=== block 1 ===
`config.mk`:
```
export PLATFORM = sky130hd
export DESIGN_NAME = mem_port_arbiter
export DESIGN_NICKNAME = d
export VERILOG_FILES = /design/src/rtl/mem_port_arbiter.sv
export SDC_FILE = /design/constraint.sdc
export NUM_CORES = 1
export LEC_CHECK = 0
export CAP_MARGIN = 20
export CORE_AREA = 2 2 746 748
export DETAILED_ROUTE_END_ITERATION = 6
export DIE_AREA = 0 0 748 750
export PLACE_DENSITY = 0.3
export SETUP_SLACK_MARGIN = 0.2
export SYNTH_ARGS = -nofsm -noshare
export SYNTH_HDL_FRONTEND = slang
export SYNTH_SLANG_ARGS = --single-unit
```
`constraint.sdc`:
```
create_clock -name clock -period 6.2 [get_ports clock]
set_input_delay 0.62 -clock clock [delete_from_list [all_inputs] [get_ports clock]]
set_output_delay 0.62 -clock clock [all_outputs]
set_load 0.03 [all_outputs]
```
`src/rtl/mem_port_arbiter.sv`:
```
// mem_port_arbiter: round-robin arbiter with burst lock sharing one memory port among N_REQ requesters,
// returning read data through a fixed-latency {valid, id} pipeline.
module mem_port_arbiter #(
  parameter int N_REQ        = 4,
  parameter int ADDR_WIDTH   = 11,
  parameter int DATA_WIDTH   = 256,
  parameter int READ_LATENCY = 1
) (
  input  logic                          clock,
  input  logic                          reset,
  input  logic [N_REQ-1:0]              req,
  input  logic [N_REQ-1:0]              wr,
  input  logic [N_REQ-1:0]              lock,
  input  logic [N_REQ*ADDR_WIDTH-1:0]   addr,
  input  logic [N_REQ*DATA_WIDTH-1:0]   wdata,
  output logic [N_REQ-1:0]              gnt,
  output logic [N_REQ-1:0]              rvalid,
  output logic [DATA_WIDTH-1:0]         rdata,
  output logic [ADDR_WIDTH-1:0]         mem_address,
  output logic                          mem_chipselect,
  output logic                          mem_write,
  output logic [DATA_WIDTH-1:0]         mem_writedata,
  output logic [DATA_WIDTH/8-1:0]       mem_byteenable,
  output logic                          mem_clken,
  input  logic [DATA_WIDTH-1:0]         mem_readdata
);
  localparam int IW = $clog2(N_REQ);
  localparam logic [0:0] ARB = 1'b0, OWNED = 1'b1;
  localparam logic [N_REQ-1:0] ONE = {{(N_REQ-1){1'b0}}, 1'b1};
  logic [0:0] state;
  logic [IW-1:0] owner, rr_ptr, sel;
  logic any;
  logic [READ_LATENCY-1:0] pv;
  logic [IW-1:0] pid [READ_LATENCY];
  // An owner that stops requesting releases the port in the same cycle, so fall through to round-robin.
  always_comb begin
    sel = '0;
    any = 1'b0;
    if (state == OWNED && req[owner]) begin
      sel = owner;
      any = 1'b1;
    end else
      for (int i = N_REQ - 1; i >= 0; i--)
        if (req[(int'(rr_ptr) + i) % N_REQ]) begin
          sel = IW'((int'(rr_ptr) + i) % N_REQ);
          any = 1'b1;
        end
    if (reset) any = 1'b0;
  end
  assign gnt            = any ? ONE << sel : '0;
  assign mem_chipselect = any;
  assign mem_write      = any & wr[sel];
  assign mem_address    = addr[int'(sel)*ADDR_WIDTH +: ADDR_WIDTH];
  assign mem_writedata  = wdata[int'(sel)*DATA_WIDTH +: DATA_WIDTH];
  assign mem_byteenable = '1;
  assign mem_clken      = 1'b1;
  assign rvalid         = pv[READ_LATENCY-1] ? ONE << pid[READ_LATENCY-1] : '0;
  assign rdata          = mem_readdata;
  always_ff @(posedge clock or posedge reset) begin
    if (reset) begin
      state  <= ARB;
      rr_ptr <= '0;
      owner  <= '0;
      pv     <= '0;
      for (int i = 0; i < READ_LATENCY; i++) pid[i] <= '0;
    end else begin
      if (any) begin
        rr_ptr <= IW'((int'(sel) + 1) % N_REQ);
        state  <= lock[sel] ? OWNED : ARB;
        if (lock[sel]) owner <= sel;
      end else if (state == OWNED && !req[owner])
        state <= ARB;
      pv[0]  <= any & ~wr[sel];
      pid[0] <= sel;
      for (int i = 1; i < READ_LATENCY; i++) begin
        pv[i]  <= pv[i-1];
        pid[i] <= pid[i-1];
      end
    end
  end
endmodule

```
**Block 1: routed clock nets over the placement**

Drawn at 1 px/um.
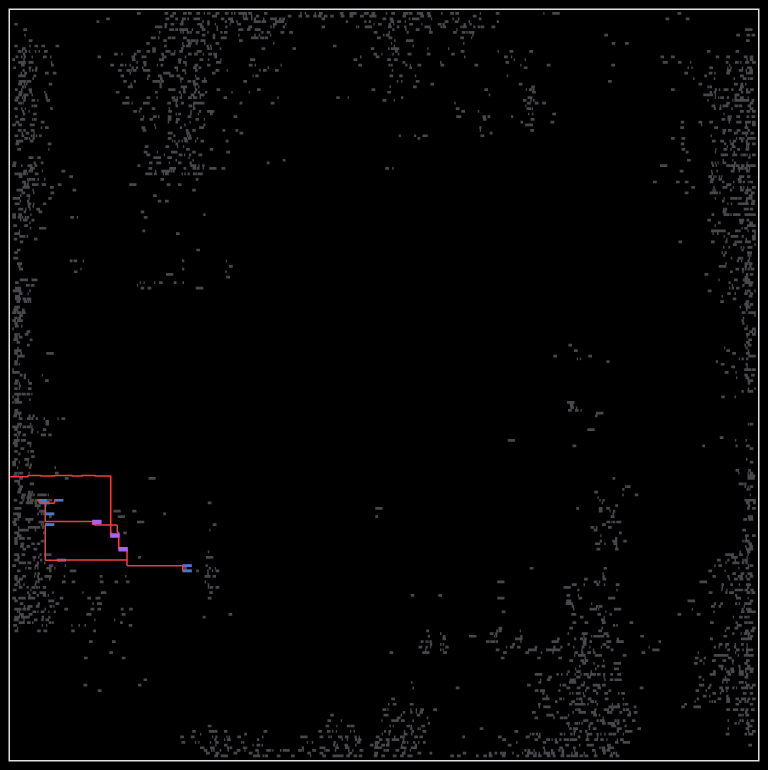
purple -> clock drivers  # count 3
red -> clock wires  # length 507 um
blue -> flip-flops  # count 8
routed clock nets = 4

==> impl_metrics.yaml <==
# flow metrics
outcome:
  status: "complete, no violations"
synthesis:
  adder_share_pct: 0.454
  synthTopCellsByCount: "1077 x nand2_1, 316 x buf_4, 268 x a31oi_1, 268 x and3_1, 83 x buf_2"
  top_area_share_pct: 36.6
  ys_seq_share_pct: 1.81
  ys_sh_xor_pct: 0
placed_design:
  gp_congestion: 0.912
  dp.cells: 10400
floorplan:
  core_util_floorplan_pct: 1.99
  taps: 7314
layout:
  syn_to_final_growth_pct: 190
  layout.cells.most_common: "clkdlybuf4s50_1"
  comb_cells: 1691
  fillers: 66000
  seqCellArea_um2: 200
  most-common-layout-cells: "1232 x clkdlybuf4s50_1, 1077 x nand2_1, 268 x a31oi_1, 268 x and3_1, 135 x buf_4"
  fin_cells: 10500
  fin_nets: 4471
setup_path:
  r2r_start: "owner[1]$_DFFE_PP0P_"
  worstPathMaxFanout: 45
  endpoint: "mem_writedata[138]"
  path_delay_family: "buffers and inverters"
  r2r_setup_slack_ns: 3.20
  regToRegEndpoint: "owner[1]$_DFFE_PP0P_"
  cp_num_cells: 12
timing:
  finalSetupViolCount: 0
  min_period_ns: 5.52
  max_slew.worst_pin.slew_ns: 0.872
  fin_hold_ws_ns: 0.611
  final-hold-violation-count: 0
  max_freq_mhz: 181
route:
  ant_nets: 0
  dr_wl_met2_um: 148000
  highest_layer: "met5"
  wl_per_cell_um: 33.2
power_and_ir_drop:
  pg_comb_mw: 17.6
  p_int_mw: 5.53
  p_comb_share_pct: 98.5
  power.group.top: "combinational cells"
  power_density_nw_per_um2: 559
worst_hold_path:
  worstHoldStart: "rr_ptr[1]$_DFFE_PP0P_"
  holdPathEnd: "rr_ptr[1]$_DFFE_PP0P_"
  holdCritPathClass: "reg2reg"
grt:
  grtUsageMet3_pct: 7.61
  use_met1_pct: 13.4
clock_tree:
  path_clk_slew_ns: 0.05
**Block 1: the metal 4 layer**

Drawn at 1 px/um. Supply wires on this layer in gray.
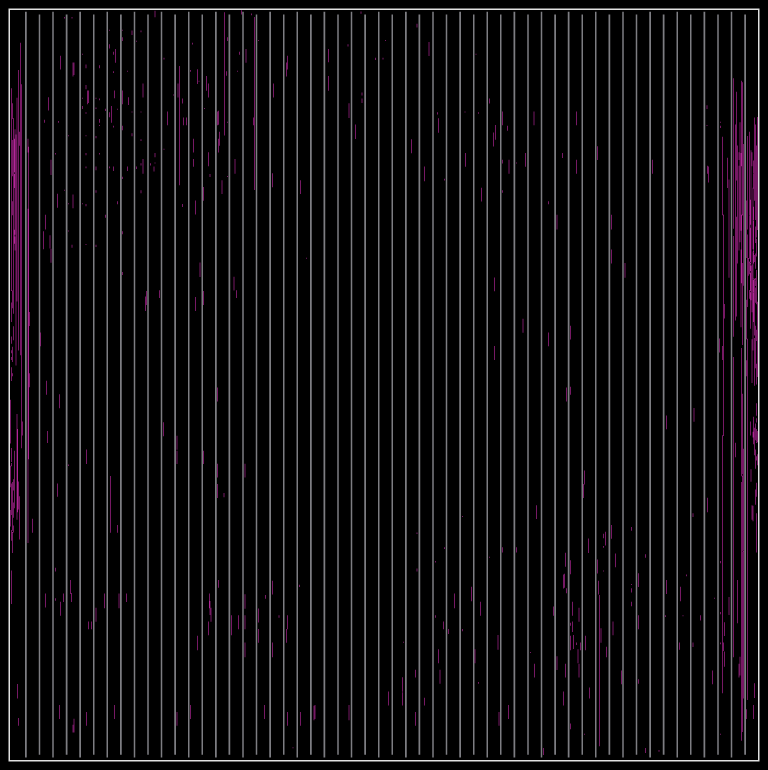
longest straight run = 364 um
main direction = vertical
wire length on this layer = 13300 um


=== block 2 ===
**Block 2: nets reached from selected ports**

Drawn at 1 px/um.
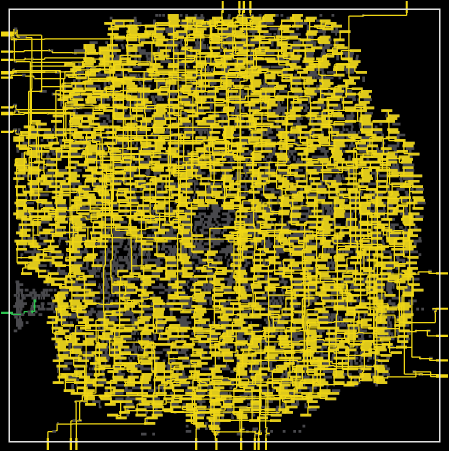
**Block 2: routed clock nets over the placement**

Drawn at 1 px/um.
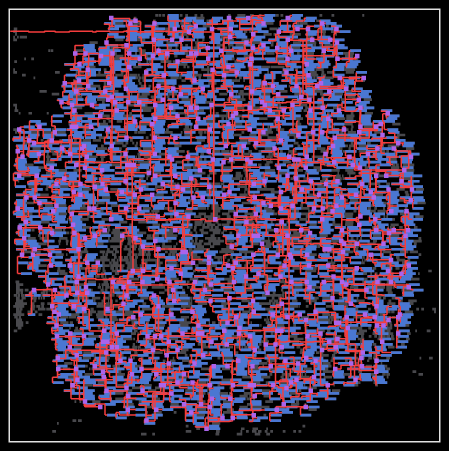
**config.mk**
```make
export PLATFORM = sky130hd
export DESIGN_NAME = instr_mem_sync
export DESIGN_NICKNAME = d
export VERILOG_FILES = /design/src/rtl/instr_mem_sync.sv
export SDC_FILE = /design/constraint.sdc
export NUM_CORES = 2
export LEC_CHECK = 0
export CAP_MARGIN = 20
export CORE_AREA = 3 3 426 428
export CTS_BUF_LIST = sky130_fd_sc_hd__clkbuf_4
export DETAILED_ROUTE_END_ITERATION = 16
export DIE_AREA = 0 0 429 431
export SETUP_SLACK_MARGIN = 0.1
export SYNTH_ARGS = -nofsm -noshare
export SYNTH_HDL_FRONTEND = slang
export SYNTH_SLANG_ARGS = --single-unit
export TNS_END_PERCENT = 5
```
**constraint.sdc**
```tcl
create_clock -name clk -period 3.53 [get_ports clk]
set_clock_uncertainty 0.1 [all_clocks]
set_input_delay 0.8825 -clock clk [delete_from_list [all_inputs] [get_ports clk]]
set_output_delay 0.8825 -clock clk [all_outputs]
set_load 0.1 [all_outputs]
```
**src/rtl/instr_mem_sync.sv**
```systemverilog
// Synchronous-read instruction memory with one-cycle fetch latency, stall hold,
// range/alignment fault reporting and a sequential program-load port.
module instr_mem_sync #(
  parameter int DATA_W    = 32,
  parameter int DEPTH     = 64,
  parameter int ADDR_W    = 32,
  parameter int BYTE_ADDR = 1
) (
  input  logic              clk,
  input  logic              rst_n,
  input  logic              fetch_req,
  input  logic [ADDR_W-1:0] pc,
  input  logic              stall,
  output logic [DATA_W-1:0] instr,
  output logic              instr_valid,
  output logic              fault,
  input  logic              load_start,
  input  logic              load_valid,
  input  logic [DATA_W-1:0] load_data,
  output logic              load_busy,
  output logic              load_done
);

  localparam int PTR_W = (DEPTH > 1) ? $clog2(DEPTH) : 1;

  typedef enum logic {IDLE, LOAD} state_t;

  state_t            state;
  logic [PTR_W-1:0]  ptr;
  logic [ADDR_W-1:0] idx;
  logic              misaligned;
  logic              in_range;
  logic              do_write;

  // Contents survive rst_n; only power-up clears them.
  logic [DATA_W-1:0] mem [DEPTH] = '{default: '0};

  // Range check uses the full-width index so high PC bits can never alias into the array.
  always_comb begin
    idx        = pc;
    misaligned = 1'b0;
    if (BYTE_ADDR != 0) begin
      idx        = {2'b00, pc[ADDR_W-1:2]};
      misaligned = (pc[1:0] != 2'b00);
    end
  end

  assign in_range = (idx < ADDR_W'(DEPTH));
  assign do_write = rst_n && (state == LOAD) && load_valid && !load_start;

  always_ff @(posedge clk) begin
    if (do_write) mem[ptr] <= load_data;
  end

  always_ff @(posedge clk) begin
    if (!rst_n) begin
      state     <= IDLE;
      ptr       <= '0;
      load_busy <= 1'b0;
      load_done <= 1'b0;
    end else begin
      load_done <= 1'b0;
      case (state)
        IDLE: begin
          if (load_start) begin
            state     <= LOAD;
            ptr       <= '0;
            load_busy <= 1'b1;
          end
        end
        LOAD: begin
          if (load_start) begin
            ptr <= '0;
          end else if (load_valid) begin
            if (ptr == PTR_W'(DEPTH - 1)) begin
              state     <= IDLE;
              ptr       <= '0;
              load_busy <= 1'b0;
              load_done <= 1'b1;
            end else begin
              ptr <= ptr + 1'b1;
            end
          end
        end
        default: begin
          state     <= IDLE;
          ptr       <= '0;
          load_busy <= 1'b0;
        end
      endcase
    end
  end

  // Stall freezes the whole fetch result, including a fault or a stale valid.
  always_ff @(posedge clk) begin
    if (!rst_n) begin
      instr       <= '0;
      instr_valid <= 1'b0;
      fault       <= 1'b0;
    end else if (!stall) begin
      if ((state == IDLE) && fetch_req) begin
        instr_valid <= 1'b1;
        if (misaligned || !in_range) begin
          instr <= '0;
          fault <= 1'b1;
        end else begin
          instr <= mem[idx[PTR_W-1:0]];
          fault <= 1'b0;
        end
      end else begin
        instr_valid <= 1'b0;
        fault       <= 1'b0;
      end
    end
  end

endmodule

```
==> impl_metrics.yaml <==
# flow metrics
outcome:
  status: "complete, no violations"
layout:
  largest_register_ffs: 2048
  buffer_area_share_pct: 6.33
  clockNetworkAreaShare_pct: 7.24
  final_layout_size_suffix_gt1_share_pct: 39.1
  layout.cells.most_common: "edfxtp_1"
  seq_cells: 2091
  nClkBuffers: 822
  n_antenna_cell: 9
  comb_area_share_pct: 17.7
  syn_to_final_growth_pct: 18.8
  seqCellArea_um2: 62400
  fin_cells: 7302
  logic_area_um2: 16800
power_and_ir_drop:
  p_comb_share_pct: 5.2
  power_density_nw_per_um2: 534
  power.group.top: "sequential cells"
  leakage_nw: 31.2
  peakVddDrop_v: 0.000299
  p_switching_mw: 11.3
setup_path:
  crit_required_ns: 2.55
  max_stage_delay_ns: 0.52
  path_delay_family: "flip-flops"
synthesis:
  mux_area_share_pct: 15.1
  avgSynthCellArea_um2: 22.0
  synth.distinct_cells: 66
  synthTopCellsByArea: "edfxtp_1 77%, mux4_2 14%, mux2i_1 1.4%"
  synthCells: 3640
  synthTopCellsByCount: "2048 x edfxtp_1, 487 x mux4_2, 152 x nand2_1, 112 x nor2_1, 108 x mux2i_1"
  top_area_cell: "edfxtp_1"
  ys_sh_xor_pct: 0.0438
  synth_nets: 3712
  ys_sh_simple_pct: 2.48
route:
  ant_nets: 0
  vias_per_cell: 5.98
  wl_met3_um: 20800
  dr_wl_met2_um: 112000
  met1Wirelength_um: 94400
  highest_layer: "met5"
worst_hold_path:
  holdPathEnd: "mem[18][9]$_DFFE_PP_"
  hold_depth: 2
timing:
  max_slew.worst_pin.slew_ns: 1.03
  final-hold-violation-count: 0
  fin_hold_ws_ns: 0.168
  finalSetupViolCount: 0
  fin_setup_tns_ns: 0
  min_period_ns: 3.16
  drv_slew: 0
floorplan:
  core_util_floorplan_pct: 44.9
  dieArea_um2: 185000
  taps: 2355
  chipWidth_um: 429
grt:
  grt_pass1_wl_um: 331000
  top_usage_layer: "met2"
  use_met1_pct: 35.5
run:
  warning_count: 30
clock_tree:
  cts_buffer_depth: 4
  cts-htree-levels: 6
  clock_sinks: 2091
placed_design:
  dp.cells: 6318
  pre_cts_ws_ns: -0.381
About 'nets reached from selected ports' of block 2:
green -> stall  # direction input, end cells 3, buffers 2, wire 33.3 um
yellow -> load_data  # direction input, end cells 2048, buffers 102, wire 32.9 mm

About 'routed clock nets over the placement' of block 2:
purple -> clock drivers  # count 560
blue -> flip-flops  # count 2091
red -> clock wires  # length 27.0 mm
routed clock nets = 561
flops lie = spread over the die
Clk Latency, worst-skew pair: 1.31 ns
Clock group: 20.9 mW


=== block 3 ===
**Block 3: routed clock nets over the placement**

Drawn at 3 px/um.
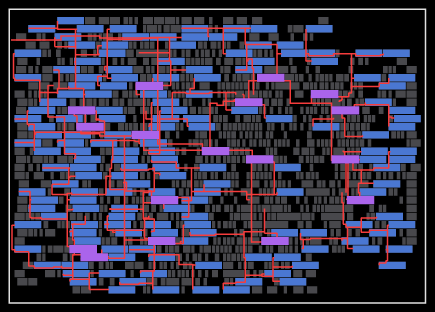
**Block 3: nets reached from selected ports**

Drawn at 2 px/um.
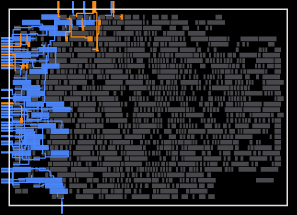
$ cat src/rtl/boot_loader_pkg.sv
// Shared types and constants for the boot_loader byte-stream RAM writer.
package boot_loader_pkg;

  localparam int BYTES_PER_WORD = 4;
  localparam int BYTE_W         = 8;
  localparam int WORD_W         = BYTES_PER_WORD * BYTE_W;
  localparam int LANE_W         = 2;

  typedef enum logic [2:0] {
    IDLE  = 3'd0,
    COUNT = 3'd1,
    DATA  = 3'd2,
    WRITE = 3'd3,
    CHECK = 3'd4,
    DONE  = 3'd5,
    ERROR = 3'd6
  } state_e;

  // Running XOR over every framed byte; the image's trailer must reproduce it.
  function automatic logic [BYTE_W-1:0] csum_fold(input logic [BYTE_W-1:0] acc,
                                                  input logic [BYTE_W-1:0] b);
    return acc ^ b;
  endfunction

endpackage

$ cat src/rtl/boot_loader_if.sv
// Stream input and RAM write port of the boot loader, seen from the system (master) or loader (slave).
interface boot_loader_if;
  import boot_loader_pkg::*;

  logic              in_valid;
  logic [BYTE_W-1:0] in_data;
  logic              in_ready;
  logic [WORD_W-1:0] mem_a;
  logic [WORD_W-1:0] mem_din;
  logic              mem_rw;
  logic              cpu_hold;
  logic              done;
  logic              error;

  modport master (
    output in_valid, in_data,
    input  in_ready, mem_a, mem_din, mem_rw, cpu_hold, done, error
  );

  modport slave (
    input  in_valid, in_data,
    output in_ready, mem_a, mem_din, mem_rw, cpu_hold, done, error
  );

endinterface

$ cat src/rtl/boot_loader_byte_packer.sv
// byte_packer: lane counter plus little-endian byte history; `word` is the word completed by the byte on `data`.
module boot_loader_byte_packer
  import boot_loader_pkg::*;
(
  input  logic              clk,
  input  logic              rst,
  input  logic              load,
  input  logic              clear,
  input  logic [BYTE_W-1:0] data,
  output logic [WORD_W-1:0] word,
  output logic              last_lane
);

  logic [LANE_W-1:0]        lane_r;
  logic [WORD_W-BYTE_W-1:0] hist_r;

  // Shift accepted bytes in from the top so byte 0 ends up in bits [7:0].
  always_ff @(posedge clk or posedge rst) begin
    if (rst) begin
      lane_r <= 2'd0;
      hist_r <= 24'd0;
    end else if (clear) begin
      lane_r <= 2'd0;
      hist_r <= 24'd0;
    end else if (load) begin
      lane_r <= lane_r + 2'd1;
      hist_r <= {data, hist_r[WORD_W-BYTE_W-1:BYTE_W]};
    end else begin
      lane_r <= lane_r;
      hist_r <= hist_r;
    end
  end

  assign word      = {data, hist_r};
  assign last_lane = (lane_r == 2'd3);

endmodule

$ cat src/rtl/boot_loader.sv
// boot_loader: framed byte stream -> one-cycle RAM word writes; holds the CPU until the image is complete.
// Define BOOT_LOADER_CHECKSUM_EN to require a trailing XOR byte (CHECK state) before releasing the CPU.
module boot_loader
  import boot_loader_pkg::*;
#(
  parameter logic [31:0] BASE_ADDR = 32'd0,
  parameter logic [31:0] MAX_WORDS = 32'd8192
) (
  input logic          clk,
  input logic          rst,
  boot_loader_if.slave bus
);

  state_e state_r;
  state_e state_s;

  logic              in_ready_r;
  logic              mem_rw_r;
  logic              cpu_hold_r;
  logic              done_r;
  logic              error_r;
  logic [WORD_W-1:0] mem_a_r;
  logic [WORD_W-1:0] mem_din_r;
  logic [WORD_W-1:0] n_r;
  logic [WORD_W-1:0] idx_r;

  logic              fire_s;
  logic              pk_load_s;
  logic              pk_clear_s;
  logic              pk_last_s;
  logic              word_end_s;
  logic [WORD_W-1:0] pk_word_s;

`ifdef BOOT_LOADER_CHECKSUM_EN
  localparam state_e FINAL_ST = CHECK;
  logic [BYTE_W-1:0] csum_r;
`else
  localparam state_e FINAL_ST = DONE;
`endif

  assign fire_s     = bus.in_valid && in_ready_r;
  assign pk_load_s  = fire_s && ((state_r == COUNT) || (state_r == DATA));
  assign pk_clear_s = (state_r == IDLE);
  assign word_end_s = pk_load_s && pk_last_s;

  boot_loader_byte_packer u_packer (
    .clk       (clk),
    .rst       (rst),
    .load      (pk_load_s),
    .clear     (pk_clear_s),
    .data      (bus.in_data),
    .word      (pk_word_s),
    .last_lane (pk_last_s)
  );

  // State register.
  always_ff @(posedge clk or posedge rst) begin
    if (rst) begin
      state_r <= IDLE;
    end else begin
      state_r <= state_s;
    end
  end

  // Next-state decode; an unreachable encoding falls into ERROR so the CPU stays held.
  always_comb begin
    state_s = state_r;
    case (state_r)
      IDLE: begin
        state_s = COUNT;
      end
      COUNT: begin
        if (word_end_s) begin
          if (pk_word_s == 32'd0) begin
            state_s = FINAL_ST;
          end else if (pk_word_s > MAX_WORDS) begin
            state_s = ERROR;
          end else begin
            state_s = DATA;
          end
        end else begin
          state_s = COUNT;
        end
      end
      DATA: begin
        if (word_end_s) begin
          state_s = WRITE;
        end else begin
          state_s = DATA;
        end
      end
      WRITE: begin
        if ((idx_r + 32'd1) == n_r) begin
          state_s = FINAL_ST;
        end else begin
          state_s = DATA;
        end
      end
`ifdef BOOT_LOADER_CHECKSUM_EN
      CHECK: begin
        if (fire_s) begin
          if (bus.in_data == csum_r) begin
            state_s = DONE;
          end else begin
            state_s = ERROR;
          end
        end else begin
          state_s = CHECK;
        end
      end
`endif
      DONE:    state_s = DONE;
      ERROR:   state_s = ERROR;
      default: state_s = ERROR;
    endcase
  end

  // Word count, word index and the latched write address/data (held after the strobe).
  always_ff @(posedge clk or posedge rst) begin
    if (rst) begin
      n_r       <= 32'd0;
      idx_r     <= 32'd0;
      mem_a_r   <= 32'd0;
      mem_din_r <= 32'd0;
    end else begin
      if ((state_r == COUNT) && word_end_s) begin
        n_r   <= pk_word_s;
        idx_r <= 32'd0;
      end else if (state_r == WRITE) begin
        idx_r <= idx_r + 32'd1;
      end
      if ((state_r == DATA) && word_end_s) begin
        mem_a_r   <= BASE_ADDR + idx_r;
        mem_din_r <= pk_word_s;
      end
    end
  end

`ifdef BOOT_LOADER_CHECKSUM_EN
  // Running XOR over count and payload bytes; the trailer itself is not folded in.
  always_ff @(posedge clk or posedge rst) begin
    if (rst) begin
      csum_r <= 8'd0;
    end else if (pk_load_s) begin
      csum_r <= csum_fold(csum_r, bus.in_data);
    end else begin
      csum_r <= csum_r;
    end
  end
`endif

  // Outputs are registered from the next state so they line up with state_r.
  always_ff @(posedge clk or posedge rst) begin
    if (rst) begin
      in_ready_r <= 1'b0;
      mem_rw_r   <= 1'b0;
      cpu_hold_r <= 1'b1;
      done_r     <= 1'b0;
      error_r    <= 1'b0;
    end else begin
      in_ready_r <= (state_s == COUNT) || (state_s == DATA) || (state_s == CHECK);
      mem_rw_r   <= (state_s == WRITE);
      cpu_hold_r <= (state_s != DONE);
      done_r     <= (state_s == DONE);
      error_r    <= (state_s == ERROR);
    end
  end

  assign bus.in_ready = in_ready_r;
  assign bus.mem_a    = mem_a_r;
  assign bus.mem_din  = mem_din_r;
  assign bus.mem_rw   = mem_rw_r;
  assign bus.cpu_hold = cpu_hold_r;
  assign bus.done     = done_r;
  assign bus.error    = error_r;

endmodule

$ cat src/flat_wrapper.sv
// flat-port wrapper written by rule: the top's interface ports become plain ports
module boot_loader_flat import boot_loader_pkg::*;
#(
  parameter logic [31:0] BASE_ADDR = 32'd0,
  parameter logic [31:0] MAX_WORDS = 32'd8192
)
  (clk, rst, bus_in_valid, bus_in_data, bus_in_ready, bus_mem_a, bus_mem_din, bus_mem_rw, bus_cpu_hold, bus_done, bus_error);
  boot_loader_if bus_i ();
  input logic clk;
  input logic rst;
  input wire logic [$bits(bus_i.in_valid)-1:0] bus_in_valid;
  input wire logic [$bits(bus_i.in_data)-1:0] bus_in_data;
  output wire logic [$bits(bus_i.in_ready)-1:0] bus_in_ready;
  output wire logic [$bits(bus_i.mem_a)-1:0] bus_mem_a;
  output wire logic [$bits(bus_i.mem_din)-1:0] bus_mem_din;
  output wire logic [$bits(bus_i.mem_rw)-1:0] bus_mem_rw;
  output wire logic [$bits(bus_i.cpu_hold)-1:0] bus_cpu_hold;
  output wire logic [$bits(bus_i.done)-1:0] bus_done;
  output wire logic [$bits(bus_i.error)-1:0] bus_error;
  assign bus_i.in_valid = bus_in_valid;
  assign bus_i.in_data = bus_in_data;
  assign bus_in_ready = bus_i.in_ready;
  assign bus_mem_a = bus_i.mem_a;
  assign bus_mem_din = bus_i.mem_din;
  assign bus_mem_rw = bus_i.mem_rw;
  assign bus_cpu_hold = bus_i.cpu_hold;
  assign bus_done = bus_i.done;
  assign bus_error = bus_i.error;
  boot_loader #(.BASE_ADDR(BASE_ADDR), .MAX_WORDS(MAX_WORDS)) u_core (.clk(clk), .rst(rst), .bus(bus_i));
endmodule
$ cat config.mk
export PLATFORM = sky130hd
export DESIGN_NAME = boot_loader_flat
export DESIGN_NICKNAME = d
export VERILOG_FILES = /design/src/rtl/boot_loader_pkg.sv /design/src/rtl/boot_loader_if.sv /design/src/rtl/boot_loader_byte_packer.sv /design/src/rtl/boot_loader.sv /design/src/flat_wrapper.sv
export SDC_FILE = /design/constraint.sdc
export NUM_CORES = 1
export LEC_CHECK = 0
export ABC_AREA = 1
export CAP_MARGIN = 20
export CORE_ASPECT_RATIO = 0.7
export CORE_UTILIZATION = 60
export DETAILED_ROUTE_END_ITERATION = 10
export HOLD_SLACK_MARGIN = 0.12
export PLACE_DENSITY = 0.86
export SYNTH_ARGS = -nofsm -noshare
export SYNTH_HDL_FRONTEND = slang
export SYNTH_SLANG_ARGS = --single-unit
$ cat constraint.sdc
create_clock -name clk -period 12.05 [get_ports clk]
set_input_delay 1.205 -clock clk [delete_from_list [all_inputs] [get_ports clk]]
set_output_delay 1.205 -clock clk [all_outputs]
set_load 0.01 [all_outputs]
==> impl_metrics.yaml <==
# flow metrics
setup_path:
  path_delay_family: "simple AND/OR/NAND/NOR gates"
  endpoint: "u_core.idx_r[1]$_DFFE_PP0P_"
  critPathBufInv: 6
  crit_chain: "clkdlybuf4s50_1 -> nand3_2 -> inv_2 -> nand2_2 -> inv_2 -> nand2_1 -> buf_4 -> nand2_1 -> inv_1 -> a22oi_1 -> inv_1"
  r2r_start: "u_core.state_r[2]$_DFF_PP0_"
  critical_path_class: "in2reg"
power_and_ir_drop:
  power.group.top: "sequential cells"
  power_frac_seq_pct: 49.4
  pg_comb_mw: 0.0162
  leakage_nw: 4.73
  p_int_mw: 0.844
floorplan:
  core_um2: 12500
  core_util_floorplan_pct: 62.1
layout:
  n_antenna_cell: 0
  buffer_area_share_pct: 8.83
  fin_cells: 1206
  comb_cells: 650
  final_layout_size_suffix_gt1_share_pct: 6.61
timing:
  final-hold-violation-count: 0
  min_period_ns: 3.89
  fin_hold_ws_ns: 0.473
route:
  drc: 4
  highest_layer: "met4"
  drtPass1Iterations: 11
  dr_wl_met2_um: 8660
synthesis:
  ys_sh_aoi_pct: 11.1
  top_area_share_pct: 51.7
  adder_share_pct: 0.321
  top_area_cell: "dfrtp_1"
  synthTopCellsByArea: "dfrtp_1 52%, nand2_1 14%, o21ai_0 7.3%"
  mux_area_share_pct: 0
  ys_cells: 959
clock_tree:
  cts_made_buffers: 17
  cts_root_buf: "clkbuf_16"
  cts_buffer_depth: 2
  path_clk_slew_ns: 0.07
placed_design:
  place_hpwl_um: 13400
  port_buffers: 79
grt:
  grtUsageMet3_pct: 6.51
  top_usage_layer: "met2"
  grt_start_max_net_pins: 93
outcome:
  violations: "DRC"
  status: "finished with violations"
run:
  warning_count: 26
## Picture notes: 'routed clock nets over the placement' of block 3
purple -> clock drivers  # count 17
blue -> flip-flops  # count 162
red -> clock wires  # length 1910 um
flops lie = spread over the die
Clk Latency, worst-skew pair: 0.43 ns
skew final: 0.0101 ns
clock share of power: 49.1%

## Picture notes: 'nets reached from selected ports' of block 3
orange -> bus_in_data  # direction input, end cells 9, buffers 8, wire 134 um
blue -> bus_mem_din  # direction output, end cells 32, buffers 32, wire 968 um


=== block 4 ===
==> src/rtl/sid_cycle_sequencer.sv <==
// SID cycle phase sequencer: fractional divider -> 4-strobe phase sequence, bus writes serialized into IDLE gaps; optional SID_CYCLE_COUNT_EN adds cycle_cnt.
// Latency: phase[PHI2_PHI1] one clk after the divider tick; reg_we/wr_ack one clk after a committing IDLE clk.
// Backpressure: wr_req is held until wr_ack; commits wait for an IDLE clk without tick, with one clk turnaround after each ack.
package sid;
    localparam int PHI2_PHI1 = 0;
    localparam int PHI1      = 1;
    localparam int PHI1_PHI2 = 2;
    localparam int PHI2      = 3;
    typedef logic [3:0] phase_t;
endpackage

module sid_cycle_sequencer #(
    parameter logic [23:0] CLK_INC = 24'd985248,
    parameter logic [23:0] CLK_MOD = 24'd12000000
) (
    input  logic        clk,
    input  logic        res,
    output sid::phase_t phase,
    input  logic        wr_req,
    input  logic [4:0]  wr_addr,
    input  logic [7:0]  wr_data,
    output logic        wr_ack,
    output logic        reg_we,
    output logic [4:0]  reg_addr,
    output logic [7:0]  reg_data,
    output logic        overrun
`ifdef SID_CYCLE_COUNT_EN
    ,
    output logic [31:0] cycle_cnt
`endif
);

    typedef enum logic [2:0] {
        ST_IDLE,
        ST_P21,
        ST_P1,
        ST_P12,
        ST_P2
    } state_t;

    state_t      state_q;
    state_t      state_d;
    logic [23:0] acc_q;
    logic [24:0] acc_sum;
    logic [23:0] acc_wrap;
    logic        tick;
    logic        commit;
    logic        overrun_set;
    sid::phase_t phase_d;

    // 25-bit sum so the compare never loses the carry out of the accumulator
    assign acc_sum  = {1'b0, acc_q} + {1'b0, CLK_INC};
    assign tick     = (acc_sum >= {1'b0, CLK_MOD});
    assign acc_wrap = acc_sum[23:0] - CLK_MOD;

    always_comb begin
        state_d     = state_q;
        commit      = 1'b0;
        overrun_set = 1'b0;
        phase_d     = '0;

        case (state_q)
            ST_IDLE: begin
                if (tick) begin
                    state_d = ST_P21;
                end else if (wr_req && !wr_ack) begin
                    // wr_ack high means this wr_req is the one just committed
                    commit = 1'b1;
                end
            end
            ST_P21:  state_d = ST_P1;
            ST_P1:   state_d = ST_P12;
            ST_P12:  state_d = ST_P2;
            ST_P2:   state_d = ST_IDLE;
            default: state_d = ST_IDLE;
        endcase

        if (tick && (state_q != ST_IDLE)) begin
            overrun_set = 1'b1;
        end

        case (state_d)
            ST_P21:  phase_d[sid::PHI2_PHI1] = 1'b1;
            ST_P1:   phase_d[sid::PHI1]      = 1'b1;
            ST_P12:  phase_d[sid::PHI1_PHI2] = 1'b1;
            ST_P2:   phase_d[sid::PHI2]      = 1'b1;
            default: phase_d                 = '0;
        endcase
    end

    always_ff @(posedge clk) begin
        if (res) begin
            acc_q    <= '0;
            state_q  <= ST_IDLE;
            phase    <= '0;
            wr_ack   <= 1'b0;
            reg_we   <= 1'b0;
            reg_addr <= '0;
            reg_data <= '0;
            overrun  <= 1'b0;
        end else begin
            acc_q   <= tick ? acc_wrap : acc_sum[23:0];
            state_q <= state_d;
            phase   <= phase_d;
            wr_ack  <= commit;
            reg_we  <= commit;
            if (commit) begin
                reg_addr <= wr_addr;
                reg_data <= wr_data;
            end
            if (overrun_set) begin
                overrun <= 1'b1;
            end
        end
    end

`ifdef SID_CYCLE_COUNT_EN
    always_ff @(posedge clk) begin
        if (res) begin
            cycle_cnt <= '0;
        end else if (phase_d[sid::PHI2_PHI1]) begin
            cycle_cnt <= cycle_cnt + 32'd1;
        end
    end
`endif

endmodule

==> config.mk <==
export PLATFORM = sky130hd
export DESIGN_NAME = sid_cycle_sequencer
export DESIGN_NICKNAME = d
export VERILOG_FILES = /design/src/rtl/sid_cycle_sequencer.sv
export SDC_FILE = /design/constraint.sdc
export NUM_CORES = 1
export LEC_CHECK = 0
export CORE_ASPECT_RATIO = 0.7
export CORE_MARGIN = 4
export CORE_UTILIZATION = 40
export CTS_CLUSTER_DIAMETER = 120
export DETAILED_ROUTE_END_ITERATION = 10
export PLACE_DENSITY = 0.68
export SYNTH_ARGS = -nofsm -noshare
export SYNTH_HDL_FRONTEND = slang
export SYNTH_SLANG_ARGS = --single-unit
export TNS_END_PERCENT = 30
==> constraint.sdc <==
create_clock -name clk -period 3 [get_ports clk]
set_input_delay 0.3 -clock clk [delete_from_list [all_inputs] [get_ports clk]]
set_output_delay 0.3 -clock clk [all_outputs]
set_load 0.05 [all_outputs]
**Block 4: routed clock nets over the placement**

Drawn at 4 px/um.
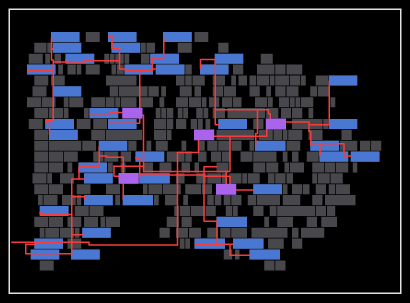
red -> clock wires  # length 543 um
purple -> clock drivers  # count 5
blue -> flip-flops  # count 41
flops lie = spread over the die
routed clock nets = 6
clock share of power: 25.0%
skew final: 0.00902 ns

==> impl_metrics.yaml <==
# flow metrics
placed_design:
  port_buffers: 35
  place_area_um2: 2880
grt:
  grt_overflow: 0
  antenna_found_initial: 0
synthesis:
  ys_seq_share_pct: 36.6
floorplan:
  core_util_floorplan_pct: 42.0
  die_h_um: 70.7
setup_path:
  worstPathMaxFanout: 7
timing:
  max_freq_mhz: 337
  finalSetupViolCount: 0
layout:
  most-common-layout-cells: "44 x nor2_1, 35 x clkdlybuf4s50_1, 34 x dfxtp_1"
  nonClockInverterCount: 3
  nClkBuffers: 5
outcome:
  status: "complete, no violations"
clock_tree:
  cts_root_buf: "clkbuf_8"
worst_hold_path:
  holdPathEnd: "state_q[1]$_SDFF_PP0_"
**Block 4: congestion heat map**

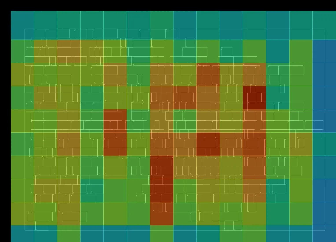
GRT met3 Usage: 6.31%
post-DR wirelength/cell: 14.3 um
share of the core filled with cells: 58.2%


=== block 5 ===
===== config.mk =====
export PLATFORM = sky130hd
export DESIGN_NAME = cpu_multicycle_ctrl
export DESIGN_NICKNAME = d
export VERILOG_FILES = /design/src/rtl/cpu_multicycle_ctrl.sv
export SDC_FILE = /design/constraint.sdc
export NUM_CORES = 1
export LEC_CHECK = 0
export ABC_CLOCK_PERIOD_IN_PS = 2800
export CAP_MARGIN = 10
export CORE_UTILIZATION = 35
export DETAILED_ROUTE_END_ITERATION = 10
export PLACE_DENSITY = 0.76
export SLEW_MARGIN = 10
export SYNTH_ARGS = -nofsm -noshare
export SYNTH_HDL_FRONTEND = slang
export SYNTH_SLANG_ARGS = --single-unit
export TNS_END_PERCENT = 100

===== constraint.sdc =====
create_clock -name clk -period 2.8 [get_ports clk]
set_input_delay 0.56 -clock clk [delete_from_list [all_inputs] [get_ports clk]]
set_output_delay 0.56 -clock clk [all_outputs]
set_load 0.03 [all_outputs]

===== src/rtl/cpu_multicycle_ctrl.sv =====
// Multicycle control FSM for the 18-bit CPU: sequences fetch/decode/execute/
// memory/writeback for one instruction at a time and counts retired instructions.
module cpu_multicycle_ctrl #(
    parameter int CNT_W = 16
) (
    input  logic             clk,
    input  logic             reset,
    input  logic [17:0]      instr,
    input  logic             alu_zero,
    input  logic             mem_ready,
    output logic             ir_load,
    output logic             pc_load,
    output logic [1:0]       pc_src,
    output logic [1:0]       alu_op,
    output logic             alu_src_imm,
    output logic             mem_req,
    output logic             mem_we,
    output logic             addr_sel,
    output logic             reg_we,
    output logic             wb_sel,
    output logic             halted,
    output logic             illegal,
    output logic [2:0]       state,
    output logic [CNT_W-1:0] retired
);

    typedef enum logic [2:0] {
        S_FETCH  = 3'd0,
        S_DECODE = 3'd1,
        S_EXEC   = 3'd2,
        S_MEM    = 3'd3,
        S_WB     = 3'd4,
        S_HALT   = 3'd5
    } state_t;

    localparam logic [3:0] OP_ADD  = 4'b0000;
    localparam logic [3:0] OP_SUB  = 4'b0001;
    localparam logic [3:0] OP_ADDI = 4'b0010;
    localparam logic [3:0] OP_LD   = 4'b0011;
    localparam logic [3:0] OP_ST   = 4'b0100;
    localparam logic [3:0] OP_BEQ  = 4'b0101;
    localparam logic [3:0] OP_JMP  = 4'b0110;
    localparam logic [3:0] OP_HALT = 4'b1111;

    localparam logic [1:0] PC_INC    = 2'd0;
    localparam logic [1:0] PC_BRANCH = 2'd1;
    localparam logic [1:0] PC_JUMP   = 2'd2;

    localparam logic [1:0] ALU_ADD = 2'd0;
    localparam logic [1:0] ALU_SUB = 2'd1;

    localparam logic [CNT_W-1:0] CNT_ONE = {{(CNT_W-1){1'b0}}, 1'b1};

    state_t           state_q, state_d;
    logic [3:0]       op_q, op_d;
    logic             illegal_q, illegal_d;
    logic [CNT_W-1:0] retired_q;
    logic             retire;

    // Only the opcode field steers control; the operand fields feed the datapath.
    logic unused_operand_bits;
    assign unused_operand_bits = ^instr[13:0];

    function automatic logic is_defined(input logic [3:0] op);
        return (op == OP_ADD) || (op == OP_SUB) || (op == OP_ADDI) || (op == OP_LD) ||
               (op == OP_ST)  || (op == OP_BEQ) || (op == OP_JMP)  || (op == OP_HALT);
    endfunction

    // NOTE: every signal written here gets a default first, so no path can
    // leave one unassigned and infer a latch.
    always_comb begin
        state_d     = state_q;
        op_d        = op_q;
        illegal_d   = 1'b0;
        retire      = 1'b0;
        ir_load     = 1'b0;
        pc_load     = 1'b0;
        pc_src      = PC_INC;
        alu_op      = ALU_ADD;
        alu_src_imm = 1'b0;
        mem_req     = 1'b0;
        mem_we      = 1'b0;
        addr_sel    = 1'b0;
        reg_we      = 1'b0;
        wb_sel      = 1'b0;
        halted      = 1'b0;

        case (state_q)
            S_FETCH: begin
                mem_req = 1'b1;
                if (mem_ready) begin
                    ir_load = 1'b1;
                    pc_load = 1'b1;
                    state_d = S_DECODE;
                end
            end

            S_DECODE: begin
                // op_q is not valid until after this edge, so decide from instr.
                op_d = instr[17:14];
                if (instr[17:14] == OP_HALT) begin
                    state_d = S_HALT;
                end else if (!is_defined(instr[17:14])) begin
                    state_d   = S_FETCH;
                    illegal_d = 1'b1;
                end else begin
                    state_d = S_EXEC;
                end
            end

            S_EXEC: begin
                case (op_q)
                    OP_ADD: begin
                        alu_op  = ALU_ADD;
                        state_d = S_WB;
                    end
                    OP_SUB: begin
                        alu_op  = ALU_SUB;
                        state_d = S_WB;
                    end
                    OP_ADDI: begin
                        alu_src_imm = 1'b1;
                        state_d     = S_WB;
                    end
                    OP_LD, OP_ST: begin
                        alu_src_imm = 1'b1;
                        state_d     = S_MEM;
                    end
                    OP_BEQ: begin
                        alu_op = ALU_SUB;
                        if (alu_zero) begin
                            pc_load = 1'b1;
                            pc_src  = PC_BRANCH;
                        end
                        retire  = 1'b1;
                        state_d = S_FETCH;
                    end
                    OP_JMP: begin
                        pc_load = 1'b1;
                        pc_src  = PC_JUMP;
                        retire  = 1'b1;
                        state_d = S_FETCH;
                    end
                    default: state_d = S_FETCH;
                endcase
            end

            S_MEM: begin
                mem_req  = 1'b1;
                addr_sel = 1'b1;
                mem_we   = (op_q == OP_ST);
                if (mem_ready) begin
                    if (op_q == OP_ST) begin
                        retire  = 1'b1;
                        state_d = S_FETCH;
                    end else begin
                        state_d = S_WB;
                    end
                end
            end

            S_WB: begin
                reg_we  = 1'b1;
                wb_sel  = (op_q == OP_LD);
                retire  = 1'b1;
                state_d = S_FETCH;
            end

            S_HALT: halted = 1'b1;

            default: state_d = S_FETCH;
        endcase
    end

    // NOTE: state registers use non-blocking assignments so every flop samples
    // the values from before this edge, independent of statement order.
    always_ff @(posedge clk) begin
        if (reset) begin
            state_q   <= S_FETCH;
            op_q      <= 4'b0000;
            illegal_q <= 1'b0;
            retired_q <= '0;
        end else begin
            state_q   <= state_d;
            op_q      <= op_d;
            illegal_q <= illegal_d;
            if (retire) begin
                retired_q <= retired_q + CNT_ONE;
            end
        end
    end

    assign state   = state_q;
    assign illegal = illegal_q;
    assign retired = retired_q;

endmodule


**Block 5: routed clock nets over the placement**

Drawn at 6 px/um.
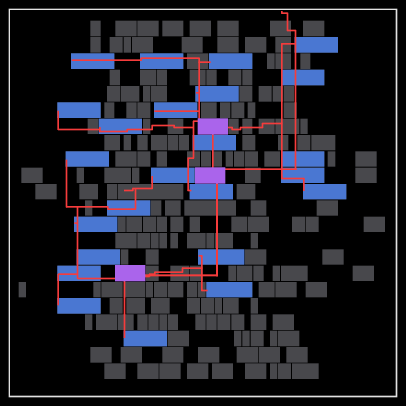
blue -> flip-flops  # count 24
red -> clock wires  # length 311 um
purple -> clock drivers  # count 3
routed clock nets = 4

==> impl_metrics.yaml <==
# flow metrics
layout:
  buffer_area_share_pct: 23.1
  most-common-layout-cells: "38 x clkdlybuf4s50_1, 22 x dfxtp_1, 16 x nor2_1"
  seq_share_pct: 26.0
  nonClockInverterCount: 4
  layout.cells.most_common: "clkdlybuf4s50_1"
  nClkBuffers: 3
  largest_register_ffs: 16
power_and_ir_drop:
  power_frac_seq_pct: 46.8
  sw_frac_of_total_pct: 23.8
  p_comb_share_pct: 13.4
  power_mw: 0.771
  seq_power_mw: 0.360
outcome:
  status: "complete, no violations"
synthesis:
  synthTopCellsByArea: "dfxtp_1 35%, a21oi_1 5.5%, nor2_1 4.4%"
  ys_sh_xor_pct: 1.94
  synthTopCellsByCount: "24 x dfxtp_1, 16 x nor2_1, 15 x a21oi_1, 12 x nand2_1, 9 x o21ai_0"
  ys_sh_simple_pct: 33.1
  yosys_area_um2: 1360
  top_area_share_pct: 35.4
  top_area_cell: "dfxtp_1"
  synth.cell_area_um2: 1360
  logic_family: "simple AND/OR/NAND/NOR gates"
  synth_nets: 192
  synth_flops: 24
  synth-main-ff-cell: "dfxtp_1"
floorplan:
  taps: 48
  core_util_floorplan_pct: 36.8
  pin_count: 55
grt:
  track_usage_pct: 16.1
  grt_overflow: 0
  grt_start_max_net_pins: 20
  antenna_found_initial: 0
timing:
  setup_ws_ns: 0.155
  min_period_ns: 2.65
  slew_headroom_pct: 54.7
  max_freq_mhz: 378
  final-hold-violation-count: 0
setup_path:
  path_delay_family: "buffers and inverters"
  max_stage_delay_ns: 0.72
  startpoint: "state[0]$_SDFFE_PP0P_"
  cp_num_cells: 4
  crit_required_ns: 2.24
  crit_chain: "nor2b_1 -> nand2_1 -> nor4b_1 -> clkdlybuf4s50_1"
  start_kind: "flip-flop"
worst_hold_path:
  hold_depth: 2
  holdPathEnd: "retired[15]$_SDFFE_PP0P_"
clock_tree:
  post-cts-setup-buffers: 0
  cts_root_buf: "clkbuf_8"
  cts_made_buffers: 3
route:
  vias_per_cell: 5.40
  drt_iter0_drc: 41
  highest_layer: "met4"
  drc: 0
  wl_met3_um: 126
  vias: 1367
placed_design:
  place_area_um2: 1780
  pre_cts_ws_ns: 0.148
run:
  warning_count: 40

=== block 6 ===
`src/rtl/reset_release_sequencer.sv`:
```
// Staged reset release: takes the synchronised system reset and releases
// NUM_STAGES downstream reset domains in ascending order, STAGE_DELAY cycles
// apart. A 4-phase software reset handshake re-asserts every stage, holds
// them low for SWRST_HOLD cycles and re-runs the sequence. scan_bypass lets
// every stage reset follow resetn directly.
module reset_release_sequencer #(
  parameter int unsigned NUM_STAGES  = 4,
  parameter int unsigned CNT_W       = 8,
  parameter int unsigned STAGE_DELAY = 16,
  parameter int unsigned SWRST_HOLD  = 8
) (
  input  logic                  clk,
  input  logic                  resetn,
  input  logic                  scan_bypass,
  input  logic                  sw_rst_req,
  output logic                  sw_rst_ack,
  output logic [NUM_STAGES-1:0] stage_resetn,
  output logic                  all_released,
  output logic                  busy
);

  localparam int unsigned IDX_W = (NUM_STAGES > 1) ? $clog2(NUM_STAGES) : 1;
  localparam logic [CNT_W-1:0] DELAY_LAST = CNT_W'(STAGE_DELAY - 1);
  localparam logic [CNT_W-1:0] HOLD_LAST  = CNT_W'(SWRST_HOLD - 1);
  localparam logic [IDX_W-1:0] IDX_LAST   = IDX_W'(NUM_STAGES - 1);

  typedef enum logic [1:0] {
    ST_SEQ    = 2'd0,
    ST_DONE   = 2'd1,
    ST_SWHOLD = 2'd2
  } state_e;

  state_e                  state_q, state_d;
  logic [CNT_W-1:0]        cnt_q, cnt_d;
  logic [IDX_W-1:0]        idx_q, idx_d;
  logic [NUM_STAGES-1:0]   stage_q, stage_d;
  logic                    all_rel_q, all_rel_d;
  logic                    busy_q, busy_d;
  logic                    ack_q, ack_d;
  logic                    pend_q, pend_d;
  logic [NUM_STAGES-1:0]   stage_bit;

  // One-hot select of the stage addressed by the release index
  always_comb begin
    for (int i = 0; i < NUM_STAGES; i++) begin
      stage_bit[i] = (idx_q == IDX_W'(i));
    end
  end

  // State register; synchronous reset overrides every state
  always_ff @(posedge clk) begin
    if (!resetn) begin
      state_q   <= ST_SEQ;
      cnt_q     <= '0;
      idx_q     <= '0;
      stage_q   <= '0;
      all_rel_q <= 1'b0;
      busy_q    <= 1'b1;
      ack_q     <= 1'b0;
      pend_q    <= 1'b0;
    end else begin
      state_q   <= state_d;
      cnt_q     <= cnt_d;
      idx_q     <= idx_d;
      stage_q   <= stage_d;
      all_rel_q <= all_rel_d;
      busy_q    <= busy_d;
      ack_q     <= ack_d;
      pend_q    <= pend_d;
    end
  end

  // Next-state: release sequencing, software-reset hold and req/ack handshake
  always_comb begin
    state_d   = state_q;
    cnt_d     = cnt_q;
    idx_d     = idx_q;
    stage_d   = stage_q;
    all_rel_d = all_rel_q;
    busy_d    = busy_q;
    ack_d     = ack_q;
    pend_d    = pend_q;
    case (state_q)
      ST_SEQ: begin
        if (cnt_q == DELAY_LAST) begin
          cnt_d   = '0;
          idx_d   = idx_q + IDX_W'(1);
          stage_d = stage_q | stage_bit;
          if (idx_q == IDX_LAST) begin
            state_d   = ST_DONE;
            all_rel_d = 1'b1;
            busy_d    = 1'b0;
            // Acknowledge a software reset only once its re-sequence completes
            if (pend_q) begin
              ack_d  = 1'b1;
              pend_d = 1'b0;
            end
          end
        end else begin
          cnt_d = cnt_q + CNT_W'(1);
        end
      end
      ST_SWHOLD: begin
        if (cnt_q == HOLD_LAST) begin
          state_d = ST_SEQ;
          cnt_d   = '0;
          idx_d   = '0;
        end else begin
          cnt_d = cnt_q + CNT_W'(1);
        end
      end
      ST_DONE: begin
        if (sw_rst_req && !ack_q) begin
          state_d   = ST_SWHOLD;
          stage_d   = '0;
          all_rel_d = 1'b0;
          busy_d    = 1'b1;
          pend_d    = 1'b1;
          cnt_d     = '0;
        end else if (!sw_rst_req) begin
          ack_d = 1'b0;
        end
      end
      default: begin
        state_d = ST_SEQ;
      end
    endcase
  end

  // Scan mux is the only combinational path to the outputs
  assign stage_resetn = scan_bypass ? {NUM_STAGES{resetn}} : stage_q;
  assign all_released = scan_bypass ? resetn : all_rel_q;
  assign busy         = busy_q;
  assign sw_rst_ack   = ack_q;

endmodule

```
`config.mk`:
```
export PLATFORM = sky130hd
export DESIGN_NAME = reset_release_sequencer
export DESIGN_NICKNAME = d
export VERILOG_FILES = /design/src/rtl/reset_release_sequencer.sv
export SDC_FILE = /design/constraint.sdc
export NUM_CORES = 1
export LEC_CHECK = 0
export CORE_ASPECT_RATIO = 1.1
export CORE_UTILIZATION = 55
export DETAILED_ROUTE_END_ITERATION = 7
export DONT_BUFFER_PORTS = 1
export GPL_TIMING_DRIVEN = 0
export PLACE_DENSITY = 0.78
export SETUP_SLACK_MARGIN = 0.4
export SYNTH_ARGS = -nofsm -noshare
export SYNTH_HDL_FRONTEND = slang
export SYNTH_SLANG_ARGS = --single-unit
```
`constraint.sdc`:
```
create_clock -name clk -period 4.9 [get_ports clk]
set_clock_uncertainty 0.15 [all_clocks]
set_input_delay 0.98 -clock clk [delete_from_list [all_inputs] [get_ports clk]]
set_output_delay 0.98 -clock clk [all_outputs]
set_load 0.02 [all_outputs]
```
**Block 6: placement density heat map**

Drawn at 8 px/um. The die is cut into 9 by 10 equal tiles; dark blue is low, red is high, 0 to 100% covered.
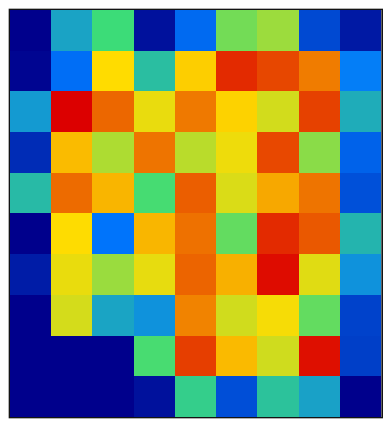
fullest tile = 100%
nearly empty tiles = 12%
emptiest ninth of the die = bottom left
mean over tiles = 52%
densest ninth of the die = middle
tiles over 75% full = 31%

==> impl_metrics.yaml <==
# flow metrics
outcome:
  status: "complete, no violations"
power_and_ir_drop:
  peakVddDrop_v: 0.000143
  p_clk_mw: 0.0989
  sw_frac_of_total_pct: 24.2
  p_comb_share_pct: 6.1
  power_density_nw_per_um2: 225
  power.group.top: "sequential cells"
placed_design:
  place_hpwl_um: 1720
  pre_cts_ws_ns: 1.97
  gp_congestion: 0.784
clock_tree:
  clock_sinks: 20
  cts_tree: "yes"
  ctsHoldBuffers: 0
  cts-htree-levels: 1
  path_clk_slew_ns: 0.11
  post-cts-setup-buffers: 0
setup_path:
  crit_required_ns: 3.77
  startpoint: "resetn"
  cp-end-kind: "output port"
  path_delay_family: "buffers and inverters"
  endpoint: "stage_resetn[0]"
  worstPathMaxFanout: 10
  worstRegToRegCells: 4
  regToRegEndpoint: "cnt_q[6]$_SDFFE_PN0P_"
layout:
  most-common-layout-cells: "20 x dfxtp_1, 19 x a21oi_1, 14 x inv_1"
  fin_nets: 164
  clockNetworkAreaShare_pct: 2.87
  syn_to_final_growth_pct: 5.97
  comb_area_share_pct: 57.1
  n_antenna_cell: 0
  nonClockInverterCount: 14
  fillers: 189
  logic_area_um2: 722
synthesis:
  synth.cell_area_um2: 1190
  synth-main-ff-cell: "dfxtp_1"
  synth_flops: 20
  top_area_cell: "dfxtp_1"
  logic_family: "AND-OR/OR-AND gates"
  avgSynthCellArea_um2: 8.23
  synth_nets: 159
  yosys_area_um2: 1190
grt:
  track_usage_pct: 23.6
  grt_overflow: 0
  grt_start_max_net_pins: 12
floorplan:
  pin_count: 11
  core_util_floorplan_pct: 59.1
timing:
  final-hold-violation-count: 0
  min_period_ns: 2.95
run:
  maxCapViolations: 0
route:
  met1Wirelength_um: 1070
  vias: 1046
worst_hold_path:
  worstHoldStart: "stage_q[2]$_SDFFE_PN0P_"
**Block 6: signal wires on met3**

Drawn at 10 px/um. Cells faint in the background.
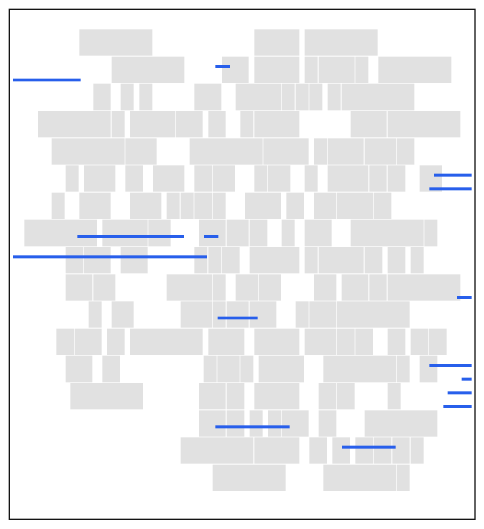
wire length on this layer = 71.9 um
main direction = horizontal


=== block 7 ===
**Block 7: placement density heat map**

Drawn at 3 px/um. The die is cut into 13 by 14 equal tiles; dark blue is low, red is high, 0 to 100% covered.
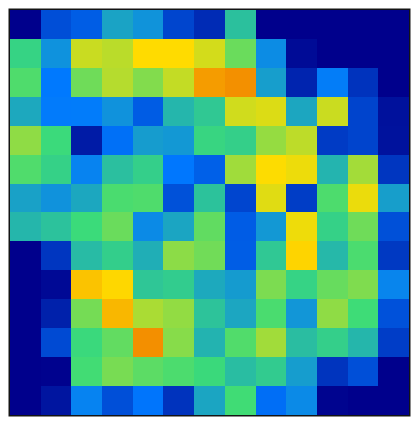
**Block 7: nets reached from selected ports**

Drawn at 2 px/um.
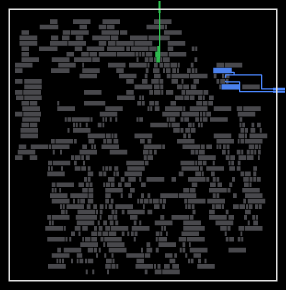
**config.mk**
```make
export PLATFORM = sky130hd
export DESIGN_NAME = microcode_sequencer
export DESIGN_NICKNAME = d
export VERILOG_FILES = /design/src/rtl/core_pkg.sv /design/src/rtl/microcode_sequencer.sv
export SDC_FILE = /design/constraint.sdc
export NUM_CORES = 1
export LEC_CHECK = 0
export CAP_MARGIN = 20
export CORE_AREA = 2 2 131 133
export DETAILED_ROUTE_END_ITERATION = 8
export DIE_AREA = 0 0 133 135
export DONT_BUFFER_PORTS = 1
export PLACE_DENSITY = 0.54
export SKIP_CTS_REPAIR_TIMING = 1
export SYNTH_ARGS = -nofsm -noshare
export SYNTH_HDL_FRONTEND = slang
export SYNTH_SLANG_ARGS = --single-unit
```
**constraint.sdc**
```tcl
create_clock -name clk -period 3.58 [get_ports clk]
set_input_delay 1.074 -clock clk [delete_from_list [all_inputs] [get_ports clk]]
set_output_delay 1.074 -clock clk [all_outputs]
set_load 0.005 [all_outputs]
```
**src/rtl/core_pkg.sv**
```systemverilog
// Shared definitions for the RV32I multi-cycle control path: microcode bit
// positions, sequencer state encoding, trap cause codes and the NOP word.
package core_pkg;

  // Bit positions inside the 16-bit microcode word from the decoder ROM.
  localparam int UC_HAS_RD      = 0;
  localparam int UC_HAS_RS1     = 1;
  localparam int UC_HAS_RS2     = 2;
  localparam int UC_MEM         = 3;
  localparam int UC_MEM_WRITE   = 4;
  localparam int UC_PC_REDIRECT = 5;
  localparam int UC_ENV         = 6;
  localparam int UC_ILLEGAL     = 7;

  // Sequencer states, one per phase of a multi-cycle instruction.
  typedef enum logic [3:0] {
    ST_FETCH  = 4'd0,
    ST_IWAIT  = 4'd1,
    ST_DECODE = 4'd2,
    ST_RREAD  = 4'd3,
    ST_EXEC   = 4'd4,
    ST_MREQ   = 4'd5,
    ST_MWAIT  = 4'd6,
    ST_WB     = 4'd7,
    ST_TRAP   = 4'd8
  } seq_state_t;

  // Trap cause codes reported on trap_cause.
  localparam logic [1:0] CAUSE_NONE    = 2'd0;
  localparam logic [1:0] CAUSE_ILLEGAL = 2'd1;
  localparam logic [1:0] CAUSE_ENV     = 2'd2;
  localparam logic [1:0] CAUSE_BUS     = 2'd3;

  // addi x0, x0, 0 -- harmless contents of the instruction register at reset.
  localparam logic [31:0] NOP_INSTR = 32'h0000_0013;

endpackage

```
**src/rtl/microcode_sequencer.sv**
```systemverilog
// Multi-cycle control FSM for the RV32I core. Fetches over a valid/ready
// instruction port, holds the instruction register for the decoder, waits
// out the ROM latency and then steps register read, execute, memory and
// writeback as the microcode word enables them. Owns the PC and trap state.
// Optional feature: define SEQ_PERF_CNT_EN to add the instret counter port.
module microcode_sequencer
  import core_pkg::*;
#(
  parameter logic [31:0] RESET_PC    = 32'h0000_0000,
  parameter int          MEM_TIMEOUT = 16
) (
  input  logic        clk,
  input  logic        rst_n,
  output logic        imem_req_valid,
  input  logic        imem_req_ready,
  output logic [31:0] imem_addr,
  input  logic        imem_rsp_valid,
  input  logic [31:0] imem_rsp_data,
  output logic [31:0] instr,
  input  logic [15:0] microcode,
  output logic        rf_rd_en,
  output logic        alu_en,
  input  logic        branch_taken,
  input  logic [31:0] target_pc,
  output logic        dmem_req_valid,
  input  logic        dmem_req_ready,
  output logic        dmem_we,
  input  logic        dmem_rsp_valid,
  output logic        rf_wr_en,
  output logic [31:0] pc,
  output logic        trap,
  output logic [1:0]  trap_cause
`ifdef SEQ_PERF_CNT_EN
  ,
  output logic [31:0] instret
`endif
);

  // The wait counter trips on the cycle it would reach MEM_TIMEOUT.
  localparam logic [7:0] TIMEOUT_LAST = 8'(MEM_TIMEOUT - 1);

  seq_state_t  state;
  seq_state_t  state_next;
  logic [31:0] pc_q;
  logic [31:0] next_pc_q;
  logic [31:0] exec_pc;
  logic [31:0] instr_q;
  logic [5:0]  uc_q;
  logic [1:0]  cause_q;
  logic [1:0]  cause_next;
  logic [7:0]  wait_cnt;
  logic        wait_clr;
  logic        wait_inc;
  logic        wait_expired;
  logic        retire;
  logic        unused_microcode;

  assign imem_addr  = pc_q;
  assign pc         = pc_q;
  assign instr      = instr_q;
  assign trap_cause = cause_q;

  assign wait_expired = (wait_cnt == TIMEOUT_LAST);
  assign exec_pc      = (uc_q[UC_PC_REDIRECT] && branch_taken) ? target_pc : pc_q + 32'd4;

  // Upper microcode bits belong to the datapath; rs flags are only needed in DECODE.
  assign unused_microcode = ^{microcode[15:8], uc_q[UC_HAS_RS2:UC_HAS_RS1]};

  // State register; reset lands in FETCH from anywhere.
  always_ff @(posedge clk or negedge rst_n) begin
    if (!rst_n) state <= ST_FETCH;
    else        state <= state_next;
  end

  // Next-state selection plus the wait-counter and retire controls.
  always_comb begin
    state_next = state;
    wait_clr   = 1'b0;
    wait_inc   = 1'b0;
    retire     = 1'b0;
    cause_next = CAUSE_NONE;
    case (state)
      ST_FETCH: begin
        if (imem_req_valid && imem_req_ready) begin
          state_next = ST_IWAIT;
          wait_clr   = 1'b1;
        end else if (wait_expired) begin
          state_next = ST_TRAP;
          cause_next = CAUSE_BUS;
        end else begin
          wait_inc = 1'b1;
        end
      end
      ST_IWAIT: begin
        if (imem_rsp_valid) begin
          state_next = ST_DECODE;
        end else if (wait_expired) begin
          state_next = ST_TRAP;
          cause_next = CAUSE_BUS;
        end else begin
          wait_inc = 1'b1;
        end
      end
      ST_DECODE: begin
        if (microcode[UC_ILLEGAL]) begin
          state_next = ST_TRAP;
          cause_next = CAUSE_ILLEGAL;
        end else if (microcode[UC_ENV]) begin
          state_next = ST_TRAP;
          cause_next = CAUSE_ENV;
        end else if (microcode[UC_HAS_RS1] || microcode[UC_HAS_RS2]) begin
          state_next = ST_RREAD;
        end else begin
          state_next = ST_EXEC;
        end
      end
      ST_RREAD: begin
        state_next = ST_EXEC;
      end
      ST_EXEC: begin
        if (uc_q[UC_MEM]) begin
          state_next = ST_MREQ;
          wait_clr   = 1'b1;
        end else if (uc_q[UC_HAS_RD]) begin
          state_next = ST_WB;
        end else begin
          state_next = ST_FETCH;
          retire     = 1'b1;
          wait_clr   = 1'b1;
        end
      end
      ST_MREQ: begin
        if (dmem_req_valid && dmem_req_ready) begin
          state_next = ST_MWAIT;
          wait_clr   = 1'b1;
        end else if (wait_expired) begin
          state_next = ST_TRAP;
          cause_next = CAUSE_BUS;
        end else begin
          wait_inc = 1'b1;
        end
      end
      ST_MWAIT: begin
        if (dmem_rsp_valid) begin
          if (uc_q[UC_HAS_RD]) begin
            state_next = ST_WB;
          end else begin
            state_next = ST_FETCH;
            retire     = 1'b1;
            wait_clr   = 1'b1;
          end
        end else if (wait_expired) begin
          state_next = ST_TRAP;
          cause_next = CAUSE_BUS;
        end else begin
          wait_inc = 1'b1;
        end
      end
      ST_WB: begin
        state_next = ST_FETCH;
        retire     = 1'b1;
        wait_clr   = 1'b1;
      end
      ST_TRAP: begin
        state_next = ST_TRAP;
      end
      default: begin
        state_next = ST_FETCH;
      end
    endcase
  end

  // Registered Moore strobes, decoded from the state being entered.
  always_ff @(posedge clk or negedge rst_n) begin
    if (!rst_n) begin
      imem_req_valid <= 1'b0;
      rf_rd_en       <= 1'b0;
      alu_en         <= 1'b0;
      dmem_req_valid <= 1'b0;
      dmem_we        <= 1'b0;
      rf_wr_en       <= 1'b0;
      trap           <= 1'b0;
    end else begin
      imem_req_valid <= (state_next == ST_FETCH);
      rf_rd_en       <= (state_next == ST_RREAD);
      alu_en         <= (state_next == ST_EXEC);
      dmem_req_valid <= (state_next == ST_MREQ);
      dmem_we        <= (state_next == ST_MREQ) && uc_q[UC_MEM_WRITE];
      rf_wr_en       <= (state_next == ST_WB);
      trap           <= (state_next == ST_TRAP);
    end
  end

  // Instruction register, latched microcode, PC, trap cause and wait counter.
  always_ff @(posedge clk or negedge rst_n) begin
    if (!rst_n) begin
      instr_q   <= NOP_INSTR;
      uc_q      <= '0;
      pc_q      <= RESET_PC;
      next_pc_q <= RESET_PC;
      cause_q   <= CAUSE_NONE;
      wait_cnt  <= '0;
    end else begin
      if (state == ST_IWAIT && imem_rsp_valid) instr_q <= imem_rsp_data;
      if (state == ST_DECODE) uc_q <= microcode[5:0];
      if (state == ST_EXEC) next_pc_q <= exec_pc;
      if (retire) pc_q <= (state == ST_EXEC) ? exec_pc : next_pc_q;
      if (state != ST_TRAP && state_next == ST_TRAP) cause_q <= cause_next;
      if (wait_clr)      wait_cnt <= '0;
      else if (wait_inc) wait_cnt <= wait_cnt + 8'd1;
    end
  end

`ifdef SEQ_PERF_CNT_EN
  // Retired-instruction counter; trapping instructions never retire.
  always_ff @(posedge clk or negedge rst_n) begin
    if (!rst_n)      instret <= '0;
    else if (retire) instret <= instret + 32'd1;
  end
`endif

endmodule

```
==> impl_metrics.yaml <==
# flow metrics
outcome:
  status: "complete, no violations"
route:
  drc: 0
  ant_nets: 0
  dr_wl_met2_um: 7840
  wl_per_cell_um: 19.5
  drtPass1Iterations: 4
  vias_per_cell: 5.63
  met1Wirelength_um: 6780
  wl_met3_um: 1260
floorplan:
  chipWidth_um: 133
  taps: 220
  core_util_floorplan_pct: 38.4
synthesis:
  synthCells: 643
  ys_sh_simple_pct: 17.4
  ys_seq_share_pct: 48.2
  top_cell: "dfrtp_1"
  synth_nets: 732
  top_area_share_pct: 46.9
  top_area_cell: "dfrtp_1"
  synth-main-ff-cell: "dfrtp_1"
  synth.distinct_cells: 62
  logic_family: "simple AND/OR/NAND/NOR gates"
  ys_warn_count: 0
  synth-edff-count: 0
  synth.cell_area_um2: 6300
  synthTopCellsByCount: "118 x dfrtp_1, 74 x nand2_1, 47 x nor2_1, 43 x mux2_2, 39 x o21ai_0"
  ys_sh_xor_pct: 2.78
power_and_ir_drop:
  power_mw: 5.23
  clkPwrFrac_pct: 34.8
  power_frac_seq_pct: 46.2
  leakage_nw: 2.88
  p_switching_mw: 1.71
  pg_comb_mw: 0.993
  p_clk_mw: 1.82
setup_path:
  critical_path_class: "reg2reg"
  endpoint: "imem_addr[22]$_DFFE_PN0P_"
  worstPathMaxFanout: 41
  cp_num_cells: 5
  slowest_stage: "or2_2"
  r2r_setup_slack_ns: 0.67
  crit_chain: "or4b_2 -> nor3_1 -> or2_2 -> o21ai_0 -> a22o_1"
  crit_required_ns: 3.89
grt:
  grtUsageMet2_pct: 30.6
  top_usage_layer: "met2"
  track_usage_pct: 19.0
  grt_pass1_vias: 4980
layout:
  clockNetworkAreaShare_pct: 9.13
  n_antenna_cell: 0
  comb_cells: 442
  logic_area_um2: 2830
  comb_area_share_pct: 41.1
  layout.cells.most_common: "dfrtp_1"
  most-common-layout-cells: "118 x dfrtp_1, 74 x nand2_1, 47 x nor2_1"
  nNonClkBuffers: 8
  fin_cells: 836
run:
  warning_count: 36
timing:
  fin_hold_ws_ns: 0.349
  max_slew.worst_pin.slew_ns: 1.01
  finalCritPeriodShare_pct: 81.2
  min_period_ns: 2.91
clock_tree:
  cts_made_buffers: 17
  path_clk_slew_ns: 0.06
  clock_sinks: 121
placed_design:
  pre_cts_ws_ns: 0.678
  place_area_um2: 6250
  place_hpwl_um: 11200
About 'placement density heat map' of block 7:
mean over tiles = 37%
nearly empty tiles = 12%
tiles over 75% full = 4.9%
fullest tile = 84%
emptiest ninth of the die = top right

About 'nets reached from selected ports' of block 7:
green -> dmem_req_ready  # direction input, end cells 3, buffers 0, wire 25.0 um
blue -> trap_cause  # direction output, end cells 2, buffers 0, wire 65.9 um
PortBufs: 0
IO Pins: 192


=== block 8 ===
### config.mk
export PLATFORM = sky130hd
export DESIGN_NAME = regfile_wb_arbiter
export DESIGN_NICKNAME = d
export VERILOG_FILES = /design/src/rtl/cpu_pkg.sv /design/src/rtl/wb_scoreboard.sv /design/src/rtl/regfile_wb_arbiter.sv
export SDC_FILE = /design/constraint.sdc
export NUM_CORES = 1
export LEC_CHECK = 0
export ABC_AREA = 0
export CAP_MARGIN = 20
export CORE_ASPECT_RATIO = 1.1
export CORE_MARGIN = 8
export CORE_UTILIZATION = 43
export DETAILED_ROUTE_END_ITERATION = 8
export PLACE_DENSITY = 0.85
export SETUP_SLACK_MARGIN = 0.02
export SYNTH_ARGS = -nofsm -noshare
export SYNTH_HDL_FRONTEND = slang
export SYNTH_SLANG_ARGS = --single-unit
### constraint.sdc
create_clock -name clk -period 2 [get_ports clk]
set_clock_uncertainty 0.15 [all_clocks]
set_input_delay 0.2 -clock clk [delete_from_list [all_inputs] [get_ports clk]]
set_output_delay 0.2 -clock clk [all_outputs]
set_load 0.1 [all_outputs]
### src/rtl/cpu_pkg.sv
// Shared CPU definitions for the writeback path: default widths and the
// writeback arbiter priority state.
package cpu_pkg;
  localparam int DATA_W = 32;
  localparam int ADDR_W = 5;

  typedef enum logic [0:0] {
    PRI0 = 1'b0,
    PRI1 = 1'b1
  } arb_state_t;
endpackage

### src/rtl/wb_scoreboard.sv
// Per-register busy bits for pending long-latency results: reservation on
// issue, release on the long-latency writeback, and the decode-side lookups.
module wb_scoreboard #(
  parameter int ADDR_W = cpu_pkg::ADDR_W
) (
  input  logic              clk,
  input  logic              rst_n,
  input  logic              i_iss_valid,
  input  logic [ADDR_W-1:0] i_iss_rd,
  output logic              o_iss_ready,
  input  logic              i_clr_en,
  input  logic [ADDR_W-1:0] i_clr_wn,
  input  logic [ADDR_W-1:0] i_rs,
  input  logic [ADDR_W-1:0] i_rt,
  input  logic [ADDR_W-1:0] i_chk_wn,
  output logic              o_hazard,
  output logic              o_chk_busy
);
  import cpu_pkg::*;

  localparam int NREG = 2 ** ADDR_W;

  logic [NREG-1:0] r_busy;
  logic [NREG-1:0] w_busy_nxt;
  logic            w_set_en;
  logic            w_clr_en;

  // r0 is hardwired zero, so it can never be pending.
  function automatic logic f_busy(input logic [NREG-1:0] vec, input logic [ADDR_W-1:0] idx);
    return (idx != {ADDR_W{1'b0}}) & vec[idx];
  endfunction

  assign o_iss_ready = !f_busy(r_busy, i_iss_rd);
  assign w_set_en    = i_iss_valid & o_iss_ready & (i_iss_rd != {ADDR_W{1'b0}});
  assign w_clr_en    = i_clr_en & (i_clr_wn != {ADDR_W{1'b0}});
  assign o_hazard    = f_busy(r_busy, i_rs) | f_busy(r_busy, i_rt);
  assign o_chk_busy  = f_busy(r_busy, i_chk_wn);

  // Next busy vector; a new reservation beats a release of the same register.
  always_comb begin
    w_busy_nxt = {NREG{1'b0}};
    for (int i = 1; i < NREG; i++) begin
      w_busy_nxt[i] = (w_set_en && (i_iss_rd == ADDR_W'(i))) ? 1'b1 :
                      (w_clr_en && (i_clr_wn == ADDR_W'(i))) ? 1'b0 : r_busy[i];
    end
  end

  // Busy vector register.
  always_ff @(posedge clk or negedge rst_n) begin
    if (!rst_n) begin
      r_busy <= {NREG{1'b0}};
    end else begin
      r_busy <= w_busy_nxt;
    end
  end
endmodule

### src/rtl/regfile_wb_arbiter.sv
// Arbitrates the single register-file write port between pipeline writeback
// (p0) and starvation-bounded long-latency writeback (p1).
module regfile_wb_arbiter #(
  parameter int DATA_W       = cpu_pkg::DATA_W,
  parameter int ADDR_W       = cpu_pkg::ADDR_W,
  parameter int STARVE_LIMIT = 4
) (
  input  logic              clk,
  input  logic              rst_n,
  input  logic              p0_valid,
  output logic              p0_ready,
  input  logic [ADDR_W-1:0] p0_wn,
  input  logic [DATA_W-1:0] p0_wd,
  input  logic              p1_valid,
  output logic              p1_ready,
  input  logic [ADDR_W-1:0] p1_wn,
  input  logic [DATA_W-1:0] p1_wd,
  input  logic              iss_valid,
  input  logic [ADDR_W-1:0] iss_rd,
  output logic              iss_ready,
  input  logic [ADDR_W-1:0] rs,
  input  logic [ADDR_W-1:0] rt,
  output logic              hazard,
  output logic              rf_we,
  output logic [ADDR_W-1:0] rf_wn,
  output logic [DATA_W-1:0] rf_wd,
  output logic              waw_err
);
  import cpu_pkg::*;

  localparam int CNT_W = (STARVE_LIMIT > 1) ? $clog2(STARVE_LIMIT) : 1;
  localparam logic [CNT_W-1:0] CNT_MAX = CNT_W'(STARVE_LIMIT - 1);

  arb_state_t        r_state;
  arb_state_t        w_state_nxt;
  logic [CNT_W-1:0]  r_starve_cnt;
  logic              w_p0_hs;
  logic              w_p1_hs;
  logic              w_p0_wn_busy;
  logic              r_rf_we;
  logic [ADDR_W-1:0] r_rf_wn;
  logic [DATA_W-1:0] r_rf_wd;
  logic              r_waw_err;

  // Arbiter state register.
  always_ff @(posedge clk or negedge rst_n) begin
    if (!rst_n) begin
      r_state <= PRI0;
    end else begin
      r_state <= w_state_nxt;
    end
  end

  // Next state: PRI1 lasts only until p1 is served or withdraws.
  always_comb begin
    w_state_nxt = r_state;
    case (r_state)
      PRI0: begin
        if (p0_valid && p1_valid && (r_starve_cnt == CNT_MAX)) w_state_nxt = PRI1;
        else                                                   w_state_nxt = PRI0;
      end
      PRI1: begin
        if (w_p1_hs || !p1_valid) w_state_nxt = PRI0;
        else                      w_state_nxt = PRI1;
      end
      default: w_state_nxt = PRI0;
    endcase
  end

  // Grant outputs per priority state.
  always_comb begin
    p0_ready = 1'b1;
    p1_ready = 1'b0;
    case (r_state)
      PRI0: begin
        p0_ready = 1'b1;
        p1_ready = !p0_valid;
      end
      PRI1: begin
        p0_ready = !p1_valid;
        p1_ready = 1'b1;
      end
      default: begin
        p0_ready = 1'b1;
        p1_ready = !p0_valid;
      end
    endcase
  end

  assign w_p0_hs = p0_valid & p0_ready;
  assign w_p1_hs = p1_valid & p1_ready;

  // Consecutive cycles p1 has waited, saturating at the force threshold.
  always_ff @(posedge clk or negedge rst_n) begin
    if (!rst_n) begin
      r_starve_cnt <= {CNT_W{1'b0}};
    end else if (p1_valid && !p1_ready) begin
      if (r_starve_cnt != CNT_MAX) r_starve_cnt <= r_starve_cnt + CNT_W'(1);
      else                         r_starve_cnt <= r_starve_cnt;
    end else begin
      r_starve_cnt <= {CNT_W{1'b0}};
    end
  end

  // Register-file write port register; writes to r0 are dropped.
  always_ff @(posedge clk or negedge rst_n) begin
    if (!rst_n) begin
      r_rf_we <= 1'b0;
      r_rf_wn <= {ADDR_W{1'b0}};
      r_rf_wd <= {DATA_W{1'b0}};
    end else if (w_p1_hs) begin
      r_rf_we <= (p1_wn != {ADDR_W{1'b0}});
      r_rf_wn <= p1_wn;
      r_rf_wd <= p1_wd;
    end else if (w_p0_hs) begin
      r_rf_we <= (p0_wn != {ADDR_W{1'b0}});
      r_rf_wn <= p0_wn;
      r_rf_wd <= p0_wd;
    end else begin
      r_rf_we <= 1'b0;
    end
  end

  // Sticky flag: pipeline overwrote a register still owed by a long op.
  always_ff @(posedge clk or negedge rst_n) begin
    if (!rst_n) begin
      r_waw_err <= 1'b0;
    end else if (w_p0_hs && w_p0_wn_busy) begin
      r_waw_err <= 1'b1;
    end else begin
      r_waw_err <= r_waw_err;
    end
  end

  assign rf_we   = r_rf_we;
  assign rf_wn   = r_rf_wn;
  assign rf_wd   = r_rf_wd;
  assign waw_err = r_waw_err;

  wb_scoreboard #(.ADDR_W(ADDR_W)) u_scoreboard (
    .clk         (clk),
    .rst_n       (rst_n),
    .i_iss_valid (iss_valid),
    .i_iss_rd    (iss_rd),
    .o_iss_ready (iss_ready),
    .i_clr_en    (w_p1_hs),
    .i_clr_wn    (p1_wn),
    .i_rs        (rs),
    .i_rt        (rt),
    .i_chk_wn    (p0_wn),
    .o_hazard    (hazard),
    .o_chk_busy  (w_p0_wn_busy)
  );
endmodule

**Block 8: routed clock nets over the placement**

Drawn at 3 px/um.
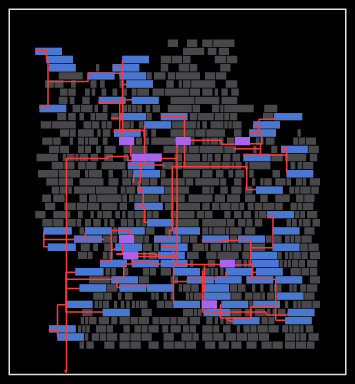
red -> clock wires  # length 971 um
purple -> clock drivers  # count 9
blue -> flip-flops  # count 73
routed clock nets = 10
clock share of power: 20.4%
Clock group: 1.11 mW
Clk Latency, worst-skew pair: 0.35 ns

**Block 8: placement density heat map**

Drawn at 3 px/um. The die is cut into 11 by 12 equal tiles; dark blue is low, red is high, 0 to 100% covered.
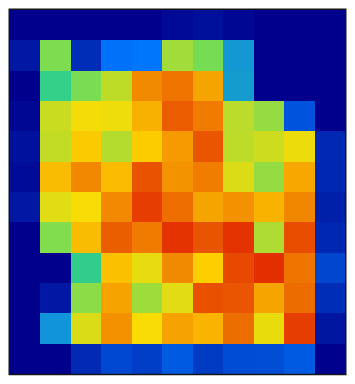
nearly empty tiles = 20%
densest ninth of the die = middle
emptiest ninth of the die = top right
mean over tiles = 48%
fullest tile = 95%
tiles over 75% full = 36%

==> impl_metrics.yaml <==
# flow metrics
outcome:
  status: "finished with violations"
  violations: "setup timing"
run:
  warning_count: 29
floorplan:
  taps: 120
  core_um2: 9840
placed_design:
  gp_congestion: 0.951
layout:
  seq_share_pct: 27.5
  seq_cells: 73
  nonClockInverterCount: 6
  fin_cells: 750
  seqCellArea_um2: 1830
  nNonClkBuffers: 205
setup_path:
  crit_required_ns: 1.65
  regToRegEndpoint: "u_scoreboard.r_busy[28]$_DFFE_PN0P_"
  endpoint: "hazard"
timing:
  max_slew.worst_pin.slew_ns: 0.532
  setup_ws_ns: -0.398
  finalSetupViolCount: 28
  final-hold-violation-count: 0
route:
  wl_met3_um: 1340
synthesis:
  ys_seq_share_pct: 42.2
  top_cell: "dfrtp_1"
grt:
  antenna_found_initial: 1
  use_met1_pct: 26.2
power_and_ir_drop:
  p_comb_share_pct: 43.8
clock_tree:
  cts_made_buffers: 9

=== block 9 ===
**Block 9: routed clock nets over the placement**

Drawn at 1 px/um.
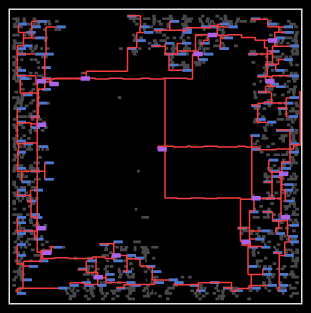
**Block 9: nets reached from selected ports**

Drawn at 1 px/um.
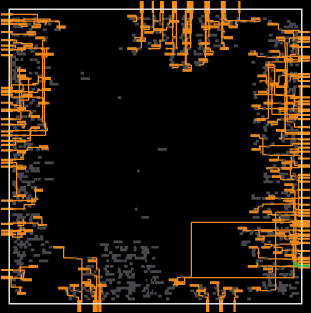
--- config.mk ---
export PLATFORM = sky130hd
export DESIGN_NAME = mem_arbiter_rr_flat
export DESIGN_NICKNAME = d
export VERILOG_FILES = /design/src/rtl/mem_arbiter_rr_if.sv /design/src/rtl/mem_arbiter_rr.sv /design/src/flat_wrapper.sv
export SDC_FILE = /design/constraint.sdc
export NUM_CORES = 1
export LEC_CHECK = 0
export ABC_CLOCK_PERIOD_IN_PS = 6400
export CAP_MARGIN = 0
export CORE_AREA = 2 2 289 291
export DETAILED_ROUTE_END_ITERATION = 7
export DIE_AREA = 0 0 291 293
export PLACE_DENSITY = 0.34
export SLEW_MARGIN = 20
export SYNTH_ARGS = -nofsm -noshare
export SYNTH_HDL_FRONTEND = slang
export SYNTH_SLANG_ARGS = --single-unit
--- constraint.sdc ---
create_clock -name clk -period 6.4 [get_ports clk]
set_input_delay 1.28 -clock clk [delete_from_list [all_inputs] [get_ports clk]]
set_output_delay 1.28 -clock clk [all_outputs]
set_load 0.01 [all_outputs]
--- src/rtl/mem_arbiter_rr_if.sv ---
// rtl/mem_arbiter_rr_if.sv - requester/memory bus bundle for the shared memory port arbiter
interface mem_arbiter_rr_if #(
  parameter int NUM_REQ = 2,
  parameter int ADDR_W  = 32,
  parameter int LINE_W  = 128
);
  // requester side
  logic [NUM_REQ-1:0]        req_valid_in;
  logic [NUM_REQ-1:0]        req_write_in;
  logic [NUM_REQ*ADDR_W-1:0] req_addr_in;
  logic [NUM_REQ*LINE_W-1:0] req_data_in;
  logic [NUM_REQ-1:0]        grant_out;
  logic [NUM_REQ-1:0]        resp_valid_out;
  logic [LINE_W-1:0]         resp_data_out;
  // memory side
  logic                      mem_req_valid_out;
  logic                      mem_req_ready_in;
  logic                      mem_req_write_out;
  logic [ADDR_W-1:0]         mem_req_addr_out;
  logic [LINE_W-1:0]         mem_req_data_out;
  logic                      mem_resp_valid_in;
  logic [LINE_W-1:0]         mem_resp_data_in;
  // status
  logic                      busy_out;

  // arbiter view
  modport master (
    input  req_valid_in, req_write_in, req_addr_in, req_data_in,
    input  mem_req_ready_in, mem_resp_valid_in, mem_resp_data_in,
    output grant_out, resp_valid_out, resp_data_out,
    output mem_req_valid_out, mem_req_write_out, mem_req_addr_out, mem_req_data_out,
    output busy_out
  );

  // requester/memory environment view
  modport slave (
    output req_valid_in, req_write_in, req_addr_in, req_data_in,
    output mem_req_ready_in, mem_resp_valid_in, mem_resp_data_in,
    input  grant_out, resp_valid_out, resp_data_out,
    input  mem_req_valid_out, mem_req_write_out, mem_req_addr_out, mem_req_data_out,
    input  busy_out
  );
endinterface

--- src/rtl/mem_arbiter_rr.sv ---
// rtl/mem_arbiter_rr.sv - N-requester round-robin/fixed-priority arbiter for the shared memory port
module mem_arbiter_rr #(
  parameter int NUM_REQ    = 2,
  parameter int ADDR_W     = 32,
  parameter int LINE_W     = 128,
  parameter int FIXED_PRIO = 0
) (
  input logic             clk,
  input logic             reset,
  mem_arbiter_rr_if.master bus
);
  localparam int IDX_W = (NUM_REQ > 1) ? $clog2(NUM_REQ) : 1;

  typedef enum logic [1:0] {
    IDLE  = 2'd0,
    ISSUE = 2'd1,
    WAIT  = 2'd2
  } state_t;

  state_t              state_q, state_d;
  logic [IDX_W-1:0]    owner_q, owner_d;
  logic [IDX_W-1:0]    rr_ptr_q, rr_ptr_d;
  logic                write_q, write_d;
  logic [ADDR_W-1:0]   addr_q, addr_d;
  logic [LINE_W-1:0]   data_q, data_d;

  logic [IDX_W-1:0]    winner;
  logic [IDX_W-1:0]    rr_idx;
  logic                sel_write;
  logic [ADDR_W-1:0]   sel_addr;
  logic [LINE_W-1:0]   sel_data;
  logic [NUM_REQ-1:0]  owner_oh;

  // Winner pick: highest set index in fixed priority, else first set bit at or above rr_ptr with wrap
  always_comb begin
    winner = '0;
    rr_idx = '0;
    if (FIXED_PRIO != 0) begin
      for (int i = 0; i < NUM_REQ; i++) begin
        if (bus.req_valid_in[i]) winner = IDX_W'(i);
      end
    end else begin
      // scan downward so the nearest requester above rr_ptr is written last and wins
      for (int k = NUM_REQ - 1; k >= 0; k--) begin
        rr_idx = IDX_W'((int'(rr_ptr_q) + k) % NUM_REQ);
        if (bus.req_valid_in[rr_idx]) winner = rr_idx;
      end
    end
  end

  // Payload of the current winner, captured only in the IDLE decision cycle
  always_comb begin
    sel_write = 1'b0;
    sel_addr  = '0;
    sel_data  = '0;
    for (int i = 0; i < NUM_REQ; i++) begin
      if (winner == IDX_W'(i)) begin
        sel_write = bus.req_write_in[i];
        sel_addr  = bus.req_addr_in[i*ADDR_W +: ADDR_W];
        sel_data  = bus.req_data_in[i*LINE_W +: LINE_W];
      end
    end
  end

  // State and capture registers; reset drops any transaction in flight
  always_ff @(posedge clk or posedge reset) begin
    if (reset) begin
      state_q  <= IDLE;
      owner_q  <= '0;
      rr_ptr_q <= '0;
      write_q  <= 1'b0;
      addr_q   <= '0;
      data_q   <= '0;
    end else begin
      state_q  <= state_d;
      owner_q  <= owner_d;
      rr_ptr_q <= rr_ptr_d;
      write_q  <= write_d;
      addr_q   <= addr_d;
      data_q   <= data_d;
    end
  end

  // Next state: arbitrate in IDLE, hold payload through ISSUE, wait for the response in WAIT
  always_comb begin
    state_d  = state_q;
    owner_d  = owner_q;
    rr_ptr_d = rr_ptr_q;
    write_d  = write_q;
    addr_d   = addr_q;
    data_d   = data_q;
    case (state_q)
      IDLE: begin
        if (|bus.req_valid_in) begin
          state_d = ISSUE;
          owner_d = winner;
          write_d = sel_write;
          addr_d  = sel_addr;
          data_d  = sel_data;
          if (FIXED_PRIO == 0) begin
            rr_ptr_d = (winner == IDX_W'(NUM_REQ - 1)) ? '0 : winner + IDX_W'(1);
          end
        end
      end
      ISSUE: begin
        // a response coinciding with accept is not ours yet and is dropped
        if (bus.mem_req_ready_in) state_d = WAIT;
      end
      WAIT: begin
        if (bus.mem_resp_valid_in) state_d = IDLE;
      end
      default: state_d = IDLE;
    endcase
  end

  // Outputs: grant and response strobe go to the owner only, memory payload from the capture registers
  always_comb begin
    for (int i = 0; i < NUM_REQ; i++) begin
      owner_oh[i] = (owner_q == IDX_W'(i));
    end
    bus.grant_out         = (state_q != IDLE) ? owner_oh : '0;
    bus.resp_valid_out    = (state_q == WAIT && bus.mem_resp_valid_in) ? owner_oh : '0;
    bus.resp_data_out     = bus.mem_resp_data_in;
    bus.mem_req_valid_out = (state_q == ISSUE);
    bus.mem_req_write_out = write_q;
    bus.mem_req_addr_out  = addr_q;
    bus.mem_req_data_out  = data_q;
    bus.busy_out          = (state_q != IDLE);
  end
endmodule

--- src/flat_wrapper.sv ---
// flat-port wrapper written by rule: the top's interface ports become plain ports
module mem_arbiter_rr_flat 
#(
  parameter int NUM_REQ    = 2,
  parameter int ADDR_W     = 32,
  parameter int LINE_W     = 128,
  parameter int FIXED_PRIO = 0
)
  (clk, reset, bus_req_valid_in, bus_req_write_in, bus_req_addr_in, bus_req_data_in, bus_mem_req_ready_in, bus_mem_resp_valid_in, bus_mem_resp_data_in, bus_grant_out, bus_resp_valid_out, bus_resp_data_out, bus_mem_req_valid_out, bus_mem_req_write_out, bus_mem_req_addr_out, bus_mem_req_data_out, bus_busy_out);
  mem_arbiter_rr_if #(.NUM_REQ(NUM_REQ), .ADDR_W(ADDR_W), .LINE_W(LINE_W)) bus_i ();
  input logic clk;
  input logic reset;
  input wire logic [$bits(bus_i.req_valid_in)-1:0] bus_req_valid_in;
  input wire logic [$bits(bus_i.req_write_in)-1:0] bus_req_write_in;
  input wire logic [$bits(bus_i.req_addr_in)-1:0] bus_req_addr_in;
  input wire logic [$bits(bus_i.req_data_in)-1:0] bus_req_data_in;
  input wire logic [$bits(bus_i.mem_req_ready_in)-1:0] bus_mem_req_ready_in;
  input wire logic [$bits(bus_i.mem_resp_valid_in)-1:0] bus_mem_resp_valid_in;
  input wire logic [$bits(bus_i.mem_resp_data_in)-1:0] bus_mem_resp_data_in;
  output wire logic [$bits(bus_i.grant_out)-1:0] bus_grant_out;
  output wire logic [$bits(bus_i.resp_valid_out)-1:0] bus_resp_valid_out;
  output wire logic [$bits(bus_i.resp_data_out)-1:0] bus_resp_data_out;
  output wire logic [$bits(bus_i.mem_req_valid_out)-1:0] bus_mem_req_valid_out;
  output wire logic [$bits(bus_i.mem_req_write_out)-1:0] bus_mem_req_write_out;
  output wire logic [$bits(bus_i.mem_req_addr_out)-1:0] bus_mem_req_addr_out;
  output wire logic [$bits(bus_i.mem_req_data_out)-1:0] bus_mem_req_data_out;
  output wire logic [$bits(bus_i.busy_out)-1:0] bus_busy_out;
  assign bus_i.req_valid_in = bus_req_valid_in;
  assign bus_i.req_write_in = bus_req_write_in;
  assign bus_i.req_addr_in = bus_req_addr_in;
  assign bus_i.req_data_in = bus_req_data_in;
  assign bus_i.mem_req_ready_in = bus_mem_req_ready_in;
  assign bus_i.mem_resp_valid_in = bus_mem_resp_valid_in;
  assign bus_i.mem_resp_data_in = bus_mem_resp_data_in;
  assign bus_grant_out = bus_i.grant_out;
  assign bus_resp_valid_out = bus_i.resp_valid_out;
  assign bus_resp_data_out = bus_i.resp_data_out;
  assign bus_mem_req_valid_out = bus_i.mem_req_valid_out;
  assign bus_mem_req_write_out = bus_i.mem_req_write_out;
  assign bus_mem_req_addr_out = bus_i.mem_req_addr_out;
  assign bus_mem_req_data_out = bus_i.mem_req_data_out;
  assign bus_busy_out = bus_i.busy_out;
  mem_arbiter_rr #(.NUM_REQ(NUM_REQ), .ADDR_W(ADDR_W), .LINE_W(LINE_W), .FIXED_PRIO(FIXED_PRIO)) u_core (.clk(clk), .reset(reset), .bus(bus_i));
endmodule
==> impl_metrics.yaml <==
# flow metrics
placed_design:
  port_buffers: 494
synthesis:
  mux_area_share_pct: 0
  synthTopCellsByArea: "dfrtp_1 49%, a221o_1 19%, o21a_1 14%"
  ys_sh_simple_pct: 0.904
  avgSynthCellArea_um2: 11.9
  adder_share_pct: 0
  synth-main-ff-cell: "dfrtp_1"
  yosys_area_um2: 8440
  top_area_cell: "dfrtp_1"
  synthCells: 707
  ys_sh_aoi_pct: 33.8
  logic_family: "AND-OR/OR-AND gates"
  synth.cell_area_um2: 8440
  ys_sh_xor_pct: 0
setup_path:
  crit_top_cell: "clkdlybuf4s50_1"
  start_kind: "primary input"
  worstRegToRegCells: 5
  worstPathMaxFanout: 3
  critPathBufInv: 2
  startpoint: "bus_mem_resp_valid_in"
  regToRegEndpoint: "u_core.bus.mem_req_data_out[101]$_DFFE_PP0P_"
timing:
  finalCritPeriodShare_pct: 58.5
  min_period_ns: 3.75
  max_freq_mhz: 267
  setup_ws_ns: 2.65
  rsz0062_at_grt: "no"
  drv_slew: 0
worst_hold_path:
  holdCritPathClass: "reg2reg"
  worstHoldStart: "u_core.rr_ptr_q$_DFFE_PP0P_"
floorplan:
  die_h_um: 293
  dieArea_um2: 85300
  rows: 105
  chipWidth_um: 291
clock_tree:
  cts_root_buf: "clkbuf_16"
  post-cts-setup-buffers: 0
  cts_buffer_depth: 2
  cts_tree: "yes"
power_and_ir_drop:
  power_density_nw_per_um2: 440
  peakVddDrop_v: 0.000222
  p_comb_share_pct: 53.0
  power_frac_seq_pct: 30.0
route:
  wl_per_cell_um: 18.7
  wl_um: 39500
  ant_nets: 0
  drt_iter0_drc: 281
grt:
  grt_pass1_wl_um: 57500
  top_usage_layer: "met2"
  track_usage_pct: 9.20
  grtUsageMet2_pct: 14.5
  grt_overflow: 0
  use_met1_pct: 9.35
layout:
  buffer_area_share_pct: 36.0
  nonClockInverterCount: 4
  seq_share_pct: 29.4
  most-common-layout-cells: "494 x clkdlybuf4s50_1, 165 x dfrtp_1, 161 x o21a_1, 161 x a221o_1, 17 x clkbuf_16"
  clockNetworkAreaShare_pct: 3.88
  layout.cells.most_common: "clkdlybuf4s50_1"
  largest_class: "non-clock buffers"
  seqCellArea_um2: 4130
outcome:
  status: "complete, no violations"
About 'routed clock nets over the placement' of block 9:
red -> clock wires  # length 3740 um
blue -> flip-flops  # count 165
purple -> clock drivers  # count 17
routed clock nets = 18
clock share of power: 16.9%
skew final: 0.0196 ns
Clock group: 1.05 mW
Clk Latency, worst-skew pair: 0.51 ns

About 'nets reached from selected ports' of block 9:
orange -> bus_mem_req_data_out  # direction output, end cells 128, buffers 128, wire 5560 um
green -> reset  # direction input, end cells 1, buffers 1, wire 9.60 um


=== block 10 ===
**Block 10: placement density heat map**

Drawn at 4 px/um. The die is cut into 8 by 8 equal tiles; dark blue is low, red is high, 0 to 100% covered.
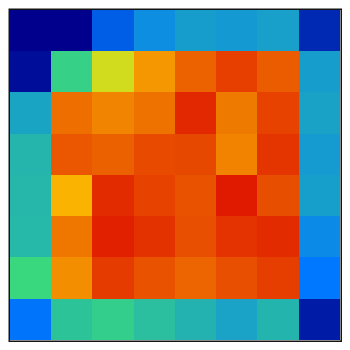
**Block 10: routed clock nets over the placement**

Drawn at 4 px/um.
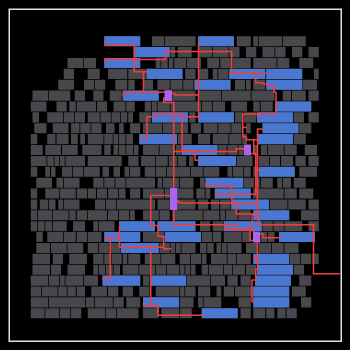
**Block 10: nets reached from selected ports**

Drawn at 3 px/um.
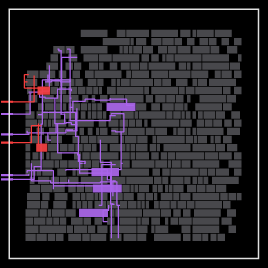
<file path="src/rtl/multicycle_control.sv">
// Multicycle LEGv8 control FSM: sequences fetch/decode/execute/memory/write-back over one shared ALU and memory port.
// Latency with zero wait states: R-type 4, LDUR 5, STUR 4, CBZ 3, B 3 cycles. Outputs are Moore-decoded except the ready-gated fetch enables and CBZ PCWrite.
// Backpressure: FETCH, MEMRD and MEMWR hold while iMemReady is low. More than MEM_TIMEOUT idle cycles in one of them traps.
module multicycle_control #(
  parameter int MEM_TIMEOUT = 15,
  parameter int CNT_W       = 32
) (
  input  logic             iCLK,
  input  logic             iRST,
  input  logic [10:0]      iOpcode,
  input  logic             iZero,
  input  logic             iMemReady,
  output logic             oPCWrite,
  output logic             oIRWrite,
  output logic             oIorD,
  output logic             oReg2Loc,
  output logic [1:0]       oALUSrc,
  output logic [1:0]       oALUOp,
  output logic [1:0]       oMemtoReg,
  output logic [1:0]       oOrigemPC,
  output logic             oRegWrite,
  output logic             oMemRead,
  output logic             oMemWrite,
  output logic [3:0]       oState,
  output logic             oIllegal,
  output logic [CNT_W-1:0] oInstrCount
);

  localparam logic [3:0] stateRst     = 4'd0;
  localparam logic [3:0] stateFetch   = 4'd1;
  localparam logic [3:0] stateDecode  = 4'd2;
  localparam logic [3:0] stateExecR   = 4'd3;
  localparam logic [3:0] stateWbR     = 4'd4;
  localparam logic [3:0] stateMemAddr = 4'd5;
  localparam logic [3:0] stateMemRd   = 4'd6;
  localparam logic [3:0] stateWbMem   = 4'd7;
  localparam logic [3:0] stateMemWr   = 4'd8;
  localparam logic [3:0] stateCbz     = 4'd9;
  localparam logic [3:0] stateBranch  = 4'd10;
  localparam logic [3:0] stateTrap    = 4'd15;

  localparam logic [10:0] opLdur = 11'b11111000010;
  localparam logic [10:0] opStur = 11'b11111000000;

  // Wide enough to hold MEM_TIMEOUT itself; the counter never goes past it.
  localparam int timeoutW = (MEM_TIMEOUT < 1) ? 1 : $clog2(MEM_TIMEOUT + 1);

  logic [3:0]          state;
  logic [3:0]          nextState;
  logic [timeoutW-1:0] timeoutCnt;
  logic [CNT_W-1:0]    instrCount;
  logic                memWait;
  logic                timedOut;
  logic                retire;

  // Only these three states talk to memory and can stall on the ready handshake.
  assign memWait  = (state == stateFetch) || (state == stateMemRd) || (state == stateMemWr);
  // Ready in the final allowed cycle still wins over the trap.
  assign timedOut = memWait && !iMemReady && (timeoutCnt >= timeoutW'(MEM_TIMEOUT));
  // Every instruction retires on the edge that leaves its last state toward FETCH.
  assign retire   = (state == stateWbR) || (state == stateWbMem) || (state == stateCbz) ||
                    (state == stateBranch) || ((state == stateMemWr) && iMemReady);

  // Next-state selection, including opcode dispatch in DECODE and LDUR/STUR split in MEMADDR.
  always_comb begin
    nextState = state;
    case (state)
      stateRst:     nextState = stateFetch;
      stateFetch: begin
        if (iMemReady)     nextState = stateDecode;
        else if (timedOut) nextState = stateTrap;
      end
      stateDecode: begin
        casez (iOpcode)
          11'b10001011000,
          11'b11001011000,
          11'b10001010000,
          11'b10101010000: nextState = stateExecR;
          11'b11111000010,
          11'b11111000000: nextState = stateMemAddr;
          11'b10110100???: nextState = stateCbz;
          11'b000101?????: nextState = stateBranch;
          default:         nextState = stateTrap;
        endcase
      end
      stateExecR:   nextState = stateWbR;
      stateWbR:     nextState = stateFetch;
      stateMemAddr: begin
        if (iOpcode == opLdur)      nextState = stateMemRd;
        else if (iOpcode == opStur) nextState = stateMemWr;
        else                        nextState = stateTrap;
      end
      stateMemRd: begin
        if (iMemReady)     nextState = stateWbMem;
        else if (timedOut) nextState = stateTrap;
      end
      stateWbMem:   nextState = stateFetch;
      stateMemWr: begin
        if (iMemReady)     nextState = stateFetch;
        else if (timedOut) nextState = stateTrap;
      end
      stateCbz:     nextState = stateFetch;
      stateBranch:  nextState = stateFetch;
      stateTrap:    nextState = stateTrap;
      default:      nextState = stateTrap;
    endcase
  end

  // State register; an asserted reset aborts whatever instruction is in flight.
  always_ff @(posedge iCLK or negedge iRST) begin
    if (!iRST) state <= stateRst;
    else       state <= nextState;
  end

  // Wait-cycle counter: counts stalled cycles, and is zero on entry to any memory state.
  always_ff @(posedge iCLK or negedge iRST) begin
    if (!iRST)                               timeoutCnt <= '0;
    else if (memWait && !iMemReady && !timedOut) timeoutCnt <= timeoutCnt + timeoutW'(1);
    else                                     timeoutCnt <= '0;
  end

  // Retired-instruction counter, free-running modulo 2^CNT_W.
  always_ff @(posedge iCLK or negedge iRST) begin
    if (!iRST)       instrCount <= '0;
    else if (retire) instrCount <= instrCount + CNT_W'(1);
  end

  // Datapath control decode from the current state.
  always_comb begin
    oPCWrite  = 1'b0;
    oIRWrite  = 1'b0;
    oIorD     = 1'b0;
    oReg2Loc  = 1'b0;
    oALUSrc   = 2'b00;
    oALUOp    = 2'b00;
    oMemtoReg = 2'b00;
    oOrigemPC = 2'b00;
    oRegWrite = 1'b0;
    oMemRead  = 1'b0;
    oMemWrite = 1'b0;
    case (state)
      stateFetch: begin
        oMemRead = 1'b1;
        oALUSrc  = 2'b10;
        // PC+4 and the IR load only commit once the instruction word arrives.
        oIRWrite = iMemReady;
        oPCWrite = iMemReady;
      end
      stateDecode:  oALUSrc = 2'b11;
      stateExecR:   oALUOp  = 2'b10;
      stateWbR:     oRegWrite = 1'b1;
      stateMemAddr: oALUSrc = 2'b01;
      stateMemRd: begin
        oMemRead = 1'b1;
        oIorD    = 1'b1;
      end
      stateWbMem: begin
        oRegWrite = 1'b1;
        oMemtoReg = 2'b01;
      end
      stateMemWr: begin
        oMemWrite = 1'b1;
        oIorD     = 1'b1;
        oReg2Loc  = 1'b1;
      end
      stateCbz: begin
        oReg2Loc  = 1'b1;
        oALUOp    = 2'b01;
        oOrigemPC = 2'b01;
        oPCWrite  = iZero;
      end
      stateBranch: begin
        oPCWrite  = 1'b1;
        oOrigemPC = 2'b10;
      end
      default: ;
    endcase
  end

  assign oState      = state;
  assign oIllegal    = (state == stateTrap);
  assign oInstrCount = instrCount;

endmodule
</file>
<file path="config.mk">
export PLATFORM = sky130hd
export DESIGN_NAME = multicycle_control
export DESIGN_NICKNAME = d
export VERILOG_FILES = /design/src/rtl/multicycle_control.sv
export SDC_FILE = /design/constraint.sdc
export NUM_CORES = 1
export LEC_CHECK = 0
export CAP_MARGIN = 5
export CORE_MARGIN = 5
export CORE_UTILIZATION = 44
export CTS_BUF_LIST = sky130_fd_sc_hd__clkbuf_2
export CTS_CLUSTER_SIZE = 12
export DETAILED_ROUTE_END_ITERATION = 8
export PLACE_DENSITY = 0.79
export SYNTH_ARGS = -nofsm -noshare
export SYNTH_HDL_FRONTEND = slang
export SYNTH_SLANG_ARGS = --single-unit
</file>
<file path="constraint.sdc">
create_clock -name iCLK -period 2 [get_ports iCLK]
set_input_delay 0.6 -clock iCLK [delete_from_list [all_inputs] [get_ports iCLK]]
set_output_delay 0.6 -clock iCLK [all_outputs]
set_load 0.01 [all_outputs]
</file>
==> impl_metrics.yaml <==
# flow metrics
layout:
  n_antenna_cell: 0
  syn_to_final_growth_pct: 89.1
  layout.cells.most_common: "buf_4"
  nClkBuffers: 6
clock_tree:
  clock_sinks: 40
  cts_buffer_depth: 2
timing:
  final-hold-violation-count: 0
  finalSetupViolCount: 28
  setup_ws_ns: -0.164
route:
  ant_nets: 0
outcome:
  status: "finished with violations"
  violations: "setup timing"
placed_design:
  place_area_um2: 3570
power_and_ir_drop:
  power.group.top: "combinational cells"
  seq_power_mw: 1.03
synthesis:
  avgSynthCellArea_um2: 8.96
  top_area_cell: "dfrtp_1"
setup_path:
  worstRegToRegCells: 11
  start_kind: "flip-flop"
About 'placement density heat map' of block 10:
fullest tile = 97%
tiles over 75% full = 53%
nearly empty tiles = 3.1%
densest ninth of the die = middle
emptiest ninth of the die = top left
mean over tiles = 63%

About 'routed clock nets over the placement' of block 10:
red -> clock wires  # length 531 um
blue -> flip-flops  # count 40
purple -> clock drivers  # count 5
routed clock nets = 6

About 'nets reached from selected ports' of block 10:
red -> oALUOp  # direction output, end cells 2, buffers 2, wire 52.5 um
purple -> oState  # direction output, end cells 4, buffers 12, wire 575 um
PortBufs: 65
IO Pins: 67


=== block 11 ===
**Block 11: congestion heat map**

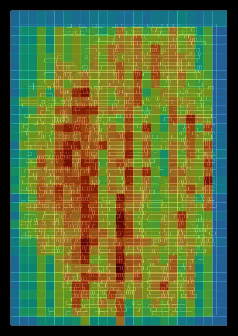
**Block 11: placement density heat map**

Drawn at 1.5 px/um. The die is cut into 17 by 25 equal tiles; dark blue is low, red is high, 0 to 100% covered.
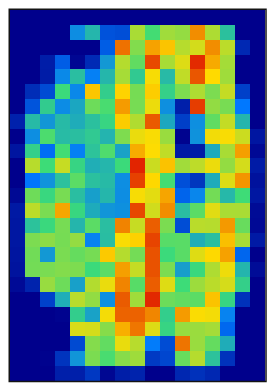
[config.mk]
export PLATFORM = sky130hd
export DESIGN_NAME = fetch_prefetch_queue_flat
export DESIGN_NICKNAME = d
export VERILOG_FILES = /design/src/rtl/fetch_prefetch_queue_if.sv /design/src/rtl/fetch_prefetch_queue.sv /design/src/flat_wrapper.sv
export SDC_FILE = /design/constraint.sdc
export NUM_CORES = 1
export LEC_CHECK = 0
export ABC_AREA = 1
export CAP_MARGIN = 15
export CELL_PAD_IN_SITES_DETAIL_PLACEMENT = 0
export CELL_PAD_IN_SITES_GLOBAL_PLACEMENT = 1
export CORE_ASPECT_RATIO = 1.5
export CORE_MARGIN = 8
export CORE_UTILIZATION = 39
export DETAILED_ROUTE_END_ITERATION = 8
export GPL_TIMING_DRIVEN = 0
export PLACE_DENSITY = 0.82
export SETUP_SLACK_MARGIN = 0.1
export SLEW_MARGIN = 20
export SYNTH_ARGS = -nofsm -noshare
export SYNTH_HDL_FRONTEND = slang
export SYNTH_SLANG_ARGS = --single-unit
[constraint.sdc]
create_clock -name Clk -period 3.7 [get_ports Clk]
set_input_delay 0.37 -clock Clk [delete_from_list [all_inputs] [get_ports Clk]]
set_output_delay 0.37 -clock Clk [all_outputs]
set_load 0.1 [all_outputs]
[src/rtl/fetch_prefetch_queue_if.sv]
// Bundle of the instruction-memory request bus, the branch redirect input
// and the decode-side ready/valid head for fetch_prefetch_queue.
// master: the fetch unit. slave: memory, branch unit and decode.
interface fetch_prefetch_queue_if #(
  parameter int DEPTH = 4
);
  localparam int CW = $clog2(DEPTH) + 1;

  logic          ImemReq;
  logic [31:0]   ImemAddr;
  logic          ImemAck;
  logic [31:0]   ImemData;
  logic          Redirect;
  logic [31:0]   RedirectPC;
  logic          DecReady;
  logic          InstrValid;
  logic [31:0]   Instruction;
  logic [31:0]   PCPlus4;
  logic [CW-1:0] Count;

  modport master (
    output ImemReq, ImemAddr, InstrValid, Instruction, PCPlus4, Count,
    input  ImemAck, ImemData, Redirect, RedirectPC, DecReady
  );

  modport slave (
    input  ImemReq, ImemAddr, InstrValid, Instruction, PCPlus4, Count,
    output ImemAck, ImemData, Redirect, RedirectPC, DecReady
  );
endinterface

[src/rtl/fetch_prefetch_queue.sv]
// Instruction fetch front end: owns the PC, fetches over a variable-latency
// req/ack bus, buffers words in a DEPTH-entry FIFO popped by decode, and
// flushes on a branch redirect (an in-flight fetch is drained and dropped).
// Optional feature macro: FETCH_PERF_CNT_EN adds FetchCount/FlushCount.
module fetch_prefetch_queue #(
  parameter int          DEPTH    = 4,
  parameter logic [31:0] RESET_PC = 32'h0
) (
  input  logic                          Clk,
  input  logic                          Reset_n,
`ifdef FETCH_PERF_CNT_EN
  output logic [31:0]                   FetchCount,
  output logic [31:0]                   FlushCount,
`endif
  fetch_prefetch_queue_if.master        bus
);

  localparam int AW = $clog2(DEPTH);
  localparam int CW = AW + 1;

  typedef enum logic [1:0] {
    S_IDLE,  // no request outstanding
    S_WAIT,  // request outstanding, response will be kept
    S_DROP   // request outstanding, response will be discarded
  } state_e;

  typedef struct packed {
    logic [31:0] instr;
    logic [31:0] pc_plus4;
  } entry_t;

  state_e        state_q, state_d;
  logic [31:0]   fetch_pc_q, fetch_pc_d;
  logic [31:0]   addr_q, addr_d;
  logic [CW-1:0] count_q, count_d;
  logic [AW-1:0] rd_ptr_q, rd_ptr_d;
  logic [AW-1:0] wr_ptr_q, wr_ptr_d;
  entry_t        mem_q [DEPTH];

  logic          push;
  logic          pop;
  logic          flush;
  logic [CW-1:0] occ_after_pop;
  logic [31:0]   redirect_pc;
  logic [31:0]   next_pc;
  entry_t        head;

  assign redirect_pc   = bus.RedirectPC & ~32'h3;
  assign next_pc       = fetch_pc_q + 32'd4;
  assign pop           = (count_q != '0) && bus.DecReady && !bus.Redirect;
  assign occ_after_pop = count_q - CW'(pop);

  // Fetch FSM: next state, next PC/address and push/flush decisions.
  always_comb begin
    // NOTE: every output of this block gets a default first so no path leaves a latch.
    state_d    = state_q;
    fetch_pc_d = fetch_pc_q;
    addr_d     = addr_q;
    push       = 1'b0;
    flush      = 1'b0;
    case (state_q)
      S_IDLE: begin
        if (bus.Redirect) begin
          flush      = 1'b1;
          fetch_pc_d = redirect_pc;
        end else if (occ_after_pop < CW'(DEPTH)) begin
          state_d = S_WAIT;
          addr_d  = fetch_pc_q;
        end
      end
      S_WAIT: begin
        if (bus.Redirect) begin
          flush      = 1'b1;
          fetch_pc_d = redirect_pc;
          state_d    = bus.ImemAck ? S_IDLE : S_DROP;
        end else if (bus.ImemAck) begin
          push       = 1'b1;
          fetch_pc_d = next_pc;
          // Only keep requesting if the word after this one has a free slot.
          if (occ_after_pop + CW'(1) < CW'(DEPTH)) begin
            addr_d = next_pc;
          end else begin
            state_d = S_IDLE;
          end
        end
      end
      S_DROP: begin
        if (bus.Redirect) begin
          flush      = 1'b1;
          fetch_pc_d = redirect_pc;
        end
        if (bus.ImemAck) begin
          state_d = S_IDLE;
        end
      end
      default: state_d = S_IDLE;
    endcase
  end

  // FIFO pointer and occupancy update; a flush overrides push and pop.
  always_comb begin
    rd_ptr_d = rd_ptr_q;
    wr_ptr_d = wr_ptr_q;
    count_d  = count_q;
    if (flush) begin
      rd_ptr_d = '0;
      wr_ptr_d = '0;
      count_d  = '0;
    end else begin
      if (push) wr_ptr_d = wr_ptr_q + AW'(1);
      if (pop)  rd_ptr_d = rd_ptr_q + AW'(1);
      count_d = count_q + CW'(push) - CW'(pop);
    end
  end

  // Control state registers.
  always_ff @(posedge Clk or negedge Reset_n) begin
    // NOTE: sequential state uses non-blocking assignment so all registers update together.
    if (!Reset_n) begin
      state_q    <= S_IDLE;
      fetch_pc_q <= RESET_PC;
      addr_q     <= '0;
      count_q    <= '0;
      rd_ptr_q   <= '0;
      wr_ptr_q   <= '0;
    end else begin
      state_q    <= state_d;
      fetch_pc_q <= fetch_pc_d;
      addr_q     <= addr_d;
      count_q    <= count_d;
      rd_ptr_q   <= rd_ptr_d;
      wr_ptr_q   <= wr_ptr_d;
    end
  end

  // FIFO storage write.
  always_ff @(posedge Clk) begin
    // NOTE: storage has no reset; entries are only observed through count_q, which is reset.
    if (push) begin
      mem_q[wr_ptr_q] <= '{instr: bus.ImemData, pc_plus4: next_pc};
    end
  end

  assign head            = mem_q[rd_ptr_q];
  assign bus.ImemReq     = (state_q != S_IDLE);
  assign bus.ImemAddr    = addr_q;
  assign bus.InstrValid  = (count_q != '0);
  assign bus.Instruction = bus.InstrValid ? head.instr    : 32'h0;
  assign bus.PCPlus4     = bus.InstrValid ? head.pc_plus4 : 32'h0;
  assign bus.Count       = count_q;

`ifdef FETCH_PERF_CNT_EN
  logic [31:0] fetch_cnt_q;
  logic [31:0] flush_cnt_q;

  // Performance counters: words pushed and redirect cycles, wrapping at 2^32.
  always_ff @(posedge Clk or negedge Reset_n) begin
    if (!Reset_n) begin
      fetch_cnt_q <= '0;
      flush_cnt_q <= '0;
    end else begin
      if (push)         fetch_cnt_q <= fetch_cnt_q + 32'd1;
      if (bus.Redirect) flush_cnt_q <= flush_cnt_q + 32'd1;
    end
  end

  assign FetchCount = fetch_cnt_q;
  assign FlushCount = flush_cnt_q;
`endif

endmodule
[src/flat_wrapper.sv]
// flat-port wrapper written by rule: the top's interface ports become plain ports
module fetch_prefetch_queue_flat 
#(
  parameter int          DEPTH    = 4,
  parameter logic [31:0] RESET_PC = 32'h0
)
  (Clk, Reset_n, bus_ImemReq, bus_ImemAddr, bus_InstrValid, bus_Instruction, bus_PCPlus4, bus_Count, bus_ImemAck, bus_ImemData, bus_Redirect, bus_RedirectPC, bus_DecReady);
  fetch_prefetch_queue_if #(.DEPTH(DEPTH)) bus_i ();
  input  logic Clk;
  input  logic Reset_n;
  output wire logic [$bits(bus_i.ImemReq)-1:0] bus_ImemReq;
  output wire logic [$bits(bus_i.ImemAddr)-1:0] bus_ImemAddr;
  output wire logic [$bits(bus_i.InstrValid)-1:0] bus_InstrValid;
  output wire logic [$bits(bus_i.Instruction)-1:0] bus_Instruction;
  output wire logic [$bits(bus_i.PCPlus4)-1:0] bus_PCPlus4;
  output wire logic [$bits(bus_i.Count)-1:0] bus_Count;
  input wire logic [$bits(bus_i.ImemAck)-1:0] bus_ImemAck;
  input wire logic [$bits(bus_i.ImemData)-1:0] bus_ImemData;
  input wire logic [$bits(bus_i.Redirect)-1:0] bus_Redirect;
  input wire logic [$bits(bus_i.RedirectPC)-1:0] bus_RedirectPC;
  input wire logic [$bits(bus_i.DecReady)-1:0] bus_DecReady;
  assign bus_ImemReq = bus_i.ImemReq;
  assign bus_ImemAddr = bus_i.ImemAddr;
  assign bus_InstrValid = bus_i.InstrValid;
  assign bus_Instruction = bus_i.Instruction;
  assign bus_PCPlus4 = bus_i.PCPlus4;
  assign bus_Count = bus_i.Count;
  assign bus_i.ImemAck = bus_ImemAck;
  assign bus_i.ImemData = bus_ImemData;
  assign bus_i.Redirect = bus_Redirect;
  assign bus_i.RedirectPC = bus_RedirectPC;
  assign bus_i.DecReady = bus_DecReady;
  fetch_prefetch_queue #(.DEPTH(DEPTH), .RESET_PC(RESET_PC)) u_core (.Clk(Clk), .Reset_n(Reset_n), .bus(bus_i));
endmodule
==> impl_metrics.yaml <==
# flow metrics
synthesis:
  synthTopCellsByArea: "edfxtp_1 54%, dfrtp_1 12%, nor2_1 9.1%"
  synthCells: 1401
  ys_warn_count: 0
  synth.cell_area_um2: 13900
  ys_sh_simple_pct: 18.1
  mux_area_share_pct: 0
  yosys_area_um2: 13900
  top_cell: "nor2_1"
  logic_family: "simple AND/OR/NAND/NOR gates"
  top_area_cell: "edfxtp_1"
  top_area_share_pct: 53.6
  synth-edff-count: 248
  synth.distinct_cells: 31
power_and_ir_drop:
  seq_power_mw: 4.88
  peakVddDrop_v: 0.000671
  sw_frac_of_total_pct: 49.8
  p_switching_mw: 8.42
  pg_comb_mw: 8.43
  leakage_nw: 6.66
  p_comb_share_pct: 49.9
placed_design:
  pre_cts_ws_ns: -0.120
  port_buffers: 163
  gp_congestion: 0.951
  place_hpwl_um: 28400
grt:
  grt_pass1_vias: 10800
  grtUsageMet3_pct: 2.92
  grt_pass1_wl_um: 60600
  antenna_found_initial: 0
timing:
  final-hold-violation-count: 0
  setup_ws_ns: 0.298
  min_period_ns: 3.40
  finalSetupViolCount: 0
  slew_headroom_pct: 32.6
  fin_hold_ws_ns: 0.223
setup_path:
  cp-end-kind: "output port"
  critPathBufInv: 3
  regToRegEndpoint: "u_core.mem_q[1][39]$_DFFE_PP_"
  startpoint: "u_core.rd_ptr_q[1]$_DFFE_PN0P_"
  start_kind: "flip-flop"
  crit_required_ns: 3.33
  cp_num_cells: 6
  slowest_stage: "dfrtp_1"
  crit_chain: "inv_2 -> clkbuf_1 -> nor2_1 -> o21ai_0 -> a21oi_1 -> clkdlybuf4s15_2"
floorplan:
  rows: 84
  taps: 473
  core_util_floorplan_pct: 39.6
  pin_count: 170
  chipWidth_um: 170
clock_tree:
  path_clk_slew_ns: 0.07
  post-cts-setup-buffers: 0
  cts_buffer_depth: 3
  cts_made_buffers: 29
  cts_tree: "yes"
route:
  ant_nets: 0
  drt_iter0_drc: 656
  drtPass1Iterations: 5
layout:
  nNonClkBuffers: 246
  fin_nets: 1686
  layout.cells.most_common: "nor2_1"
  n_antenna_cell: 0
  top_register: "u_core.mem_q"
  fillers: 3205
  largest_class: "registers"
run:
  maxCapViolations: 0
  warning_count: 34
outcome:
  status: "complete, no violations"
Notes on 'congestion heat map' of block 11 above:
gr busiest metal: met2
met1 Use GR: 20.4%
met2 usage: 35.5%
share of the core filled with cells: 50.1%

Notes on 'placement density heat map' of block 11 above:
mean over tiles = 40%
fullest tile = 96%
tiles over 75% full = 12%
densest ninth of the die = middle
emptiest ninth of the die = top left
nearly empty tiles = 21%


=== block 12 ===
## src/rtl/nn_sld_pkg.sv

```systemverilog
// Shared types and constants for the sliding-window sequencer.
// Mode encodings, fill depths and the sequencer FSM state enum.
package nn_sld_pkg;

  localparam logic [1:0] MODE_3X3    = 2'b00;
  localparam logic [1:0] MODE_FULL_A = 2'b01;
  localparam logic [1:0] MODE_FULL_B = 2'b10;
  localparam logic [1:0] MODE_FULL_C = 2'b11;

  localparam logic [2:0] FILL_3X3  = 3'd3;
  localparam logic [2:0] FILL_FULL = 3'd6;

  typedef enum logic [2:0] {
    IDLE,
    FILL,
    WIN,
    STEP,
    DONE
  } state_t;

  function automatic logic [2:0] fill_depth(input logic [1:0] m);
    return (m == MODE_3X3) ? FILL_3X3 : FILL_FULL;
  endfunction

endpackage

```

## src/rtl/nn_sld_addr_gen.sv

```systemverilog
// Running read address plus column/band counters for the sequencer.
// Ports: i_load/i_base_addr/i_img_w/i_img_h/i_fill latch a job; i_rd, i_step, i_band advance; o_addr, o_band_last, o_job_last.
module nn_sld_addr_gen
  import nn_sld_pkg::*;
#(
  parameter int ADDR_WIDTH = 10,
  parameter int DIM_WIDTH  = 8
) (
  input  logic                  i_clk,
  input  logic                  i_rst,
  input  logic                  i_load,
  input  logic [ADDR_WIDTH-1:0] i_base_addr,
  input  logic [DIM_WIDTH-1:0]  i_img_w,
  input  logic [DIM_WIDTH-1:0]  i_img_h,
  input  logic [2:0]            i_fill,
  input  logic                  i_rd,
  input  logic                  i_step,
  input  logic                  i_band,
  output logic [ADDR_WIDTH-1:0] o_addr,
  output logic                  o_band_last,
  output logic                  o_job_last
);

  logic [ADDR_WIDTH-1:0] addr_q;
  logic [DIM_WIDTH-1:0]  span_q;
  logic [DIM_WIDTH-1:0]  hl_q;
  logic [DIM_WIDTH-1:0]  col_q;
  logic [DIM_WIDTH-1:0]  band_q;

  // span/hl are only used when the config passed the error check,
  // so the subtractions cannot underflow on a live job.
  always_ff @(posedge i_clk or negedge i_rst) begin
    if (!i_rst) begin
      addr_q <= '0;
      span_q <= '0;
      hl_q   <= '0;
      col_q  <= '0;
      band_q <= '0;
    end else if (i_load) begin
      addr_q <= i_base_addr;
      span_q <= i_img_w - DIM_WIDTH'(i_fill);
      hl_q   <= i_img_h - 1'b1;
      col_q  <= '0;
      band_q <= '0;
    end else begin
      if (i_rd)
        addr_q <= addr_q + 1'b1;
      if (i_step)
        col_q <= col_q + 1'b1;
      if (i_band) begin
        col_q  <= '0;
        band_q <= band_q + 1'b1;
      end
    end
  end

  assign o_addr      = addr_q;
  assign o_band_last = (col_q == span_q);
  assign o_job_last  = o_band_last && (band_q == hl_q);

endmodule

```

## src/rtl/nn_sld_ctrl.sv

```systemverilog
// Sliding image register file sequencer: fetch, shift, window handshake.
// Ports: i_start/i_mode/i_img_w/i_img_h/i_base_addr config; i_pe_ready; o_rd_*, o_shift, o_mode, o_3x3, o_win_valid, o_busy, o_done, o_err.
module nn_sld_ctrl
  import nn_sld_pkg::*;
#(
  parameter int ADDR_WIDTH = 10,
  parameter int DIM_WIDTH  = 8
) (
  input  logic                  i_clk,
  input  logic                  i_rst,
  input  logic                  i_start,
  input  logic [1:0]            i_mode,
  input  logic [DIM_WIDTH-1:0]  i_img_w,
  input  logic [DIM_WIDTH-1:0]  i_img_h,
  input  logic [ADDR_WIDTH-1:0] i_base_addr,
  input  logic                  i_pe_ready,
  output logic                  o_rd_en,
  output logic [ADDR_WIDTH-1:0] o_rd_addr,
  output logic                  o_shift,
  output logic [1:0]            o_mode,
  output logic                  o_3x3,
  output logic                  o_win_valid,
  output logic                  o_busy,
  output logic                  o_done,
  output logic                  o_err
);

  state_t     state_q, state_d;
  logic [2:0] pcnt_q, pcnt_d;
  logic [2:0] fill_q;
  logic [1:0] mode_q;
  logic       half_q;
  logic       err_q;
  logic       shift_q;
  logic       rd_en, step, band;
  logic       band_last, job_last;
  logic       accept, cfg_bad;
  logic [2:0] fill_in;

  assign fill_in = fill_depth(i_mode);
  assign cfg_bad = (i_img_w < DIM_WIDTH'(fill_in)) ||
                   (i_img_h == '0);
  assign accept  = (state_q == IDLE) && i_start;

  nn_sld_addr_gen #(
    .ADDR_WIDTH (ADDR_WIDTH),
    .DIM_WIDTH  (DIM_WIDTH)
  ) u_addr (
    .i_clk       (i_clk),
    .i_rst       (i_rst),
    .i_load      (accept),
    .i_base_addr (i_base_addr),
    .i_img_w     (i_img_w),
    .i_img_h     (i_img_h),
    .i_fill      (fill_in),
    .i_rd        (rd_en),
    .i_step      (step),
    .i_band      (band),
    .o_addr      (o_rd_addr),
    .o_band_last (band_last),
    .o_job_last  (job_last)
  );

  // FILL/STEP each hold one extra cycle after their last read so the
  // registered shift lands before the window is presented.
  always_comb begin
    state_d = state_q;
    pcnt_d  = pcnt_q;
    rd_en   = 1'b0;
    step    = 1'b0;
    band    = 1'b0;
    unique case (state_q)
      IDLE: begin
        if (i_start) begin
          pcnt_d  = '0;
          state_d = cfg_bad ? DONE : FILL;
        end
      end
      FILL: begin
        rd_en = (pcnt_q < fill_q);
        if (pcnt_q == fill_q)
          state_d = WIN;
        else
          pcnt_d = pcnt_q + 1'b1;
      end
      STEP: begin
        rd_en = (pcnt_q == '0);
        if (pcnt_q == 3'd1)
          state_d = WIN;
        else
          pcnt_d = pcnt_q + 1'b1;
      end
      WIN: begin
        if (i_pe_ready) begin
          pcnt_d = '0;
          if (!band_last) begin
            step    = 1'b1;
            state_d = STEP;
          end else if (!job_last) begin
            band    = 1'b1;
            state_d = FILL;
          end else begin
            state_d = DONE;
          end
        end
      end
      DONE:    state_d = IDLE;
      default: state_d = IDLE;
    endcase
  end

  always_ff @(posedge i_clk or negedge i_rst) begin
    if (!i_rst) begin
      state_q <= IDLE;
      pcnt_q  <= '0;
      fill_q  <= '0;
      mode_q  <= '0;
      half_q  <= 1'b0;
      err_q   <= 1'b0;
      shift_q <= 1'b0;
    end else begin
      state_q <= state_d;
      pcnt_q  <= pcnt_d;
      shift_q <= rd_en;
      if (accept) begin
        mode_q <= i_mode;
        fill_q <= fill_in;
        half_q <= 1'b1;
        err_q  <= cfg_bad;
      end else if (band && (mode_q == MODE_3X3)) begin
        half_q <= ~half_q;
      end
    end
  end

  assign o_rd_en     = rd_en;
  assign o_shift     = shift_q;
  assign o_mode      = mode_q;
  assign o_3x3       = half_q;
  assign o_win_valid = (state_q == WIN);
  assign o_busy      = (state_q == FILL) ||
                       (state_q == WIN)  ||
                       (state_q == STEP);
  assign o_done      = (state_q == DONE);
  assign o_err       = err_q;

endmodule

```

## config.mk

```make
export PLATFORM = sky130hd
export DESIGN_NAME = nn_sld_ctrl
export DESIGN_NICKNAME = d
export VERILOG_FILES = /design/src/rtl/nn_sld_pkg.sv /design/src/rtl/nn_sld_addr_gen.sv /design/src/rtl/nn_sld_ctrl.sv
export SDC_FILE = /design/constraint.sdc
export NUM_CORES = 1
export LEC_CHECK = 0
export CAP_MARGIN = 10
export CORE_MARGIN = 3
export CORE_UTILIZATION = 54
export CTS_CLUSTER_DIAMETER = 200
export DETAILED_ROUTE_END_ITERATION = 12
export PLACE_DENSITY = 0.77
export SYNTH_ARGS = -nofsm -noshare
export SYNTH_HDL_FRONTEND = slang
export SYNTH_SLANG_ARGS = --single-unit
export TNS_END_PERCENT = 50
```

## constraint.sdc

```tcl
create_clock -name i_clk -period 3.1 [get_ports i_clk]
set_clock_uncertainty 0.15 [all_clocks]
set_input_delay 0.93 -clock i_clk [delete_from_list [all_inputs] [get_ports i_clk]]
set_output_delay 0.93 -clock i_clk [all_outputs]
set_load 0.005 [all_outputs]
```

**Block 12: placement density heat map**

Drawn at 4 px/um. The die is cut into 8 by 8 equal tiles; dark blue is low, red is high, 0 to 100% covered.
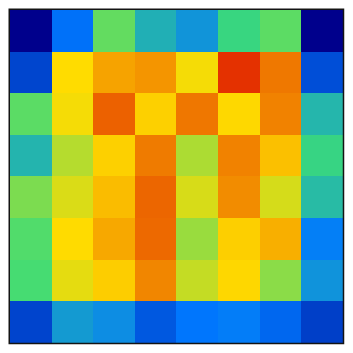
tiles over 75% full = 38%
fullest tile = 94%
densest ninth of the die = middle
nearly empty tiles = 3.1%
mean over tiles = 58%
share of the core filled with cells: 72.6%
Initial Util: 57.0%
core area: 5640 um2

==> impl_metrics.yaml <==
# flow metrics
synthesis:
  mux_area_share_pct: 0.972
  ys_warn_count: 0
  ys_sh_aoi_pct: 14.0
  synth-edff-count: 0
  synth_flops: 56
  ys_cells: 357
layout:
  fin_nets: 475
  logic_area_um2: 1710
  layout.cells.most_common: "dfrtp_1"
  seq_cells: 56
  n_antenna_cell: 0
  largest_class: "logic gates"
  most-common-layout-cells: "56 x dfrtp_1, 48 x clkdlybuf4s50_1, 47 x nand2_1"
clock_tree:
  cts_buffer_depth: 2
power_and_ir_drop:
  power_mw: 2.45
  power_frac_seq_pct: 43.3
  p_int_mw: 1.58
setup_path:
  critPathBufInv: 2
  cp_data_arrival_time_ns: 3.11
  crit_top_cell: "ha_1"
  endpoint: "state_q[2]$_DFFE_PN0P_"
  worstPathMaxFanout: 3
  critical_path_class: "in2reg"
outcome:
  status: "complete, no violations"
timing:
  fin_hold_ws_ns: 0.342
  max_freq_mhz: 329
  max_slew.worst_pin.slew_ns: 0.535
route:
  vias_per_cell: 5.82
floorplan:
  die_h_um: 83.2
  pin_count: 51
grt:
  grtUsageMet2_pct: 39.6
run:
  warning_count: 31
**Block 12: routed clock nets over the placement**

Drawn at 4 px/um.
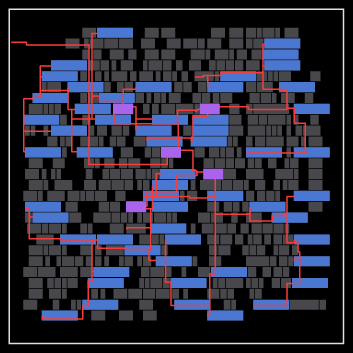
red -> clock wires  # length 659 um
blue -> flip-flops  # count 56
purple -> clock drivers  # count 5
flops lie = spread over the die


=== block 13 ===
==> src/rtl/writeback_arbiter_if.sv <==
// Bundle of the two writeback sources, the allocation port, the busy scoreboard
// and the register-file write port. The arbiter binds the slave modport.
interface writeback_arbiter_if #(
  parameter int N = 32,
  parameter int n = 32
);
  localparam int M = $clog2(N);

  // A source transfer happens on a rising edge where valid and ready are both
  // high; ready never depends combinationally on valid.
  logic         alu_valid;
  logic         alu_ready;
  logic [M-1:0] alu_addr;
  logic [n-1:0] alu_data;

  logic         mem_valid;
  logic         mem_ready;
  logic [M-1:0] mem_addr;
  logic [n-1:0] mem_data;

  logic         alloc_valid;
  logic [M-1:0] alloc_addr;

  logic [N-1:0] busy;

  logic         write_enable;
  logic [M-1:0] write_addr;
  logic [n-1:0] data_in;

  modport master (
    output alu_valid, alu_addr, alu_data,
    output mem_valid, mem_addr, mem_data,
    output alloc_valid, alloc_addr,
    input  alu_ready, mem_ready, busy,
    input  write_enable, write_addr, data_in
  );

  modport slave (
    input  alu_valid, alu_addr, alu_data,
    input  mem_valid, mem_addr, mem_data,
    input  alloc_valid, alloc_addr,
    output alu_ready, mem_ready, busy,
    output write_enable, write_addr, data_in
  );
endinterface

==> src/rtl/writeback_arbiter.sv <==
// Merges ALU and load results into one register-file write port, one write per
// cycle, round-robin under contention, and tracks pending writes per register.

module wb_queue #(
  parameter int AW    = 5,
  parameter int DW    = 32,
  parameter int DEPTH = 2
) (
  input  logic          clk,
  input  logic          rst,
  input  logic          push,
  input  logic [AW-1:0] push_addr,
  input  logic [DW-1:0] push_data,
  input  logic          pop,
  output logic          ready,
  output logic          not_empty,
  output logic [AW-1:0] head_addr,
  output logic [DW-1:0] head_data
);
  localparam int PW = (DEPTH > 1) ? $clog2(DEPTH) : 1;
  localparam int CW = $clog2(DEPTH + 1);

  logic [AW-1:0] addr_mem [DEPTH];
  logic [DW-1:0] data_mem [DEPTH];
  logic [PW-1:0] wr_ptr;
  logic [PW-1:0] rd_ptr;
  logic [CW-1:0] count;

  function automatic logic [PW-1:0] next_ptr(input logic [PW-1:0] p);
    return (p == PW'(DEPTH - 1)) ? '0 : p + 1'b1;
  endfunction

  assign ready     = (count < CW'(DEPTH));
  assign not_empty = (count != '0);
  assign head_addr = addr_mem[rd_ptr];
  assign head_data = data_mem[rd_ptr];

  // Storage is not cleared on reset: entries are unreachable once count is 0.
  always_ff @(posedge clk) begin
    if (rst) begin
      wr_ptr <= '0;
      rd_ptr <= '0;
      count  <= '0;
    end else begin
      if (push) begin
        addr_mem[wr_ptr] <= push_addr;
        data_mem[wr_ptr] <= push_data;
        wr_ptr           <= next_ptr(wr_ptr);
      end
      if (pop) begin
        rd_ptr <= next_ptr(rd_ptr);
      end
      case ({push, pop})
        2'b10:   count <= count + 1'b1;
        2'b01:   count <= count - 1'b1;
        default: count <= count;
      endcase
    end
  end
endmodule

module writeback_arbiter #(
  parameter int N     = 32,
  parameter int n     = 32,
  parameter int DEPTH = 2
) (
  input  logic                clk,
  input  logic                rst,
  writeback_arbiter_if.slave  bus
);
  localparam int M = $clog2(N);

  logic         alu_push, mem_push;
  logic         alu_pop, mem_pop;
  logic         alu_ready, mem_ready;
  logic         alu_ne, mem_ne;
  logic [M-1:0] alu_head_addr, mem_head_addr;
  logic [n-1:0] alu_head_data, mem_head_data;
  logic         last_grant;
  logic         grant_mem;
  logic         write_enable;
  logic [M-1:0] write_addr;
  logic [n-1:0] data_in;
  logic [N-1:0] busy_q;
  logic [N-1:0] busy_next;

  // Writes to x0 complete the handshake but are dropped before the queue.
  assign alu_push = bus.alu_valid && alu_ready && (bus.alu_addr != '0);
  assign mem_push = bus.mem_valid && mem_ready && (bus.mem_addr != '0);

  wb_queue #(.AW(M), .DW(n), .DEPTH(DEPTH)) u_alu_q (
    .clk       (clk),
    .rst       (rst),
    .push      (alu_push),
    .push_addr (bus.alu_addr),
    .push_data (bus.alu_data),
    .pop       (alu_pop),
    .ready     (alu_ready),
    .not_empty (alu_ne),
    .head_addr (alu_head_addr),
    .head_data (alu_head_data)
  );

  wb_queue #(.AW(M), .DW(n), .DEPTH(DEPTH)) u_mem_q (
    .clk       (clk),
    .rst       (rst),
    .push      (mem_push),
    .push_addr (bus.mem_addr),
    .push_data (bus.mem_data),
    .pop       (mem_pop),
    .ready     (mem_ready),
    .not_empty (mem_ne),
    .head_addr (mem_head_addr),
    .head_data (mem_head_data)
  );

  // last_grant: 0 = ALU granted last, so a tie goes to the load queue.
  always_comb begin
    grant_mem    = mem_ne && (!alu_ne || !last_grant);
    mem_pop      = grant_mem;
    alu_pop      = alu_ne && !grant_mem;
    write_enable = alu_ne || mem_ne;
    write_addr   = '0;
    data_in      = '0;
    if (mem_pop) begin
      write_addr = mem_head_addr;
      data_in    = mem_head_data;
    end else if (alu_pop) begin
      write_addr = alu_head_addr;
      data_in    = alu_head_data;
    end
  end

  always_ff @(posedge clk) begin
    if (rst) begin
      last_grant <= 1'b0;
    end else if (alu_pop || mem_pop) begin
      last_grant <= mem_pop;
    end
  end

  // Set after clear so a same-cycle alloc beats the retiring write.
  always_comb begin
    busy_next = busy_q;
    if (write_enable) begin
      busy_next[write_addr] = 1'b0;
    end
    if (bus.alloc_valid && (bus.alloc_addr != '0)) begin
      busy_next[bus.alloc_addr] = 1'b1;
    end
    busy_next[0] = 1'b0;
  end

  always_ff @(posedge clk) begin
    if (rst) begin
      busy_q <= '0;
    end else begin
      busy_q <= busy_next;
    end
  end

  assign bus.alu_ready    = alu_ready;
  assign bus.mem_ready    = mem_ready;
  assign bus.busy         = busy_q;
  assign bus.write_enable = write_enable;
  assign bus.write_addr   = write_addr;
  assign bus.data_in      = data_in;
endmodule

==> src/flat_wrapper.sv <==
// flat-port wrapper written by rule: the top's interface ports become plain ports
module writeback_arbiter_flat 
#(
  parameter int N     = 32,
  parameter int n     = 32,
  parameter int DEPTH = 2
)
  (clk, rst, bus_alu_valid, bus_alu_addr, bus_alu_data, bus_mem_valid, bus_mem_addr, bus_mem_data, bus_alloc_valid, bus_alloc_addr, bus_alu_ready, bus_mem_ready, bus_busy, bus_write_enable, bus_write_addr, bus_data_in);
  writeback_arbiter_if #(.N(N), .n(n)) bus_i ();
  input  logic clk;
  input  logic rst;
  input wire logic [$bits(bus_i.alu_valid)-1:0] bus_alu_valid;
  input wire logic [$bits(bus_i.alu_addr)-1:0] bus_alu_addr;
  input wire logic [$bits(bus_i.alu_data)-1:0] bus_alu_data;
  input wire logic [$bits(bus_i.mem_valid)-1:0] bus_mem_valid;
  input wire logic [$bits(bus_i.mem_addr)-1:0] bus_mem_addr;
  input wire logic [$bits(bus_i.mem_data)-1:0] bus_mem_data;
  input wire logic [$bits(bus_i.alloc_valid)-1:0] bus_alloc_valid;
  input wire logic [$bits(bus_i.alloc_addr)-1:0] bus_alloc_addr;
  output wire logic [$bits(bus_i.alu_ready)-1:0] bus_alu_ready;
  output wire logic [$bits(bus_i.mem_ready)-1:0] bus_mem_ready;
  output wire logic [$bits(bus_i.busy)-1:0] bus_busy;
  output wire logic [$bits(bus_i.write_enable)-1:0] bus_write_enable;
  output wire logic [$bits(bus_i.write_addr)-1:0] bus_write_addr;
  output wire logic [$bits(bus_i.data_in)-1:0] bus_data_in;
  assign bus_i.alu_valid = bus_alu_valid;
  assign bus_i.alu_addr = bus_alu_addr;
  assign bus_i.alu_data = bus_alu_data;
  assign bus_i.mem_valid = bus_mem_valid;
  assign bus_i.mem_addr = bus_mem_addr;
  assign bus_i.mem_data = bus_mem_data;
  assign bus_i.alloc_valid = bus_alloc_valid;
  assign bus_i.alloc_addr = bus_alloc_addr;
  assign bus_alu_ready = bus_i.alu_ready;
  assign bus_mem_ready = bus_i.mem_ready;
  assign bus_busy = bus_i.busy;
  assign bus_write_enable = bus_i.write_enable;
  assign bus_write_addr = bus_i.write_addr;
  assign bus_data_in = bus_i.data_in;
  writeback_arbiter #(.N(N), .n(n), .DEPTH(DEPTH)) u_core (.clk(clk), .rst(rst), .bus(bus_i));
endmodule
==> config.mk <==
export PLATFORM = sky130hd
export DESIGN_NAME = writeback_arbiter_flat
export DESIGN_NICKNAME = d
export VERILOG_FILES = /design/src/rtl/writeback_arbiter_if.sv /design/src/rtl/writeback_arbiter.sv /design/src/flat_wrapper.sv
export SDC_FILE = /design/constraint.sdc
export NUM_CORES = 1
export LEC_CHECK = 0
export ABC_AREA = 1
export CORE_ASPECT_RATIO = 0.9
export CORE_MARGIN = 2
export CORE_UTILIZATION = 55
export CTS_CLUSTER_DIAMETER = 60
export DETAILED_ROUTE_END_ITERATION = 7
export MAX_ROUTING_LAYER = met4
export PLACE_DENSITY = 0.9
export SLEW_MARGIN = 20
export SYNTH_ARGS = -nofsm -noshare
export SYNTH_HDL_FRONTEND = slang
export SYNTH_HIERARCHICAL = 1
export SYNTH_SLANG_ARGS = --single-unit
==> constraint.sdc <==
create_clock -name clk -period 9.92 [get_ports clk]
set_input_delay 0.992 -clock clk [delete_from_list [all_inputs] [get_ports clk]]
set_output_delay 0.992 -clock clk [all_outputs]
set_load 0.02 [all_outputs]
**Block 13: congestion heat map**

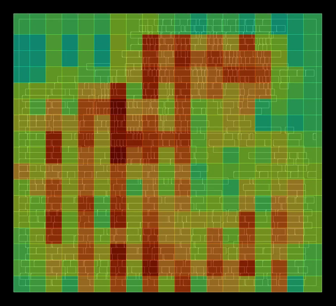
met1 Use GR: 29.7%
share of the core filled with cells: 71.5%
Global Route Usage Sum: 25.4%
GRT met3 Usage: 5.15%
post-DR wirelength/cell: 20.3 um

**Block 13: nets reached from selected ports**

Drawn at 2 px/um.
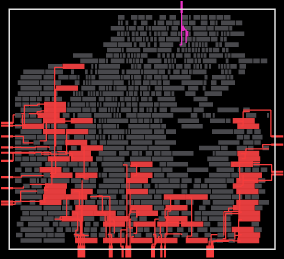
magenta -> bus_alloc_valid  # direction input, end cells 2, buffers 1, wire 27.6 um
red -> bus_mem_data  # direction input, end cells 64, buffers 32, wire 1160 um
PortBufs: 154
IO Pins: 156

**Block 13: the metal 4 layer**

Drawn at 3 px/um. Supply wires on this layer in gray.
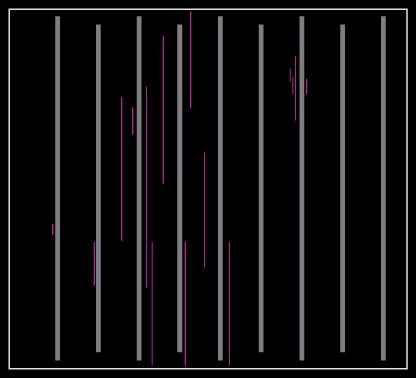
share of all routed wire = 2.2%
longest straight run = 66.6 um
main direction = vertical
wire length on this layer = 418 um
nets with wire on the layer = 14
DR vias: 5224
overall routed net length: 18900 um

==> impl_metrics.yaml <==
# flow metrics
outcome:
  status: "complete, no violations"
layout:
  fin_cells: 929
  most-common-layout-cells: "154 x clkdlybuf4s50_1, 148 x edfxtp_1, 60 x mux2_4"
  seq_share_pct: 50.8
  final_layout_size_suffix_gt1_share_pct: 21.5
  nClkBuffers: 19
  nNonClkBuffers: 161
  logic_area_um2: 2530
  fillers: 896
  comb_cells: 318
power_and_ir_drop:
  power.group.top: "combinational cells"
  p_clk_mw: 0.683
  seq_power_mw: 0.959
  power_frac_seq_pct: 34.4
  clkPwrFrac_pct: 24.5
  pg_comb_mw: 1.14
  p_int_mw: 1.81
  peakVddDrop_v: 0.000171
  power_mw: 2.79
synthesis:
  mux_area_share_pct: 13.0
  synth.cell_area_um2: 8130
  avgSynthCellArea_um2: 14.5
  synth-main-ff-cell: "edfxtp_1"
  async_reset_ff_share_pct: 0
  ys_sh_xor_pct: 0.216
  ys_seq_share_pct: 65.0
  ys_sh_aoi_pct: 7.98
route:
  wl_met3_um: 1210
  ant_nets: 0
  vias_per_cell: 5.62
  drtPass1Iterations: 6
setup_path:
  endpoint: "bus_data_in[3]"
  critical_path_class: "reg2out"
  worstRegToRegCells: 12
  r2r_setup_slack_ns: 6.65
  crit_chain: "inv_1 -> nand2_1 -> nand2_8 -> nand2_4 -> inv_2 -> nor2_4 -> a22o_1 -> clkdlybuf4s50_1"
  crit_required_ns: 8.93
  cp_num_cells: 8
  worstPathMaxFanout: 38
timing:
  final-hold-violation-count: 0
  slew_headroom_pct: 29.6
  finalSetupViolCount: 0
  fin_setup_tns_ns: 0
  finalCritPeriodShare_pct: 47.5
  max_slew.worst_pin.slew_ns: 1.05
run:
  warning_count: 26
grt:
  top_usage_layer: "met2"
  grt_start_max_net_pins: 45
  grt_pass1_wl_um: 29200
worst_hold_path:
  holdCritPathClass: "reg2reg"
  holdPathEnd: "u_core/bus.busy[21]$_SDFF_PP0_"
clock_tree:
  cts-htree-levels: 4
  ctsResizeCount: 0
  cts_root_buf: "clkbuf_16"
  cts_made_buffers: 17
placed_design:
  gp_congestion: 0.847
floorplan:
  dieArea_um2: 15800

=== block 14 ===
**Block 14: signal wires on met3**

Drawn at 6 px/um. Cells faint in the background.
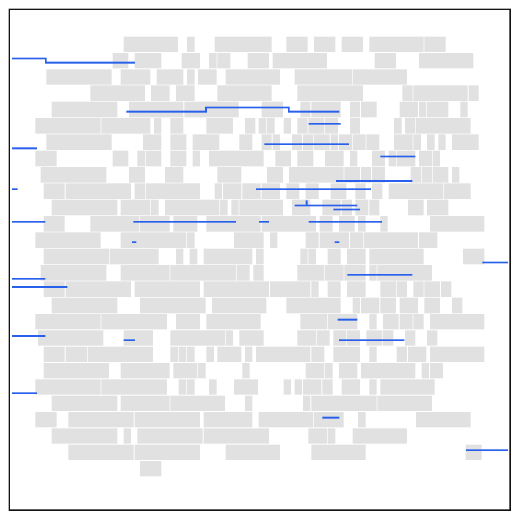
**Block 14: nets reached from selected ports**

Drawn at 3 px/um.
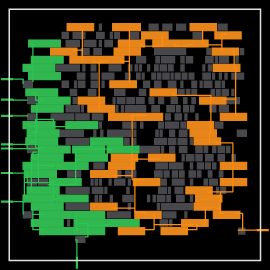
**Block 14: congestion heat map**

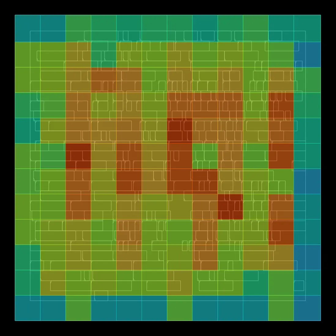
`config.mk`:
```
export PLATFORM = sky130hd
export DESIGN_NAME = uart_tx_fifo
export DESIGN_NICKNAME = d
export VERILOG_FILES = /design/src/rtl/uart_tx_fifo.sv
export SDC_FILE = /design/constraint.sdc
export NUM_CORES = 1
export LEC_CHECK = 0
export CAP_MARGIN = 20
export CORE_MARGIN = 4
export CORE_UTILIZATION = 59
export DETAILED_ROUTE_END_ITERATION = 10
export PLACE_DENSITY_LB_ADDON = 0.25
export SLEW_MARGIN = 30
export SYNTH_ARGS = -nofsm -noshare
export SYNTH_HDL_FRONTEND = slang
export SYNTH_SLANG_ARGS = --single-unit
```
`constraint.sdc`:
```
create_clock -name clk -period 3.2 [get_ports clk]
set_clock_uncertainty 0.1 [all_clocks]
set_input_delay 0.64 -clock clk [delete_from_list [all_inputs] [get_ports clk]]
set_output_delay 0.64 -clock clk [all_outputs]
set_load 0.01 [all_outputs]
```
`src/rtl/uart_tx_fifo.sv`:
```
// uart_tx_fifo: parametrised UART transmitter with a small character queue.
// Frames are start bit, DATA_BITS LSB first, optional parity, STOP_BITS stop bits.
// A new frame starts directly after the last stop bit whenever the queue holds data,
// so characters go out back-to-back with no idle gap.
module uart_tx_fifo #(
  parameter int CLKS_PER_BIT = 10417,
  parameter int DATA_BITS    = 8,
  parameter int PARITY       = 0,
  parameter int STOP_BITS    = 1,
  parameter int FIFO_DEPTH   = 4
) (
  input  logic                 clk,
  input  logic                 reset,
  input  logic [DATA_BITS-1:0] data,
  input  logic                 tx_en,
  output logic                 tx,
  output logic                 busy,
  output logic                 done,
  output logic                 full,
  output logic                 empty,
  output logic                 overflow
);

  // Pointer index width, plus one wrap bit to tell full from empty.
  localparam int AW = $clog2(FIFO_DEPTH);
  localparam int PW = AW + 1;
  // Baud counter wide enough to hold CLKS_PER_BIT-1.
  localparam int CW = $clog2(CLKS_PER_BIT);

  localparam logic [CW-1:0] CNT_LAST  = CW'(CLKS_PER_BIT - 1);
  localparam logic [3:0]    DATA_LAST = 4'(DATA_BITS - 1);
  localparam logic [3:0]    STOP_LAST = 4'(STOP_BITS - 1);

  typedef enum logic [2:0] {
    S_IDLE,
    S_START,
    S_DATA,
    S_PARITY,
    S_STOP
  } state_t;

  // ---------------------------------------------------------------------------
  // Queue storage and pointers
  // ---------------------------------------------------------------------------
  logic [DATA_BITS-1:0] mem [FIFO_DEPTH];

  logic [PW-1:0] wr_ptr_reg, wr_ptr_next;
  logic [PW-1:0] rd_ptr_reg, rd_ptr_next;
  logic          full_reg, full_next;
  logic          empty_reg, empty_next;
  logic          overflow_reg, overflow_next;
  logic          push;
  logic          pop;
  logic [DATA_BITS-1:0] head;

  // ---------------------------------------------------------------------------
  // Transmit state
  // ---------------------------------------------------------------------------
  state_t               state_reg, state_next;
  logic [CW-1:0]        baud_cnt_reg, baud_cnt_next;
  logic [3:0]           bit_idx_reg, bit_idx_next;
  logic [DATA_BITS-1:0] shift_reg, shift_next;
  logic                 parity_reg, parity_next;
  logic                 tx_reg, tx_next;
  logic                 busy_reg, busy_next;
  logic                 done_reg, done_next;
  logic                 bit_tick;
  logic                 head_parity;

  assign head = mem[rd_ptr_reg[AW-1:0]];

  // Parity bit for the character about to be loaded: even = XOR, odd = XNOR.
  assign head_parity = (PARITY == 1) ? ~(^head) : (^head);

  // Last cycle of the current bit time.
  assign bit_tick = (baud_cnt_reg == CNT_LAST);

  // Queue storage: written only on accepted pushes, contents need no reset.
  always_ff @(posedge clk) begin
    if (push) begin
      mem[wr_ptr_reg[AW-1:0]] <= data;
    end
  end

  // Queue bookkeeping: a write into a full queue is still accepted when the
  // transmitter pops on the same edge, since a slot frees up at that moment.
  always_comb begin
    push          = tx_en && (!full_reg || pop);
    overflow_next = tx_en && full_reg && !pop;
    wr_ptr_next   = wr_ptr_reg + {{AW{1'b0}}, push};
    rd_ptr_next   = rd_ptr_reg + {{AW{1'b0}}, pop};
    empty_next    = (wr_ptr_next == rd_ptr_next);
    full_next     = (wr_ptr_next[AW] != rd_ptr_next[AW]) &&
                    (wr_ptr_next[AW-1:0] == rd_ptr_next[AW-1:0]);
  end

  // Queue pointer and flag registers.
  always_ff @(posedge clk or negedge reset) begin
    if (!reset) begin
      wr_ptr_reg   <= '0;
      rd_ptr_reg   <= '0;
      full_reg     <= 1'b0;
      empty_reg    <= 1'b1;
      overflow_reg <= 1'b0;
    end else begin
      wr_ptr_reg   <= wr_ptr_next;
      rd_ptr_reg   <= rd_ptr_next;
      full_reg     <= full_next;
      empty_reg    <= empty_next;
      overflow_reg <= overflow_next;
    end
  end

  // Frame sequencing: next state, line value for the next cycle, and the pop.
  always_comb begin
    state_next  = state_reg;
    bit_idx_next = bit_idx_reg;
    shift_next  = shift_reg;
    parity_next = parity_reg;
    tx_next     = tx_reg;
    done_next   = 1'b0;
    pop         = 1'b0;

    // The counter free-runs through a frame and restarts at each bit boundary,
    // so every bit is exactly CLKS_PER_BIT cycles and frames never drift.
    if (state_reg == S_IDLE || bit_tick) begin
      baud_cnt_next = '0;
    end else begin
      baud_cnt_next = baud_cnt_reg + 1'b1;
    end

    case (state_reg)
      S_IDLE: begin
        tx_next      = 1'b1;
        bit_idx_next = '0;
        if (!empty_reg) begin
          pop         = 1'b1;
          shift_next  = head;
          parity_next = head_parity;
          tx_next     = 1'b0;
          state_next  = S_START;
        end
      end

      S_START: begin
        if (bit_tick) begin
          bit_idx_next = '0;
          tx_next      = shift_reg[0];
          state_next   = S_DATA;
        end
      end

      S_DATA: begin
        if (bit_tick) begin
          if (bit_idx_reg == DATA_LAST) begin
            bit_idx_next = '0;
            if (PARITY != 0) begin
              tx_next    = parity_reg;
              state_next = S_PARITY;
            end else begin
              tx_next    = 1'b1;
              state_next = S_STOP;
            end
          end else begin
            bit_idx_next = bit_idx_reg + 4'd1;
            shift_next   = shift_reg >> 1;
            tx_next      = shift_reg[1];
          end
        end
      end

      S_PARITY: begin
        if (bit_tick) begin
          bit_idx_next = '0;
          tx_next      = 1'b1;
          state_next   = S_STOP;
        end
      end

      S_STOP: begin
        if (bit_tick) begin
          if (bit_idx_reg == STOP_LAST) begin
            done_next    = 1'b1;
            bit_idx_next = '0;
            if (!empty_reg) begin
              // Chain straight into the next start bit.
              pop         = 1'b1;
              shift_next  = head;
              parity_next = head_parity;
              tx_next     = 1'b0;
              state_next  = S_START;
            end else begin
              tx_next    = 1'b1;
              state_next = S_IDLE;
            end
          end else begin
            bit_idx_next = bit_idx_reg + 4'd1;
          end
        end
      end

      default: begin
        tx_next    = 1'b1;
        state_next = S_IDLE;
      end
    endcase

    busy_next = (state_next != S_IDLE);
  end

  // Transmit registers; reset forces the line high at once, mid-frame included.
  always_ff @(posedge clk or negedge reset) begin
    if (!reset) begin
      state_reg    <= S_IDLE;
      baud_cnt_reg <= '0;
      bit_idx_reg  <= '0;
      shift_reg    <= '0;
      parity_reg   <= 1'b0;
      tx_reg       <= 1'b1;
      busy_reg     <= 1'b0;
      done_reg     <= 1'b0;
    end else begin
      state_reg    <= state_next;
      baud_cnt_reg <= baud_cnt_next;
      bit_idx_reg  <= bit_idx_next;
      shift_reg    <= shift_next;
      parity_reg   <= parity_next;
      tx_reg       <= tx_next;
      busy_reg     <= busy_next;
      done_reg     <= done_next;
    end
  end

  assign tx       = tx_reg;
  assign busy     = busy_reg;
  assign done     = done_reg;
  assign full     = full_reg;
  assign empty    = empty_reg;
  assign overflow = overflow_reg;

endmodule

```
==> impl_metrics.yaml <==
# flow metrics
timing:
  max_freq_mhz: 385
  min_period_ns: 2.60
  drv_slew: 0
  finalSetupViolCount: 0
  rsz0062_at_grt: "no"
  fin_setup_tns_ns: 0
  final-hold-violation-count: 0
  slew_headroom_pct: 61.7
power_and_ir_drop:
  seq_power_mw: 1.41
  p_switching_mw: 0.856
  pg_comb_mw: 0.727
  p_clk_mw: 0.783
  sw_frac_of_total_pct: 29.3
  power_density_nw_per_um2: 764
layout:
  fin_nets: 310
  nNonClkBuffers: 24
  seq_share_pct: 52.1
  syn_to_final_growth_pct: 14.4
  n_antenna_cell: 0
  nClkBuffers: 10
  final_cell_area_um2: 3820
grt:
  track_usage_pct: 19.3
  use_met1_pct: 25.0
synthesis:
  ys_warn_count: 0
  ys_seq_share_pct: 59.6
  top_area_share_pct: 29.2
  synth_nets: 285
floorplan:
  taps: 72
  dieArea_um2: 6930
  rows: 27
  die_h_um: 83.2
route:
  drtPass1Iterations: 4
  drt_iter0_drc: 181
  wl_per_cell_um: 16.4
  met1Wirelength_um: 2660
  highest_layer: "met4"
  dr_wl_met2_um: 3050
clock_tree:
  clock_sinks: 73
  clk_latency_ns: 0.35
  cts_tree: "yes"
  path_clk_slew_ns: 0.08
setup_path:
  cp_num_cells: 11
  cp_data_arrival_time_ns: 2.77
  max_stage_delay_ns: 0.41
  r2r_setup_slack_ns: 0.60
  endpoint: "full$_DFF_PN0_"
placed_design:
  gp_congestion: 0.822
  pre_cts_ws_ns: 0.602
run:
  maxCapViolations: 0
outcome:
  status: "complete, no violations"
## Picture notes: 'signal wires on met3' of block 14
longest straight run = 18.9 um
nets with wire on the layer = 21
share of all routed wire = 3.8%
main direction = horizontal

## Picture notes: 'nets reached from selected ports' of block 14
green -> data  # direction input, end cells 32, buffers 8, wire 268 um
orange -> reset  # direction input, end cells 41, buffers 1, wire 313 um
PortBufs: 16
IO Pins: 17

## Picture notes: 'congestion heat map' of block 14
GRT met3 Usage: 3.17%
gr busiest metal: met2


=== block 15 ===
**Block 15: the metal 4 layer**

Drawn at 3 px/um. Supply wires on this layer in gray.
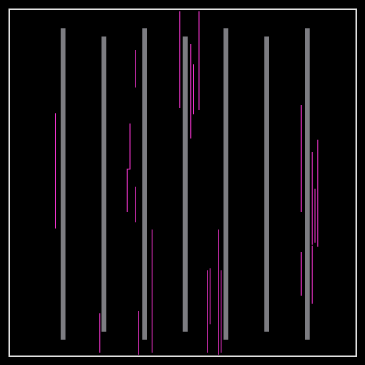
**Block 15: routed clock nets over the placement**

Drawn at 3 px/um.
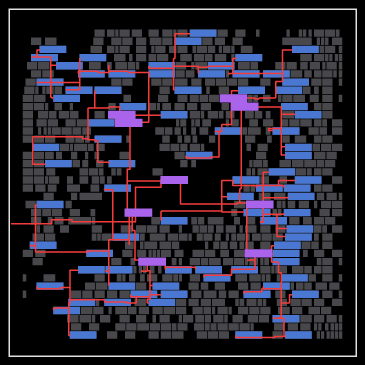
==> src/rtl/cp0_reg_file.sv <==
// Coprocessor-0 register file: MFC0/MTC0 responder plus exception, ERET and interrupt state.
// Optional timer (Count/Compare/TI) is built only when CP0_TIMER_EN is defined.
module cp0_reg_file #(
  parameter logic [31:0] STATUS_RESET = 32'h0040_0000
) (
  input  logic        clk,
  input  logic        rst_n,
  input  logic        cp0_write_en_i,
  input  logic        cp0_read_en_i,
  input  logic [7:0]  cp0_addr_i,
  input  logic [31:0] cp0_write_data_i,
  output logic [31:0] cp0_read_data_o,
  input  logic        exc_en_i,
  input  logic [4:0]  exc_code_i,
  input  logic [31:0] exc_pc_i,
  input  logic        exc_delayslot_i,
  input  logic [31:0] exc_badvaddr_i,
  input  logic        eret_i,
  input  logic [5:0]  hw_int_i,
  output logic [31:0] epc_o,
  output logic [31:0] status_o,
  output logic [31:0] cause_o,
  output logic        int_req_o
);

  localparam logic [4:0] RegBadVAddr = 5'd8;
  localparam logic [4:0] RegCount    = 5'd9;
  localparam logic [4:0] RegCompare  = 5'd11;
  localparam logic [4:0] RegStatus   = 5'd12;
  localparam logic [4:0] RegCause    = 5'd13;
  localparam logic [4:0] RegEpc      = 5'd14;

  logic [4:0]  addr_rd;
  logic        addr_sel0;
  logic        wr_en;

  logic [7:0]  im_q, im_d;
  logic        exl_q, exl_d;
  logic        ie_q, ie_d;
  logic        bd_q, bd_d;
  logic [1:0]  ip_sw_q, ip_sw_d;
  logic [4:0]  exc_code_q, exc_code_d;
  logic [31:0] epc_q, epc_d;
  logic [31:0] badvaddr_q, badvaddr_d;

  logic        ti;
  logic [31:0] count_val;
  logic [31:0] compare_val;
  logic [5:0]  ip_hw;

  assign addr_rd   = cp0_addr_i[7:3];
  assign addr_sel0 = (cp0_addr_i[2:0] == 3'd0);
  // An MTC0 only commits when no exception or ERET claims the same cycle.
  assign wr_en     = cp0_write_en_i & ~exc_en_i & ~eret_i & addr_sel0;

  always_comb begin
    im_d       = im_q;
    exl_d      = exl_q;
    ie_d       = ie_q;
    bd_d       = bd_q;
    ip_sw_d    = ip_sw_q;
    exc_code_d = exc_code_q;
    epc_d      = epc_q;
    badvaddr_d = badvaddr_q;
    if (exc_en_i) begin
      if (!exl_q) begin
        epc_d = exc_delayslot_i ? (exc_pc_i - 32'd4) : exc_pc_i;
        bd_d  = exc_delayslot_i;
      end
      exl_d      = 1'b1;
      exc_code_d = exc_code_i;
      if ((exc_code_i == 5'd4) || (exc_code_i == 5'd5)) begin
        badvaddr_d = exc_badvaddr_i;
      end
    end else if (eret_i) begin
      exl_d = 1'b0;
    end else if (wr_en) begin
      case (addr_rd)
        RegStatus: begin
          im_d  = cp0_write_data_i[15:8];
          exl_d = cp0_write_data_i[1];
          ie_d  = cp0_write_data_i[0];
        end
        RegCause: ip_sw_d = cp0_write_data_i[9:8];
        RegEpc:   epc_d   = cp0_write_data_i;
        default: ;
      endcase
    end
  end

  always_ff @(posedge clk or negedge rst_n) begin
    if (!rst_n) begin
      im_q       <= STATUS_RESET[15:8];
      exl_q      <= STATUS_RESET[1];
      ie_q       <= STATUS_RESET[0];
      bd_q       <= 1'b0;
      ip_sw_q    <= 2'b00;
      exc_code_q <= 5'd0;
      epc_q      <= 32'd0;
      badvaddr_q <= 32'd0;
    end else begin
      im_q       <= im_d;
      exl_q      <= exl_d;
      ie_q       <= ie_d;
      bd_q       <= bd_d;
      ip_sw_q    <= ip_sw_d;
      exc_code_q <= exc_code_d;
      epc_q      <= epc_d;
      badvaddr_q <= badvaddr_d;
    end
  end

`ifdef CP0_TIMER_EN
  logic [31:0] count_q, count_d;
  logic [31:0] compare_q, compare_d;
  logic        tick_q, tick_d;
  logic        ti_q, ti_d;

  // Count advances on every second edge; compare match uses the pre-increment value.
  always_comb begin
    tick_d    = ~tick_q;
    count_d   = tick_q ? (count_q + 32'd1) : count_q;
    compare_d = compare_q;
    ti_d      = ti_q;
    if (count_q == compare_q) begin
      ti_d = 1'b1;
    end
    if (wr_en && (addr_rd == RegCount)) begin
      count_d = cp0_write_data_i;
      tick_d  = 1'b0;
    end
    if (wr_en && (addr_rd == RegCompare)) begin
      compare_d = cp0_write_data_i;
      ti_d      = 1'b0;
    end
  end

  always_ff @(posedge clk or negedge rst_n) begin
    if (!rst_n) begin
      count_q   <= 32'd0;
      compare_q <= 32'd0;
      tick_q    <= 1'b0;
      ti_q      <= 1'b0;
    end else begin
      count_q   <= count_d;
      compare_q <= compare_d;
      tick_q    <= tick_d;
      ti_q      <= ti_d;
    end
  end

  assign ti          = ti_q;
  assign count_val   = count_q;
  assign compare_val = compare_q;
`else
  assign ti          = 1'b0;
  assign count_val   = 32'd0;
  assign compare_val = 32'd0;
`endif

  assign ip_hw    = {hw_int_i[5] | ti, hw_int_i[4:0]};
  assign status_o = {9'd0, 1'b1, 6'd0, im_q, 6'd0, exl_q, ie_q};
  assign cause_o  = {bd_q, ti, 14'd0, ip_hw, ip_sw_q, 1'b0, exc_code_q, 2'b00};
  assign epc_o    = epc_q;
  assign int_req_o = ie_q & ~exl_q & (|(cause_o[15:8] & status_o[15:8]));

  always_comb begin
    cp0_read_data_o = 32'd0;
    if (cp0_read_en_i && addr_sel0) begin
      case (addr_rd)
        RegBadVAddr: cp0_read_data_o = badvaddr_q;
        RegCount:    cp0_read_data_o = count_val;
        RegCompare:  cp0_read_data_o = compare_val;
        RegStatus:   cp0_read_data_o = status_o;
        RegCause:    cp0_read_data_o = cause_o;
        RegEpc:      cp0_read_data_o = epc_q;
        default:     cp0_read_data_o = 32'd0;
      endcase
    end
  end

endmodule

==> config.mk <==
export PLATFORM = sky130hd
export DESIGN_NAME = cp0_reg_file
export DESIGN_NICKNAME = d
export VERILOG_FILES = /design/src/rtl/cp0_reg_file.sv
export SDC_FILE = /design/constraint.sdc
export NUM_CORES = 1
export LEC_CHECK = 0
export ABC_AREA = 0
export CAP_MARGIN = 20
export CORE_MARGIN = 4
export CORE_UTILIZATION = 44
export CTS_CLUSTER_DIAMETER = 80
export CTS_CLUSTER_SIZE = 25
export DETAILED_ROUTE_END_ITERATION = 7
export PLACE_DENSITY = 0.91
export SYNTH_ARGS = -nofsm -noshare
export SYNTH_HDL_FRONTEND = slang
export SYNTH_SLANG_ARGS = --single-unit
==> constraint.sdc <==
create_clock -name clk -period 6.01 [get_ports clk]
set_clock_uncertainty 0.15 [all_clocks]
set_input_delay 0.9015 -clock clk [delete_from_list [all_inputs] [get_ports clk]]
set_output_delay 0.9015 -clock clk [all_outputs]
set_load 0.005 [all_outputs]
==> impl_metrics.yaml <==
# flow metrics
outcome:
  status: "complete, no violations"
setup_path:
  startpoint: "cp0_addr_i[5]"
  max_stage_delay_ns: 1.01
  worstPathMaxFanout: 32
  cp_num_cells: 6
  endpoint: "cp0_read_data_o[14]"
  cp_data_arrival_time_ns: 3.67
  regToRegEndpoint: "epc_o[13]$_DFFE_PN0P_"
  crit_chain: "clkdlybuf4s50_1 -> inv_1 -> maj3_1 -> or4b_2 -> a21oi_1 -> clkdlybuf4s50_1"
  critical_path_class: "in2out"
  cp-end-kind: "output port"
  crit_top_cell: "clkdlybuf4s50_1"
layout:
  syn_to_final_growth_pct: 45.2
  final_cell_area_um2: 7330
  post-route-util_pct: 66.5
  largest_class: "logic gates"
  seqCellArea_um2: 2050
  fillers: 859
  buffer_area_share_pct: 29.8
  seq_share_pct: 28.0
  logic_area_um2: 2640
timing:
  finalCritPeriodShare_pct: 78.6
  finalSetupViolCount: 0
  fin_setup_tns_ns: 0
  drv_slew: 0
  fin_hold_ws_ns: 0.197
  max_slew.worst_pin.slew_ns: 1.05
route:
  met1Wirelength_um: 6600
  vias_per_cell: 5.64
  ant_nets: 0
  wl_met3_um: 1310
  drtPass1Iterations: 6
grt:
  grtUsageMet2_pct: 44.8
  grt_overflow: 0
  top_usage_layer: "met2"
  grt_pass1_wl_um: 26100
  grtUsageMet3_pct: 5.05
  use_met1_pct: 30.3
  antenna_found_initial: 0
power_and_ir_drop:
  p_switching_mw: 0.431
  power.group.top: "sequential cells"
  peakVddDrop_v: 0.000162
  sw_frac_of_total_pct: 27.0
  power_frac_seq_pct: 45.1
  p_comb_share_pct: 23.4
  leakage_nw: 2.92
synthesis:
  ys_sh_xor_pct: 4.51
  top_cell: "dfrtp_1"
  synth-edff-count: 0
  avgSynthCellArea_um2: 10.1
  logic_family: "simple AND/OR/NAND/NOR gates"
  top_area_share_pct: 40.6
clock_tree:
  cts_made_buffers: 9
  cts_root_buf: "clkbuf_16"
floorplan:
  die_h_um: 115
placed_design:
  pre_cts_ws_ns: 1.28
  place_hpwl_um: 12800
  place_area_um2: 7010
Notes on 'the metal 4 layer' of block 15 above:
wire length on this layer = 539 um
nets with wire on the layer = 20
longest straight run = 41.5 um
DR vias: 4692
overall routed net length: 17300 um

Notes on 'routed clock nets over the placement' of block 15 above:
blue -> flip-flops  # count 82
purple -> clock drivers  # count 9
red -> clock wires  # length 1080 um
flops lie = spread over the die
routed clock nets = 10
clock share of power: 31.5%
Clk Latency, worst-skew pair: 0.33 ns


=== block 16 ===
<file path="src/rtl/instruction_cache_pkg.sv">
// ============================================================================
//  Module  : instruction_cache_pkg
//  Brief   : Shared encodings for the instruction cache and its main-memory
//            interface (memory commands, memory status, refill FSM states).
//  Revision: 1.0 - initial release
// ============================================================================
`default_nettype none

package instruction_cache_pkg;

  // Commands driven towards main memory
  localparam logic [1:0] MEM_NOP   = 2'd0;
  localparam logic [1:0] MEM_READ  = 2'd1;
  localparam logic [1:0] MEM_WRITE = 2'd2;

  // Registered completion status returned by main memory
  localparam logic [1:0] MEM_RESTING       = 2'd0;
  localparam logic [1:0] MEM_INST_FINISHED = 2'd1;
  localparam logic [1:0] MEM_DATA_FINISHED = 2'd2;

  // Cache controller states
  localparam logic [1:0] S_IDLE = 2'd0;
  localparam logic [1:0] S_REQ  = 2'd1;
  localparam logic [1:0] S_WAIT = 2'd2;
  localparam logic [1:0] S_DONE = 2'd3;

endpackage

`default_nettype wire

</file>
<file path="src/rtl/icache_refill_ctrl.sv">
// ============================================================================
//  Module  : icache_refill_ctrl
//  Brief   : Line refill sequencer. Issues one word read per REQ cycle,
//            checks the registered memory status in WAIT, strobes a word
//            write on success and keeps the word counter for retries.
//  Revision: 1.0 - initial release
// ============================================================================
`default_nettype none

module icache_refill_ctrl
  import instruction_cache_pkg::*;
#(
  parameter  int ADDR_WIDTH     = 17,
  parameter  int WORD_BITS      = 2,
  localparam int LINE_ADDR_BITS = ADDR_WIDTH - 2 - WORD_BITS
) (
  input  logic                      clk,
  input  logic                      rst_n,
  input  logic                      start,
  input  logic                      in_req,
  input  logic                      in_wait,
  input  logic [LINE_ADDR_BITS-1:0] line_addr,
  input  logic [1:0]                mem_status,
  output logic [1:0]                mem_signal,
  output logic [ADDR_WIDTH-1:0]     mem_addr,
  output logic                      word_we,
  output logic [WORD_BITS-1:0]      word_idx,
  output logic                      last_word
);

  logic [WORD_BITS-1:0] counter_q;
  logic [WORD_BITS-1:0] counter_d;

  // A read is only accepted if memory reports the instruction port finished;
  // anything else means the data cache won and the same word is retried.
  assign word_we   = in_wait && (mem_status == MEM_INST_FINISHED);
  assign last_word = (counter_q == {WORD_BITS{1'b1}});
  assign word_idx  = counter_q;

  // Memory sees a READ only in the single REQ cycle, so READ never repeats back-to-back
  assign mem_signal = in_req ? MEM_READ : MEM_NOP;
  assign mem_addr   = in_req ? {line_addr, counter_q, 2'b00} : '0;

  // Word counter: cleared on a new miss, advanced on each stored word
  always_comb begin
    counter_d = counter_q;
    if (start) begin
      counter_d = '0;
    end else if (word_we) begin
      counter_d = counter_q + 1'b1;
    end
  end

  // Counter register
  always_ff @(posedge clk or negedge rst_n) begin
    if (!rst_n) begin
      counter_q <= '0;
    end else begin
      counter_q <= counter_d;
    end
  end

endmodule

`default_nettype wire

</file>
<file path="src/rtl/instruction_cache.sv">
// ============================================================================
//  Module  : instruction_cache
//  Brief   : Direct-mapped read-only instruction cache. Hits answer one cycle
//            after the request; misses refill a whole line word by word from
//            main memory, retrying words pre-empted by data-cache traffic.
//  Revision: 1.0 - initial release
// ============================================================================
`default_nettype none

module instruction_cache
  import instruction_cache_pkg::*;
#(
  parameter int ADDR_WIDTH = 17,
  parameter int LEN        = 32,
  parameter int BYTE_SIZE  = 8,
  parameter int LINE_WORDS = 4,
  parameter int INDEX_BITS = 4
) (
  input  logic                  clk,
  input  logic                  rst_n,
  input  logic                  inst_fetch_enabled,
  input  logic [ADDR_WIDTH-1:0] pc,
  input  logic                  flush,
  output logic                  inst_valid,
  output logic [LEN-1:0]        inst,
  output logic [1:0]            i_cache_mem_vis_signal,
  output logic [ADDR_WIDTH-1:0] i_cache_mem_vis_addr,
  input  logic [LEN-1:0]        mem_data,
  input  logic [1:0]            mem_status
);

  localparam int OFF_BITS       = 2;
  localparam int WORD_BITS      = $clog2(LINE_WORDS);
  localparam int LINES          = 1 << INDEX_BITS;
  localparam int TAG_BITS       = ADDR_WIDTH - OFF_BITS - WORD_BITS - INDEX_BITS;
  localparam int LINE_ADDR_BITS = ADDR_WIDTH - OFF_BITS - WORD_BITS;
  localparam int NBYTES         = LEN / BYTE_SIZE;

  // Storage arrays
  logic [LEN-1:0]      data_arr [LINES*LINE_WORDS];
  logic [TAG_BITS-1:0] tag_arr  [LINES];

  // Registered state
  logic [1:0]                state_q, state_d;
  logic [LINE_ADDR_BITS-1:0] line_q, line_d;
  logic [WORD_BITS-1:0]      word_q, word_d;
  logic                      flush_pend_q, flush_pend_d;
  logic                      inst_valid_q, inst_valid_d;
  logic [LEN-1:0]            inst_q, inst_d;
  logic [LINES-1:0]          valid_q, valid_d;

  // Address decode of the incoming fetch
  logic [WORD_BITS-1:0]  pc_word;
  logic [INDEX_BITS-1:0] pc_index;
  logic [TAG_BITS-1:0]   pc_tag;
  logic                  unused_pc_bits;

  assign pc_word        = pc[OFF_BITS +: WORD_BITS];
  assign pc_index       = pc[OFF_BITS+WORD_BITS +: INDEX_BITS];
  assign pc_tag         = pc[ADDR_WIDTH-1 -: TAG_BITS];
  assign unused_pc_bits = ^pc[OFF_BITS-1:0];

  // Refill line split
  logic [INDEX_BITS-1:0] fill_index;
  logic [TAG_BITS-1:0]   fill_tag;

  assign fill_index = line_q[INDEX_BITS-1:0];
  assign fill_tag   = line_q[LINE_ADDR_BITS-1 -: TAG_BITS];

  // The cycle carrying an inst_valid pulse is not served, giving the fetch
  // stage one cycle to move pc; a flush in the same cycle forces a miss.
  logic serve_req, hit, miss_start;

  assign serve_req  = inst_fetch_enabled && !inst_valid_q;
  assign hit        = valid_q[pc_index] && (tag_arr[pc_index] == pc_tag) && !flush;
  assign miss_start = (state_q == S_IDLE) && serve_req && !hit;

  // Memory words arrive with the addressed byte in the MSBs; reverse to little-endian
  logic [LEN-1:0] mem_swapped;

  genvar gi;
  generate
    for (gi = 0; gi < NBYTES; gi++) begin : g_bswap
      assign mem_swapped[gi*BYTE_SIZE +: BYTE_SIZE] = mem_data[(NBYTES-1-gi)*BYTE_SIZE +: BYTE_SIZE];
    end
  endgenerate

  logic                 word_we, last_word;
  logic [WORD_BITS-1:0] fill_word;

  icache_refill_ctrl #(
    .ADDR_WIDTH (ADDR_WIDTH),
    .WORD_BITS  (WORD_BITS)
  ) u_refill (
    .clk        (clk),
    .rst_n      (rst_n),
    .start      (miss_start),
    .in_req     (state_q == S_REQ),
    .in_wait    (state_q == S_WAIT),
    .line_addr  (line_q),
    .mem_status (mem_status),
    .mem_signal (i_cache_mem_vis_signal),
    .mem_addr   (i_cache_mem_vis_addr),
    .word_we    (word_we),
    .word_idx   (fill_word),
    .last_word  (last_word)
  );

  // Controller next state: lookup in IDLE, sequence refill, deliver in DONE
  always_comb begin
    state_d      = state_q;
    line_d       = line_q;
    word_d       = word_q;
    flush_pend_d = flush_pend_q;
    valid_d      = valid_q;
    inst_valid_d = 1'b0;
    inst_d       = inst_q;
    if (flush) begin
      valid_d = '0;
    end
    case (state_q)
      S_IDLE: begin
        if (serve_req) begin
          if (hit) begin
            inst_valid_d = 1'b1;
            inst_d       = data_arr[{pc_index, pc_word}];
          end else begin
            state_d      = S_REQ;
            line_d       = pc[ADDR_WIDTH-1 -: LINE_ADDR_BITS];
            word_d       = pc_word;
            flush_pend_d = 1'b0;
          end
        end
      end
      S_REQ: begin
        state_d = S_WAIT;
        if (flush) flush_pend_d = 1'b1;
      end
      S_WAIT: begin
        if (flush) flush_pend_d = 1'b1;
        if (word_we && last_word) begin
          state_d = S_DONE;
        end else begin
          state_d = S_REQ;
        end
      end
      S_DONE: begin
        inst_valid_d = 1'b1;
        inst_d       = data_arr[{fill_index, word_q}];
        // A flush seen during the refill leaves the new line invalid
        if (!flush_pend_q && !flush) begin
          valid_d[fill_index] = 1'b1;
        end
        state_d = S_IDLE;
      end
      default: state_d = S_IDLE;
    endcase
  end

  // Control and output registers, aborted asynchronously by reset
  always_ff @(posedge clk or negedge rst_n) begin
    if (!rst_n) begin
      state_q      <= S_IDLE;
      line_q       <= '0;
      word_q       <= '0;
      flush_pend_q <= 1'b0;
      inst_valid_q <= 1'b0;
      inst_q       <= '0;
      valid_q      <= '0;
    end else begin
      state_q      <= state_d;
      line_q       <= line_d;
      word_q       <= word_d;
      flush_pend_q <= flush_pend_d;
      inst_valid_q <= inst_valid_d;
      inst_q       <= inst_d;
      valid_q      <= valid_d;
    end
  end

  // Data and tag arrays; validity is tracked separately so no reset is needed here
  always_ff @(posedge clk) begin
    if (word_we) begin
      data_arr[{fill_index, fill_word}] <= mem_swapped;
    end
    if (state_q == S_DONE) begin
      tag_arr[fill_index] <= fill_tag;
    end
  end

  assign inst_valid = inst_valid_q;
  assign inst       = inst_q;

endmodule

`default_nettype wire
</file>
<file path="config.mk">
export PLATFORM = sky130hd
export DESIGN_NAME = instruction_cache
export DESIGN_NICKNAME = d
export VERILOG_FILES = /design/src/rtl/instruction_cache_pkg.sv /design/src/rtl/icache_refill_ctrl.sv /design/src/rtl/instruction_cache.sv
export SDC_FILE = /design/constraint.sdc
export NUM_CORES = 2
export LEC_CHECK = 0
export ABC_AREA = 1
export CELL_PAD_IN_SITES_DETAIL_PLACEMENT = 0
export CELL_PAD_IN_SITES_GLOBAL_PLACEMENT = 2
export CORE_AREA = 2 2 495 497
export CTS_CLUSTER_DIAMETER = 60
export DETAILED_ROUTE_END_ITERATION = 16
export DIE_AREA = 0 0 497 499
export MAX_ROUTING_LAYER = met4
export PLACE_DENSITY = 0.85
export SYNTH_ARGS = -nofsm -noshare
export SYNTH_HDL_FRONTEND = slang
export SYNTH_SLANG_ARGS = --single-unit
</file>
<file path="constraint.sdc">
create_clock -name clk -period 10.15 [get_ports clk]
set_input_delay 1.5225 -clock clk [delete_from_list [all_inputs] [get_ports clk]]
set_output_delay 1.5225 -clock clk [all_outputs]
set_load 0.05 [all_outputs]
</file>
**Block 16: nets reached from selected ports**

Drawn at 1 px/um.
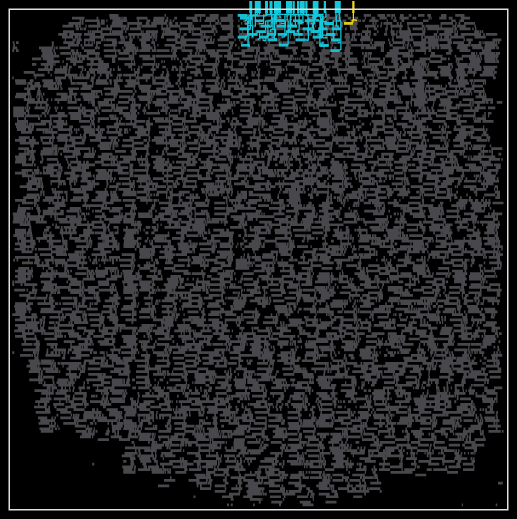
cyan -> inst  # direction output, end cells 32, buffers 32, wire 1080 um
yellow -> inst_valid  # direction output, end cells 1, buffers 1, wire 19.9 um
IO Pins: 107
PortBufs: 101

==> impl_metrics.yaml <==
# flow metrics
synthesis:
  synth_flops: 2261
  synthCells: 11200
  top_area_cell: "edfxtp_1"
  synthTopCellsByArea: "edfxtp_1 61%, o21ai_0 14%, nor2_1 5.3%"
  ys_warn_count: 0
  synth-main-ff-cell: "edfxtp_1"
  top_area_share_pct: 60.6
power_and_ir_drop:
  power_density_nw_per_um2: 239
  sw_frac_of_total_pct: 37.2
  p_int_mw: 18.1
outcome:
  status: "complete, no violations"
setup_path:
  worstRegToRegCells: 13
  cp_data_arrival_time_ns: 6.04
  r2r_setup_slack_ns: 5.03
grt:
  grt_pass1_vias: 84700
  antenna_found_initial: 19
timing:
  rsz0062_at_grt: "no"
  max_freq_mhz: 193
  max_slew.worst_pin.slew_ns: 1.28
  drv_slew: 0
clock_tree:
  clock_sinks: 2261
  ctsResizeCount: 0
  post-cts-setup-buffers: 0
layout:
  layout.cells.most_common: "o21ai_0"
  nClkBuffers: 346
  clockNetworkAreaShare_pct: 6.93
route:
  wl_um: 416000
  drtPass1Iterations: 6
placed_design:
  place_hpwl_um: 224000
  gp_congestion: 0.867
run:
  warning_count: 100
worst_hold_path:
  holdPathEnd: "flush_pend_q$_DFFE_PN0P_"

=== block 17 ===
--- src/rtl/dwrr_pkg.sv ---
// Shared definitions for the DWRR arbiter and its request queues.
// Holds common parameter defaults, the source-index type and the lowest-grant helper.
package dwrr_pkg;

    localparam int NUM_REQS_DEF = 4;
    localparam int QWID_DEF     = 8;
    localparam int DWID_DEF     = 8;
    localparam int PSIZE_DEF    = 8;
    localparam int IDWID_DEF    = $clog2(NUM_REQS_DEF);

    // Widest request vector onehot_lowest() accepts; callers zero-extend into it.
    localparam int OH_MAX = 32;

    typedef logic [IDWID_DEF-1:0] dwrr_id_t;

    // Isolates the lowest set bit: v & -v.
    function automatic logic [OH_MAX-1:0] onehot_lowest(input logic [OH_MAX-1:0] v);
        return v & (~v + OH_MAX'(1));
    endfunction

endpackage

--- src/rtl/dwrr_fifo.sv ---
// Single-clock packet FIFO used once per requestor in dwrr_req_queues.
// Push is ignored when full, pop is ignored when empty; read data is the current head.
module dwrr_fifo
    import dwrr_pkg::*;
#(
    parameter int DWID  = DWID_DEF,
    parameter int DEPTH = 4,
    localparam int PTRWID = $clog2(DEPTH)
) (
    input  logic              clk,
    input  logic              rst_n,
    input  logic              push,
    input  logic              pop,
    input  logic [DWID-1:0]   wdata,
    output logic [DWID-1:0]   rdata,
    output logic              full,
    output logic              empty,
    output logic [PTRWID:0]   occ
);

    logic [DWID-1:0]   mem [DEPTH];
    logic [PTRWID-1:0] wr_ptr;
    logic [PTRWID-1:0] rd_ptr;
    logic              do_push;
    logic              do_pop;

    assign full    = (occ == (PTRWID+1)'(DEPTH));
    assign empty   = (occ == '0);
    assign do_push = push & ~full;
    assign do_pop  = pop & ~empty;
    assign rdata   = mem[rd_ptr];

    // NOTE: storage is deliberately not reset; occupancy alone decides which entries are valid.
    always_ff @(posedge clk) begin
        if (do_push) begin
            mem[wr_ptr] <= wdata;
        end
    end

    // NOTE: sequential state uses non-blocking assignments so every register samples pre-edge values.
    always_ff @(posedge clk or negedge rst_n) begin
        if (!rst_n) begin
            wr_ptr <= '0;
            rd_ptr <= '0;
            occ    <= '0;
        end else begin
            if (do_push) begin
                wr_ptr <= wr_ptr + PTRWID'(1);
            end
            if (do_pop) begin
                rd_ptr <= rd_ptr + PTRWID'(1);
            end
            case ({do_push, do_pop})
                2'b10:   occ <= occ + (PTRWID+1)'(1);
                2'b01:   occ <= occ - (PTRWID+1)'(1);
                default: occ <= occ;
            endcase
        end
    end

endmodule

--- src/rtl/dwrr_req_queues.sv ---
// Per-requestor input queues feeding the DWRR arbiter; pops the granted head into a registered output.
// Optional per-queue saturating drop counters are built when DWRRQ_DROP_CNT_EN is defined.
module dwrr_req_queues
    import dwrr_pkg::*;
#(
    parameter int NUM_REQS = NUM_REQS_DEF,
    parameter int DWID     = DWID_DEF,
    parameter int DEPTH    = 4,
    localparam int PTRWID  = $clog2(DEPTH),
    localparam int IDWID   = $clog2(NUM_REQS)
) (
    input  logic                     clk,
    input  logic                     rst_n,
    input  logic [NUM_REQS-1:0]      in_valid,
    input  logic [NUM_REQS*DWID-1:0] in_data,
    output logic [NUM_REQS-1:0]      in_ready,
    output logic [NUM_REQS-1:0]      reqs,
    input  logic [NUM_REQS-1:0]      gnt,
    output logic                     out_valid,
    output logic [DWID-1:0]          out_data,
    output logic [IDWID-1:0]         out_id,
    output logic                     err
`ifdef DWRRQ_DROP_CNT_EN
    ,
    output logic [NUM_REQS*8-1:0]    drop_cnt
`endif
);

    logic [NUM_REQS-1:0] q_full;
    logic [NUM_REQS-1:0] q_empty;
    logic [NUM_REQS-1:0] gnt_lo;
    logic [NUM_REQS-1:0] pop;
    logic [DWID-1:0]     q_rdata [NUM_REQS];
    logic [PTRWID:0]     occ_unused [NUM_REQS];
    logic                multi_gnt;
    logic                err_set;
    logic [DWID-1:0]     sel_data;
    logic [IDWID-1:0]    sel_id;

    assign in_ready = ~q_full;
    assign reqs     = ~q_empty;

    for (genvar i = 0; i < NUM_REQS; i++) begin : g_q
        dwrr_fifo #(
            .DWID  (DWID),
            .DEPTH (DEPTH)
        ) u_fifo (
            .clk   (clk),
            .rst_n (rst_n),
            .push  (in_valid[i] & ~q_full[i]),
            .pop   (pop[i]),
            .wdata (in_data[i*DWID +: DWID]),
            .rdata (q_rdata[i]),
            .full  (q_full[i]),
            .empty (q_empty[i]),
            .occ   (occ_unused[i])
        );
    end

    // A multi-bit grant still pops the lowest granted queue, but is flagged.
    assign gnt_lo    = NUM_REQS'(onehot_lowest(OH_MAX'(gnt)));
    assign pop       = gnt_lo & ~q_empty;
    assign multi_gnt = |(gnt & (gnt - NUM_REQS'(1)));
    assign err_set   = multi_gnt | (|(gnt & q_empty));

    // NOTE: defaults before the loop keep this purely combinational (no latch on idle cycles).
    always_comb begin
        sel_data = '0;
        sel_id   = '0;
        for (int i = 0; i < NUM_REQS; i++) begin
            if (pop[i]) begin
                sel_data = q_rdata[i];
                sel_id   = IDWID'(i);
            end
        end
    end

    always_ff @(posedge clk or negedge rst_n) begin
        if (!rst_n) begin
            out_valid <= 1'b0;
            out_data  <= '0;
            out_id    <= '0;
            err       <= 1'b0;
        end else begin
            out_valid <= |pop;
            if (|pop) begin
                out_data <= sel_data;
                out_id   <= sel_id;
            end
            if (err_set) begin
                err <= 1'b1;
            end
        end
    end

`ifdef DWRRQ_DROP_CNT_EN
    logic [7:0] drop_q [NUM_REQS];

    for (genvar i = 0; i < NUM_REQS; i++) begin : g_drop
        always_ff @(posedge clk or negedge rst_n) begin
            if (!rst_n) begin
                drop_q[i] <= '0;
            end else if (in_valid[i] && q_full[i] && drop_q[i] != 8'hFF) begin
                drop_q[i] <= drop_q[i] + 8'd1;
            end
        end
        assign drop_cnt[i*8 +: 8] = drop_q[i];
    end
`else
    // Pushes into a full queue are ignored without any record.
`endif

endmodule

--- config.mk ---
export PLATFORM = sky130hd
export DESIGN_NAME = dwrr_req_queues
export DESIGN_NICKNAME = d
export VERILOG_FILES = /design/src/rtl/dwrr_pkg.sv /design/src/rtl/dwrr_fifo.sv /design/src/rtl/dwrr_req_queues.sv
export SDC_FILE = /design/constraint.sdc
export NUM_CORES = 1
export LEC_CHECK = 0
export ABC_AREA = 1
export CAP_MARGIN = 15
export CORE_ASPECT_RATIO = 0.9
export CORE_UTILIZATION = 58
export CTS_CLUSTER_DIAMETER = 80
export CTS_CLUSTER_SIZE = 12
export DETAILED_ROUTE_END_ITERATION = 8
export GPL_TIMING_DRIVEN = 1
export PLACE_DENSITY = 0.86
export SYNTH_ARGS = -nofsm -noshare
export SYNTH_HDL_FRONTEND = slang
export SYNTH_SLANG_ARGS = --single-unit
--- constraint.sdc ---
create_clock -name clk -period 2.9 [get_ports clk]
set_clock_uncertainty 0.2 [all_clocks]
set_input_delay 0.435 -clock clk [delete_from_list [all_inputs] [get_ports clk]]
set_output_delay 0.435 -clock clk [all_outputs]
set_load 0.02 [all_outputs]
**Block 17: routed clock nets over the placement**

Drawn at 3 px/um.
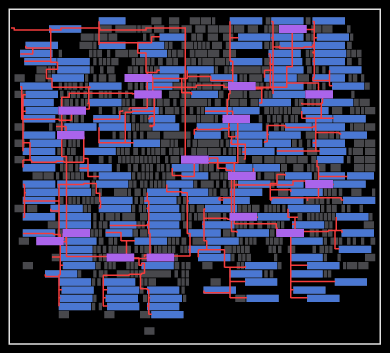
blue -> flip-flops  # count 168
red -> clock wires  # length 1710 um
purple -> clock drivers  # count 17
routed clock nets = 18
flops lie = spread over the die

==> impl_metrics.yaml <==
# flow metrics
clock_tree:
  cts_root_buf: "clkbuf_16"
  ctsHoldBuffers: 1
  clock_sinks: 168
  cts_buffer_depth: 2
  post-cts-setup-buffers: 0
  cts_made_buffers: 17
synthesis:
  avgSynthCellArea_um2: 10.4
  ys_sh_simple_pct: 18.5
  synth-edff-count: 128
  top_area_share_pct: 50.1
  synthTopCellsByCount: "158 x nand2_1, 128 x edfxtp_1, 126 x inv_1, 81 x nor2_1, 49 x nand3_1"
  synth.cell_area_um2: 7670
  synth-main-ff-cell: "edfxtp_1"
  ys_sh_aoi_pct: 3.33
  top_cell: "nand2_1"
  ys_seq_share_pct: 63.2
  yosys_area_um2: 7670
  synthCells: 739
floorplan:
  core_util_floorplan_pct: 60.0
  pin_count: 62
  dieArea_um2: 13700
power_and_ir_drop:
  power_mw: 8.96
  power_frac_seq_pct: 42.2
  clkPwrFrac_pct: 24.5
  sw_frac_of_total_pct: 37.2
  leakage_nw: 4.00
  p_comb_share_pct: 33.4
  pg_comb_mw: 2.99
  power_density_nw_per_um2: 990
  p_int_mw: 5.63
route:
  met1Wirelength_um: 6180
  vias: 5291
  ant_nets: 0
  drtPass1Iterations: 5
  wl_um: 16000
layout:
  seqCellArea_um2: 4840
  nNonClkBuffers: 79
  post-route-util_pct: 70.8
  clockNetworkAreaShare_pct: 6.39
  final_layout_size_suffix_gt1_share_pct: 11.1
  most-common-layout-cells: "158 x nand2_1, 128 x edfxtp_1, 126 x inv_1"
  fin_nets: 883
  fillers: 822
  seq_cells: 168
timing:
  slew_headroom_pct: 37.4
  max_slew.worst_pin.slew_ns: 0.939
  min_period_ns: 2.66
  fin_hold_ws_ns: 0.279
  finalCritPeriodShare_pct: 91.8
placed_design:
  port_buffers: 61
  place_hpwl_um: 10900
setup_path:
  max_stage_delay_ns: 0.42
  cp-end-kind: "flip-flop"
  cp_data_arrival_time_ns: 2.73
  path_delay_family: "adder cells"
  worstRegToRegCells: 9
  r2r_start: "g_q[2].u_fifo.occ[0]$_DFFE_PN0P_"
grt:
  grt_pass1_wl_um: 25700
  antenna_found_initial: 0
  track_usage_pct: 25.4
  grt_pass1_vias: 5423
  top_usage_layer: "met2"
outcome:
  status: "complete, no violations"
run:
  warning_count: 38
**Block 17: nets reached from selected ports**

Drawn at 2 px/um.
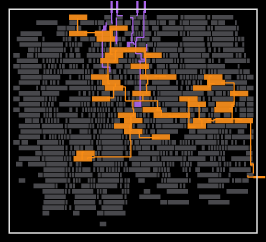
purple -> reqs  # direction output, end cells 4, buffers 4, wire 142 um
orange -> rst_n  # direction input, end cells 40, buffers 2, wire 340 um


=== block 18 ===
**Block 18: nets reached from selected ports**

Drawn at 1 px/um.
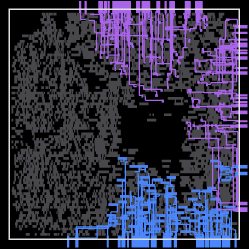
**Block 18: the metal 4 layer**

Drawn at 1.5 px/um. Supply wires on this layer in gray.
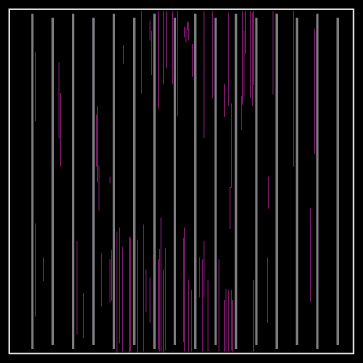
**Block 18: routed clock nets over the placement**

Drawn at 1.5 px/um.
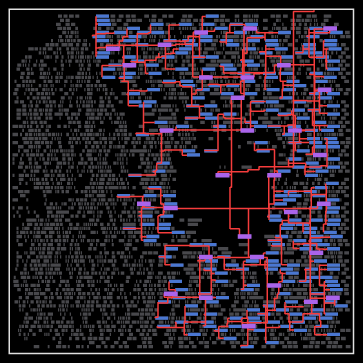
==> src/rtl/mem_port_arbiter.sv <==
// Purpose : arbitrates the unified single-port memory between the fetch port and the data port.
// Latency : grant at N, mem_req at N+1, ack 1 cycle after mem_ack; out-of-range requests ack at N+1.
// Backpr. : requesters hold req until their ack pulse; f_stall/m_stall flag each port that is still waiting.
// Ports   : f_* fetch port (80-bit instruction window), m_* data port (64-bit word),
//           mem_* registered handshake to the memory model, clk/rst_n (async active-low).
module mem_port_arbiter #(
  parameter int ADDR_LIMIT = 1024,
  parameter int STARVE_MAX = 4,
  parameter int TIMEOUT    = 15
) (
  input  logic        clk,
  input  logic        rst_n,
  input  logic        f_req,
  input  logic [63:0] f_addr,
  output logic        f_ack,
  output logic [79:0] f_rdata,
  output logic        f_err,
  output logic        f_stall,
  input  logic        m_req,
  input  logic        m_we,
  input  logic [63:0] m_addr,
  input  logic [63:0] m_wdata,
  output logic        m_ack,
  output logic [63:0] m_rdata,
  output logic        m_err,
  output logic        m_stall,
  output logic        mem_req,
  output logic        mem_we,
  output logic [63:0] mem_addr,
  output logic [63:0] mem_wdata,
  input  logic        mem_ack,
  input  logic [79:0] mem_rdata
);

  localparam int SW = $clog2(STARVE_MAX + 1);
  localparam int WW = $clog2(TIMEOUT + 1);

  typedef enum logic [1:0] {IDLE, F_BUSY, M_BUSY, RESP} state_t;

  state_t        state_q, state_d;
  logic [SW-1:0] starve_q, starve_d;
  logic [WW-1:0] wait_q, wait_d;

  logic        f_ack_d, f_err_d, m_ack_d, m_err_d;
  logic [79:0] f_rdata_d;
  logic [63:0] m_rdata_d;
  logic        mem_req_d, mem_we_d;
  logic [63:0] mem_addr_d, mem_wdata_d;

  // 65-bit end addresses so that a request wrapping past 2^64 is caught as out of range.
  logic [64:0] f_end, m_end;
  logic        f_oob, m_oob, m_wins, timed_out;

  assign f_end     = {1'b0, f_addr} + 65'd10;
  assign m_end     = {1'b0, m_addr} + 65'd8;
  assign f_oob     = f_end > 65'(ADDR_LIMIT);
  assign m_oob     = m_end > 65'(ADDR_LIMIT);
  assign m_wins    = m_req && !(f_req && starve_q == SW'(STARVE_MAX));
  assign timed_out = wait_q == WW'(TIMEOUT - 1);

  assign f_stall = f_req & ~f_ack;
  assign m_stall = m_req & ~m_ack;

  always_comb begin
    state_d     = state_q;
    starve_d    = starve_q;
    wait_d      = wait_q;
    f_ack_d     = 1'b0;
    m_ack_d     = 1'b0;
    f_err_d     = f_err;
    m_err_d     = m_err;
    f_rdata_d   = f_rdata;
    m_rdata_d   = m_rdata;
    mem_req_d   = mem_req;
    mem_we_d    = mem_we;
    mem_addr_d  = mem_addr;
    mem_wdata_d = mem_wdata;

    unique case (state_q)
      IDLE: begin
        if (m_wins) begin
          // Fetch can only lose while below the limit, so this increment saturates by construction.
          if (f_req) starve_d = starve_q + SW'(1);
          if (m_oob) begin
            m_ack_d   = 1'b1;
            m_err_d   = 1'b1;
            m_rdata_d = '0;
            state_d   = RESP;
          end else begin
            mem_req_d   = 1'b1;
            mem_we_d    = m_we;
            mem_addr_d  = m_addr;
            mem_wdata_d = m_wdata;
            wait_d      = '0;
            state_d     = M_BUSY;
          end
        end else if (f_req) begin
          starve_d = '0;
          if (f_oob) begin
            f_ack_d   = 1'b1;
            f_err_d   = 1'b1;
            f_rdata_d = '0;
            state_d   = RESP;
          end else begin
            mem_req_d   = 1'b1;
            mem_we_d    = 1'b0;
            mem_addr_d  = f_addr;
            mem_wdata_d = '0;
            wait_d      = '0;
            state_d     = F_BUSY;
          end
        end
      end

      F_BUSY: begin
        // A late ack landing on the timeout cycle still counts as success.
        if (mem_ack) begin
          f_ack_d   = 1'b1;
          f_err_d   = 1'b0;
          f_rdata_d = mem_rdata;
          mem_req_d = 1'b0;
          state_d   = RESP;
        end else if (timed_out) begin
          f_ack_d   = 1'b1;
          f_err_d   = 1'b1;
          f_rdata_d = '0;
          mem_req_d = 1'b0;
          state_d   = RESP;
        end else begin
          wait_d = wait_q + WW'(1);
        end
      end

      M_BUSY: begin
        if (mem_ack) begin
          m_ack_d   = 1'b1;
          m_err_d   = 1'b0;
          m_rdata_d = mem_we ? 64'd0 : mem_rdata[63:0];
          mem_req_d = 1'b0;
          state_d   = RESP;
        end else if (timed_out) begin
          m_ack_d   = 1'b1;
          m_err_d   = 1'b1;
          m_rdata_d = '0;
          mem_req_d = 1'b0;
          state_d   = RESP;
        end else begin
          wait_d = wait_q + WW'(1);
        end
      end

      // Ack cycle: requests are deliberately not sampled so a still-held request is not re-served.
      RESP: state_d = IDLE;

      default: state_d = IDLE;
    endcase
  end

  always_ff @(posedge clk or negedge rst_n) begin
    if (!rst_n) begin
      state_q   <= IDLE;
      starve_q  <= '0;
      wait_q    <= '0;
      f_ack     <= 1'b0;
      f_err     <= 1'b0;
      f_rdata   <= '0;
      m_ack     <= 1'b0;
      m_err     <= 1'b0;
      m_rdata   <= '0;
      mem_req   <= 1'b0;
      mem_we    <= 1'b0;
      mem_addr  <= '0;
      mem_wdata <= '0;
    end else begin
      state_q   <= state_d;
      starve_q  <= starve_d;
      wait_q    <= wait_d;
      f_ack     <= f_ack_d;
      f_err     <= f_err_d;
      f_rdata   <= f_rdata_d;
      m_ack     <= m_ack_d;
      m_err     <= m_err_d;
      m_rdata   <= m_rdata_d;
      mem_req   <= mem_req_d;
      mem_we    <= mem_we_d;
      mem_addr  <= mem_addr_d;
      mem_wdata <= mem_wdata_d;
    end
  end

endmodule

==> config.mk <==
export PLATFORM = sky130hd
export DESIGN_NAME = mem_port_arbiter
export DESIGN_NICKNAME = d
export VERILOG_FILES = /design/src/rtl/mem_port_arbiter.sv
export SDC_FILE = /design/constraint.sdc
export NUM_CORES = 1
export LEC_CHECK = 0
export ABC_AREA = 1
export CAP_MARGIN = 20
export CORE_UTILIZATION = 33
export DETAILED_ROUTE_END_ITERATION = 16
export SYNTH_ARGS = -nofsm -noshare
export SYNTH_HDL_FRONTEND = slang
export SYNTH_SLANG_ARGS = --single-unit
==> constraint.sdc <==
create_clock -name clk -period 1.8 [get_ports clk]
set_input_delay 0.27 -clock clk [delete_from_list [all_inputs] [get_ports clk]]
set_output_delay 0.27 -clock clk [all_outputs]
set_load 0.02 [all_outputs]
==> impl_metrics.yaml <==
# flow metrics
route:
  drtPass1Iterations: 8
power_and_ir_drop:
  seq_power_mw: 8.87
  peakVddDrop_v: 0.000873
  power_density_nw_per_um2: 977
  p_switching_mw: 10.9
  pg_comb_mw: 13.4
setup_path:
  worstPathMaxFanout: 5
  regToRegEndpoint: "m_rdata[53]$_DFFE_PN0P_"
  crit_chain: "clkdlybuf4s15_2 -> nand2_1 -> nor2_2 -> nand2_1 -> nor2_1 -> nand2_2 -> or2_0 -> nand3_1 -> nor2_1 -> nand2_1 -> nor2_1 -> nand2_1 -> nand2_4 -> buf_6 -> nand3_2 -> nand3_4 -> buf_12 -> buf_12 -> buf_16 -> nand2_1 -> o21ai_0"
  crit_top_cell: "nand2_1"
  startpoint: "m_addr[29]"
outcome:
  violations: "setup timing"
  status: "finished with violations"
layout:
  largest_class: "logic gates"
  final_cell_area_um2: 29400
  logic_area_um2: 9890
  comb_cells: 1856
  nNonClkBuffers: 1037
  nonClockInverterCount: 160
  buffer_area_share_pct: 33.4
  fin_cells: 4076
  clockNetworkAreaShare_pct: 3.54
  fillers: 4674
  seqCellArea_um2: 7180
floorplan:
  die_h_um: 229
timing:
  finalSetupViolCount: 433
  max_slew.worst_pin.slew_ns: 0.561
  setup_ws_ns: -0.639
synthesis:
  synth.cell_area_um2: 16900
  ys_sh_simple_pct: 42.2
  ys_warn_count: 0
  synthTopCellsByCount: "981 x nand2_1, 287 x dfrtp_1, 275 x nor2_1, 155 x inv_1, 126 x nand4_1"
clock_tree:
  ctsHoldBuffers: 1
worst_hold_path:
  holdCritPathClass: "in2reg"
  worstHoldStart: "m_addr[4]"
grt:
  grt_pass1_vias: 20100
  antenna_found_initial: 9
  grt_start_max_net_pins: 63
placed_design:
  gp_congestion: 0.963
## Picture notes: 'nets reached from selected ports' of block 18
purple -> mem_rdata  # direction input, end cells 144, buffers 80, wire 4440 um
blue -> mem_wdata  # direction output, end cells 64, buffers 64, wire 2950 um
IO Pins: 558
PortBufs: 557

## Picture notes: 'the metal 4 layer' of block 18
longest straight run = 103 um
wire length on this layer = 3610 um
DR vias: 20.0k
overall routed net length: 72800 um

## Picture notes: 'routed clock nets over the placement' of block 18
red -> clock wires  # length 3680 um
blue -> flip-flops  # count 287
purple -> clock drivers  # count 31
routed clock nets = 32
clock share of power: 22.3%
skew final: 0.0222 ns
Clk Latency, worst-skew pair: 0.56 ns
Clock group: 6.42 mW


=== block 19 ===
**Block 19: nets reached from selected ports**

Drawn at 6 px/um.
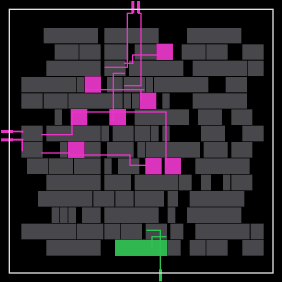
**Block 19: routed clock nets over the placement**

Drawn at 8 px/um.
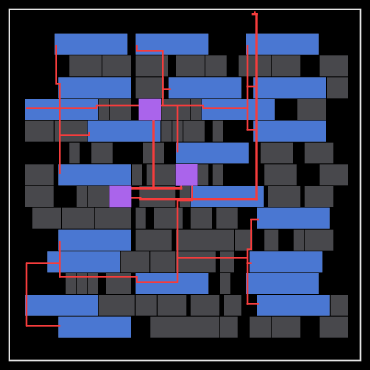
**Block 19: congestion heat map**

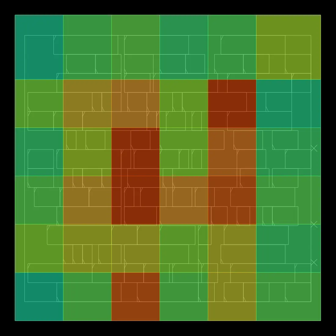
==> src/rtl/fifo_read_packer.sv <==
// ----------------------------------------------------------------------------
// fifo_read_packer
//
// Read-side consumer of the async FIFO, living entirely in the FIFO read clock
// domain. It pops WIDTH-bit words, packs PACK of them (first popped word in
// the least significant slot) into one OW-bit word and offers that word on a
// valid/ready interface. A level-sensitive flush emits a partially filled
// word, zero-padded, once the FIFO has run dry.
//
// Parameters
//   WIDTH       FIFO word width (must match the FIFO instance)
//   PACK        FIFO words per output word (>= 2); OW = WIDTH*PACK
//
// Ports
//   clk_in      in   1        read-domain clock (FIFO r_clk)
//   rst_n       in   1        asynchronous active-low reset
//   fifo_empty  in   1        FIFO empty flag
//   fifo_rdata  in   WIDTH    FIFO read data, valid one cycle after a pop
//   fifo_rd_rq  out  1        pop request to the FIFO (combinational)
//   out_data    out  OW       packed word, slot k in bits [k*WIDTH +: WIDTH]
//   out_words   out  CW       number of valid FIFO words in out_data
//   out_valid   out  1        out_data/out_words valid
//   out_parity  out  1        ^out_data (only with PACKER_PARITY_EN)
//   out_ready   in   1        downstream accept
//   flush       in   1        emit the partial word once the FIFO is empty
//
// Build option
//   PACKER_PARITY_EN  adds out_parity, registered alongside out_data.
// ----------------------------------------------------------------------------
module fifo_read_packer #(
    parameter int WIDTH = 4,
    parameter int PACK  = 2,
    localparam int OW   = WIDTH * PACK,
    localparam int CW   = $clog2(PACK + 1)
) (
    input  logic             clk_in,
    input  logic             rst_n,
    input  logic             fifo_empty,
    input  logic [WIDTH-1:0] fifo_rdata,
    output logic             fifo_rd_rq,
    output logic [OW-1:0]    out_data,
    output logic [CW-1:0]    out_words,
    output logic             out_valid,
`ifdef PACKER_PARITY_EN
    output logic             out_parity,
`endif
    input  logic             out_ready,
    input  logic             flush
);

    localparam logic [CW-1:0] PACK_C = CW'(PACK);

    // cnt counts captured words plus the pop still in flight.
    logic [CW-1:0] cnt_q, cnt_d;
    logic          inflight_q;
    logic [OW-1:0] acc_q, acc_d;
    logic [OW-1:0] out_data_q, out_data_d;
    logic [CW-1:0] out_words_q, out_words_d;
    logic          out_valid_q, out_valid_d;
`ifdef PACKER_PARITY_EN
    logic          parity_q, parity_d;
`endif

    logic          pop;
    logic          slot_free;
    logic          full_xfer;
    logic          flush_xfer;
    logic          xfer;
    logic [CW-1:0] slot;

    // NOTE: every signal gets its default at the top of the block so that no
    // path leaves it unassigned -- otherwise synthesis infers a latch.
    always_comb begin
        // Gated by rst_n so the request is low for the whole reset window,
        // not only after the first edge.
        pop        = rst_n & ~fifo_empty & (cnt_q < PACK_C);
        slot_free  = ~out_valid_q | out_ready;
        full_xfer  = (cnt_q == PACK_C) & ~inflight_q & slot_free;
        // fifo_empty is required, so a pop on the same edge always wins.
        flush_xfer = flush & fifo_empty & (cnt_q != '0) & (cnt_q < PACK_C)
                   & ~inflight_q & slot_free;
        xfer       = full_xfer | flush_xfer;

        // Slot for the word landing now = words already captured.
        slot  = cnt_q - CW'(inflight_q);
        acc_d = acc_q;
        if (inflight_q) begin
            acc_d[int'(slot)*WIDTH +: WIDTH] = fifo_rdata;
        end

        // A transfer never coincides with a pop or a capture: it needs an
        // empty pipe and either a full count or an empty FIFO.
        cnt_d = cnt_q + CW'(pop);
        if (xfer) begin
            cnt_d = '0;
            acc_d = '0;
        end

        out_data_d  = out_data_q;
        out_words_d = out_words_q;
        out_valid_d = out_valid_q;
        if (xfer) begin
            out_data_d  = acc_q;
            out_words_d = cnt_q;
            out_valid_d = 1'b1;
        end else if (out_ready) begin
            out_valid_d = 1'b0;
        end

`ifdef PACKER_PARITY_EN
        parity_d = xfer ? ^acc_q : parity_q;
`endif
    end

    // NOTE: state registers use non-blocking assignments so every flop
    // samples pre-edge values regardless of process evaluation order.
    always_ff @(posedge clk_in or negedge rst_n) begin
        if (!rst_n) begin
            cnt_q       <= '0;
            inflight_q  <= 1'b0;
            acc_q       <= '0;
            out_data_q  <= '0;
            out_words_q <= '0;
            out_valid_q <= 1'b0;
`ifdef PACKER_PARITY_EN
            parity_q    <= 1'b0;
`endif
        end else begin
            cnt_q       <= cnt_d;
            inflight_q  <= pop;
            acc_q       <= acc_d;
            out_data_q  <= out_data_d;
            out_words_q <= out_words_d;
            out_valid_q <= out_valid_d;
`ifdef PACKER_PARITY_EN
            parity_q    <= parity_d;
`endif
        end
    end

    assign fifo_rd_rq = pop;
    assign out_data   = out_data_q;
    assign out_words  = out_words_q;
    assign out_valid  = out_valid_q;
`ifdef PACKER_PARITY_EN
    assign out_parity = parity_q;
`endif

endmodule
==> config.mk <==
export PLATFORM = sky130hd
export DESIGN_NAME = fifo_read_packer
export DESIGN_NICKNAME = d
export VERILOG_FILES = /design/src/rtl/fifo_read_packer.sv
export SDC_FILE = /design/constraint.sdc
export NUM_CORES = 1
export LEC_CHECK = 0
export CAP_MARGIN = 15
export CORE_UTILIZATION = 55
export CTS_BUF_LIST = sky130_fd_sc_hd__clkbuf_4 sky130_fd_sc_hd__clkbuf_8
export CTS_CLUSTER_DIAMETER = 80
export DETAILED_ROUTE_END_ITERATION = 8
export PLACE_DENSITY = 0.95
export SYNTH_ARGS = -nofsm -noshare
export SYNTH_HDL_FRONTEND = slang
export SYNTH_SLANG_ARGS = --single-unit
==> constraint.sdc <==
create_clock -name clk_in -period 5.2 [get_ports clk_in]
set_clock_uncertainty 0.2 [all_clocks]
set_input_delay 1.04 -clock clk_in [delete_from_list [all_inputs] [get_ports clk_in]]
set_output_delay 1.04 -clock clk_in [all_outputs]
set_load 0.005 [all_outputs]
==> impl_metrics.yaml <==
# flow metrics
timing:
  max_freq_mhz: 253
  finalSetupViolCount: 0
  fin_setup_tns_ns: 0
  fin_hold_ws_ns: 0.306
  final-hold-violation-count: 0
setup_path:
  cp_num_cells: 4
  cp_data_arrival_time_ns: 2.71
  r2r_start: "cnt_q[1]$_DFF_PN0_"
  endpoint: "fifo_rd_rq"
  worstPathMaxFanout: 23
  start_kind: "primary input"
  crit_chain: "clkdlybuf4s50_1 -> buf_4 -> nor3b_1 -> clkdlybuf4s50_1"
  crit_required_ns: 3.96
  critical_path_class: "in2out"
  regToRegEndpoint: "out_data[0]$_DFFE_PN0P_"
synthesis:
  avgSynthCellArea_um2: 12.8
  top_cell: "dfrtp_1"
  yosys_area_um2: 957
  synthTopCellsByArea: "dfrtp_1 58%, mux2_2 9.4%, a22oi_1 6.3%"
  synthTopCellsByCount: "22 x dfrtp_1, 11 x nor2_1, 8 x a22oi_1, 8 x mux2_2"
  mux_area_share_pct: 9.41
  ys_sh_simple_pct: 13.6
  ys_warn_count: 0
  ys_seq_share_pct: 57.5
  top_area_share_pct: 57.5
layout:
  fin_nets: 112
  most-common-layout-cells: "22 x dfrtp_1, 20 x clkdlybuf4s50_1, 11 x nor2_1"
  buffer_area_share_pct: 17.2
  final_cell_area_um2: 1210
  fillers: 111
  nClkBuffers: 4
  n_antenna_cell: 0
  seq_share_pct: 45.5
  layout.cells.most_common: "dfrtp_1"
  nonClockInverterCount: 4
  seq_cells: 22
  largest_class: "registers"
  comb_area_share_pct: 31.4
power_and_ir_drop:
  p_switching_mw: 0.179
  p_comb_share_pct: 39.7
  power.group.top: "sequential cells"
  power_density_nw_per_um2: 492
  sw_frac_of_total_pct: 30.0
  pg_comb_mw: 0.236
  leakage_nw: 0.585
  p_int_mw: 0.417
  power_frac_seq_pct: 45.3
  power_mw: 0.596
grt:
  grt_pass1_vias: 647
  grt_overflow: 0
worst_hold_path:
  holdCritPathClass: "reg2reg"
  holdPathEnd: "out_words[1]$_DFFE_PN0P_"
route:
  vias_per_cell: 5.62
  ant_nets: 0
  wl_um: 1520
  drc: 3
  dr_wl_met2_um: 764
clock_tree:
  cts-htree-levels: 1
  cts_tree: "yes"
  cts_buffer_depth: 2
  path_clk_slew_ns: 0.11
outcome:
  violations: "DRC"
  status: "finished with violations"
placed_design:
  place_hpwl_um: 1180
run:
  maxCapViolations: 0
About 'nets reached from selected ports' of block 19:
magenta -> fifo_rdata  # direction input, end cells 8, buffers 4, wire 116 um
green -> flush  # direction input, end cells 1, buffers 1, wire 13.3 um
PortBufs: 20
IO Pins: 21

About 'routed clock nets over the placement' of block 19:
red -> clock wires  # length 215 um
blue -> flip-flops  # count 22
purple -> clock drivers  # count 3
routed clock nets = 4
clock share of power: 15.0%
Clock group: 0.0893 mW
Clk Latency, worst-skew pair: 0.29 ns

About 'congestion heat map' of block 19:
gr busiest metal: met2
met1 Use GR: 23.9%
share of the core filled with cells: 77.6%
Global Route Usage Sum: 20.4%
met2 usage: 34.3%


=== block 20 ===
**Block 20: placement density heat map**

Drawn at 2 px/um. The die is cut into 15 by 16 equal tiles; dark blue is low, red is high, 0 to 100% covered.
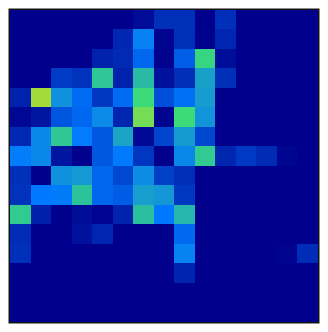
**Block 20: the metal 4 layer**

Drawn at 2 px/um. Supply wires on this layer in gray.
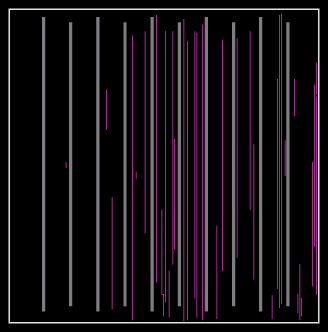
**Block 20: congestion heat map**

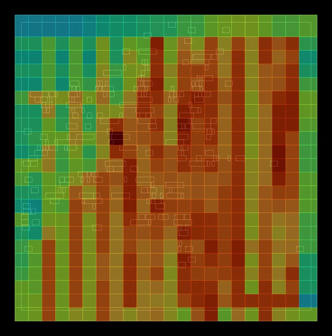
## config.mk

```make
export PLATFORM = sky130hd
export DESIGN_NAME = ace_ack_ctrl_flat
export DESIGN_NICKNAME = d
export VERILOG_FILES = /design/src/rtl/ace_ack_ctrl_pkg.sv /design/src/rtl/ace_ack_ctrl_if.sv /design/src/rtl/ace_ack_counter.sv /design/src/rtl/ace_ack_ctrl.sv /design/src/flat_wrapper.sv
export SDC_FILE = /design/constraint.sdc
export NUM_CORES = 1
export LEC_CHECK = 0
export ABC_AREA = 1
export CAP_MARGIN = 25
export CORE_AREA = 3 3 151 153
export CTS_BUF_LIST = sky130_fd_sc_hd__clkbuf_16
export CTS_CLUSTER_SIZE = 16
export DETAILED_ROUTE_END_ITERATION = 7
export DIE_AREA = 0 0 154 156
export HOLD_SLACK_MARGIN = 0.15
export PLACE_DENSITY_LB_ADDON = 0.1
export REMOVE_ABC_BUFFERS = 1
export SLEW_MARGIN = 15
export SYNTH_ARGS = -nofsm -noshare
export SYNTH_HDL_FRONTEND = slang
export SYNTH_HIERARCHICAL = 1
export SYNTH_SLANG_ARGS = --single-unit
```

## constraint.sdc

```tcl
create_clock -name clk_i -period 3.2 [get_ports clk_i]
set_input_delay 0.64 -clock clk_i [delete_from_list [all_inputs] [get_ports clk_i]]
set_output_delay 0.64 -clock clk_i [all_outputs]
set_load 0.005 [all_outputs]
```

## src/rtl/ace_ack_ctrl_pkg.sv

```systemverilog
// Shared types for the ACE completion controller: request/response
// structs for the master-side ACE port.
package ace_ack_ctrl_pkg;

  localparam int unsigned IdWidth   = 4;
  localparam int unsigned AddrWidth = 32;
  localparam int unsigned DataWidth = 32;

  typedef logic [IdWidth-1:0]       id_t;
  typedef logic [AddrWidth-1:0]     addr_t;
  typedef logic [DataWidth-1:0]     data_t;
  typedef logic [DataWidth/8-1:0]   strb_t;

  typedef struct packed {
    id_t        aw_id;
    addr_t      aw_addr;
    logic [7:0] aw_len;
    logic [5:0] aw_atop;
    logic       aw_valid;
    data_t      w_data;
    strb_t      w_strb;
    logic       w_last;
    logic       w_valid;
    logic       b_ready;
    id_t        ar_id;
    addr_t      ar_addr;
    logic [7:0] ar_len;
    logic       ar_valid;
    logic       r_ready;
    logic       wack;
    logic       rack;
  } ace_req_t;

  typedef struct packed {
    logic       aw_ready;
    logic       ar_ready;
    logic       w_ready;
    id_t        b_id;
    logic [1:0] b_resp;
    logic       b_valid;
    id_t        r_id;
    data_t      r_data;
    logic [3:0] r_resp;
    logic       r_last;
    logic       r_valid;
  } ace_resp_t;

endpackage

```

## src/rtl/ace_ack_ctrl_if.sv

```systemverilog
// ACE request/response bundle. The master modport drives requests,
// the slave modport drives responses.
interface ace_ack_ctrl_if;
  import ace_ack_ctrl_pkg::*;

  ace_req_t  req;
  ace_resp_t resp;

  modport master (output req, input resp);
  modport slave  (input req, output resp);

endinterface

```

## src/rtl/ace_ack_counter.sv

```systemverilog
// One direction (read or write) of the completion controller: counts
// transactions from address handshake to acknowledge, queues acks owed
// after the final data/response handshake, and gates the address
// channel when the limit is reached or the port is draining.
module ace_ack_counter #(
  parameter int unsigned Max  = 8,
  parameter int unsigned CntW = $clog2(Max + 1)
) (
  input  logic            clk_i,
  input  logic            rst_i,
  input  logic            run_i,
  input  logic            slv_valid_i,
  input  logic            mst_ready_i,
  input  logic            done_i,
  input  logic            hold_i,
  output logic            mst_valid_o,
  output logic            slv_ready_o,
  output logic            ack_o,
  output logic [CntW-1:0] cnt_o,
  output logic            idle_next_o
);

  logic [CntW-1:0] cnt_q, cnt_d, pend_q, pend_d;
  logic            presented_q, presented_d;
  logic            stall, pass, hs;

  // Gating, ack generation and next-state counts; an address already
  // shown on the bus bypasses the gate so its valid stays up until accepted.
  always_comb begin
    stall       = (cnt_q == CntW'(Max)) || !run_i;
    pass        = !stall || presented_q;
    mst_valid_o = slv_valid_i && pass;
    slv_ready_o = mst_ready_i && pass;
    hs          = mst_valid_o && mst_ready_i;
    ack_o       = (pend_q != '0) && !hold_i;
    cnt_d       = cnt_q + CntW'(hs) - CntW'(ack_o);
    pend_d      = pend_q + CntW'(done_i) - CntW'(ack_o);
    presented_d = mst_valid_o && !mst_ready_i;
    idle_next_o = (cnt_d == '0) && !presented_d;
  end

  // Counter and presented-flag registers.
  always_ff @(posedge clk_i or posedge rst_i) begin
    if (rst_i) begin
      cnt_q       <= '0;
      pend_q      <= '0;
      presented_q <= 1'b0;
    end else begin
      cnt_q       <= cnt_d;
      pend_q      <= pend_d;
      presented_q <= presented_d;
    end
  end

  assign cnt_o = cnt_q;

endmodule

```

## src/rtl/ace_ack_ctrl.sv

```systemverilog
// Master-side ACE completion controller: passes all channels through,
// generates RACK/WACK, limits outstanding reads/writes and offers a
// flush handshake that quiesces the port.
module ace_ack_ctrl
  import ace_ack_ctrl_pkg::*;
#(
  parameter  int unsigned MaxReadTxns  = 8,
  parameter  int unsigned MaxWriteTxns = 8,
  localparam int unsigned RdCntW       = $clog2(MaxReadTxns + 1),
  localparam int unsigned WrCntW       = $clog2(MaxWriteTxns + 1)
) (
  input  logic              clk_i,
  input  logic              rst_i,
  ace_ack_ctrl_if.slave     slv,
  ace_ack_ctrl_if.master    mst,
  input  logic              rack_hold_i,
  input  logic              wack_hold_i,
  input  logic              flush_i,
  output logic              flush_done_o,
  output logic [RdCntW-1:0] rd_outstanding_o,
  output logic [WrCntW-1:0] wr_outstanding_o
);

  typedef enum logic [1:0] {RUN, DRAIN, DONE} ack_ctrl_state_e;

  ack_ctrl_state_e state_q;
  logic            flush_done_q;
  logic            run;
  logic            rd_done, wr_done;
  logic            rd_valid, rd_ready, rd_ack, rd_idle;
  logic            wr_valid, wr_ready, wr_ack, wr_idle;

  assign run     = (state_q == RUN);
  assign rd_done = mst.resp.r_valid && slv.req.r_ready && mst.resp.r_last;
  assign wr_done = mst.resp.b_valid && slv.req.b_ready;

  ace_ack_counter #(.Max(MaxReadTxns), .CntW(RdCntW)) i_rd_cnt (
    .clk_i       (clk_i),
    .rst_i       (rst_i),
    .run_i       (run),
    .slv_valid_i (slv.req.ar_valid),
    .mst_ready_i (mst.resp.ar_ready),
    .done_i      (rd_done),
    .hold_i      (rack_hold_i),
    .mst_valid_o (rd_valid),
    .slv_ready_o (rd_ready),
    .ack_o       (rd_ack),
    .cnt_o       (rd_outstanding_o),
    .idle_next_o (rd_idle)
  );

  ace_ack_counter #(.Max(MaxWriteTxns), .CntW(WrCntW)) i_wr_cnt (
    .clk_i       (clk_i),
    .rst_i       (rst_i),
    .run_i       (run),
    .slv_valid_i (slv.req.aw_valid),
    .mst_ready_i (mst.resp.aw_ready),
    .done_i      (wr_done),
    .hold_i      (wack_hold_i),
    .mst_valid_o (wr_valid),
    .slv_ready_o (wr_ready),
    .ack_o       (wr_ack),
    .cnt_o       (wr_outstanding_o),
    .idle_next_o (wr_idle)
  );

  // Request path: pass through, with gated address valids and our own acks.
  always_comb begin
    mst.req          = slv.req;
    mst.req.ar_valid = rd_valid;
    mst.req.aw_valid = wr_valid;
    mst.req.rack     = rd_ack;
    mst.req.wack     = wr_ack;
  end

  // Response path: pass through, with gated address readies.
  always_comb begin
    slv.resp          = mst.resp;
    slv.resp.ar_ready = rd_ready;
    slv.resp.aw_ready = wr_ready;
  end

  // Flush FSM; DONE is entered on the edge where the last ack retires.
  always_ff @(posedge clk_i or posedge rst_i) begin
    if (rst_i) begin
      state_q      <= RUN;
      flush_done_q <= 1'b0;
    end else begin
      case (state_q)
        RUN: begin
          if (flush_i) state_q <= DRAIN;
        end
        DRAIN: begin
          if (!flush_i) begin
            state_q <= RUN;
          end else if (rd_idle && wr_idle) begin
            state_q      <= DONE;
            flush_done_q <= 1'b1;
          end
        end
        DONE: begin
          if (!flush_i) begin
            state_q      <= RUN;
            flush_done_q <= 1'b0;
          end
        end
        default: begin
          state_q      <= RUN;
          flush_done_q <= 1'b0;
        end
      endcase
    end
  end

  assign flush_done_o = flush_done_q;

`ifndef SYNTHESIS
  atop_unsupported: assert property (@(posedge clk_i) disable iff (rst_i)
    slv.req.aw_valid |-> (slv.req.aw_atop == '0));
`endif

endmodule

```

## src/flat_wrapper.sv

```systemverilog
// flat-port wrapper written by rule: the top's interface ports become plain ports
module ace_ack_ctrl_flat import ace_ack_ctrl_pkg::*;
#(
  parameter  int unsigned MaxReadTxns  = 8,
  parameter  int unsigned MaxWriteTxns = 8,
  localparam int unsigned RdCntW       = $clog2(MaxReadTxns + 1),
  localparam int unsigned WrCntW       = $clog2(MaxWriteTxns + 1)
)
  (clk_i, rst_i, rack_hold_i, wack_hold_i, flush_i, flush_done_o, rd_outstanding_o, wr_outstanding_o, slv_req, slv_resp, mst_req, mst_resp);
  ace_ack_ctrl_if slv_i ();
  ace_ack_ctrl_if mst_i ();
  input  logic clk_i;
  input  logic rst_i;
  input  logic rack_hold_i;
  input  logic wack_hold_i;
  input  logic flush_i;
  output logic flush_done_o;
  output logic [RdCntW-1:0] rd_outstanding_o;
  output logic [WrCntW-1:0] wr_outstanding_o;
  input wire logic [$bits(slv_i.req)-1:0] slv_req;
  output wire logic [$bits(slv_i.resp)-1:0] slv_resp;
  output wire logic [$bits(mst_i.req)-1:0] mst_req;
  input wire logic [$bits(mst_i.resp)-1:0] mst_resp;
  assign slv_i.req = slv_req;
  assign slv_resp = slv_i.resp;
  assign mst_req = mst_i.req;
  assign mst_i.resp = mst_resp;
  ace_ack_ctrl #(.MaxReadTxns(MaxReadTxns), .MaxWriteTxns(MaxWriteTxns)) u_core (.clk_i(clk_i), .rst_i(rst_i), .slv(slv_i), .mst(mst_i), .rack_hold_i(rack_hold_i), .wack_hold_i(wack_hold_i), .flush_i(flush_i), .flush_done_o(flush_done_o), .rd_outstanding_o(rd_outstanding_o), .wr_outstanding_o(wr_outstanding_o));
endmodule
```

==> impl_metrics.yaml <==
# flow metrics
outcome:
  status: "complete, no violations"
layout:
  n_antenna_cell: 0
  fillers: 2481
  fin_nets: 432
  largest_class: "logic gates"
  layout.cells.most_common: "inv_1"
  most-common-layout-cells: "43 x inv_1, 30 x clkdlybuf4s50_1, 24 x nand2_1"
  final_cell_area_um2: 2330
  seq_cells: 21
  buffer_area_share_pct: 20.2
  comb_cells: 92
  nonClockInverterCount: 45
synthesis:
  synthCells: 348
  async_reset_ff_share_pct: 100
  synth_flops: 21
  adder_share_pct: 11.8
  ys_sh_simple_pct: 9.44
  synth-main-ff-cell: "dfrtp_1"
  synthTopCellsByCount: "190 x buf_4, 44 x inv_1, 27 x nand2_1, 21 x dfrtp_1, 20 x ha_1"
  mux_area_share_pct: 0
  synthTopCellsByArea: "buf_4 51%, dfrtp_1 19%, ha_1 8.9%"
  logic_family: "buffers and inverters"
  ys_sh_xor_pct: 1.25
grt:
  grt_start_max_net_pins: 12
  track_usage_pct: 32.1
  grt_pass1_vias: 1649
  grt_overflow: 0
route:
  wl_um: 40600
  drt_iter0_drc: 149
  met1Wirelength_um: 4140
  vias: 1915
  drtPass1Iterations: 4
timing:
  finalCritPeriodShare_pct: 95.5
  max_slew.worst_pin.slew_ns: 0.488
  slew_headroom_pct: 67.4
  finClkSkew_ns: 0.00515
  max_freq_mhz: 327
  min_period_ns: 3.06
  final-hold-violation-count: 0
  finalSetupViolCount: 0
  fin_hold_ws_ns: 0.519
  fin_setup_tns_ns: 0
clock_tree:
  cts_buffer_depth: 2
  path_clk_slew_ns: 0.07
  clk_latency_ns: 0.26
power_and_ir_drop:
  sw_frac_of_total_pct: 40.9
  p_comb_share_pct: 62.1
  pg_comb_mw: 1.24
  peakVddDrop_v: 0.000253
  seq_power_mw: 0.467
  power_frac_seq_pct: 23.4
run:
  maxCapViolations: 0
  warning_count: 27
placed_design:
  place_hpwl_um: 39000
  port_buffers: 33
  gp_congestion: 1.19
setup_path:
  worstPathMaxFanout: 2
  r2r_setup_slack_ns: 0.16
  cp_data_arrival_time_ns: 3.21
  startpoint: "slv_req[87]"
  crit_top_cell: "nand2_1"
  r2r_start: "u_core/state_q[1]$_DFFE_PP0P_"
  regToRegEndpoint: "u_core/flush_done_o$_DFFE_PP0P_"
worst_hold_path:
  holdPathEnd: "u_core/flush_done_o$_DFFE_PP0P_"
floorplan:
  pin_count: 394
  dieArea_um2: 24000
  core_util_floorplan_pct: 12.9
  core_um2: 21700
## Picture notes: 'placement density heat map' of block 20
densest ninth of the die = middle
fullest tile = 63%
nearly empty tiles = 61%
emptiest ninth of the die = bottom right
mean over tiles = 8.2%

## Picture notes: 'the metal 4 layer' of block 20
share of all routed wire = 6.7%
nets with wire on the layer = 32
main direction = vertical
wire length on this layer = 2730 um
longest straight run = 151 um

## Picture notes: 'congestion heat map' of block 20
share of the core filled with cells: 10.7%
post-DR wirelength/cell: 82.5 um
gr busiest metal: met2


=== block 21 ===
**Block 21: nets reached from selected ports**

Drawn at 4 px/um.
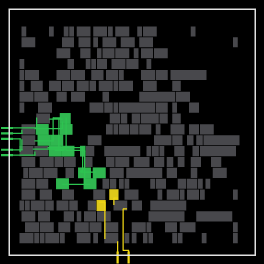
**Block 21: congestion heat map**

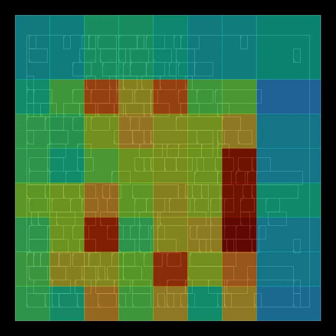
**config.mk**
```make
export PLATFORM = sky130hd
export DESIGN_NAME = hazard_unit_mc
export DESIGN_NICKNAME = d
export VERILOG_FILES = /design/src/rtl/hazard_unit_mc.sv
export SDC_FILE = /design/constraint.sdc
export NUM_CORES = 1
export LEC_CHECK = 0
export CORE_MARGIN = 2
export CORE_UTILIZATION = 39
export DETAILED_ROUTE_END_ITERATION = 10
export PLACE_DENSITY = 0.87
export SLEW_MARGIN = 30
export SYNTH_ARGS = -nofsm -noshare
export SYNTH_HDL_FRONTEND = slang
export SYNTH_SLANG_ARGS = --single-unit
```
**constraint.sdc**
```tcl
create_clock -name i_clk -period 5.2 [get_ports i_clk]
set_input_delay 0.78 -clock i_clk [delete_from_list [all_inputs] [get_ports i_clk]]
set_output_delay 0.78 -clock i_clk [all_outputs]
set_load 0.02 [all_outputs]
```
**src/rtl/hazard_unit_mc.sv**
```systemverilog
// hazard_unit_mc: pipeline hazard unit for the 5-stage Osiris core.
// Generates EX forwarding selects, load-use stalls, branch flushes, and
// sequences a fixed-latency multi-cycle MUL/DIV unit (MDU) held in EX.
// Optional feature macro: HAZARD_UNIT_MC_PERF_CNT_EN (saturating stall counter).
module hazard_unit_mc #(
    parameter int unsigned REG_ADDR_WIDTH = 5,
    parameter int unsigned MDU_LATENCY    = 4,
    parameter int unsigned CNT_WIDTH      = 32
) (
    input  logic                      i_clk,
    input  logic                      i_rst_n,
    input  logic [REG_ADDR_WIDTH-1:0] i_rs1Addr_ID,
    input  logic [REG_ADDR_WIDTH-1:0] i_rs2Addr_ID,
    input  logic [REG_ADDR_WIDTH-1:0] i_rs1Addr_EX,
    input  logic [REG_ADDR_WIDTH-1:0] i_rs2Addr_EX,
    input  logic [REG_ADDR_WIDTH-1:0] i_rdAddr_EX,
    input  logic [1:0]                i_result_src_EX,
    input  logic                      i_pcSrc_EX,
    input  logic                      i_mdu_start_EX,
    input  logic [REG_ADDR_WIDTH-1:0] i_rdAddr_M,
    input  logic                      i_reg_write_M,
    input  logic [REG_ADDR_WIDTH-1:0] i_rdAddr_WB,
    input  logic                      i_reg_write_WB,
    output logic                      o_stall_IF,
    output logic                      o_stall_ID,
    output logic                      o_stall_EX,
    output logic                      o_flush_ID,
    output logic                      o_flush_EX,
    output logic                      o_flush_M,
    output logic [1:0]                o_forward_rs1_EX,
    output logic [1:0]                o_forward_rs2_EX,
    output logic                      o_mdu_busy,
    output logic                      o_mdu_done,
    output logic [CNT_WIDTH-1:0]      o_stall_cnt
);

    localparam int unsigned MDU_CNT_W = 8;
    localparam logic [MDU_CNT_W-1:0] MDU_LOAD = MDU_CNT_W'(MDU_LATENCY - 2);

    // Latency must fit the 8-bit down-counter and leave room for the DONE cycle
    if (MDU_LATENCY < 2 || MDU_LATENCY > 255) begin : g_cfg_err
        $error("hazard_unit_mc: MDU_LATENCY=%0d outside legal range 2..255", MDU_LATENCY);
    end

    typedef enum logic [1:0] {
        S_IDLE = 2'd0,
        S_BUSY = 2'd1,
        S_DONE = 2'd2
    } mdu_state_t;

    mdu_state_t           r_state;
    mdu_state_t           w_state_nxt;
    logic [MDU_CNT_W-1:0] r_cnt;
    logic [MDU_CNT_W-1:0] w_cnt_nxt;
    logic                 w_mdu_stall;
    logic                 w_load_use;
    logic [1:0]           w_fwd_rs1;
    logic [1:0]           w_fwd_rs2;

    // MDU sequencer state and latency counter
    always_ff @(posedge i_clk or negedge i_rst_n) begin
        if (!i_rst_n) begin
            r_state <= S_IDLE;
            r_cnt   <= '0;
        end else begin
            r_state <= w_state_nxt;
            r_cnt   <= w_cnt_nxt;
        end
    end

    // MDU next-state; start is ignored in DONE since the same op is still in EX
    always_comb begin
        w_state_nxt = r_state;
        w_cnt_nxt   = r_cnt;
        unique case (r_state)
            S_IDLE: begin
                if (i_mdu_start_EX) begin
                    w_state_nxt = S_BUSY;
                    w_cnt_nxt   = MDU_LOAD;
                end
            end
            S_BUSY: begin
                if (r_cnt == '0) begin
                    w_state_nxt = S_DONE;
                end else begin
                    w_cnt_nxt = r_cnt - MDU_CNT_W'(1);
                end
            end
            S_DONE: begin
                w_state_nxt = S_IDLE;
            end
            default: begin
                w_state_nxt = S_IDLE;
                w_cnt_nxt   = '0;
            end
        endcase
    end

    // Forwarding selects: M result has priority over WB; x0 never forwards
    always_comb begin
        w_fwd_rs1 = 2'b00;
        w_fwd_rs2 = 2'b00;
        if (i_rs1Addr_EX != '0 && i_reg_write_M && i_rs1Addr_EX == i_rdAddr_M) begin
            w_fwd_rs1 = 2'b10;
        end else if (i_rs1Addr_EX != '0 && i_reg_write_WB && i_rs1Addr_EX == i_rdAddr_WB) begin
            w_fwd_rs1 = 2'b01;
        end
        if (i_rs2Addr_EX != '0 && i_reg_write_M && i_rs2Addr_EX == i_rdAddr_M) begin
            w_fwd_rs2 = 2'b10;
        end else if (i_rs2Addr_EX != '0 && i_reg_write_WB && i_rs2Addr_EX == i_rdAddr_WB) begin
            w_fwd_rs2 = 2'b01;
        end
    end

    // Hazard conditions: load-use needs a load (result_src 01) to a non-x0 rd
    always_comb begin
        w_load_use  = (i_result_src_EX == 2'b01) && (i_rdAddr_EX != '0) &&
                      ((i_rs1Addr_ID == i_rdAddr_EX) || (i_rs2Addr_ID == i_rdAddr_EX));
        w_mdu_stall = ((r_state == S_IDLE) && i_mdu_start_EX) || (r_state == S_BUSY);
    end

    // Prioritised pipeline controls; everything forced low while reset is held
    always_comb begin
        o_stall_IF       = 1'b0;
        o_stall_ID       = 1'b0;
        o_stall_EX       = 1'b0;
        o_flush_ID       = 1'b0;
        o_flush_EX       = 1'b0;
        o_flush_M        = 1'b0;
        o_forward_rs1_EX = 2'b00;
        o_forward_rs2_EX = 2'b00;
        o_mdu_busy       = 1'b0;
        o_mdu_done       = 1'b0;
        if (i_rst_n) begin
            o_forward_rs1_EX = w_fwd_rs1;
            o_forward_rs2_EX = w_fwd_rs2;
            o_mdu_busy       = (r_state != S_IDLE);
            o_mdu_done       = (r_state == S_DONE);
            if (w_mdu_stall) begin
                o_stall_IF = 1'b1;
                o_stall_ID = 1'b1;
                o_stall_EX = 1'b1;
                o_flush_M  = 1'b1;
            end else if (i_pcSrc_EX) begin
                o_flush_ID = 1'b1;
                o_flush_EX = 1'b1;
            end else if (w_load_use) begin
                o_stall_IF = 1'b1;
                o_stall_ID = 1'b1;
                o_flush_EX = 1'b1;
            end
        end
    end

`ifdef HAZARD_UNIT_MC_PERF_CNT_EN
    logic [CNT_WIDTH-1:0] r_stall_cnt;

    // Saturating count of front-end stall cycles; cleared only by reset
    always_ff @(posedge i_clk or negedge i_rst_n) begin
        if (!i_rst_n) begin
            r_stall_cnt <= '0;
        end else if (o_stall_IF && (r_stall_cnt != {CNT_WIDTH{1'b1}})) begin
            r_stall_cnt <= r_stall_cnt + CNT_WIDTH'(1);
        end
    end

    assign o_stall_cnt = r_stall_cnt;
`else
    assign o_stall_cnt = '0;
`endif

endmodule

```
==> impl_metrics.yaml <==
# flow metrics
route:
  drt_iter0_drc: 22
  vias: 1173
clock_tree:
  cts_buffer_depth: 2
  cts_tree: "yes"
layout:
  final_layout_size_suffix_gt1_share_pct: 3.81
  logic_area_um2: 857
  fin_cells: 254
  seq_cells: 10
  top_register: "r_cnt"
timing:
  final-hold-violation-count: 0
  max_freq_mhz: 268
  fin_hold_ws_ns: 0.542
setup_path:
  crit_required_ns: 4.42
  critPathBufInv: 2
  start_kind: "primary input"
  r2r_setup_slack_ns: 3.40
grt:
  grt_pass1_wl_um: 4640
  grt_start_max_net_pins: 12
floorplan:
  core_um2: 3080
synthesis:
  ys_seq_share_pct: 19.7
outcome:
  status: "complete, no violations"
About 'nets reached from selected ports' of block 21:
yellow -> o_forward_rs1_EX  # direction output, end cells 2, buffers 2, wire 29.4 um
green -> i_rs2Addr_EX  # direction input, end cells 12, buffers 5, wire 118 um

About 'congestion heat map' of block 21:
post-DR wirelength/cell: 12.2 um
Global Route Usage Sum: 16.4%
share of the core filled with cells: 56.9%
GRT met3 Usage: 3.15%
met1 Use GR: 18.0%


=== block 22 ===
===== config.mk =====
export PLATFORM = sky130hd
export DESIGN_NAME = nibble_loader
export DESIGN_NICKNAME = d
export VERILOG_FILES = /design/src/rtl/nibble_loader_pkg.sv /design/src/rtl/nibble_loader_shreg.sv /design/src/rtl/nibble_loader.sv
export SDC_FILE = /design/constraint.sdc
export NUM_CORES = 1
export LEC_CHECK = 0
export ABC_CLOCK_PERIOD_IN_PS = 2200
export CAP_MARGIN = 20
export CORE_UTILIZATION = 45
export CTS_CLUSTER_SIZE = 10
export DETAILED_ROUTE_END_ITERATION = 6
export GPL_TIMING_DRIVEN = 0
export PLACE_DENSITY = 0.7
export SETUP_SLACK_MARGIN = 0.02
export SLEW_MARGIN = 20
export SYNTH_ARGS = -nofsm -noshare
export SYNTH_HDL_FRONTEND = slang
export SYNTH_SLANG_ARGS = --single-unit

===== constraint.sdc =====
create_clock -name clk -period 2.2 [get_ports clk]
set_clock_uncertainty 0.15 [all_clocks]
set_input_delay 0.66 -clock clk [delete_from_list [all_inputs] [get_ports clk]]
set_output_delay 0.66 -clock clk [all_outputs]
set_load 0.05 [all_outputs]

===== src/rtl/nibble_loader_pkg.sv =====
// Shared constants and state encoding for the nibble loader and the 64-bit
// register it feeds.
package nibble_loader_pkg;

   localparam int P_DATA = 64;
   localparam int P_NIB  = 4;
   localparam int N      = P_DATA / P_NIB;
   localparam int CNT_W  = $clog2(N);

   typedef enum logic [1:0] {
      ST_IDLE = 2'd0,
      ST_LOAD = 2'd1,
      ST_EMIT = 2'd2
   } state_t;

endpackage


===== src/rtl/nibble_loader_shreg.sv =====
// Shift-in register: new nibbles enter at the LSB end, so the first nibble
// of a word ends up in the top slot once the word is complete.
module nib_shreg #(
   parameter int W  = 64,
   parameter int NW = 4
) (
   input  logic          clk,
   input  logic          R,
   input  logic          clr,
   input  logic          en,
   input  logic [NW-1:0] nib,
   output logic [W-1:0]  sr
);

   always_ff @(posedge clk) begin
      if (!R || clr) begin
         sr <= '0;
      end else if (en) begin
         sr <= {sr[W-NW-1:0], nib};
      end
   end

endmodule


===== src/rtl/nibble_loader.sv =====
// Assembles P_DATA/P_NIB nibbles, MSB-first, into one word and presents it
// with a single-cycle E strobe; start/abort/busy handshake for the UI logic.
module nibble_loader
   import nibble_loader_pkg::*;
#(
   parameter int P_DATA = nibble_loader_pkg::P_DATA,
   parameter int P_NIB  = nibble_loader_pkg::P_NIB
) (
   input  logic                             clk,
   input  logic                             R,
   input  logic                             start,
   input  logic                             abort,
   input  logic [P_NIB-1:0]                 nib,
   input  logic                             nib_vld,
   output logic [P_DATA-1:0]                data,
   output logic                             E,
   output logic                             busy,
   output logic [$clog2(P_DATA/P_NIB)-1:0]  cnt
);

   localparam int NN = P_DATA / P_NIB;
   localparam int CW = $clog2(NN);
   localparam logic [CW-1:0] CNT_LAST = CW'(NN - 1);

   if (P_DATA % P_NIB != 0) begin : g_bad_width
      $error("nibble_loader: P_DATA must be a multiple of P_NIB");
   end

   state_t            state;
   logic [P_DATA-1:0] sr;
   logic              sr_clr;
   logic              sr_en;
   logic              take_start;
   logic              take_nib;

   // abort outranks both start and nib_vld, so it gates every shift/clear path
   assign take_start = (state == ST_IDLE) && start && !abort;
   assign take_nib   = (state == ST_LOAD) && nib_vld && !abort;
   assign sr_clr     = take_start || ((state == ST_LOAD) && abort);
   assign sr_en      = take_nib;

   nib_shreg #(
      .W  (P_DATA),
      .NW (P_NIB)
   ) u_shreg (
      .clk (clk),
      .R   (R),
      .clr (sr_clr),
      .en  (sr_en),
      .nib (nib),
      .sr  (sr)
   );

   always_ff @(posedge clk) begin
      if (!R) begin
         state <= ST_IDLE;
         data  <= '0;
         E     <= 1'b0;
         busy  <= 1'b0;
         cnt   <= '0;
      end else begin
         case (state)
            ST_IDLE: begin
               E <= 1'b0;
               if (take_start) begin
                  state <= ST_LOAD;
                  busy  <= 1'b1;
                  cnt   <= '0;
               end
            end
            ST_LOAD: begin
               if (abort) begin
                  state <= ST_IDLE;
                  busy  <= 1'b0;
                  cnt   <= '0;
               end else if (nib_vld) begin
                  if (cnt == CNT_LAST) begin
                     // last nibble bypasses sr straight into the output word
                     data  <= {sr[P_DATA-P_NIB-1:0], nib};
                     E     <= 1'b1;
                     state <= ST_EMIT;
                     cnt   <= '0;
                  end else begin
                     cnt <= cnt + CW'(1);
                  end
               end
            end
            ST_EMIT: begin
               E     <= 1'b0;
               busy  <= 1'b0;
               state <= ST_IDLE;
            end
            default: begin
               state <= ST_IDLE;
               E     <= 1'b0;
               busy  <= 1'b0;
               cnt   <= '0;
            end
         endcase
      end
   end

endmodule

==> impl_metrics.yaml <==
# flow metrics
outcome:
  status: "complete, no violations"
grt:
  antenna_found_initial: 0
  use_met1_pct: 27.6
clock_tree:
  post-cts-setup-buffers: 0
  ctsResizeCount: 77
  cts_buffer_depth: 2
  ctsHoldBuffers: 0
  cts_made_buffers: 17
  clock_sinks: 132
route:
  wl_um: 12900
  drtPass1Iterations: 4
  wl_met3_um: 462
  dr_wl_met2_um: 6130
  ant_nets: 0
  met1Wirelength_um: 6130
  vias_per_cell: 5.24
layout:
  seq_share_pct: 36.8
  clockNetworkAreaShare_pct: 7.89
  final_cell_area_um2: 7190
  seqCellArea_um2: 2640
  syn_to_final_growth_pct: 25.7
  most-common-layout-cells: "132 x dfxtp_1, 68 x nand3_1, 66 x dlygate4sd2_1"
  post-route-util_pct: 58.8
  final_layout_size_suffix_gt1_share_pct: 18.2
  fillers: 1083
  n_antenna_cell: 0
  nNonClkBuffers: 135
power_and_ir_drop:
  clkPwrFrac_pct: 50.9
  p_switching_mw: 1.13
floorplan:
  core_util_floorplan_pct: 46.8
  die_h_um: 115
  rows: 40
setup_path:
  startpoint: "data[63]$_SDFFE_PN0P_"
  r2r_setup_slack_ns: 0.23
  start_kind: "flip-flop"
  worstRegToRegCells: 6
  cp_data_arrival_time_ns: 1.33
  max_stage_delay_ns: 0.54
  critical_path_class: "reg2out"
  endpoint: "data[63]"
synthesis:
  top_cell: "dfxtp_1"
  yosys_area_um2: 5720
  top_area_share_pct: 46.2
  synth_nets: 549
  ys_sh_aoi_pct: 15.4
  synthTopCellsByCount: "132 x dfxtp_1, 68 x nand3_1, 65 x o21ai_0, 61 x mux2i_1, 52 x a21boi_0"
  synth.distinct_cells: 35
  async_reset_ff_share_pct: 0
run:
  maxCapViolations: 0
timing:
  rsz0062_at_grt: "no"
placed_design:
  gp_congestion: 0.778
  dp.cells: 785
worst_hold_path:
  holdCritPathClass: "reg2reg"
**Block 22: nets reached from selected ports**

Drawn at 2 px/um.
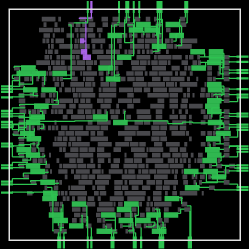
purple -> start  # direction input, end cells 3, buffers 1, wire 33.9 um
green -> data  # direction output, end cells 64, buffers 64, wire 1480 um
PortBufs: 78
IO Pins: 79

**Block 22: routed clock nets over the placement**

Drawn at 3 px/um.
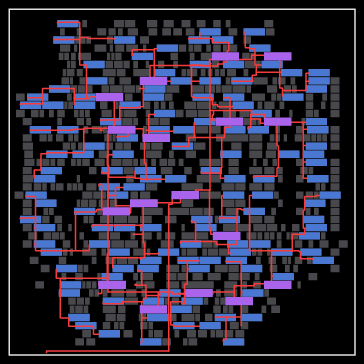
red -> clock wires  # length 1600 um
purple -> clock drivers  # count 17
blue -> flip-flops  # count 132
routed clock nets = 18

**Block 22: placement density heat map**

Drawn at 3 px/um. The die is cut into 11 by 11 equal tiles; dark blue is low, red is high, 0 to 100% covered.
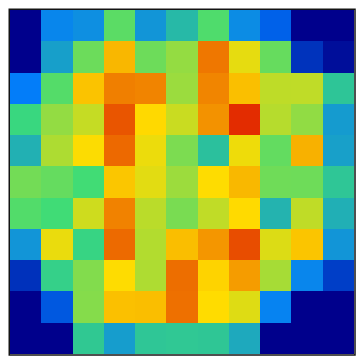
nearly empty tiles = 9.9%
tiles over 75% full = 23%
fullest tile = 95%


=== block 23 ===
**Block 23: congestion heat map**

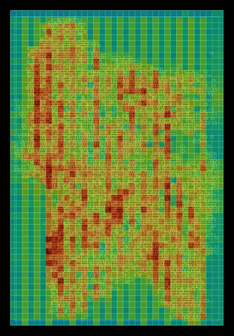
**Block 23: routed clock nets over the placement**

Drawn at 1 px/um.
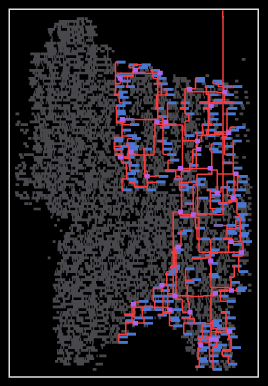
$ cat src/rtl/mac_array_fx.sv
// mac_array_fx: A-lane fixed-point multiply-accumulate array.
// Each accepted beat multiplies one scalar by every lane of a matrix row.
// Each lane accumulates its product. On the vector's last beat every lane
// emits a rounded, saturated result, held under valid/ready backpressure.
// Pipeline: P (product) -> ACC (accumulate) -> RND (round/saturate) -> OUT.

module mac_lane_fx #(
   parameter int DW   = 16,
   parameter int FRAC = 8,
   parameter int OW   = 16,
   parameter int AW   = 37
) (
   input  logic          clk,
   input  logic          rst_n,
   input  logic          acc_en_i,
   input  logic [DW-1:0] vin_i,
   input  logic [DW-1:0] m_i,
   input  logic          p_vld_i,
   input  logic          first_i,
   input  logic          a_done_i,
   output logic [OW-1:0] r_o,
   output logic          sat_o
);
   // Half an output LSB. The expression reduces to 0 when FRAC is 0.
   localparam logic signed [AW-1:0] RND  = AW'((AW'(1) << FRAC) >> 1);
   localparam logic signed [AW-1:0] MAXV = AW'((AW'(1) << (OW-1)) - AW'(1));
   localparam logic signed [AW-1:0] MINV = ~MAXV;

   logic signed [2*DW-1:0] prod_q;
   logic signed [AW-1:0]   acc_q, acc_d, shf;
   logic [OW-1:0]          r_q, r_d;
   logic                   sat_q, sat_d;

   // Next accumulator value; round-half-up and clip the finished sum
   always_comb begin
      acc_d = (first_i ? '0 : acc_q) + {{(AW-2*DW){prod_q[2*DW-1]}}, prod_q};
      shf   = (acc_q + RND) >>> FRAC;
      r_d   = shf[OW-1:0];
      sat_d = 1'b0;
      if (shf > MAXV) begin
         r_d   = MAXV[OW-1:0];
         sat_d = 1'b1;
      end else if (shf < MINV) begin
         r_d   = MINV[OW-1:0];
         sat_d = 1'b1;
      end
   end

   // Product, accumulate and rounded-result registers
   always_ff @(posedge clk or negedge rst_n) begin
      if (!rst_n) begin
         prod_q <= '0;
         acc_q  <= '0;
         r_q    <= '0;
         sat_q  <= 1'b0;
      end else begin
         if (acc_en_i) prod_q <= $signed(vin_i) * $signed(m_i);
         if (p_vld_i)  acc_q  <= acc_d;
         if (a_done_i) begin
            r_q   <= r_d;
            sat_q <= sat_d;
         end
      end
   end

   assign r_o   = r_q;
   assign sat_o = sat_q;
endmodule

module mac_array_fx #(
   parameter int A       = 2,
   parameter int J       = 14,
   parameter int DW      = 16,
   parameter int FRAC    = 8,
   parameter int OW      = 16,
   // Derived widths; leave at their defaults
   parameter int J_WIDTH = $clog2(J) + 1,
   parameter int AW      = 2*DW + $clog2(J) + 1
) (
   input  logic                 clk,
   input  logic                 rst_n,
   input  logic [DW-1:0]        vinput,
   input  logic                 vinput_tvalid,
   input  logic                 vinput_tlast,
   input  logic [A*DW-1:0]      M_row,
   input  logic                 M_row_tvalid,
   input  logic                 M_row_tlast,
   output logic                 in_tready,
   output logic [A*OW-1:0]      beta,
   output logic                 beta_tvalid,
   input  logic                 beta_tready,
   output logic [A-1:0]         beta_sat,
   output logic [J_WIDTH-1:0]   beta_count,
   output logic                 err_tlast,
   output logic                 err_len
);
   logic                       acc_en, last;
   logic [J_WIDTH-1:0]         cnt_q, cnt_d, p_cnt_q, a_cnt_q, beta_count_q;
   logic                       p_vld_q, p_last_q, first_q, a_done_q, r_done_q;
   logic                       hold_q, beta_tvalid_q, err_tlast_q, err_len_q;
   logic [A-1:0][OW-1:0]       lane_r, beta_q;
   logic [A-1:0]               lane_sat, beta_sat_q;

   assign in_tready = ~hold_q;
   assign acc_en    = vinput_tvalid & M_row_tvalid & in_tready;
   assign last      = vinput_tlast | M_row_tlast | (cnt_q == J_WIDTH'(J-1));

   // Term counter: counts accepted beats, restarts after a closing beat
   always_comb begin
      cnt_d = cnt_q;
      if (acc_en) cnt_d = last ? '0 : cnt_q + J_WIDTH'(1);
   end

   for (genvar a = 0; a < A; a++) begin : g_lane
      mac_lane_fx #(.DW(DW), .FRAC(FRAC), .OW(OW), .AW(AW)) u_lane (
         .clk      (clk),
         .rst_n    (rst_n),
         .acc_en_i (acc_en),
         .vin_i    (vinput),
         .m_i      (M_row[a*DW +: DW]),
         .p_vld_i  (p_vld_q),
         .first_i  (first_q),
         .a_done_i (a_done_q),
         .r_o      (lane_r[a]),
         .sat_o    (lane_sat[a])
      );
   end

   // Pipeline control: stage valids, term count carried with the last beat
   always_ff @(posedge clk or negedge rst_n) begin
      if (!rst_n) begin
         cnt_q    <= '0;
         p_cnt_q  <= '0;
         a_cnt_q  <= '0;
         p_vld_q  <= 1'b0;
         p_last_q <= 1'b0;
         first_q  <= 1'b1;
         a_done_q <= 1'b0;
         r_done_q <= 1'b0;
      end else begin
         cnt_q    <= cnt_d;
         p_vld_q  <= acc_en;
         p_last_q <= acc_en & last;
         if (acc_en) p_cnt_q <= cnt_q + J_WIDTH'(1);
         if (p_vld_q) begin
            first_q <= p_last_q;
            a_cnt_q <= p_cnt_q;
         end
         a_done_q <= p_vld_q & p_last_q;
         r_done_q <= a_done_q;
      end
   end

   // Hold blocks input from the closing beat until the result is taken
   always_ff @(posedge clk or negedge rst_n) begin
      if (!rst_n)                             hold_q <= 1'b0;
      else if (acc_en & last)                 hold_q <= 1'b1;
      else if (beta_tvalid_q & beta_tready)   hold_q <= 1'b0;
   end

   // Output register; loads once per vector so it is stable under stall
   always_ff @(posedge clk or negedge rst_n) begin
      if (!rst_n) begin
         beta_q        <= '0;
         beta_sat_q    <= '0;
         beta_count_q  <= '0;
         beta_tvalid_q <= 1'b0;
      end else if (r_done_q) begin
         beta_q        <= lane_r;
         beta_sat_q    <= lane_sat;
         beta_count_q  <= a_cnt_q;
         beta_tvalid_q <= 1'b1;
      end else if (beta_tvalid_q & beta_tready) begin
         beta_tvalid_q <= 1'b0;
      end
   end

   // Sticky protocol error flags, cleared only by reset
   always_ff @(posedge clk or negedge rst_n) begin
      if (!rst_n) begin
         err_tlast_q <= 1'b0;
         err_len_q   <= 1'b0;
      end else if (acc_en) begin
         if (vinput_tlast ^ M_row_tlast) err_tlast_q <= 1'b1;
         if ((cnt_q == J_WIDTH'(J-1)) & ~vinput_tlast & ~M_row_tlast) err_len_q <= 1'b1;
      end
   end

   assign beta        = beta_q;
   assign beta_sat    = beta_sat_q;
   assign beta_count  = beta_count_q;
   assign beta_tvalid = beta_tvalid_q;
   assign err_tlast   = err_tlast_q;
   assign err_len     = err_len_q;
endmodule

$ cat config.mk
export PLATFORM = sky130hd
export DESIGN_NAME = mac_array_fx
export DESIGN_NICKNAME = d
export VERILOG_FILES = /design/src/rtl/mac_array_fx.sv
export SDC_FILE = /design/constraint.sdc
export NUM_CORES = 2
export LEC_CHECK = 0
export CAP_MARGIN = 20
export CORE_ASPECT_RATIO = 1.5
export CORE_MARGIN = 5
export CORE_UTILIZATION = 40
export CTS_BUF_LIST = sky130_fd_sc_hd__clkbuf_8
export DETAILED_ROUTE_END_ITERATION = 10
export GPL_ROUTABILITY_DRIVEN = 0
export PLACE_DENSITY = 0.66
export RECOVER_POWER = 25
export SETUP_SLACK_MARGIN = 0.02
export SLEW_MARGIN = 20
export SYNTH_ARGS = -nofsm -noshare
export SYNTH_HDL_FRONTEND = slang
export SYNTH_SLANG_ARGS = --single-unit
$ cat constraint.sdc
create_clock -name clk -period 8.1 [get_ports clk]
set_clock_uncertainty 0.05 [all_clocks]
set_input_delay 1.62 -clock clk [delete_from_list [all_inputs] [get_ports clk]]
set_output_delay 1.62 -clock clk [all_outputs]
set_load 0.05 [all_outputs]
==> impl_metrics.yaml <==
# flow metrics
synthesis:
  ys_seq_share_pct: 17.4
  ys_sh_xor_pct: 4.40
  synth-edff-count: 0
  synthTopCellsByCount: "642 x inv_1, 526 x fa_1, 424 x nand2_1, 252 x and2_1, 241 x ha_1"
  avgSynthCellArea_um2: 9.17
  synth.distinct_cells: 85
  top_cell: "inv_1"
timing:
  drv_slew: 279
  setup_ws_ns: 0.375
  finalCritPeriodShare_pct: 95.4
grt:
  use_met1_pct: 23.7
  grt_start_max_net_pins: 156
  grt_pass1_vias: 27000
layout:
  comb_cells: 2667
  fin_cells: 5037
  syn_to_final_growth_pct: 12.6
  largest_register_ffs: 74
  fin_nets: 4709
  final_cell_area_um2: 38100
clock_tree:
  ctsHoldBuffers: 0
  clock_sinks: 235
run:
  maxCapViolations: 5
route:
  highest_layer: "met5"
  dr_wl_met2_um: 41400
floorplan:
  chipWidth_um: 248
outcome:
  violations: "capacitance limit, slew limit"
  status: "finished with violations"
setup_path:
  critical_path_class: "in2reg"
  worstRegToRegCells: 4
  path_delay_family: "adder cells"
About 'congestion heat map' of block 23:
met2 usage: 32.5%
share of the core filled with cells: 45.4%
post-DR wirelength/cell: 16.1 um
gr busiest metal: met2
GRT met3 Usage: 1.45%

About 'routed clock nets over the placement' of block 23:
blue -> flip-flops  # count 235
purple -> clock drivers  # count 38
red -> clock wires  # length 3850 um
routed clock nets = 39
Clk Latency, worst-skew pair: 0.58 ns


=== block 24 ===
`src/rtl/hazard_ctrl.sv`:
```
// hazard_ctrl -- hazard controller for the 5-stage RV32I pipeline.
//
// Detects load-use hazards, flushes the front end on taken control transfers
// and freezes the whole pipeline while data memory is not ready. Outputs are
// combinational from the FSM state and the current inputs, so a hazard takes
// effect in the same cycle it appears.
//
// Parameters:
//   DATA_WIDTH   instruction width (RV32I decode assumes 32)
//   LOAD_LAT     load-use stall cycles per hazard, 1..15
//   FLUSH_DEPTH  IF/ID flush cycles after a taken branch/jump, 1..15
//   CNT_WIDTH    perf counter width (only with HAZARD_PERF_CNT_EN)
//
// Ports:
//   clk_i        clock
//   rst_i        synchronous reset, active high
//   br_sel_i     EX-stage branch/jump is taken
//   ex_inst_i    instruction in EX
//   mem_inst_i   instruction in MEM
//   dmem_rdy_i   data memory accepts/returns this cycle
//   hold_o       [0]PC [1]IF/ID [2]ID/EX [3]EX/MEM [4]MEM/WB keep value
//   flush_o      [0]IF/ID [1]ID/EX [2]EX/MEM load NOP bubble
//   stall_o      00 none, 01 data, 10 control, 11 mem wait
//
// Optional build macro HAZARD_PERF_CNT_EN adds saturating cycle counters
// stall_cyc_o / flush_cyc_o / wait_cyc_o for stall codes 01 / 10 / 11.

module hazard_ctrl #(
  parameter int DATA_WIDTH  = 32,
  parameter int LOAD_LAT    = 1,
  parameter int FLUSH_DEPTH = 1,
  parameter int CNT_WIDTH   = 16
) (
  input  logic                  clk_i,
  input  logic                  rst_i,
  input  logic                  br_sel_i,
  input  logic [DATA_WIDTH-1:0] ex_inst_i,
  input  logic [DATA_WIDTH-1:0] mem_inst_i,
  input  logic                  dmem_rdy_i,
  output logic [4:0]            hold_o,
  output logic [2:0]            flush_o,
  output logic [1:0]            stall_o
`ifdef HAZARD_PERF_CNT_EN
  ,
  output logic [CNT_WIDTH-1:0]  stall_cyc_o,
  output logic [CNT_WIDTH-1:0]  flush_cyc_o,
  output logic [CNT_WIDTH-1:0]  wait_cyc_o
`endif
);

  typedef enum logic [1:0] {
    S_RUN,
    S_LD_STALL,
    S_FLUSH
  } state_t;

  localparam logic [4:0] OP_LOAD  = 5'b00000;
  localparam logic [4:0] OP_STORE = 5'b01000;
  localparam logic [4:0] OP_BR    = 5'b11000;
  localparam logic [4:0] OP_JALR  = 5'b11001;
  localparam logic [4:0] OP_JAL   = 5'b11011;

  state_t     state;
  logic [3:0] cnt;

  // Decode fields
  logic [4:0] ex_op, ex_rs1, ex_rs2, mem_op, mem_rd;
  assign ex_op  = ex_inst_i[6:2];
  assign ex_rs1 = ex_inst_i[19:15];
  assign ex_rs2 = ex_inst_i[24:20];
  assign mem_op = mem_inst_i[6:2];
  assign mem_rd = mem_inst_i[11:7];

  // Remaining instruction bits carry no hazard information.
  logic unused_inst_bits;
  assign unused_inst_bits = ^{ex_inst_i, mem_inst_i};

  logic mem_is_load, mem_is_store, ex_is_ctrl;
  logic ev_wait, ev_ldu, ev_brt;

  assign mem_is_load  = (mem_op == OP_LOAD);
  assign mem_is_store = (mem_op == OP_STORE);
  assign ex_is_ctrl   = (ex_op == OP_BR) || (ex_op == OP_JALR) || (ex_op == OP_JAL);

  assign ev_wait = (mem_is_load || mem_is_store) && !dmem_rdy_i;
  assign ev_ldu  = mem_is_load && (mem_rd != 5'd0) &&
                   ((mem_rd == ex_rs1) || (mem_rd == ex_rs2));
  assign ev_brt  = br_sel_i && ex_is_ctrl;

  // Output decode. Memory wait overrides everything; in RUN a load-use
  // hazard beats a taken branch, which stays in EX and is re-evaluated later.
  always_comb begin
    // NOTE: every output gets a default first so no path leaves it unassigned,
    // which would infer a latch.
    hold_o  = 5'b00000;
    flush_o = 3'b000;
    stall_o = 2'b00;
    if (rst_i) begin
      // all zero while in reset
    end else if (ev_wait) begin
      hold_o  = 5'b11111;
      stall_o = 2'b11;
    end else begin
      unique case (state)
        S_RUN: begin
          if (ev_ldu) begin
            hold_o  = 5'b00111;
            flush_o = 3'b100;
            stall_o = 2'b01;
          end else if (ev_brt) begin
            flush_o = 3'b011;
            stall_o = 2'b10;
          end
        end
        S_LD_STALL: begin
          hold_o  = 5'b00111;
          flush_o = 3'b100;
          stall_o = 2'b01;
        end
        S_FLUSH: begin
          flush_o = 3'b001;
          stall_o = 2'b10;
        end
        default: ;
      endcase
    end
  end

  // State and down-counter. The RUN cycle that detects the event is the first
  // of the LOAD_LAT / FLUSH_DEPTH cycles, so the counter loads with N-1.
  always_ff @(posedge clk_i) begin
    // NOTE: sequential state uses non-blocking assignments so every register
    // samples the pre-edge values regardless of statement order.
    if (rst_i) begin
      state <= S_RUN;
      cnt   <= 4'd0;
    end else if (!ev_wait) begin
      unique case (state)
        S_RUN: begin
          if (ev_ldu) begin
            if (LOAD_LAT > 1) begin
              state <= S_LD_STALL;
              cnt   <= 4'(LOAD_LAT - 1);
            end
          end else if (ev_brt) begin
            if (FLUSH_DEPTH > 1) begin
              state <= S_FLUSH;
              cnt   <= 4'(FLUSH_DEPTH - 1);
            end
          end
        end
        S_LD_STALL, S_FLUSH: begin
          if (cnt == 4'd1) begin
            state <= S_RUN;
            cnt   <= 4'd0;
          end else begin
            cnt <= cnt - 4'd1;
          end
        end
        default: begin
          state <= S_RUN;
          cnt   <= 4'd0;
        end
      endcase
    end
  end

`ifdef HAZARD_PERF_CNT_EN
  // Saturating cycle counters per stall class.
  always_ff @(posedge clk_i) begin
    if (rst_i) begin
      stall_cyc_o <= '0;
      flush_cyc_o <= '0;
      wait_cyc_o  <= '0;
    end else begin
      if (stall_o == 2'b01 && stall_cyc_o != '1)
        stall_cyc_o <= stall_cyc_o + CNT_WIDTH'(1);
      if (stall_o == 2'b10 && flush_cyc_o != '1)
        flush_cyc_o <= flush_cyc_o + CNT_WIDTH'(1);
      if (stall_o == 2'b11 && wait_cyc_o != '1)
        wait_cyc_o <= wait_cyc_o + CNT_WIDTH'(1);
    end
  end
`else
  localparam int unused_cnt_width = CNT_WIDTH;
`endif

endmodule

```
`config.mk`:
```
export PLATFORM = sky130hd
export DESIGN_NAME = hazard_ctrl
export DESIGN_NICKNAME = d
export VERILOG_FILES = /design/src/rtl/hazard_ctrl.sv
export SDC_FILE = /design/constraint.sdc
export NUM_CORES = 1
export LEC_CHECK = 0
export ABC_AREA = 0
export CAP_MARGIN = 20
export CORE_MARGIN = 2
export CORE_UTILIZATION = 15
export DETAILED_ROUTE_END_ITERATION = 10
export PLACE_DENSITY = 0.93
export SYNTH_ARGS = -nofsm -noshare
export SYNTH_HDL_FRONTEND = slang
export SYNTH_SLANG_ARGS = --single-unit
export TNS_END_PERCENT = 5
```
`constraint.sdc`:
```
create_clock -name clk_i -period 2.3 [get_ports clk_i]
set_input_delay 0.345 -clock clk_i [delete_from_list [all_inputs] [get_ports clk_i]]
set_output_delay 0.345 -clock clk_i [all_outputs]
set_load 0.005 [all_outputs]
```
**Block 24: placement density heat map**

Drawn at 8 px/um. The die is cut into 9 by 9 equal tiles; dark blue is low, red is high, 0 to 100% covered.
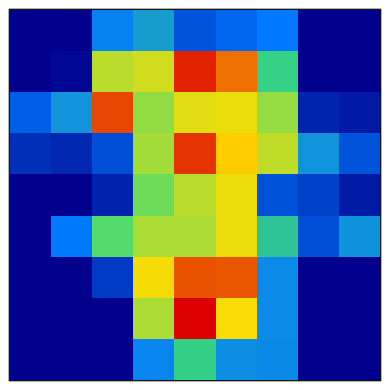
mean over tiles = 32%
nearly empty tiles = 31%
tiles over 75% full = 9.9%
emptiest ninth of the die = bottom left
fullest tile = 100%
share of the core filled with cells: 42.1%
core area: 1710 um2
Initial Util: 15.7%

==> impl_metrics.yaml <==
# flow metrics
outcome:
  status: "complete, no violations"
grt:
  grt_pass1_wl_um: 1720
  use_met1_pct: 11.8
  grt_overflow: 0
layout:
  syn_to_final_growth_pct: 169
  buffer_area_share_pct: 60.5
  most-common-layout-cells: "19 x clkdlybuf4s50_1, 10 x xnor2_1, 8 x dlygate4sd2_1"
  nonClockInverterCount: 1
  nNonClkBuffers: 45
  largest_class: "non-clock buffers"
run:
  warning_count: 68
worst_hold_path:
  holdCritPathClass: "in2out"
synthesis:
  synthCells: 38
  ys_sh_aoi_pct: 20.6
  ys_sh_xor_pct: 32.7
  synth_nets: 106
  ys_sh_simple_pct: 31.3
setup_path:
  critical_path_class: "in2out"
  crit_chain: "dlygate4sd2_1 -> or4_4 -> a211o_1 -> o31ai_2 -> buf_4 -> buf_6 -> buf_6"
  critPathBufInv: 4
timing:
  min_period_ns: 2.28
  fin_hold_ws_ns: 1.42
power_and_ir_drop:
  leakage_nw: 0.337
  pg_comb_mw: 0.0928


==> gallery <==
Routed clock nets over the placement.
(a)
Drawn at 3 px/um.
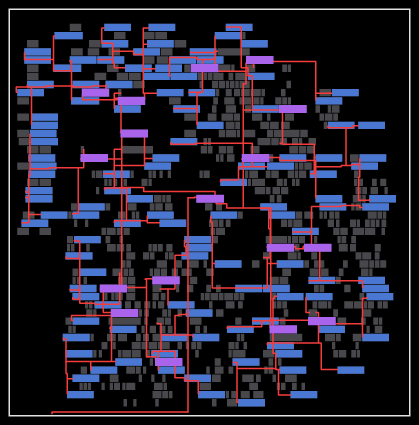
(b)
Drawn at 8 px/um.
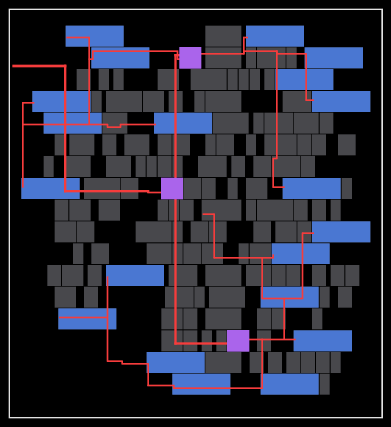
(c)
Drawn at 4 px/um.
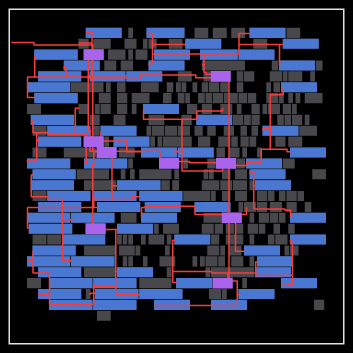
(d)
Drawn at 1 px/um.
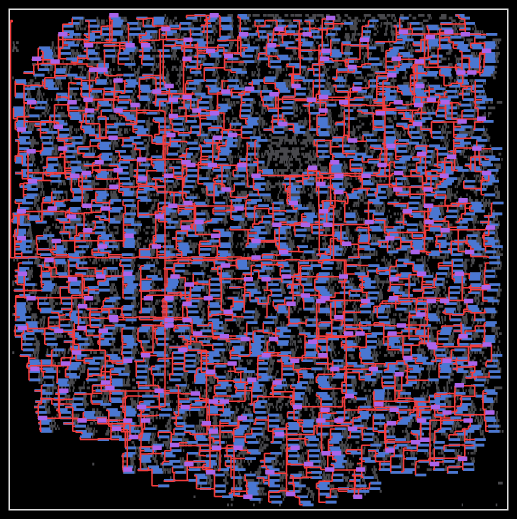
(e)
Drawn at 1.5 px/um.
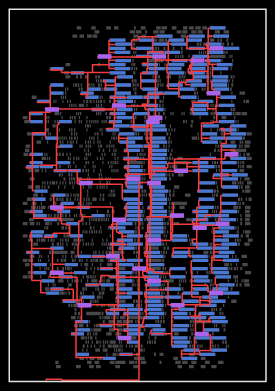
(f)
Drawn at 2 px/um.
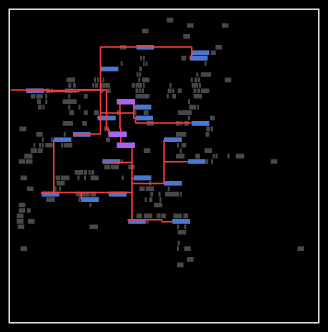
(d): block 16
(c): block 14
(b): block 6
(f): block 20
(a): block 7
(e): block 11

Key to (c):
blue -> flip-flops  # count 73
red -> clock wires  # length 842 um
purple -> clock drivers  # count 9
routed clock nets = 10


## Gallery

Placement density heat map.
Plate I
Drawn at 3 px/um. The die is cut into 14 by 10 equal tiles; dark blue is low, red is high, 0 to 100% covered.
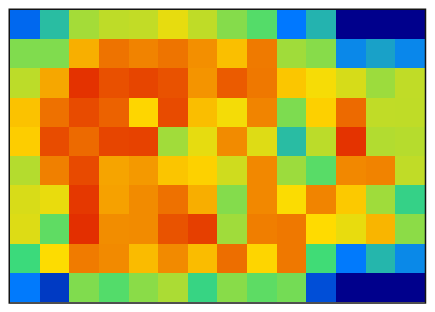
Plate II
Drawn at 3 px/um. The die is cut into 13 by 12 equal tiles; dark blue is low, red is high, 0 to 100% covered.
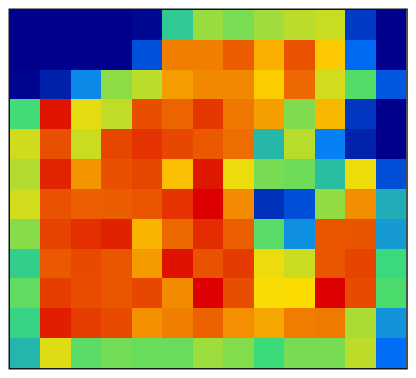
Plate III
Drawn at 4 px/um. The die is cut into 10 by 7 equal tiles; dark blue is low, red is high, 0 to 100% covered.
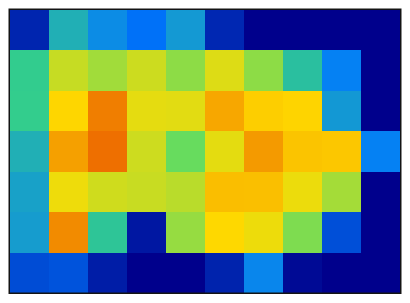
Plate IV
The die is cut into 21 by 22 equal tiles; dark blue is low, red is high, 0 to 100% covered.
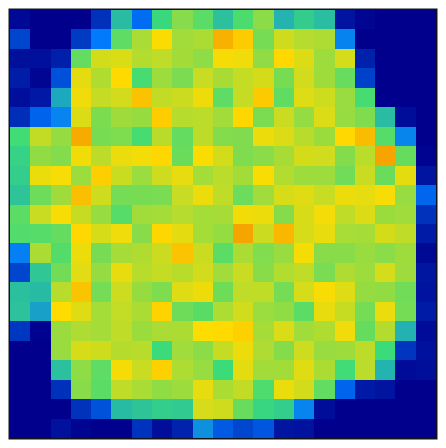
Plate V
Drawn at 6 px/um. The die is cut into 6 by 6 equal tiles; dark blue is low, red is high, 0 to 100% covered.
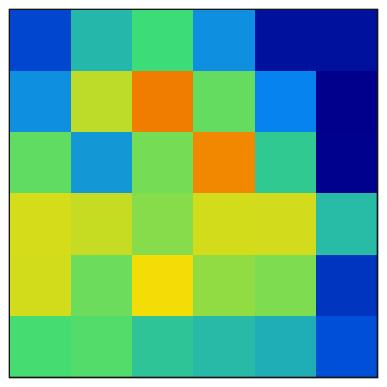
Plate VI
The die is cut into 25 by 25 equal tiles; dark blue is low, red is high, 0 to 100% covered.
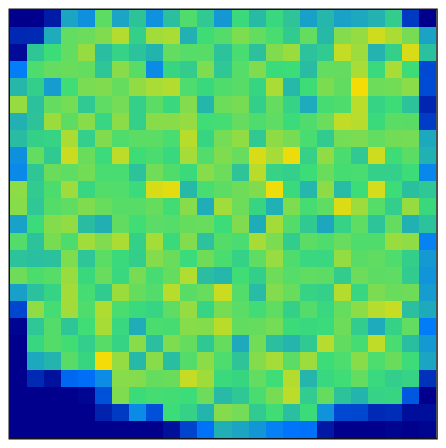
Of these, largest die: Plate VI
Block 2 is Plate IV.
Block 3 is Plate I.
Block 13 is Plate II.
Block 4 is Plate III.
Block 21 is Plate V.
Block 16 is Plate VI.

No activity file was given, so power comes from the tool's default toggle rates.
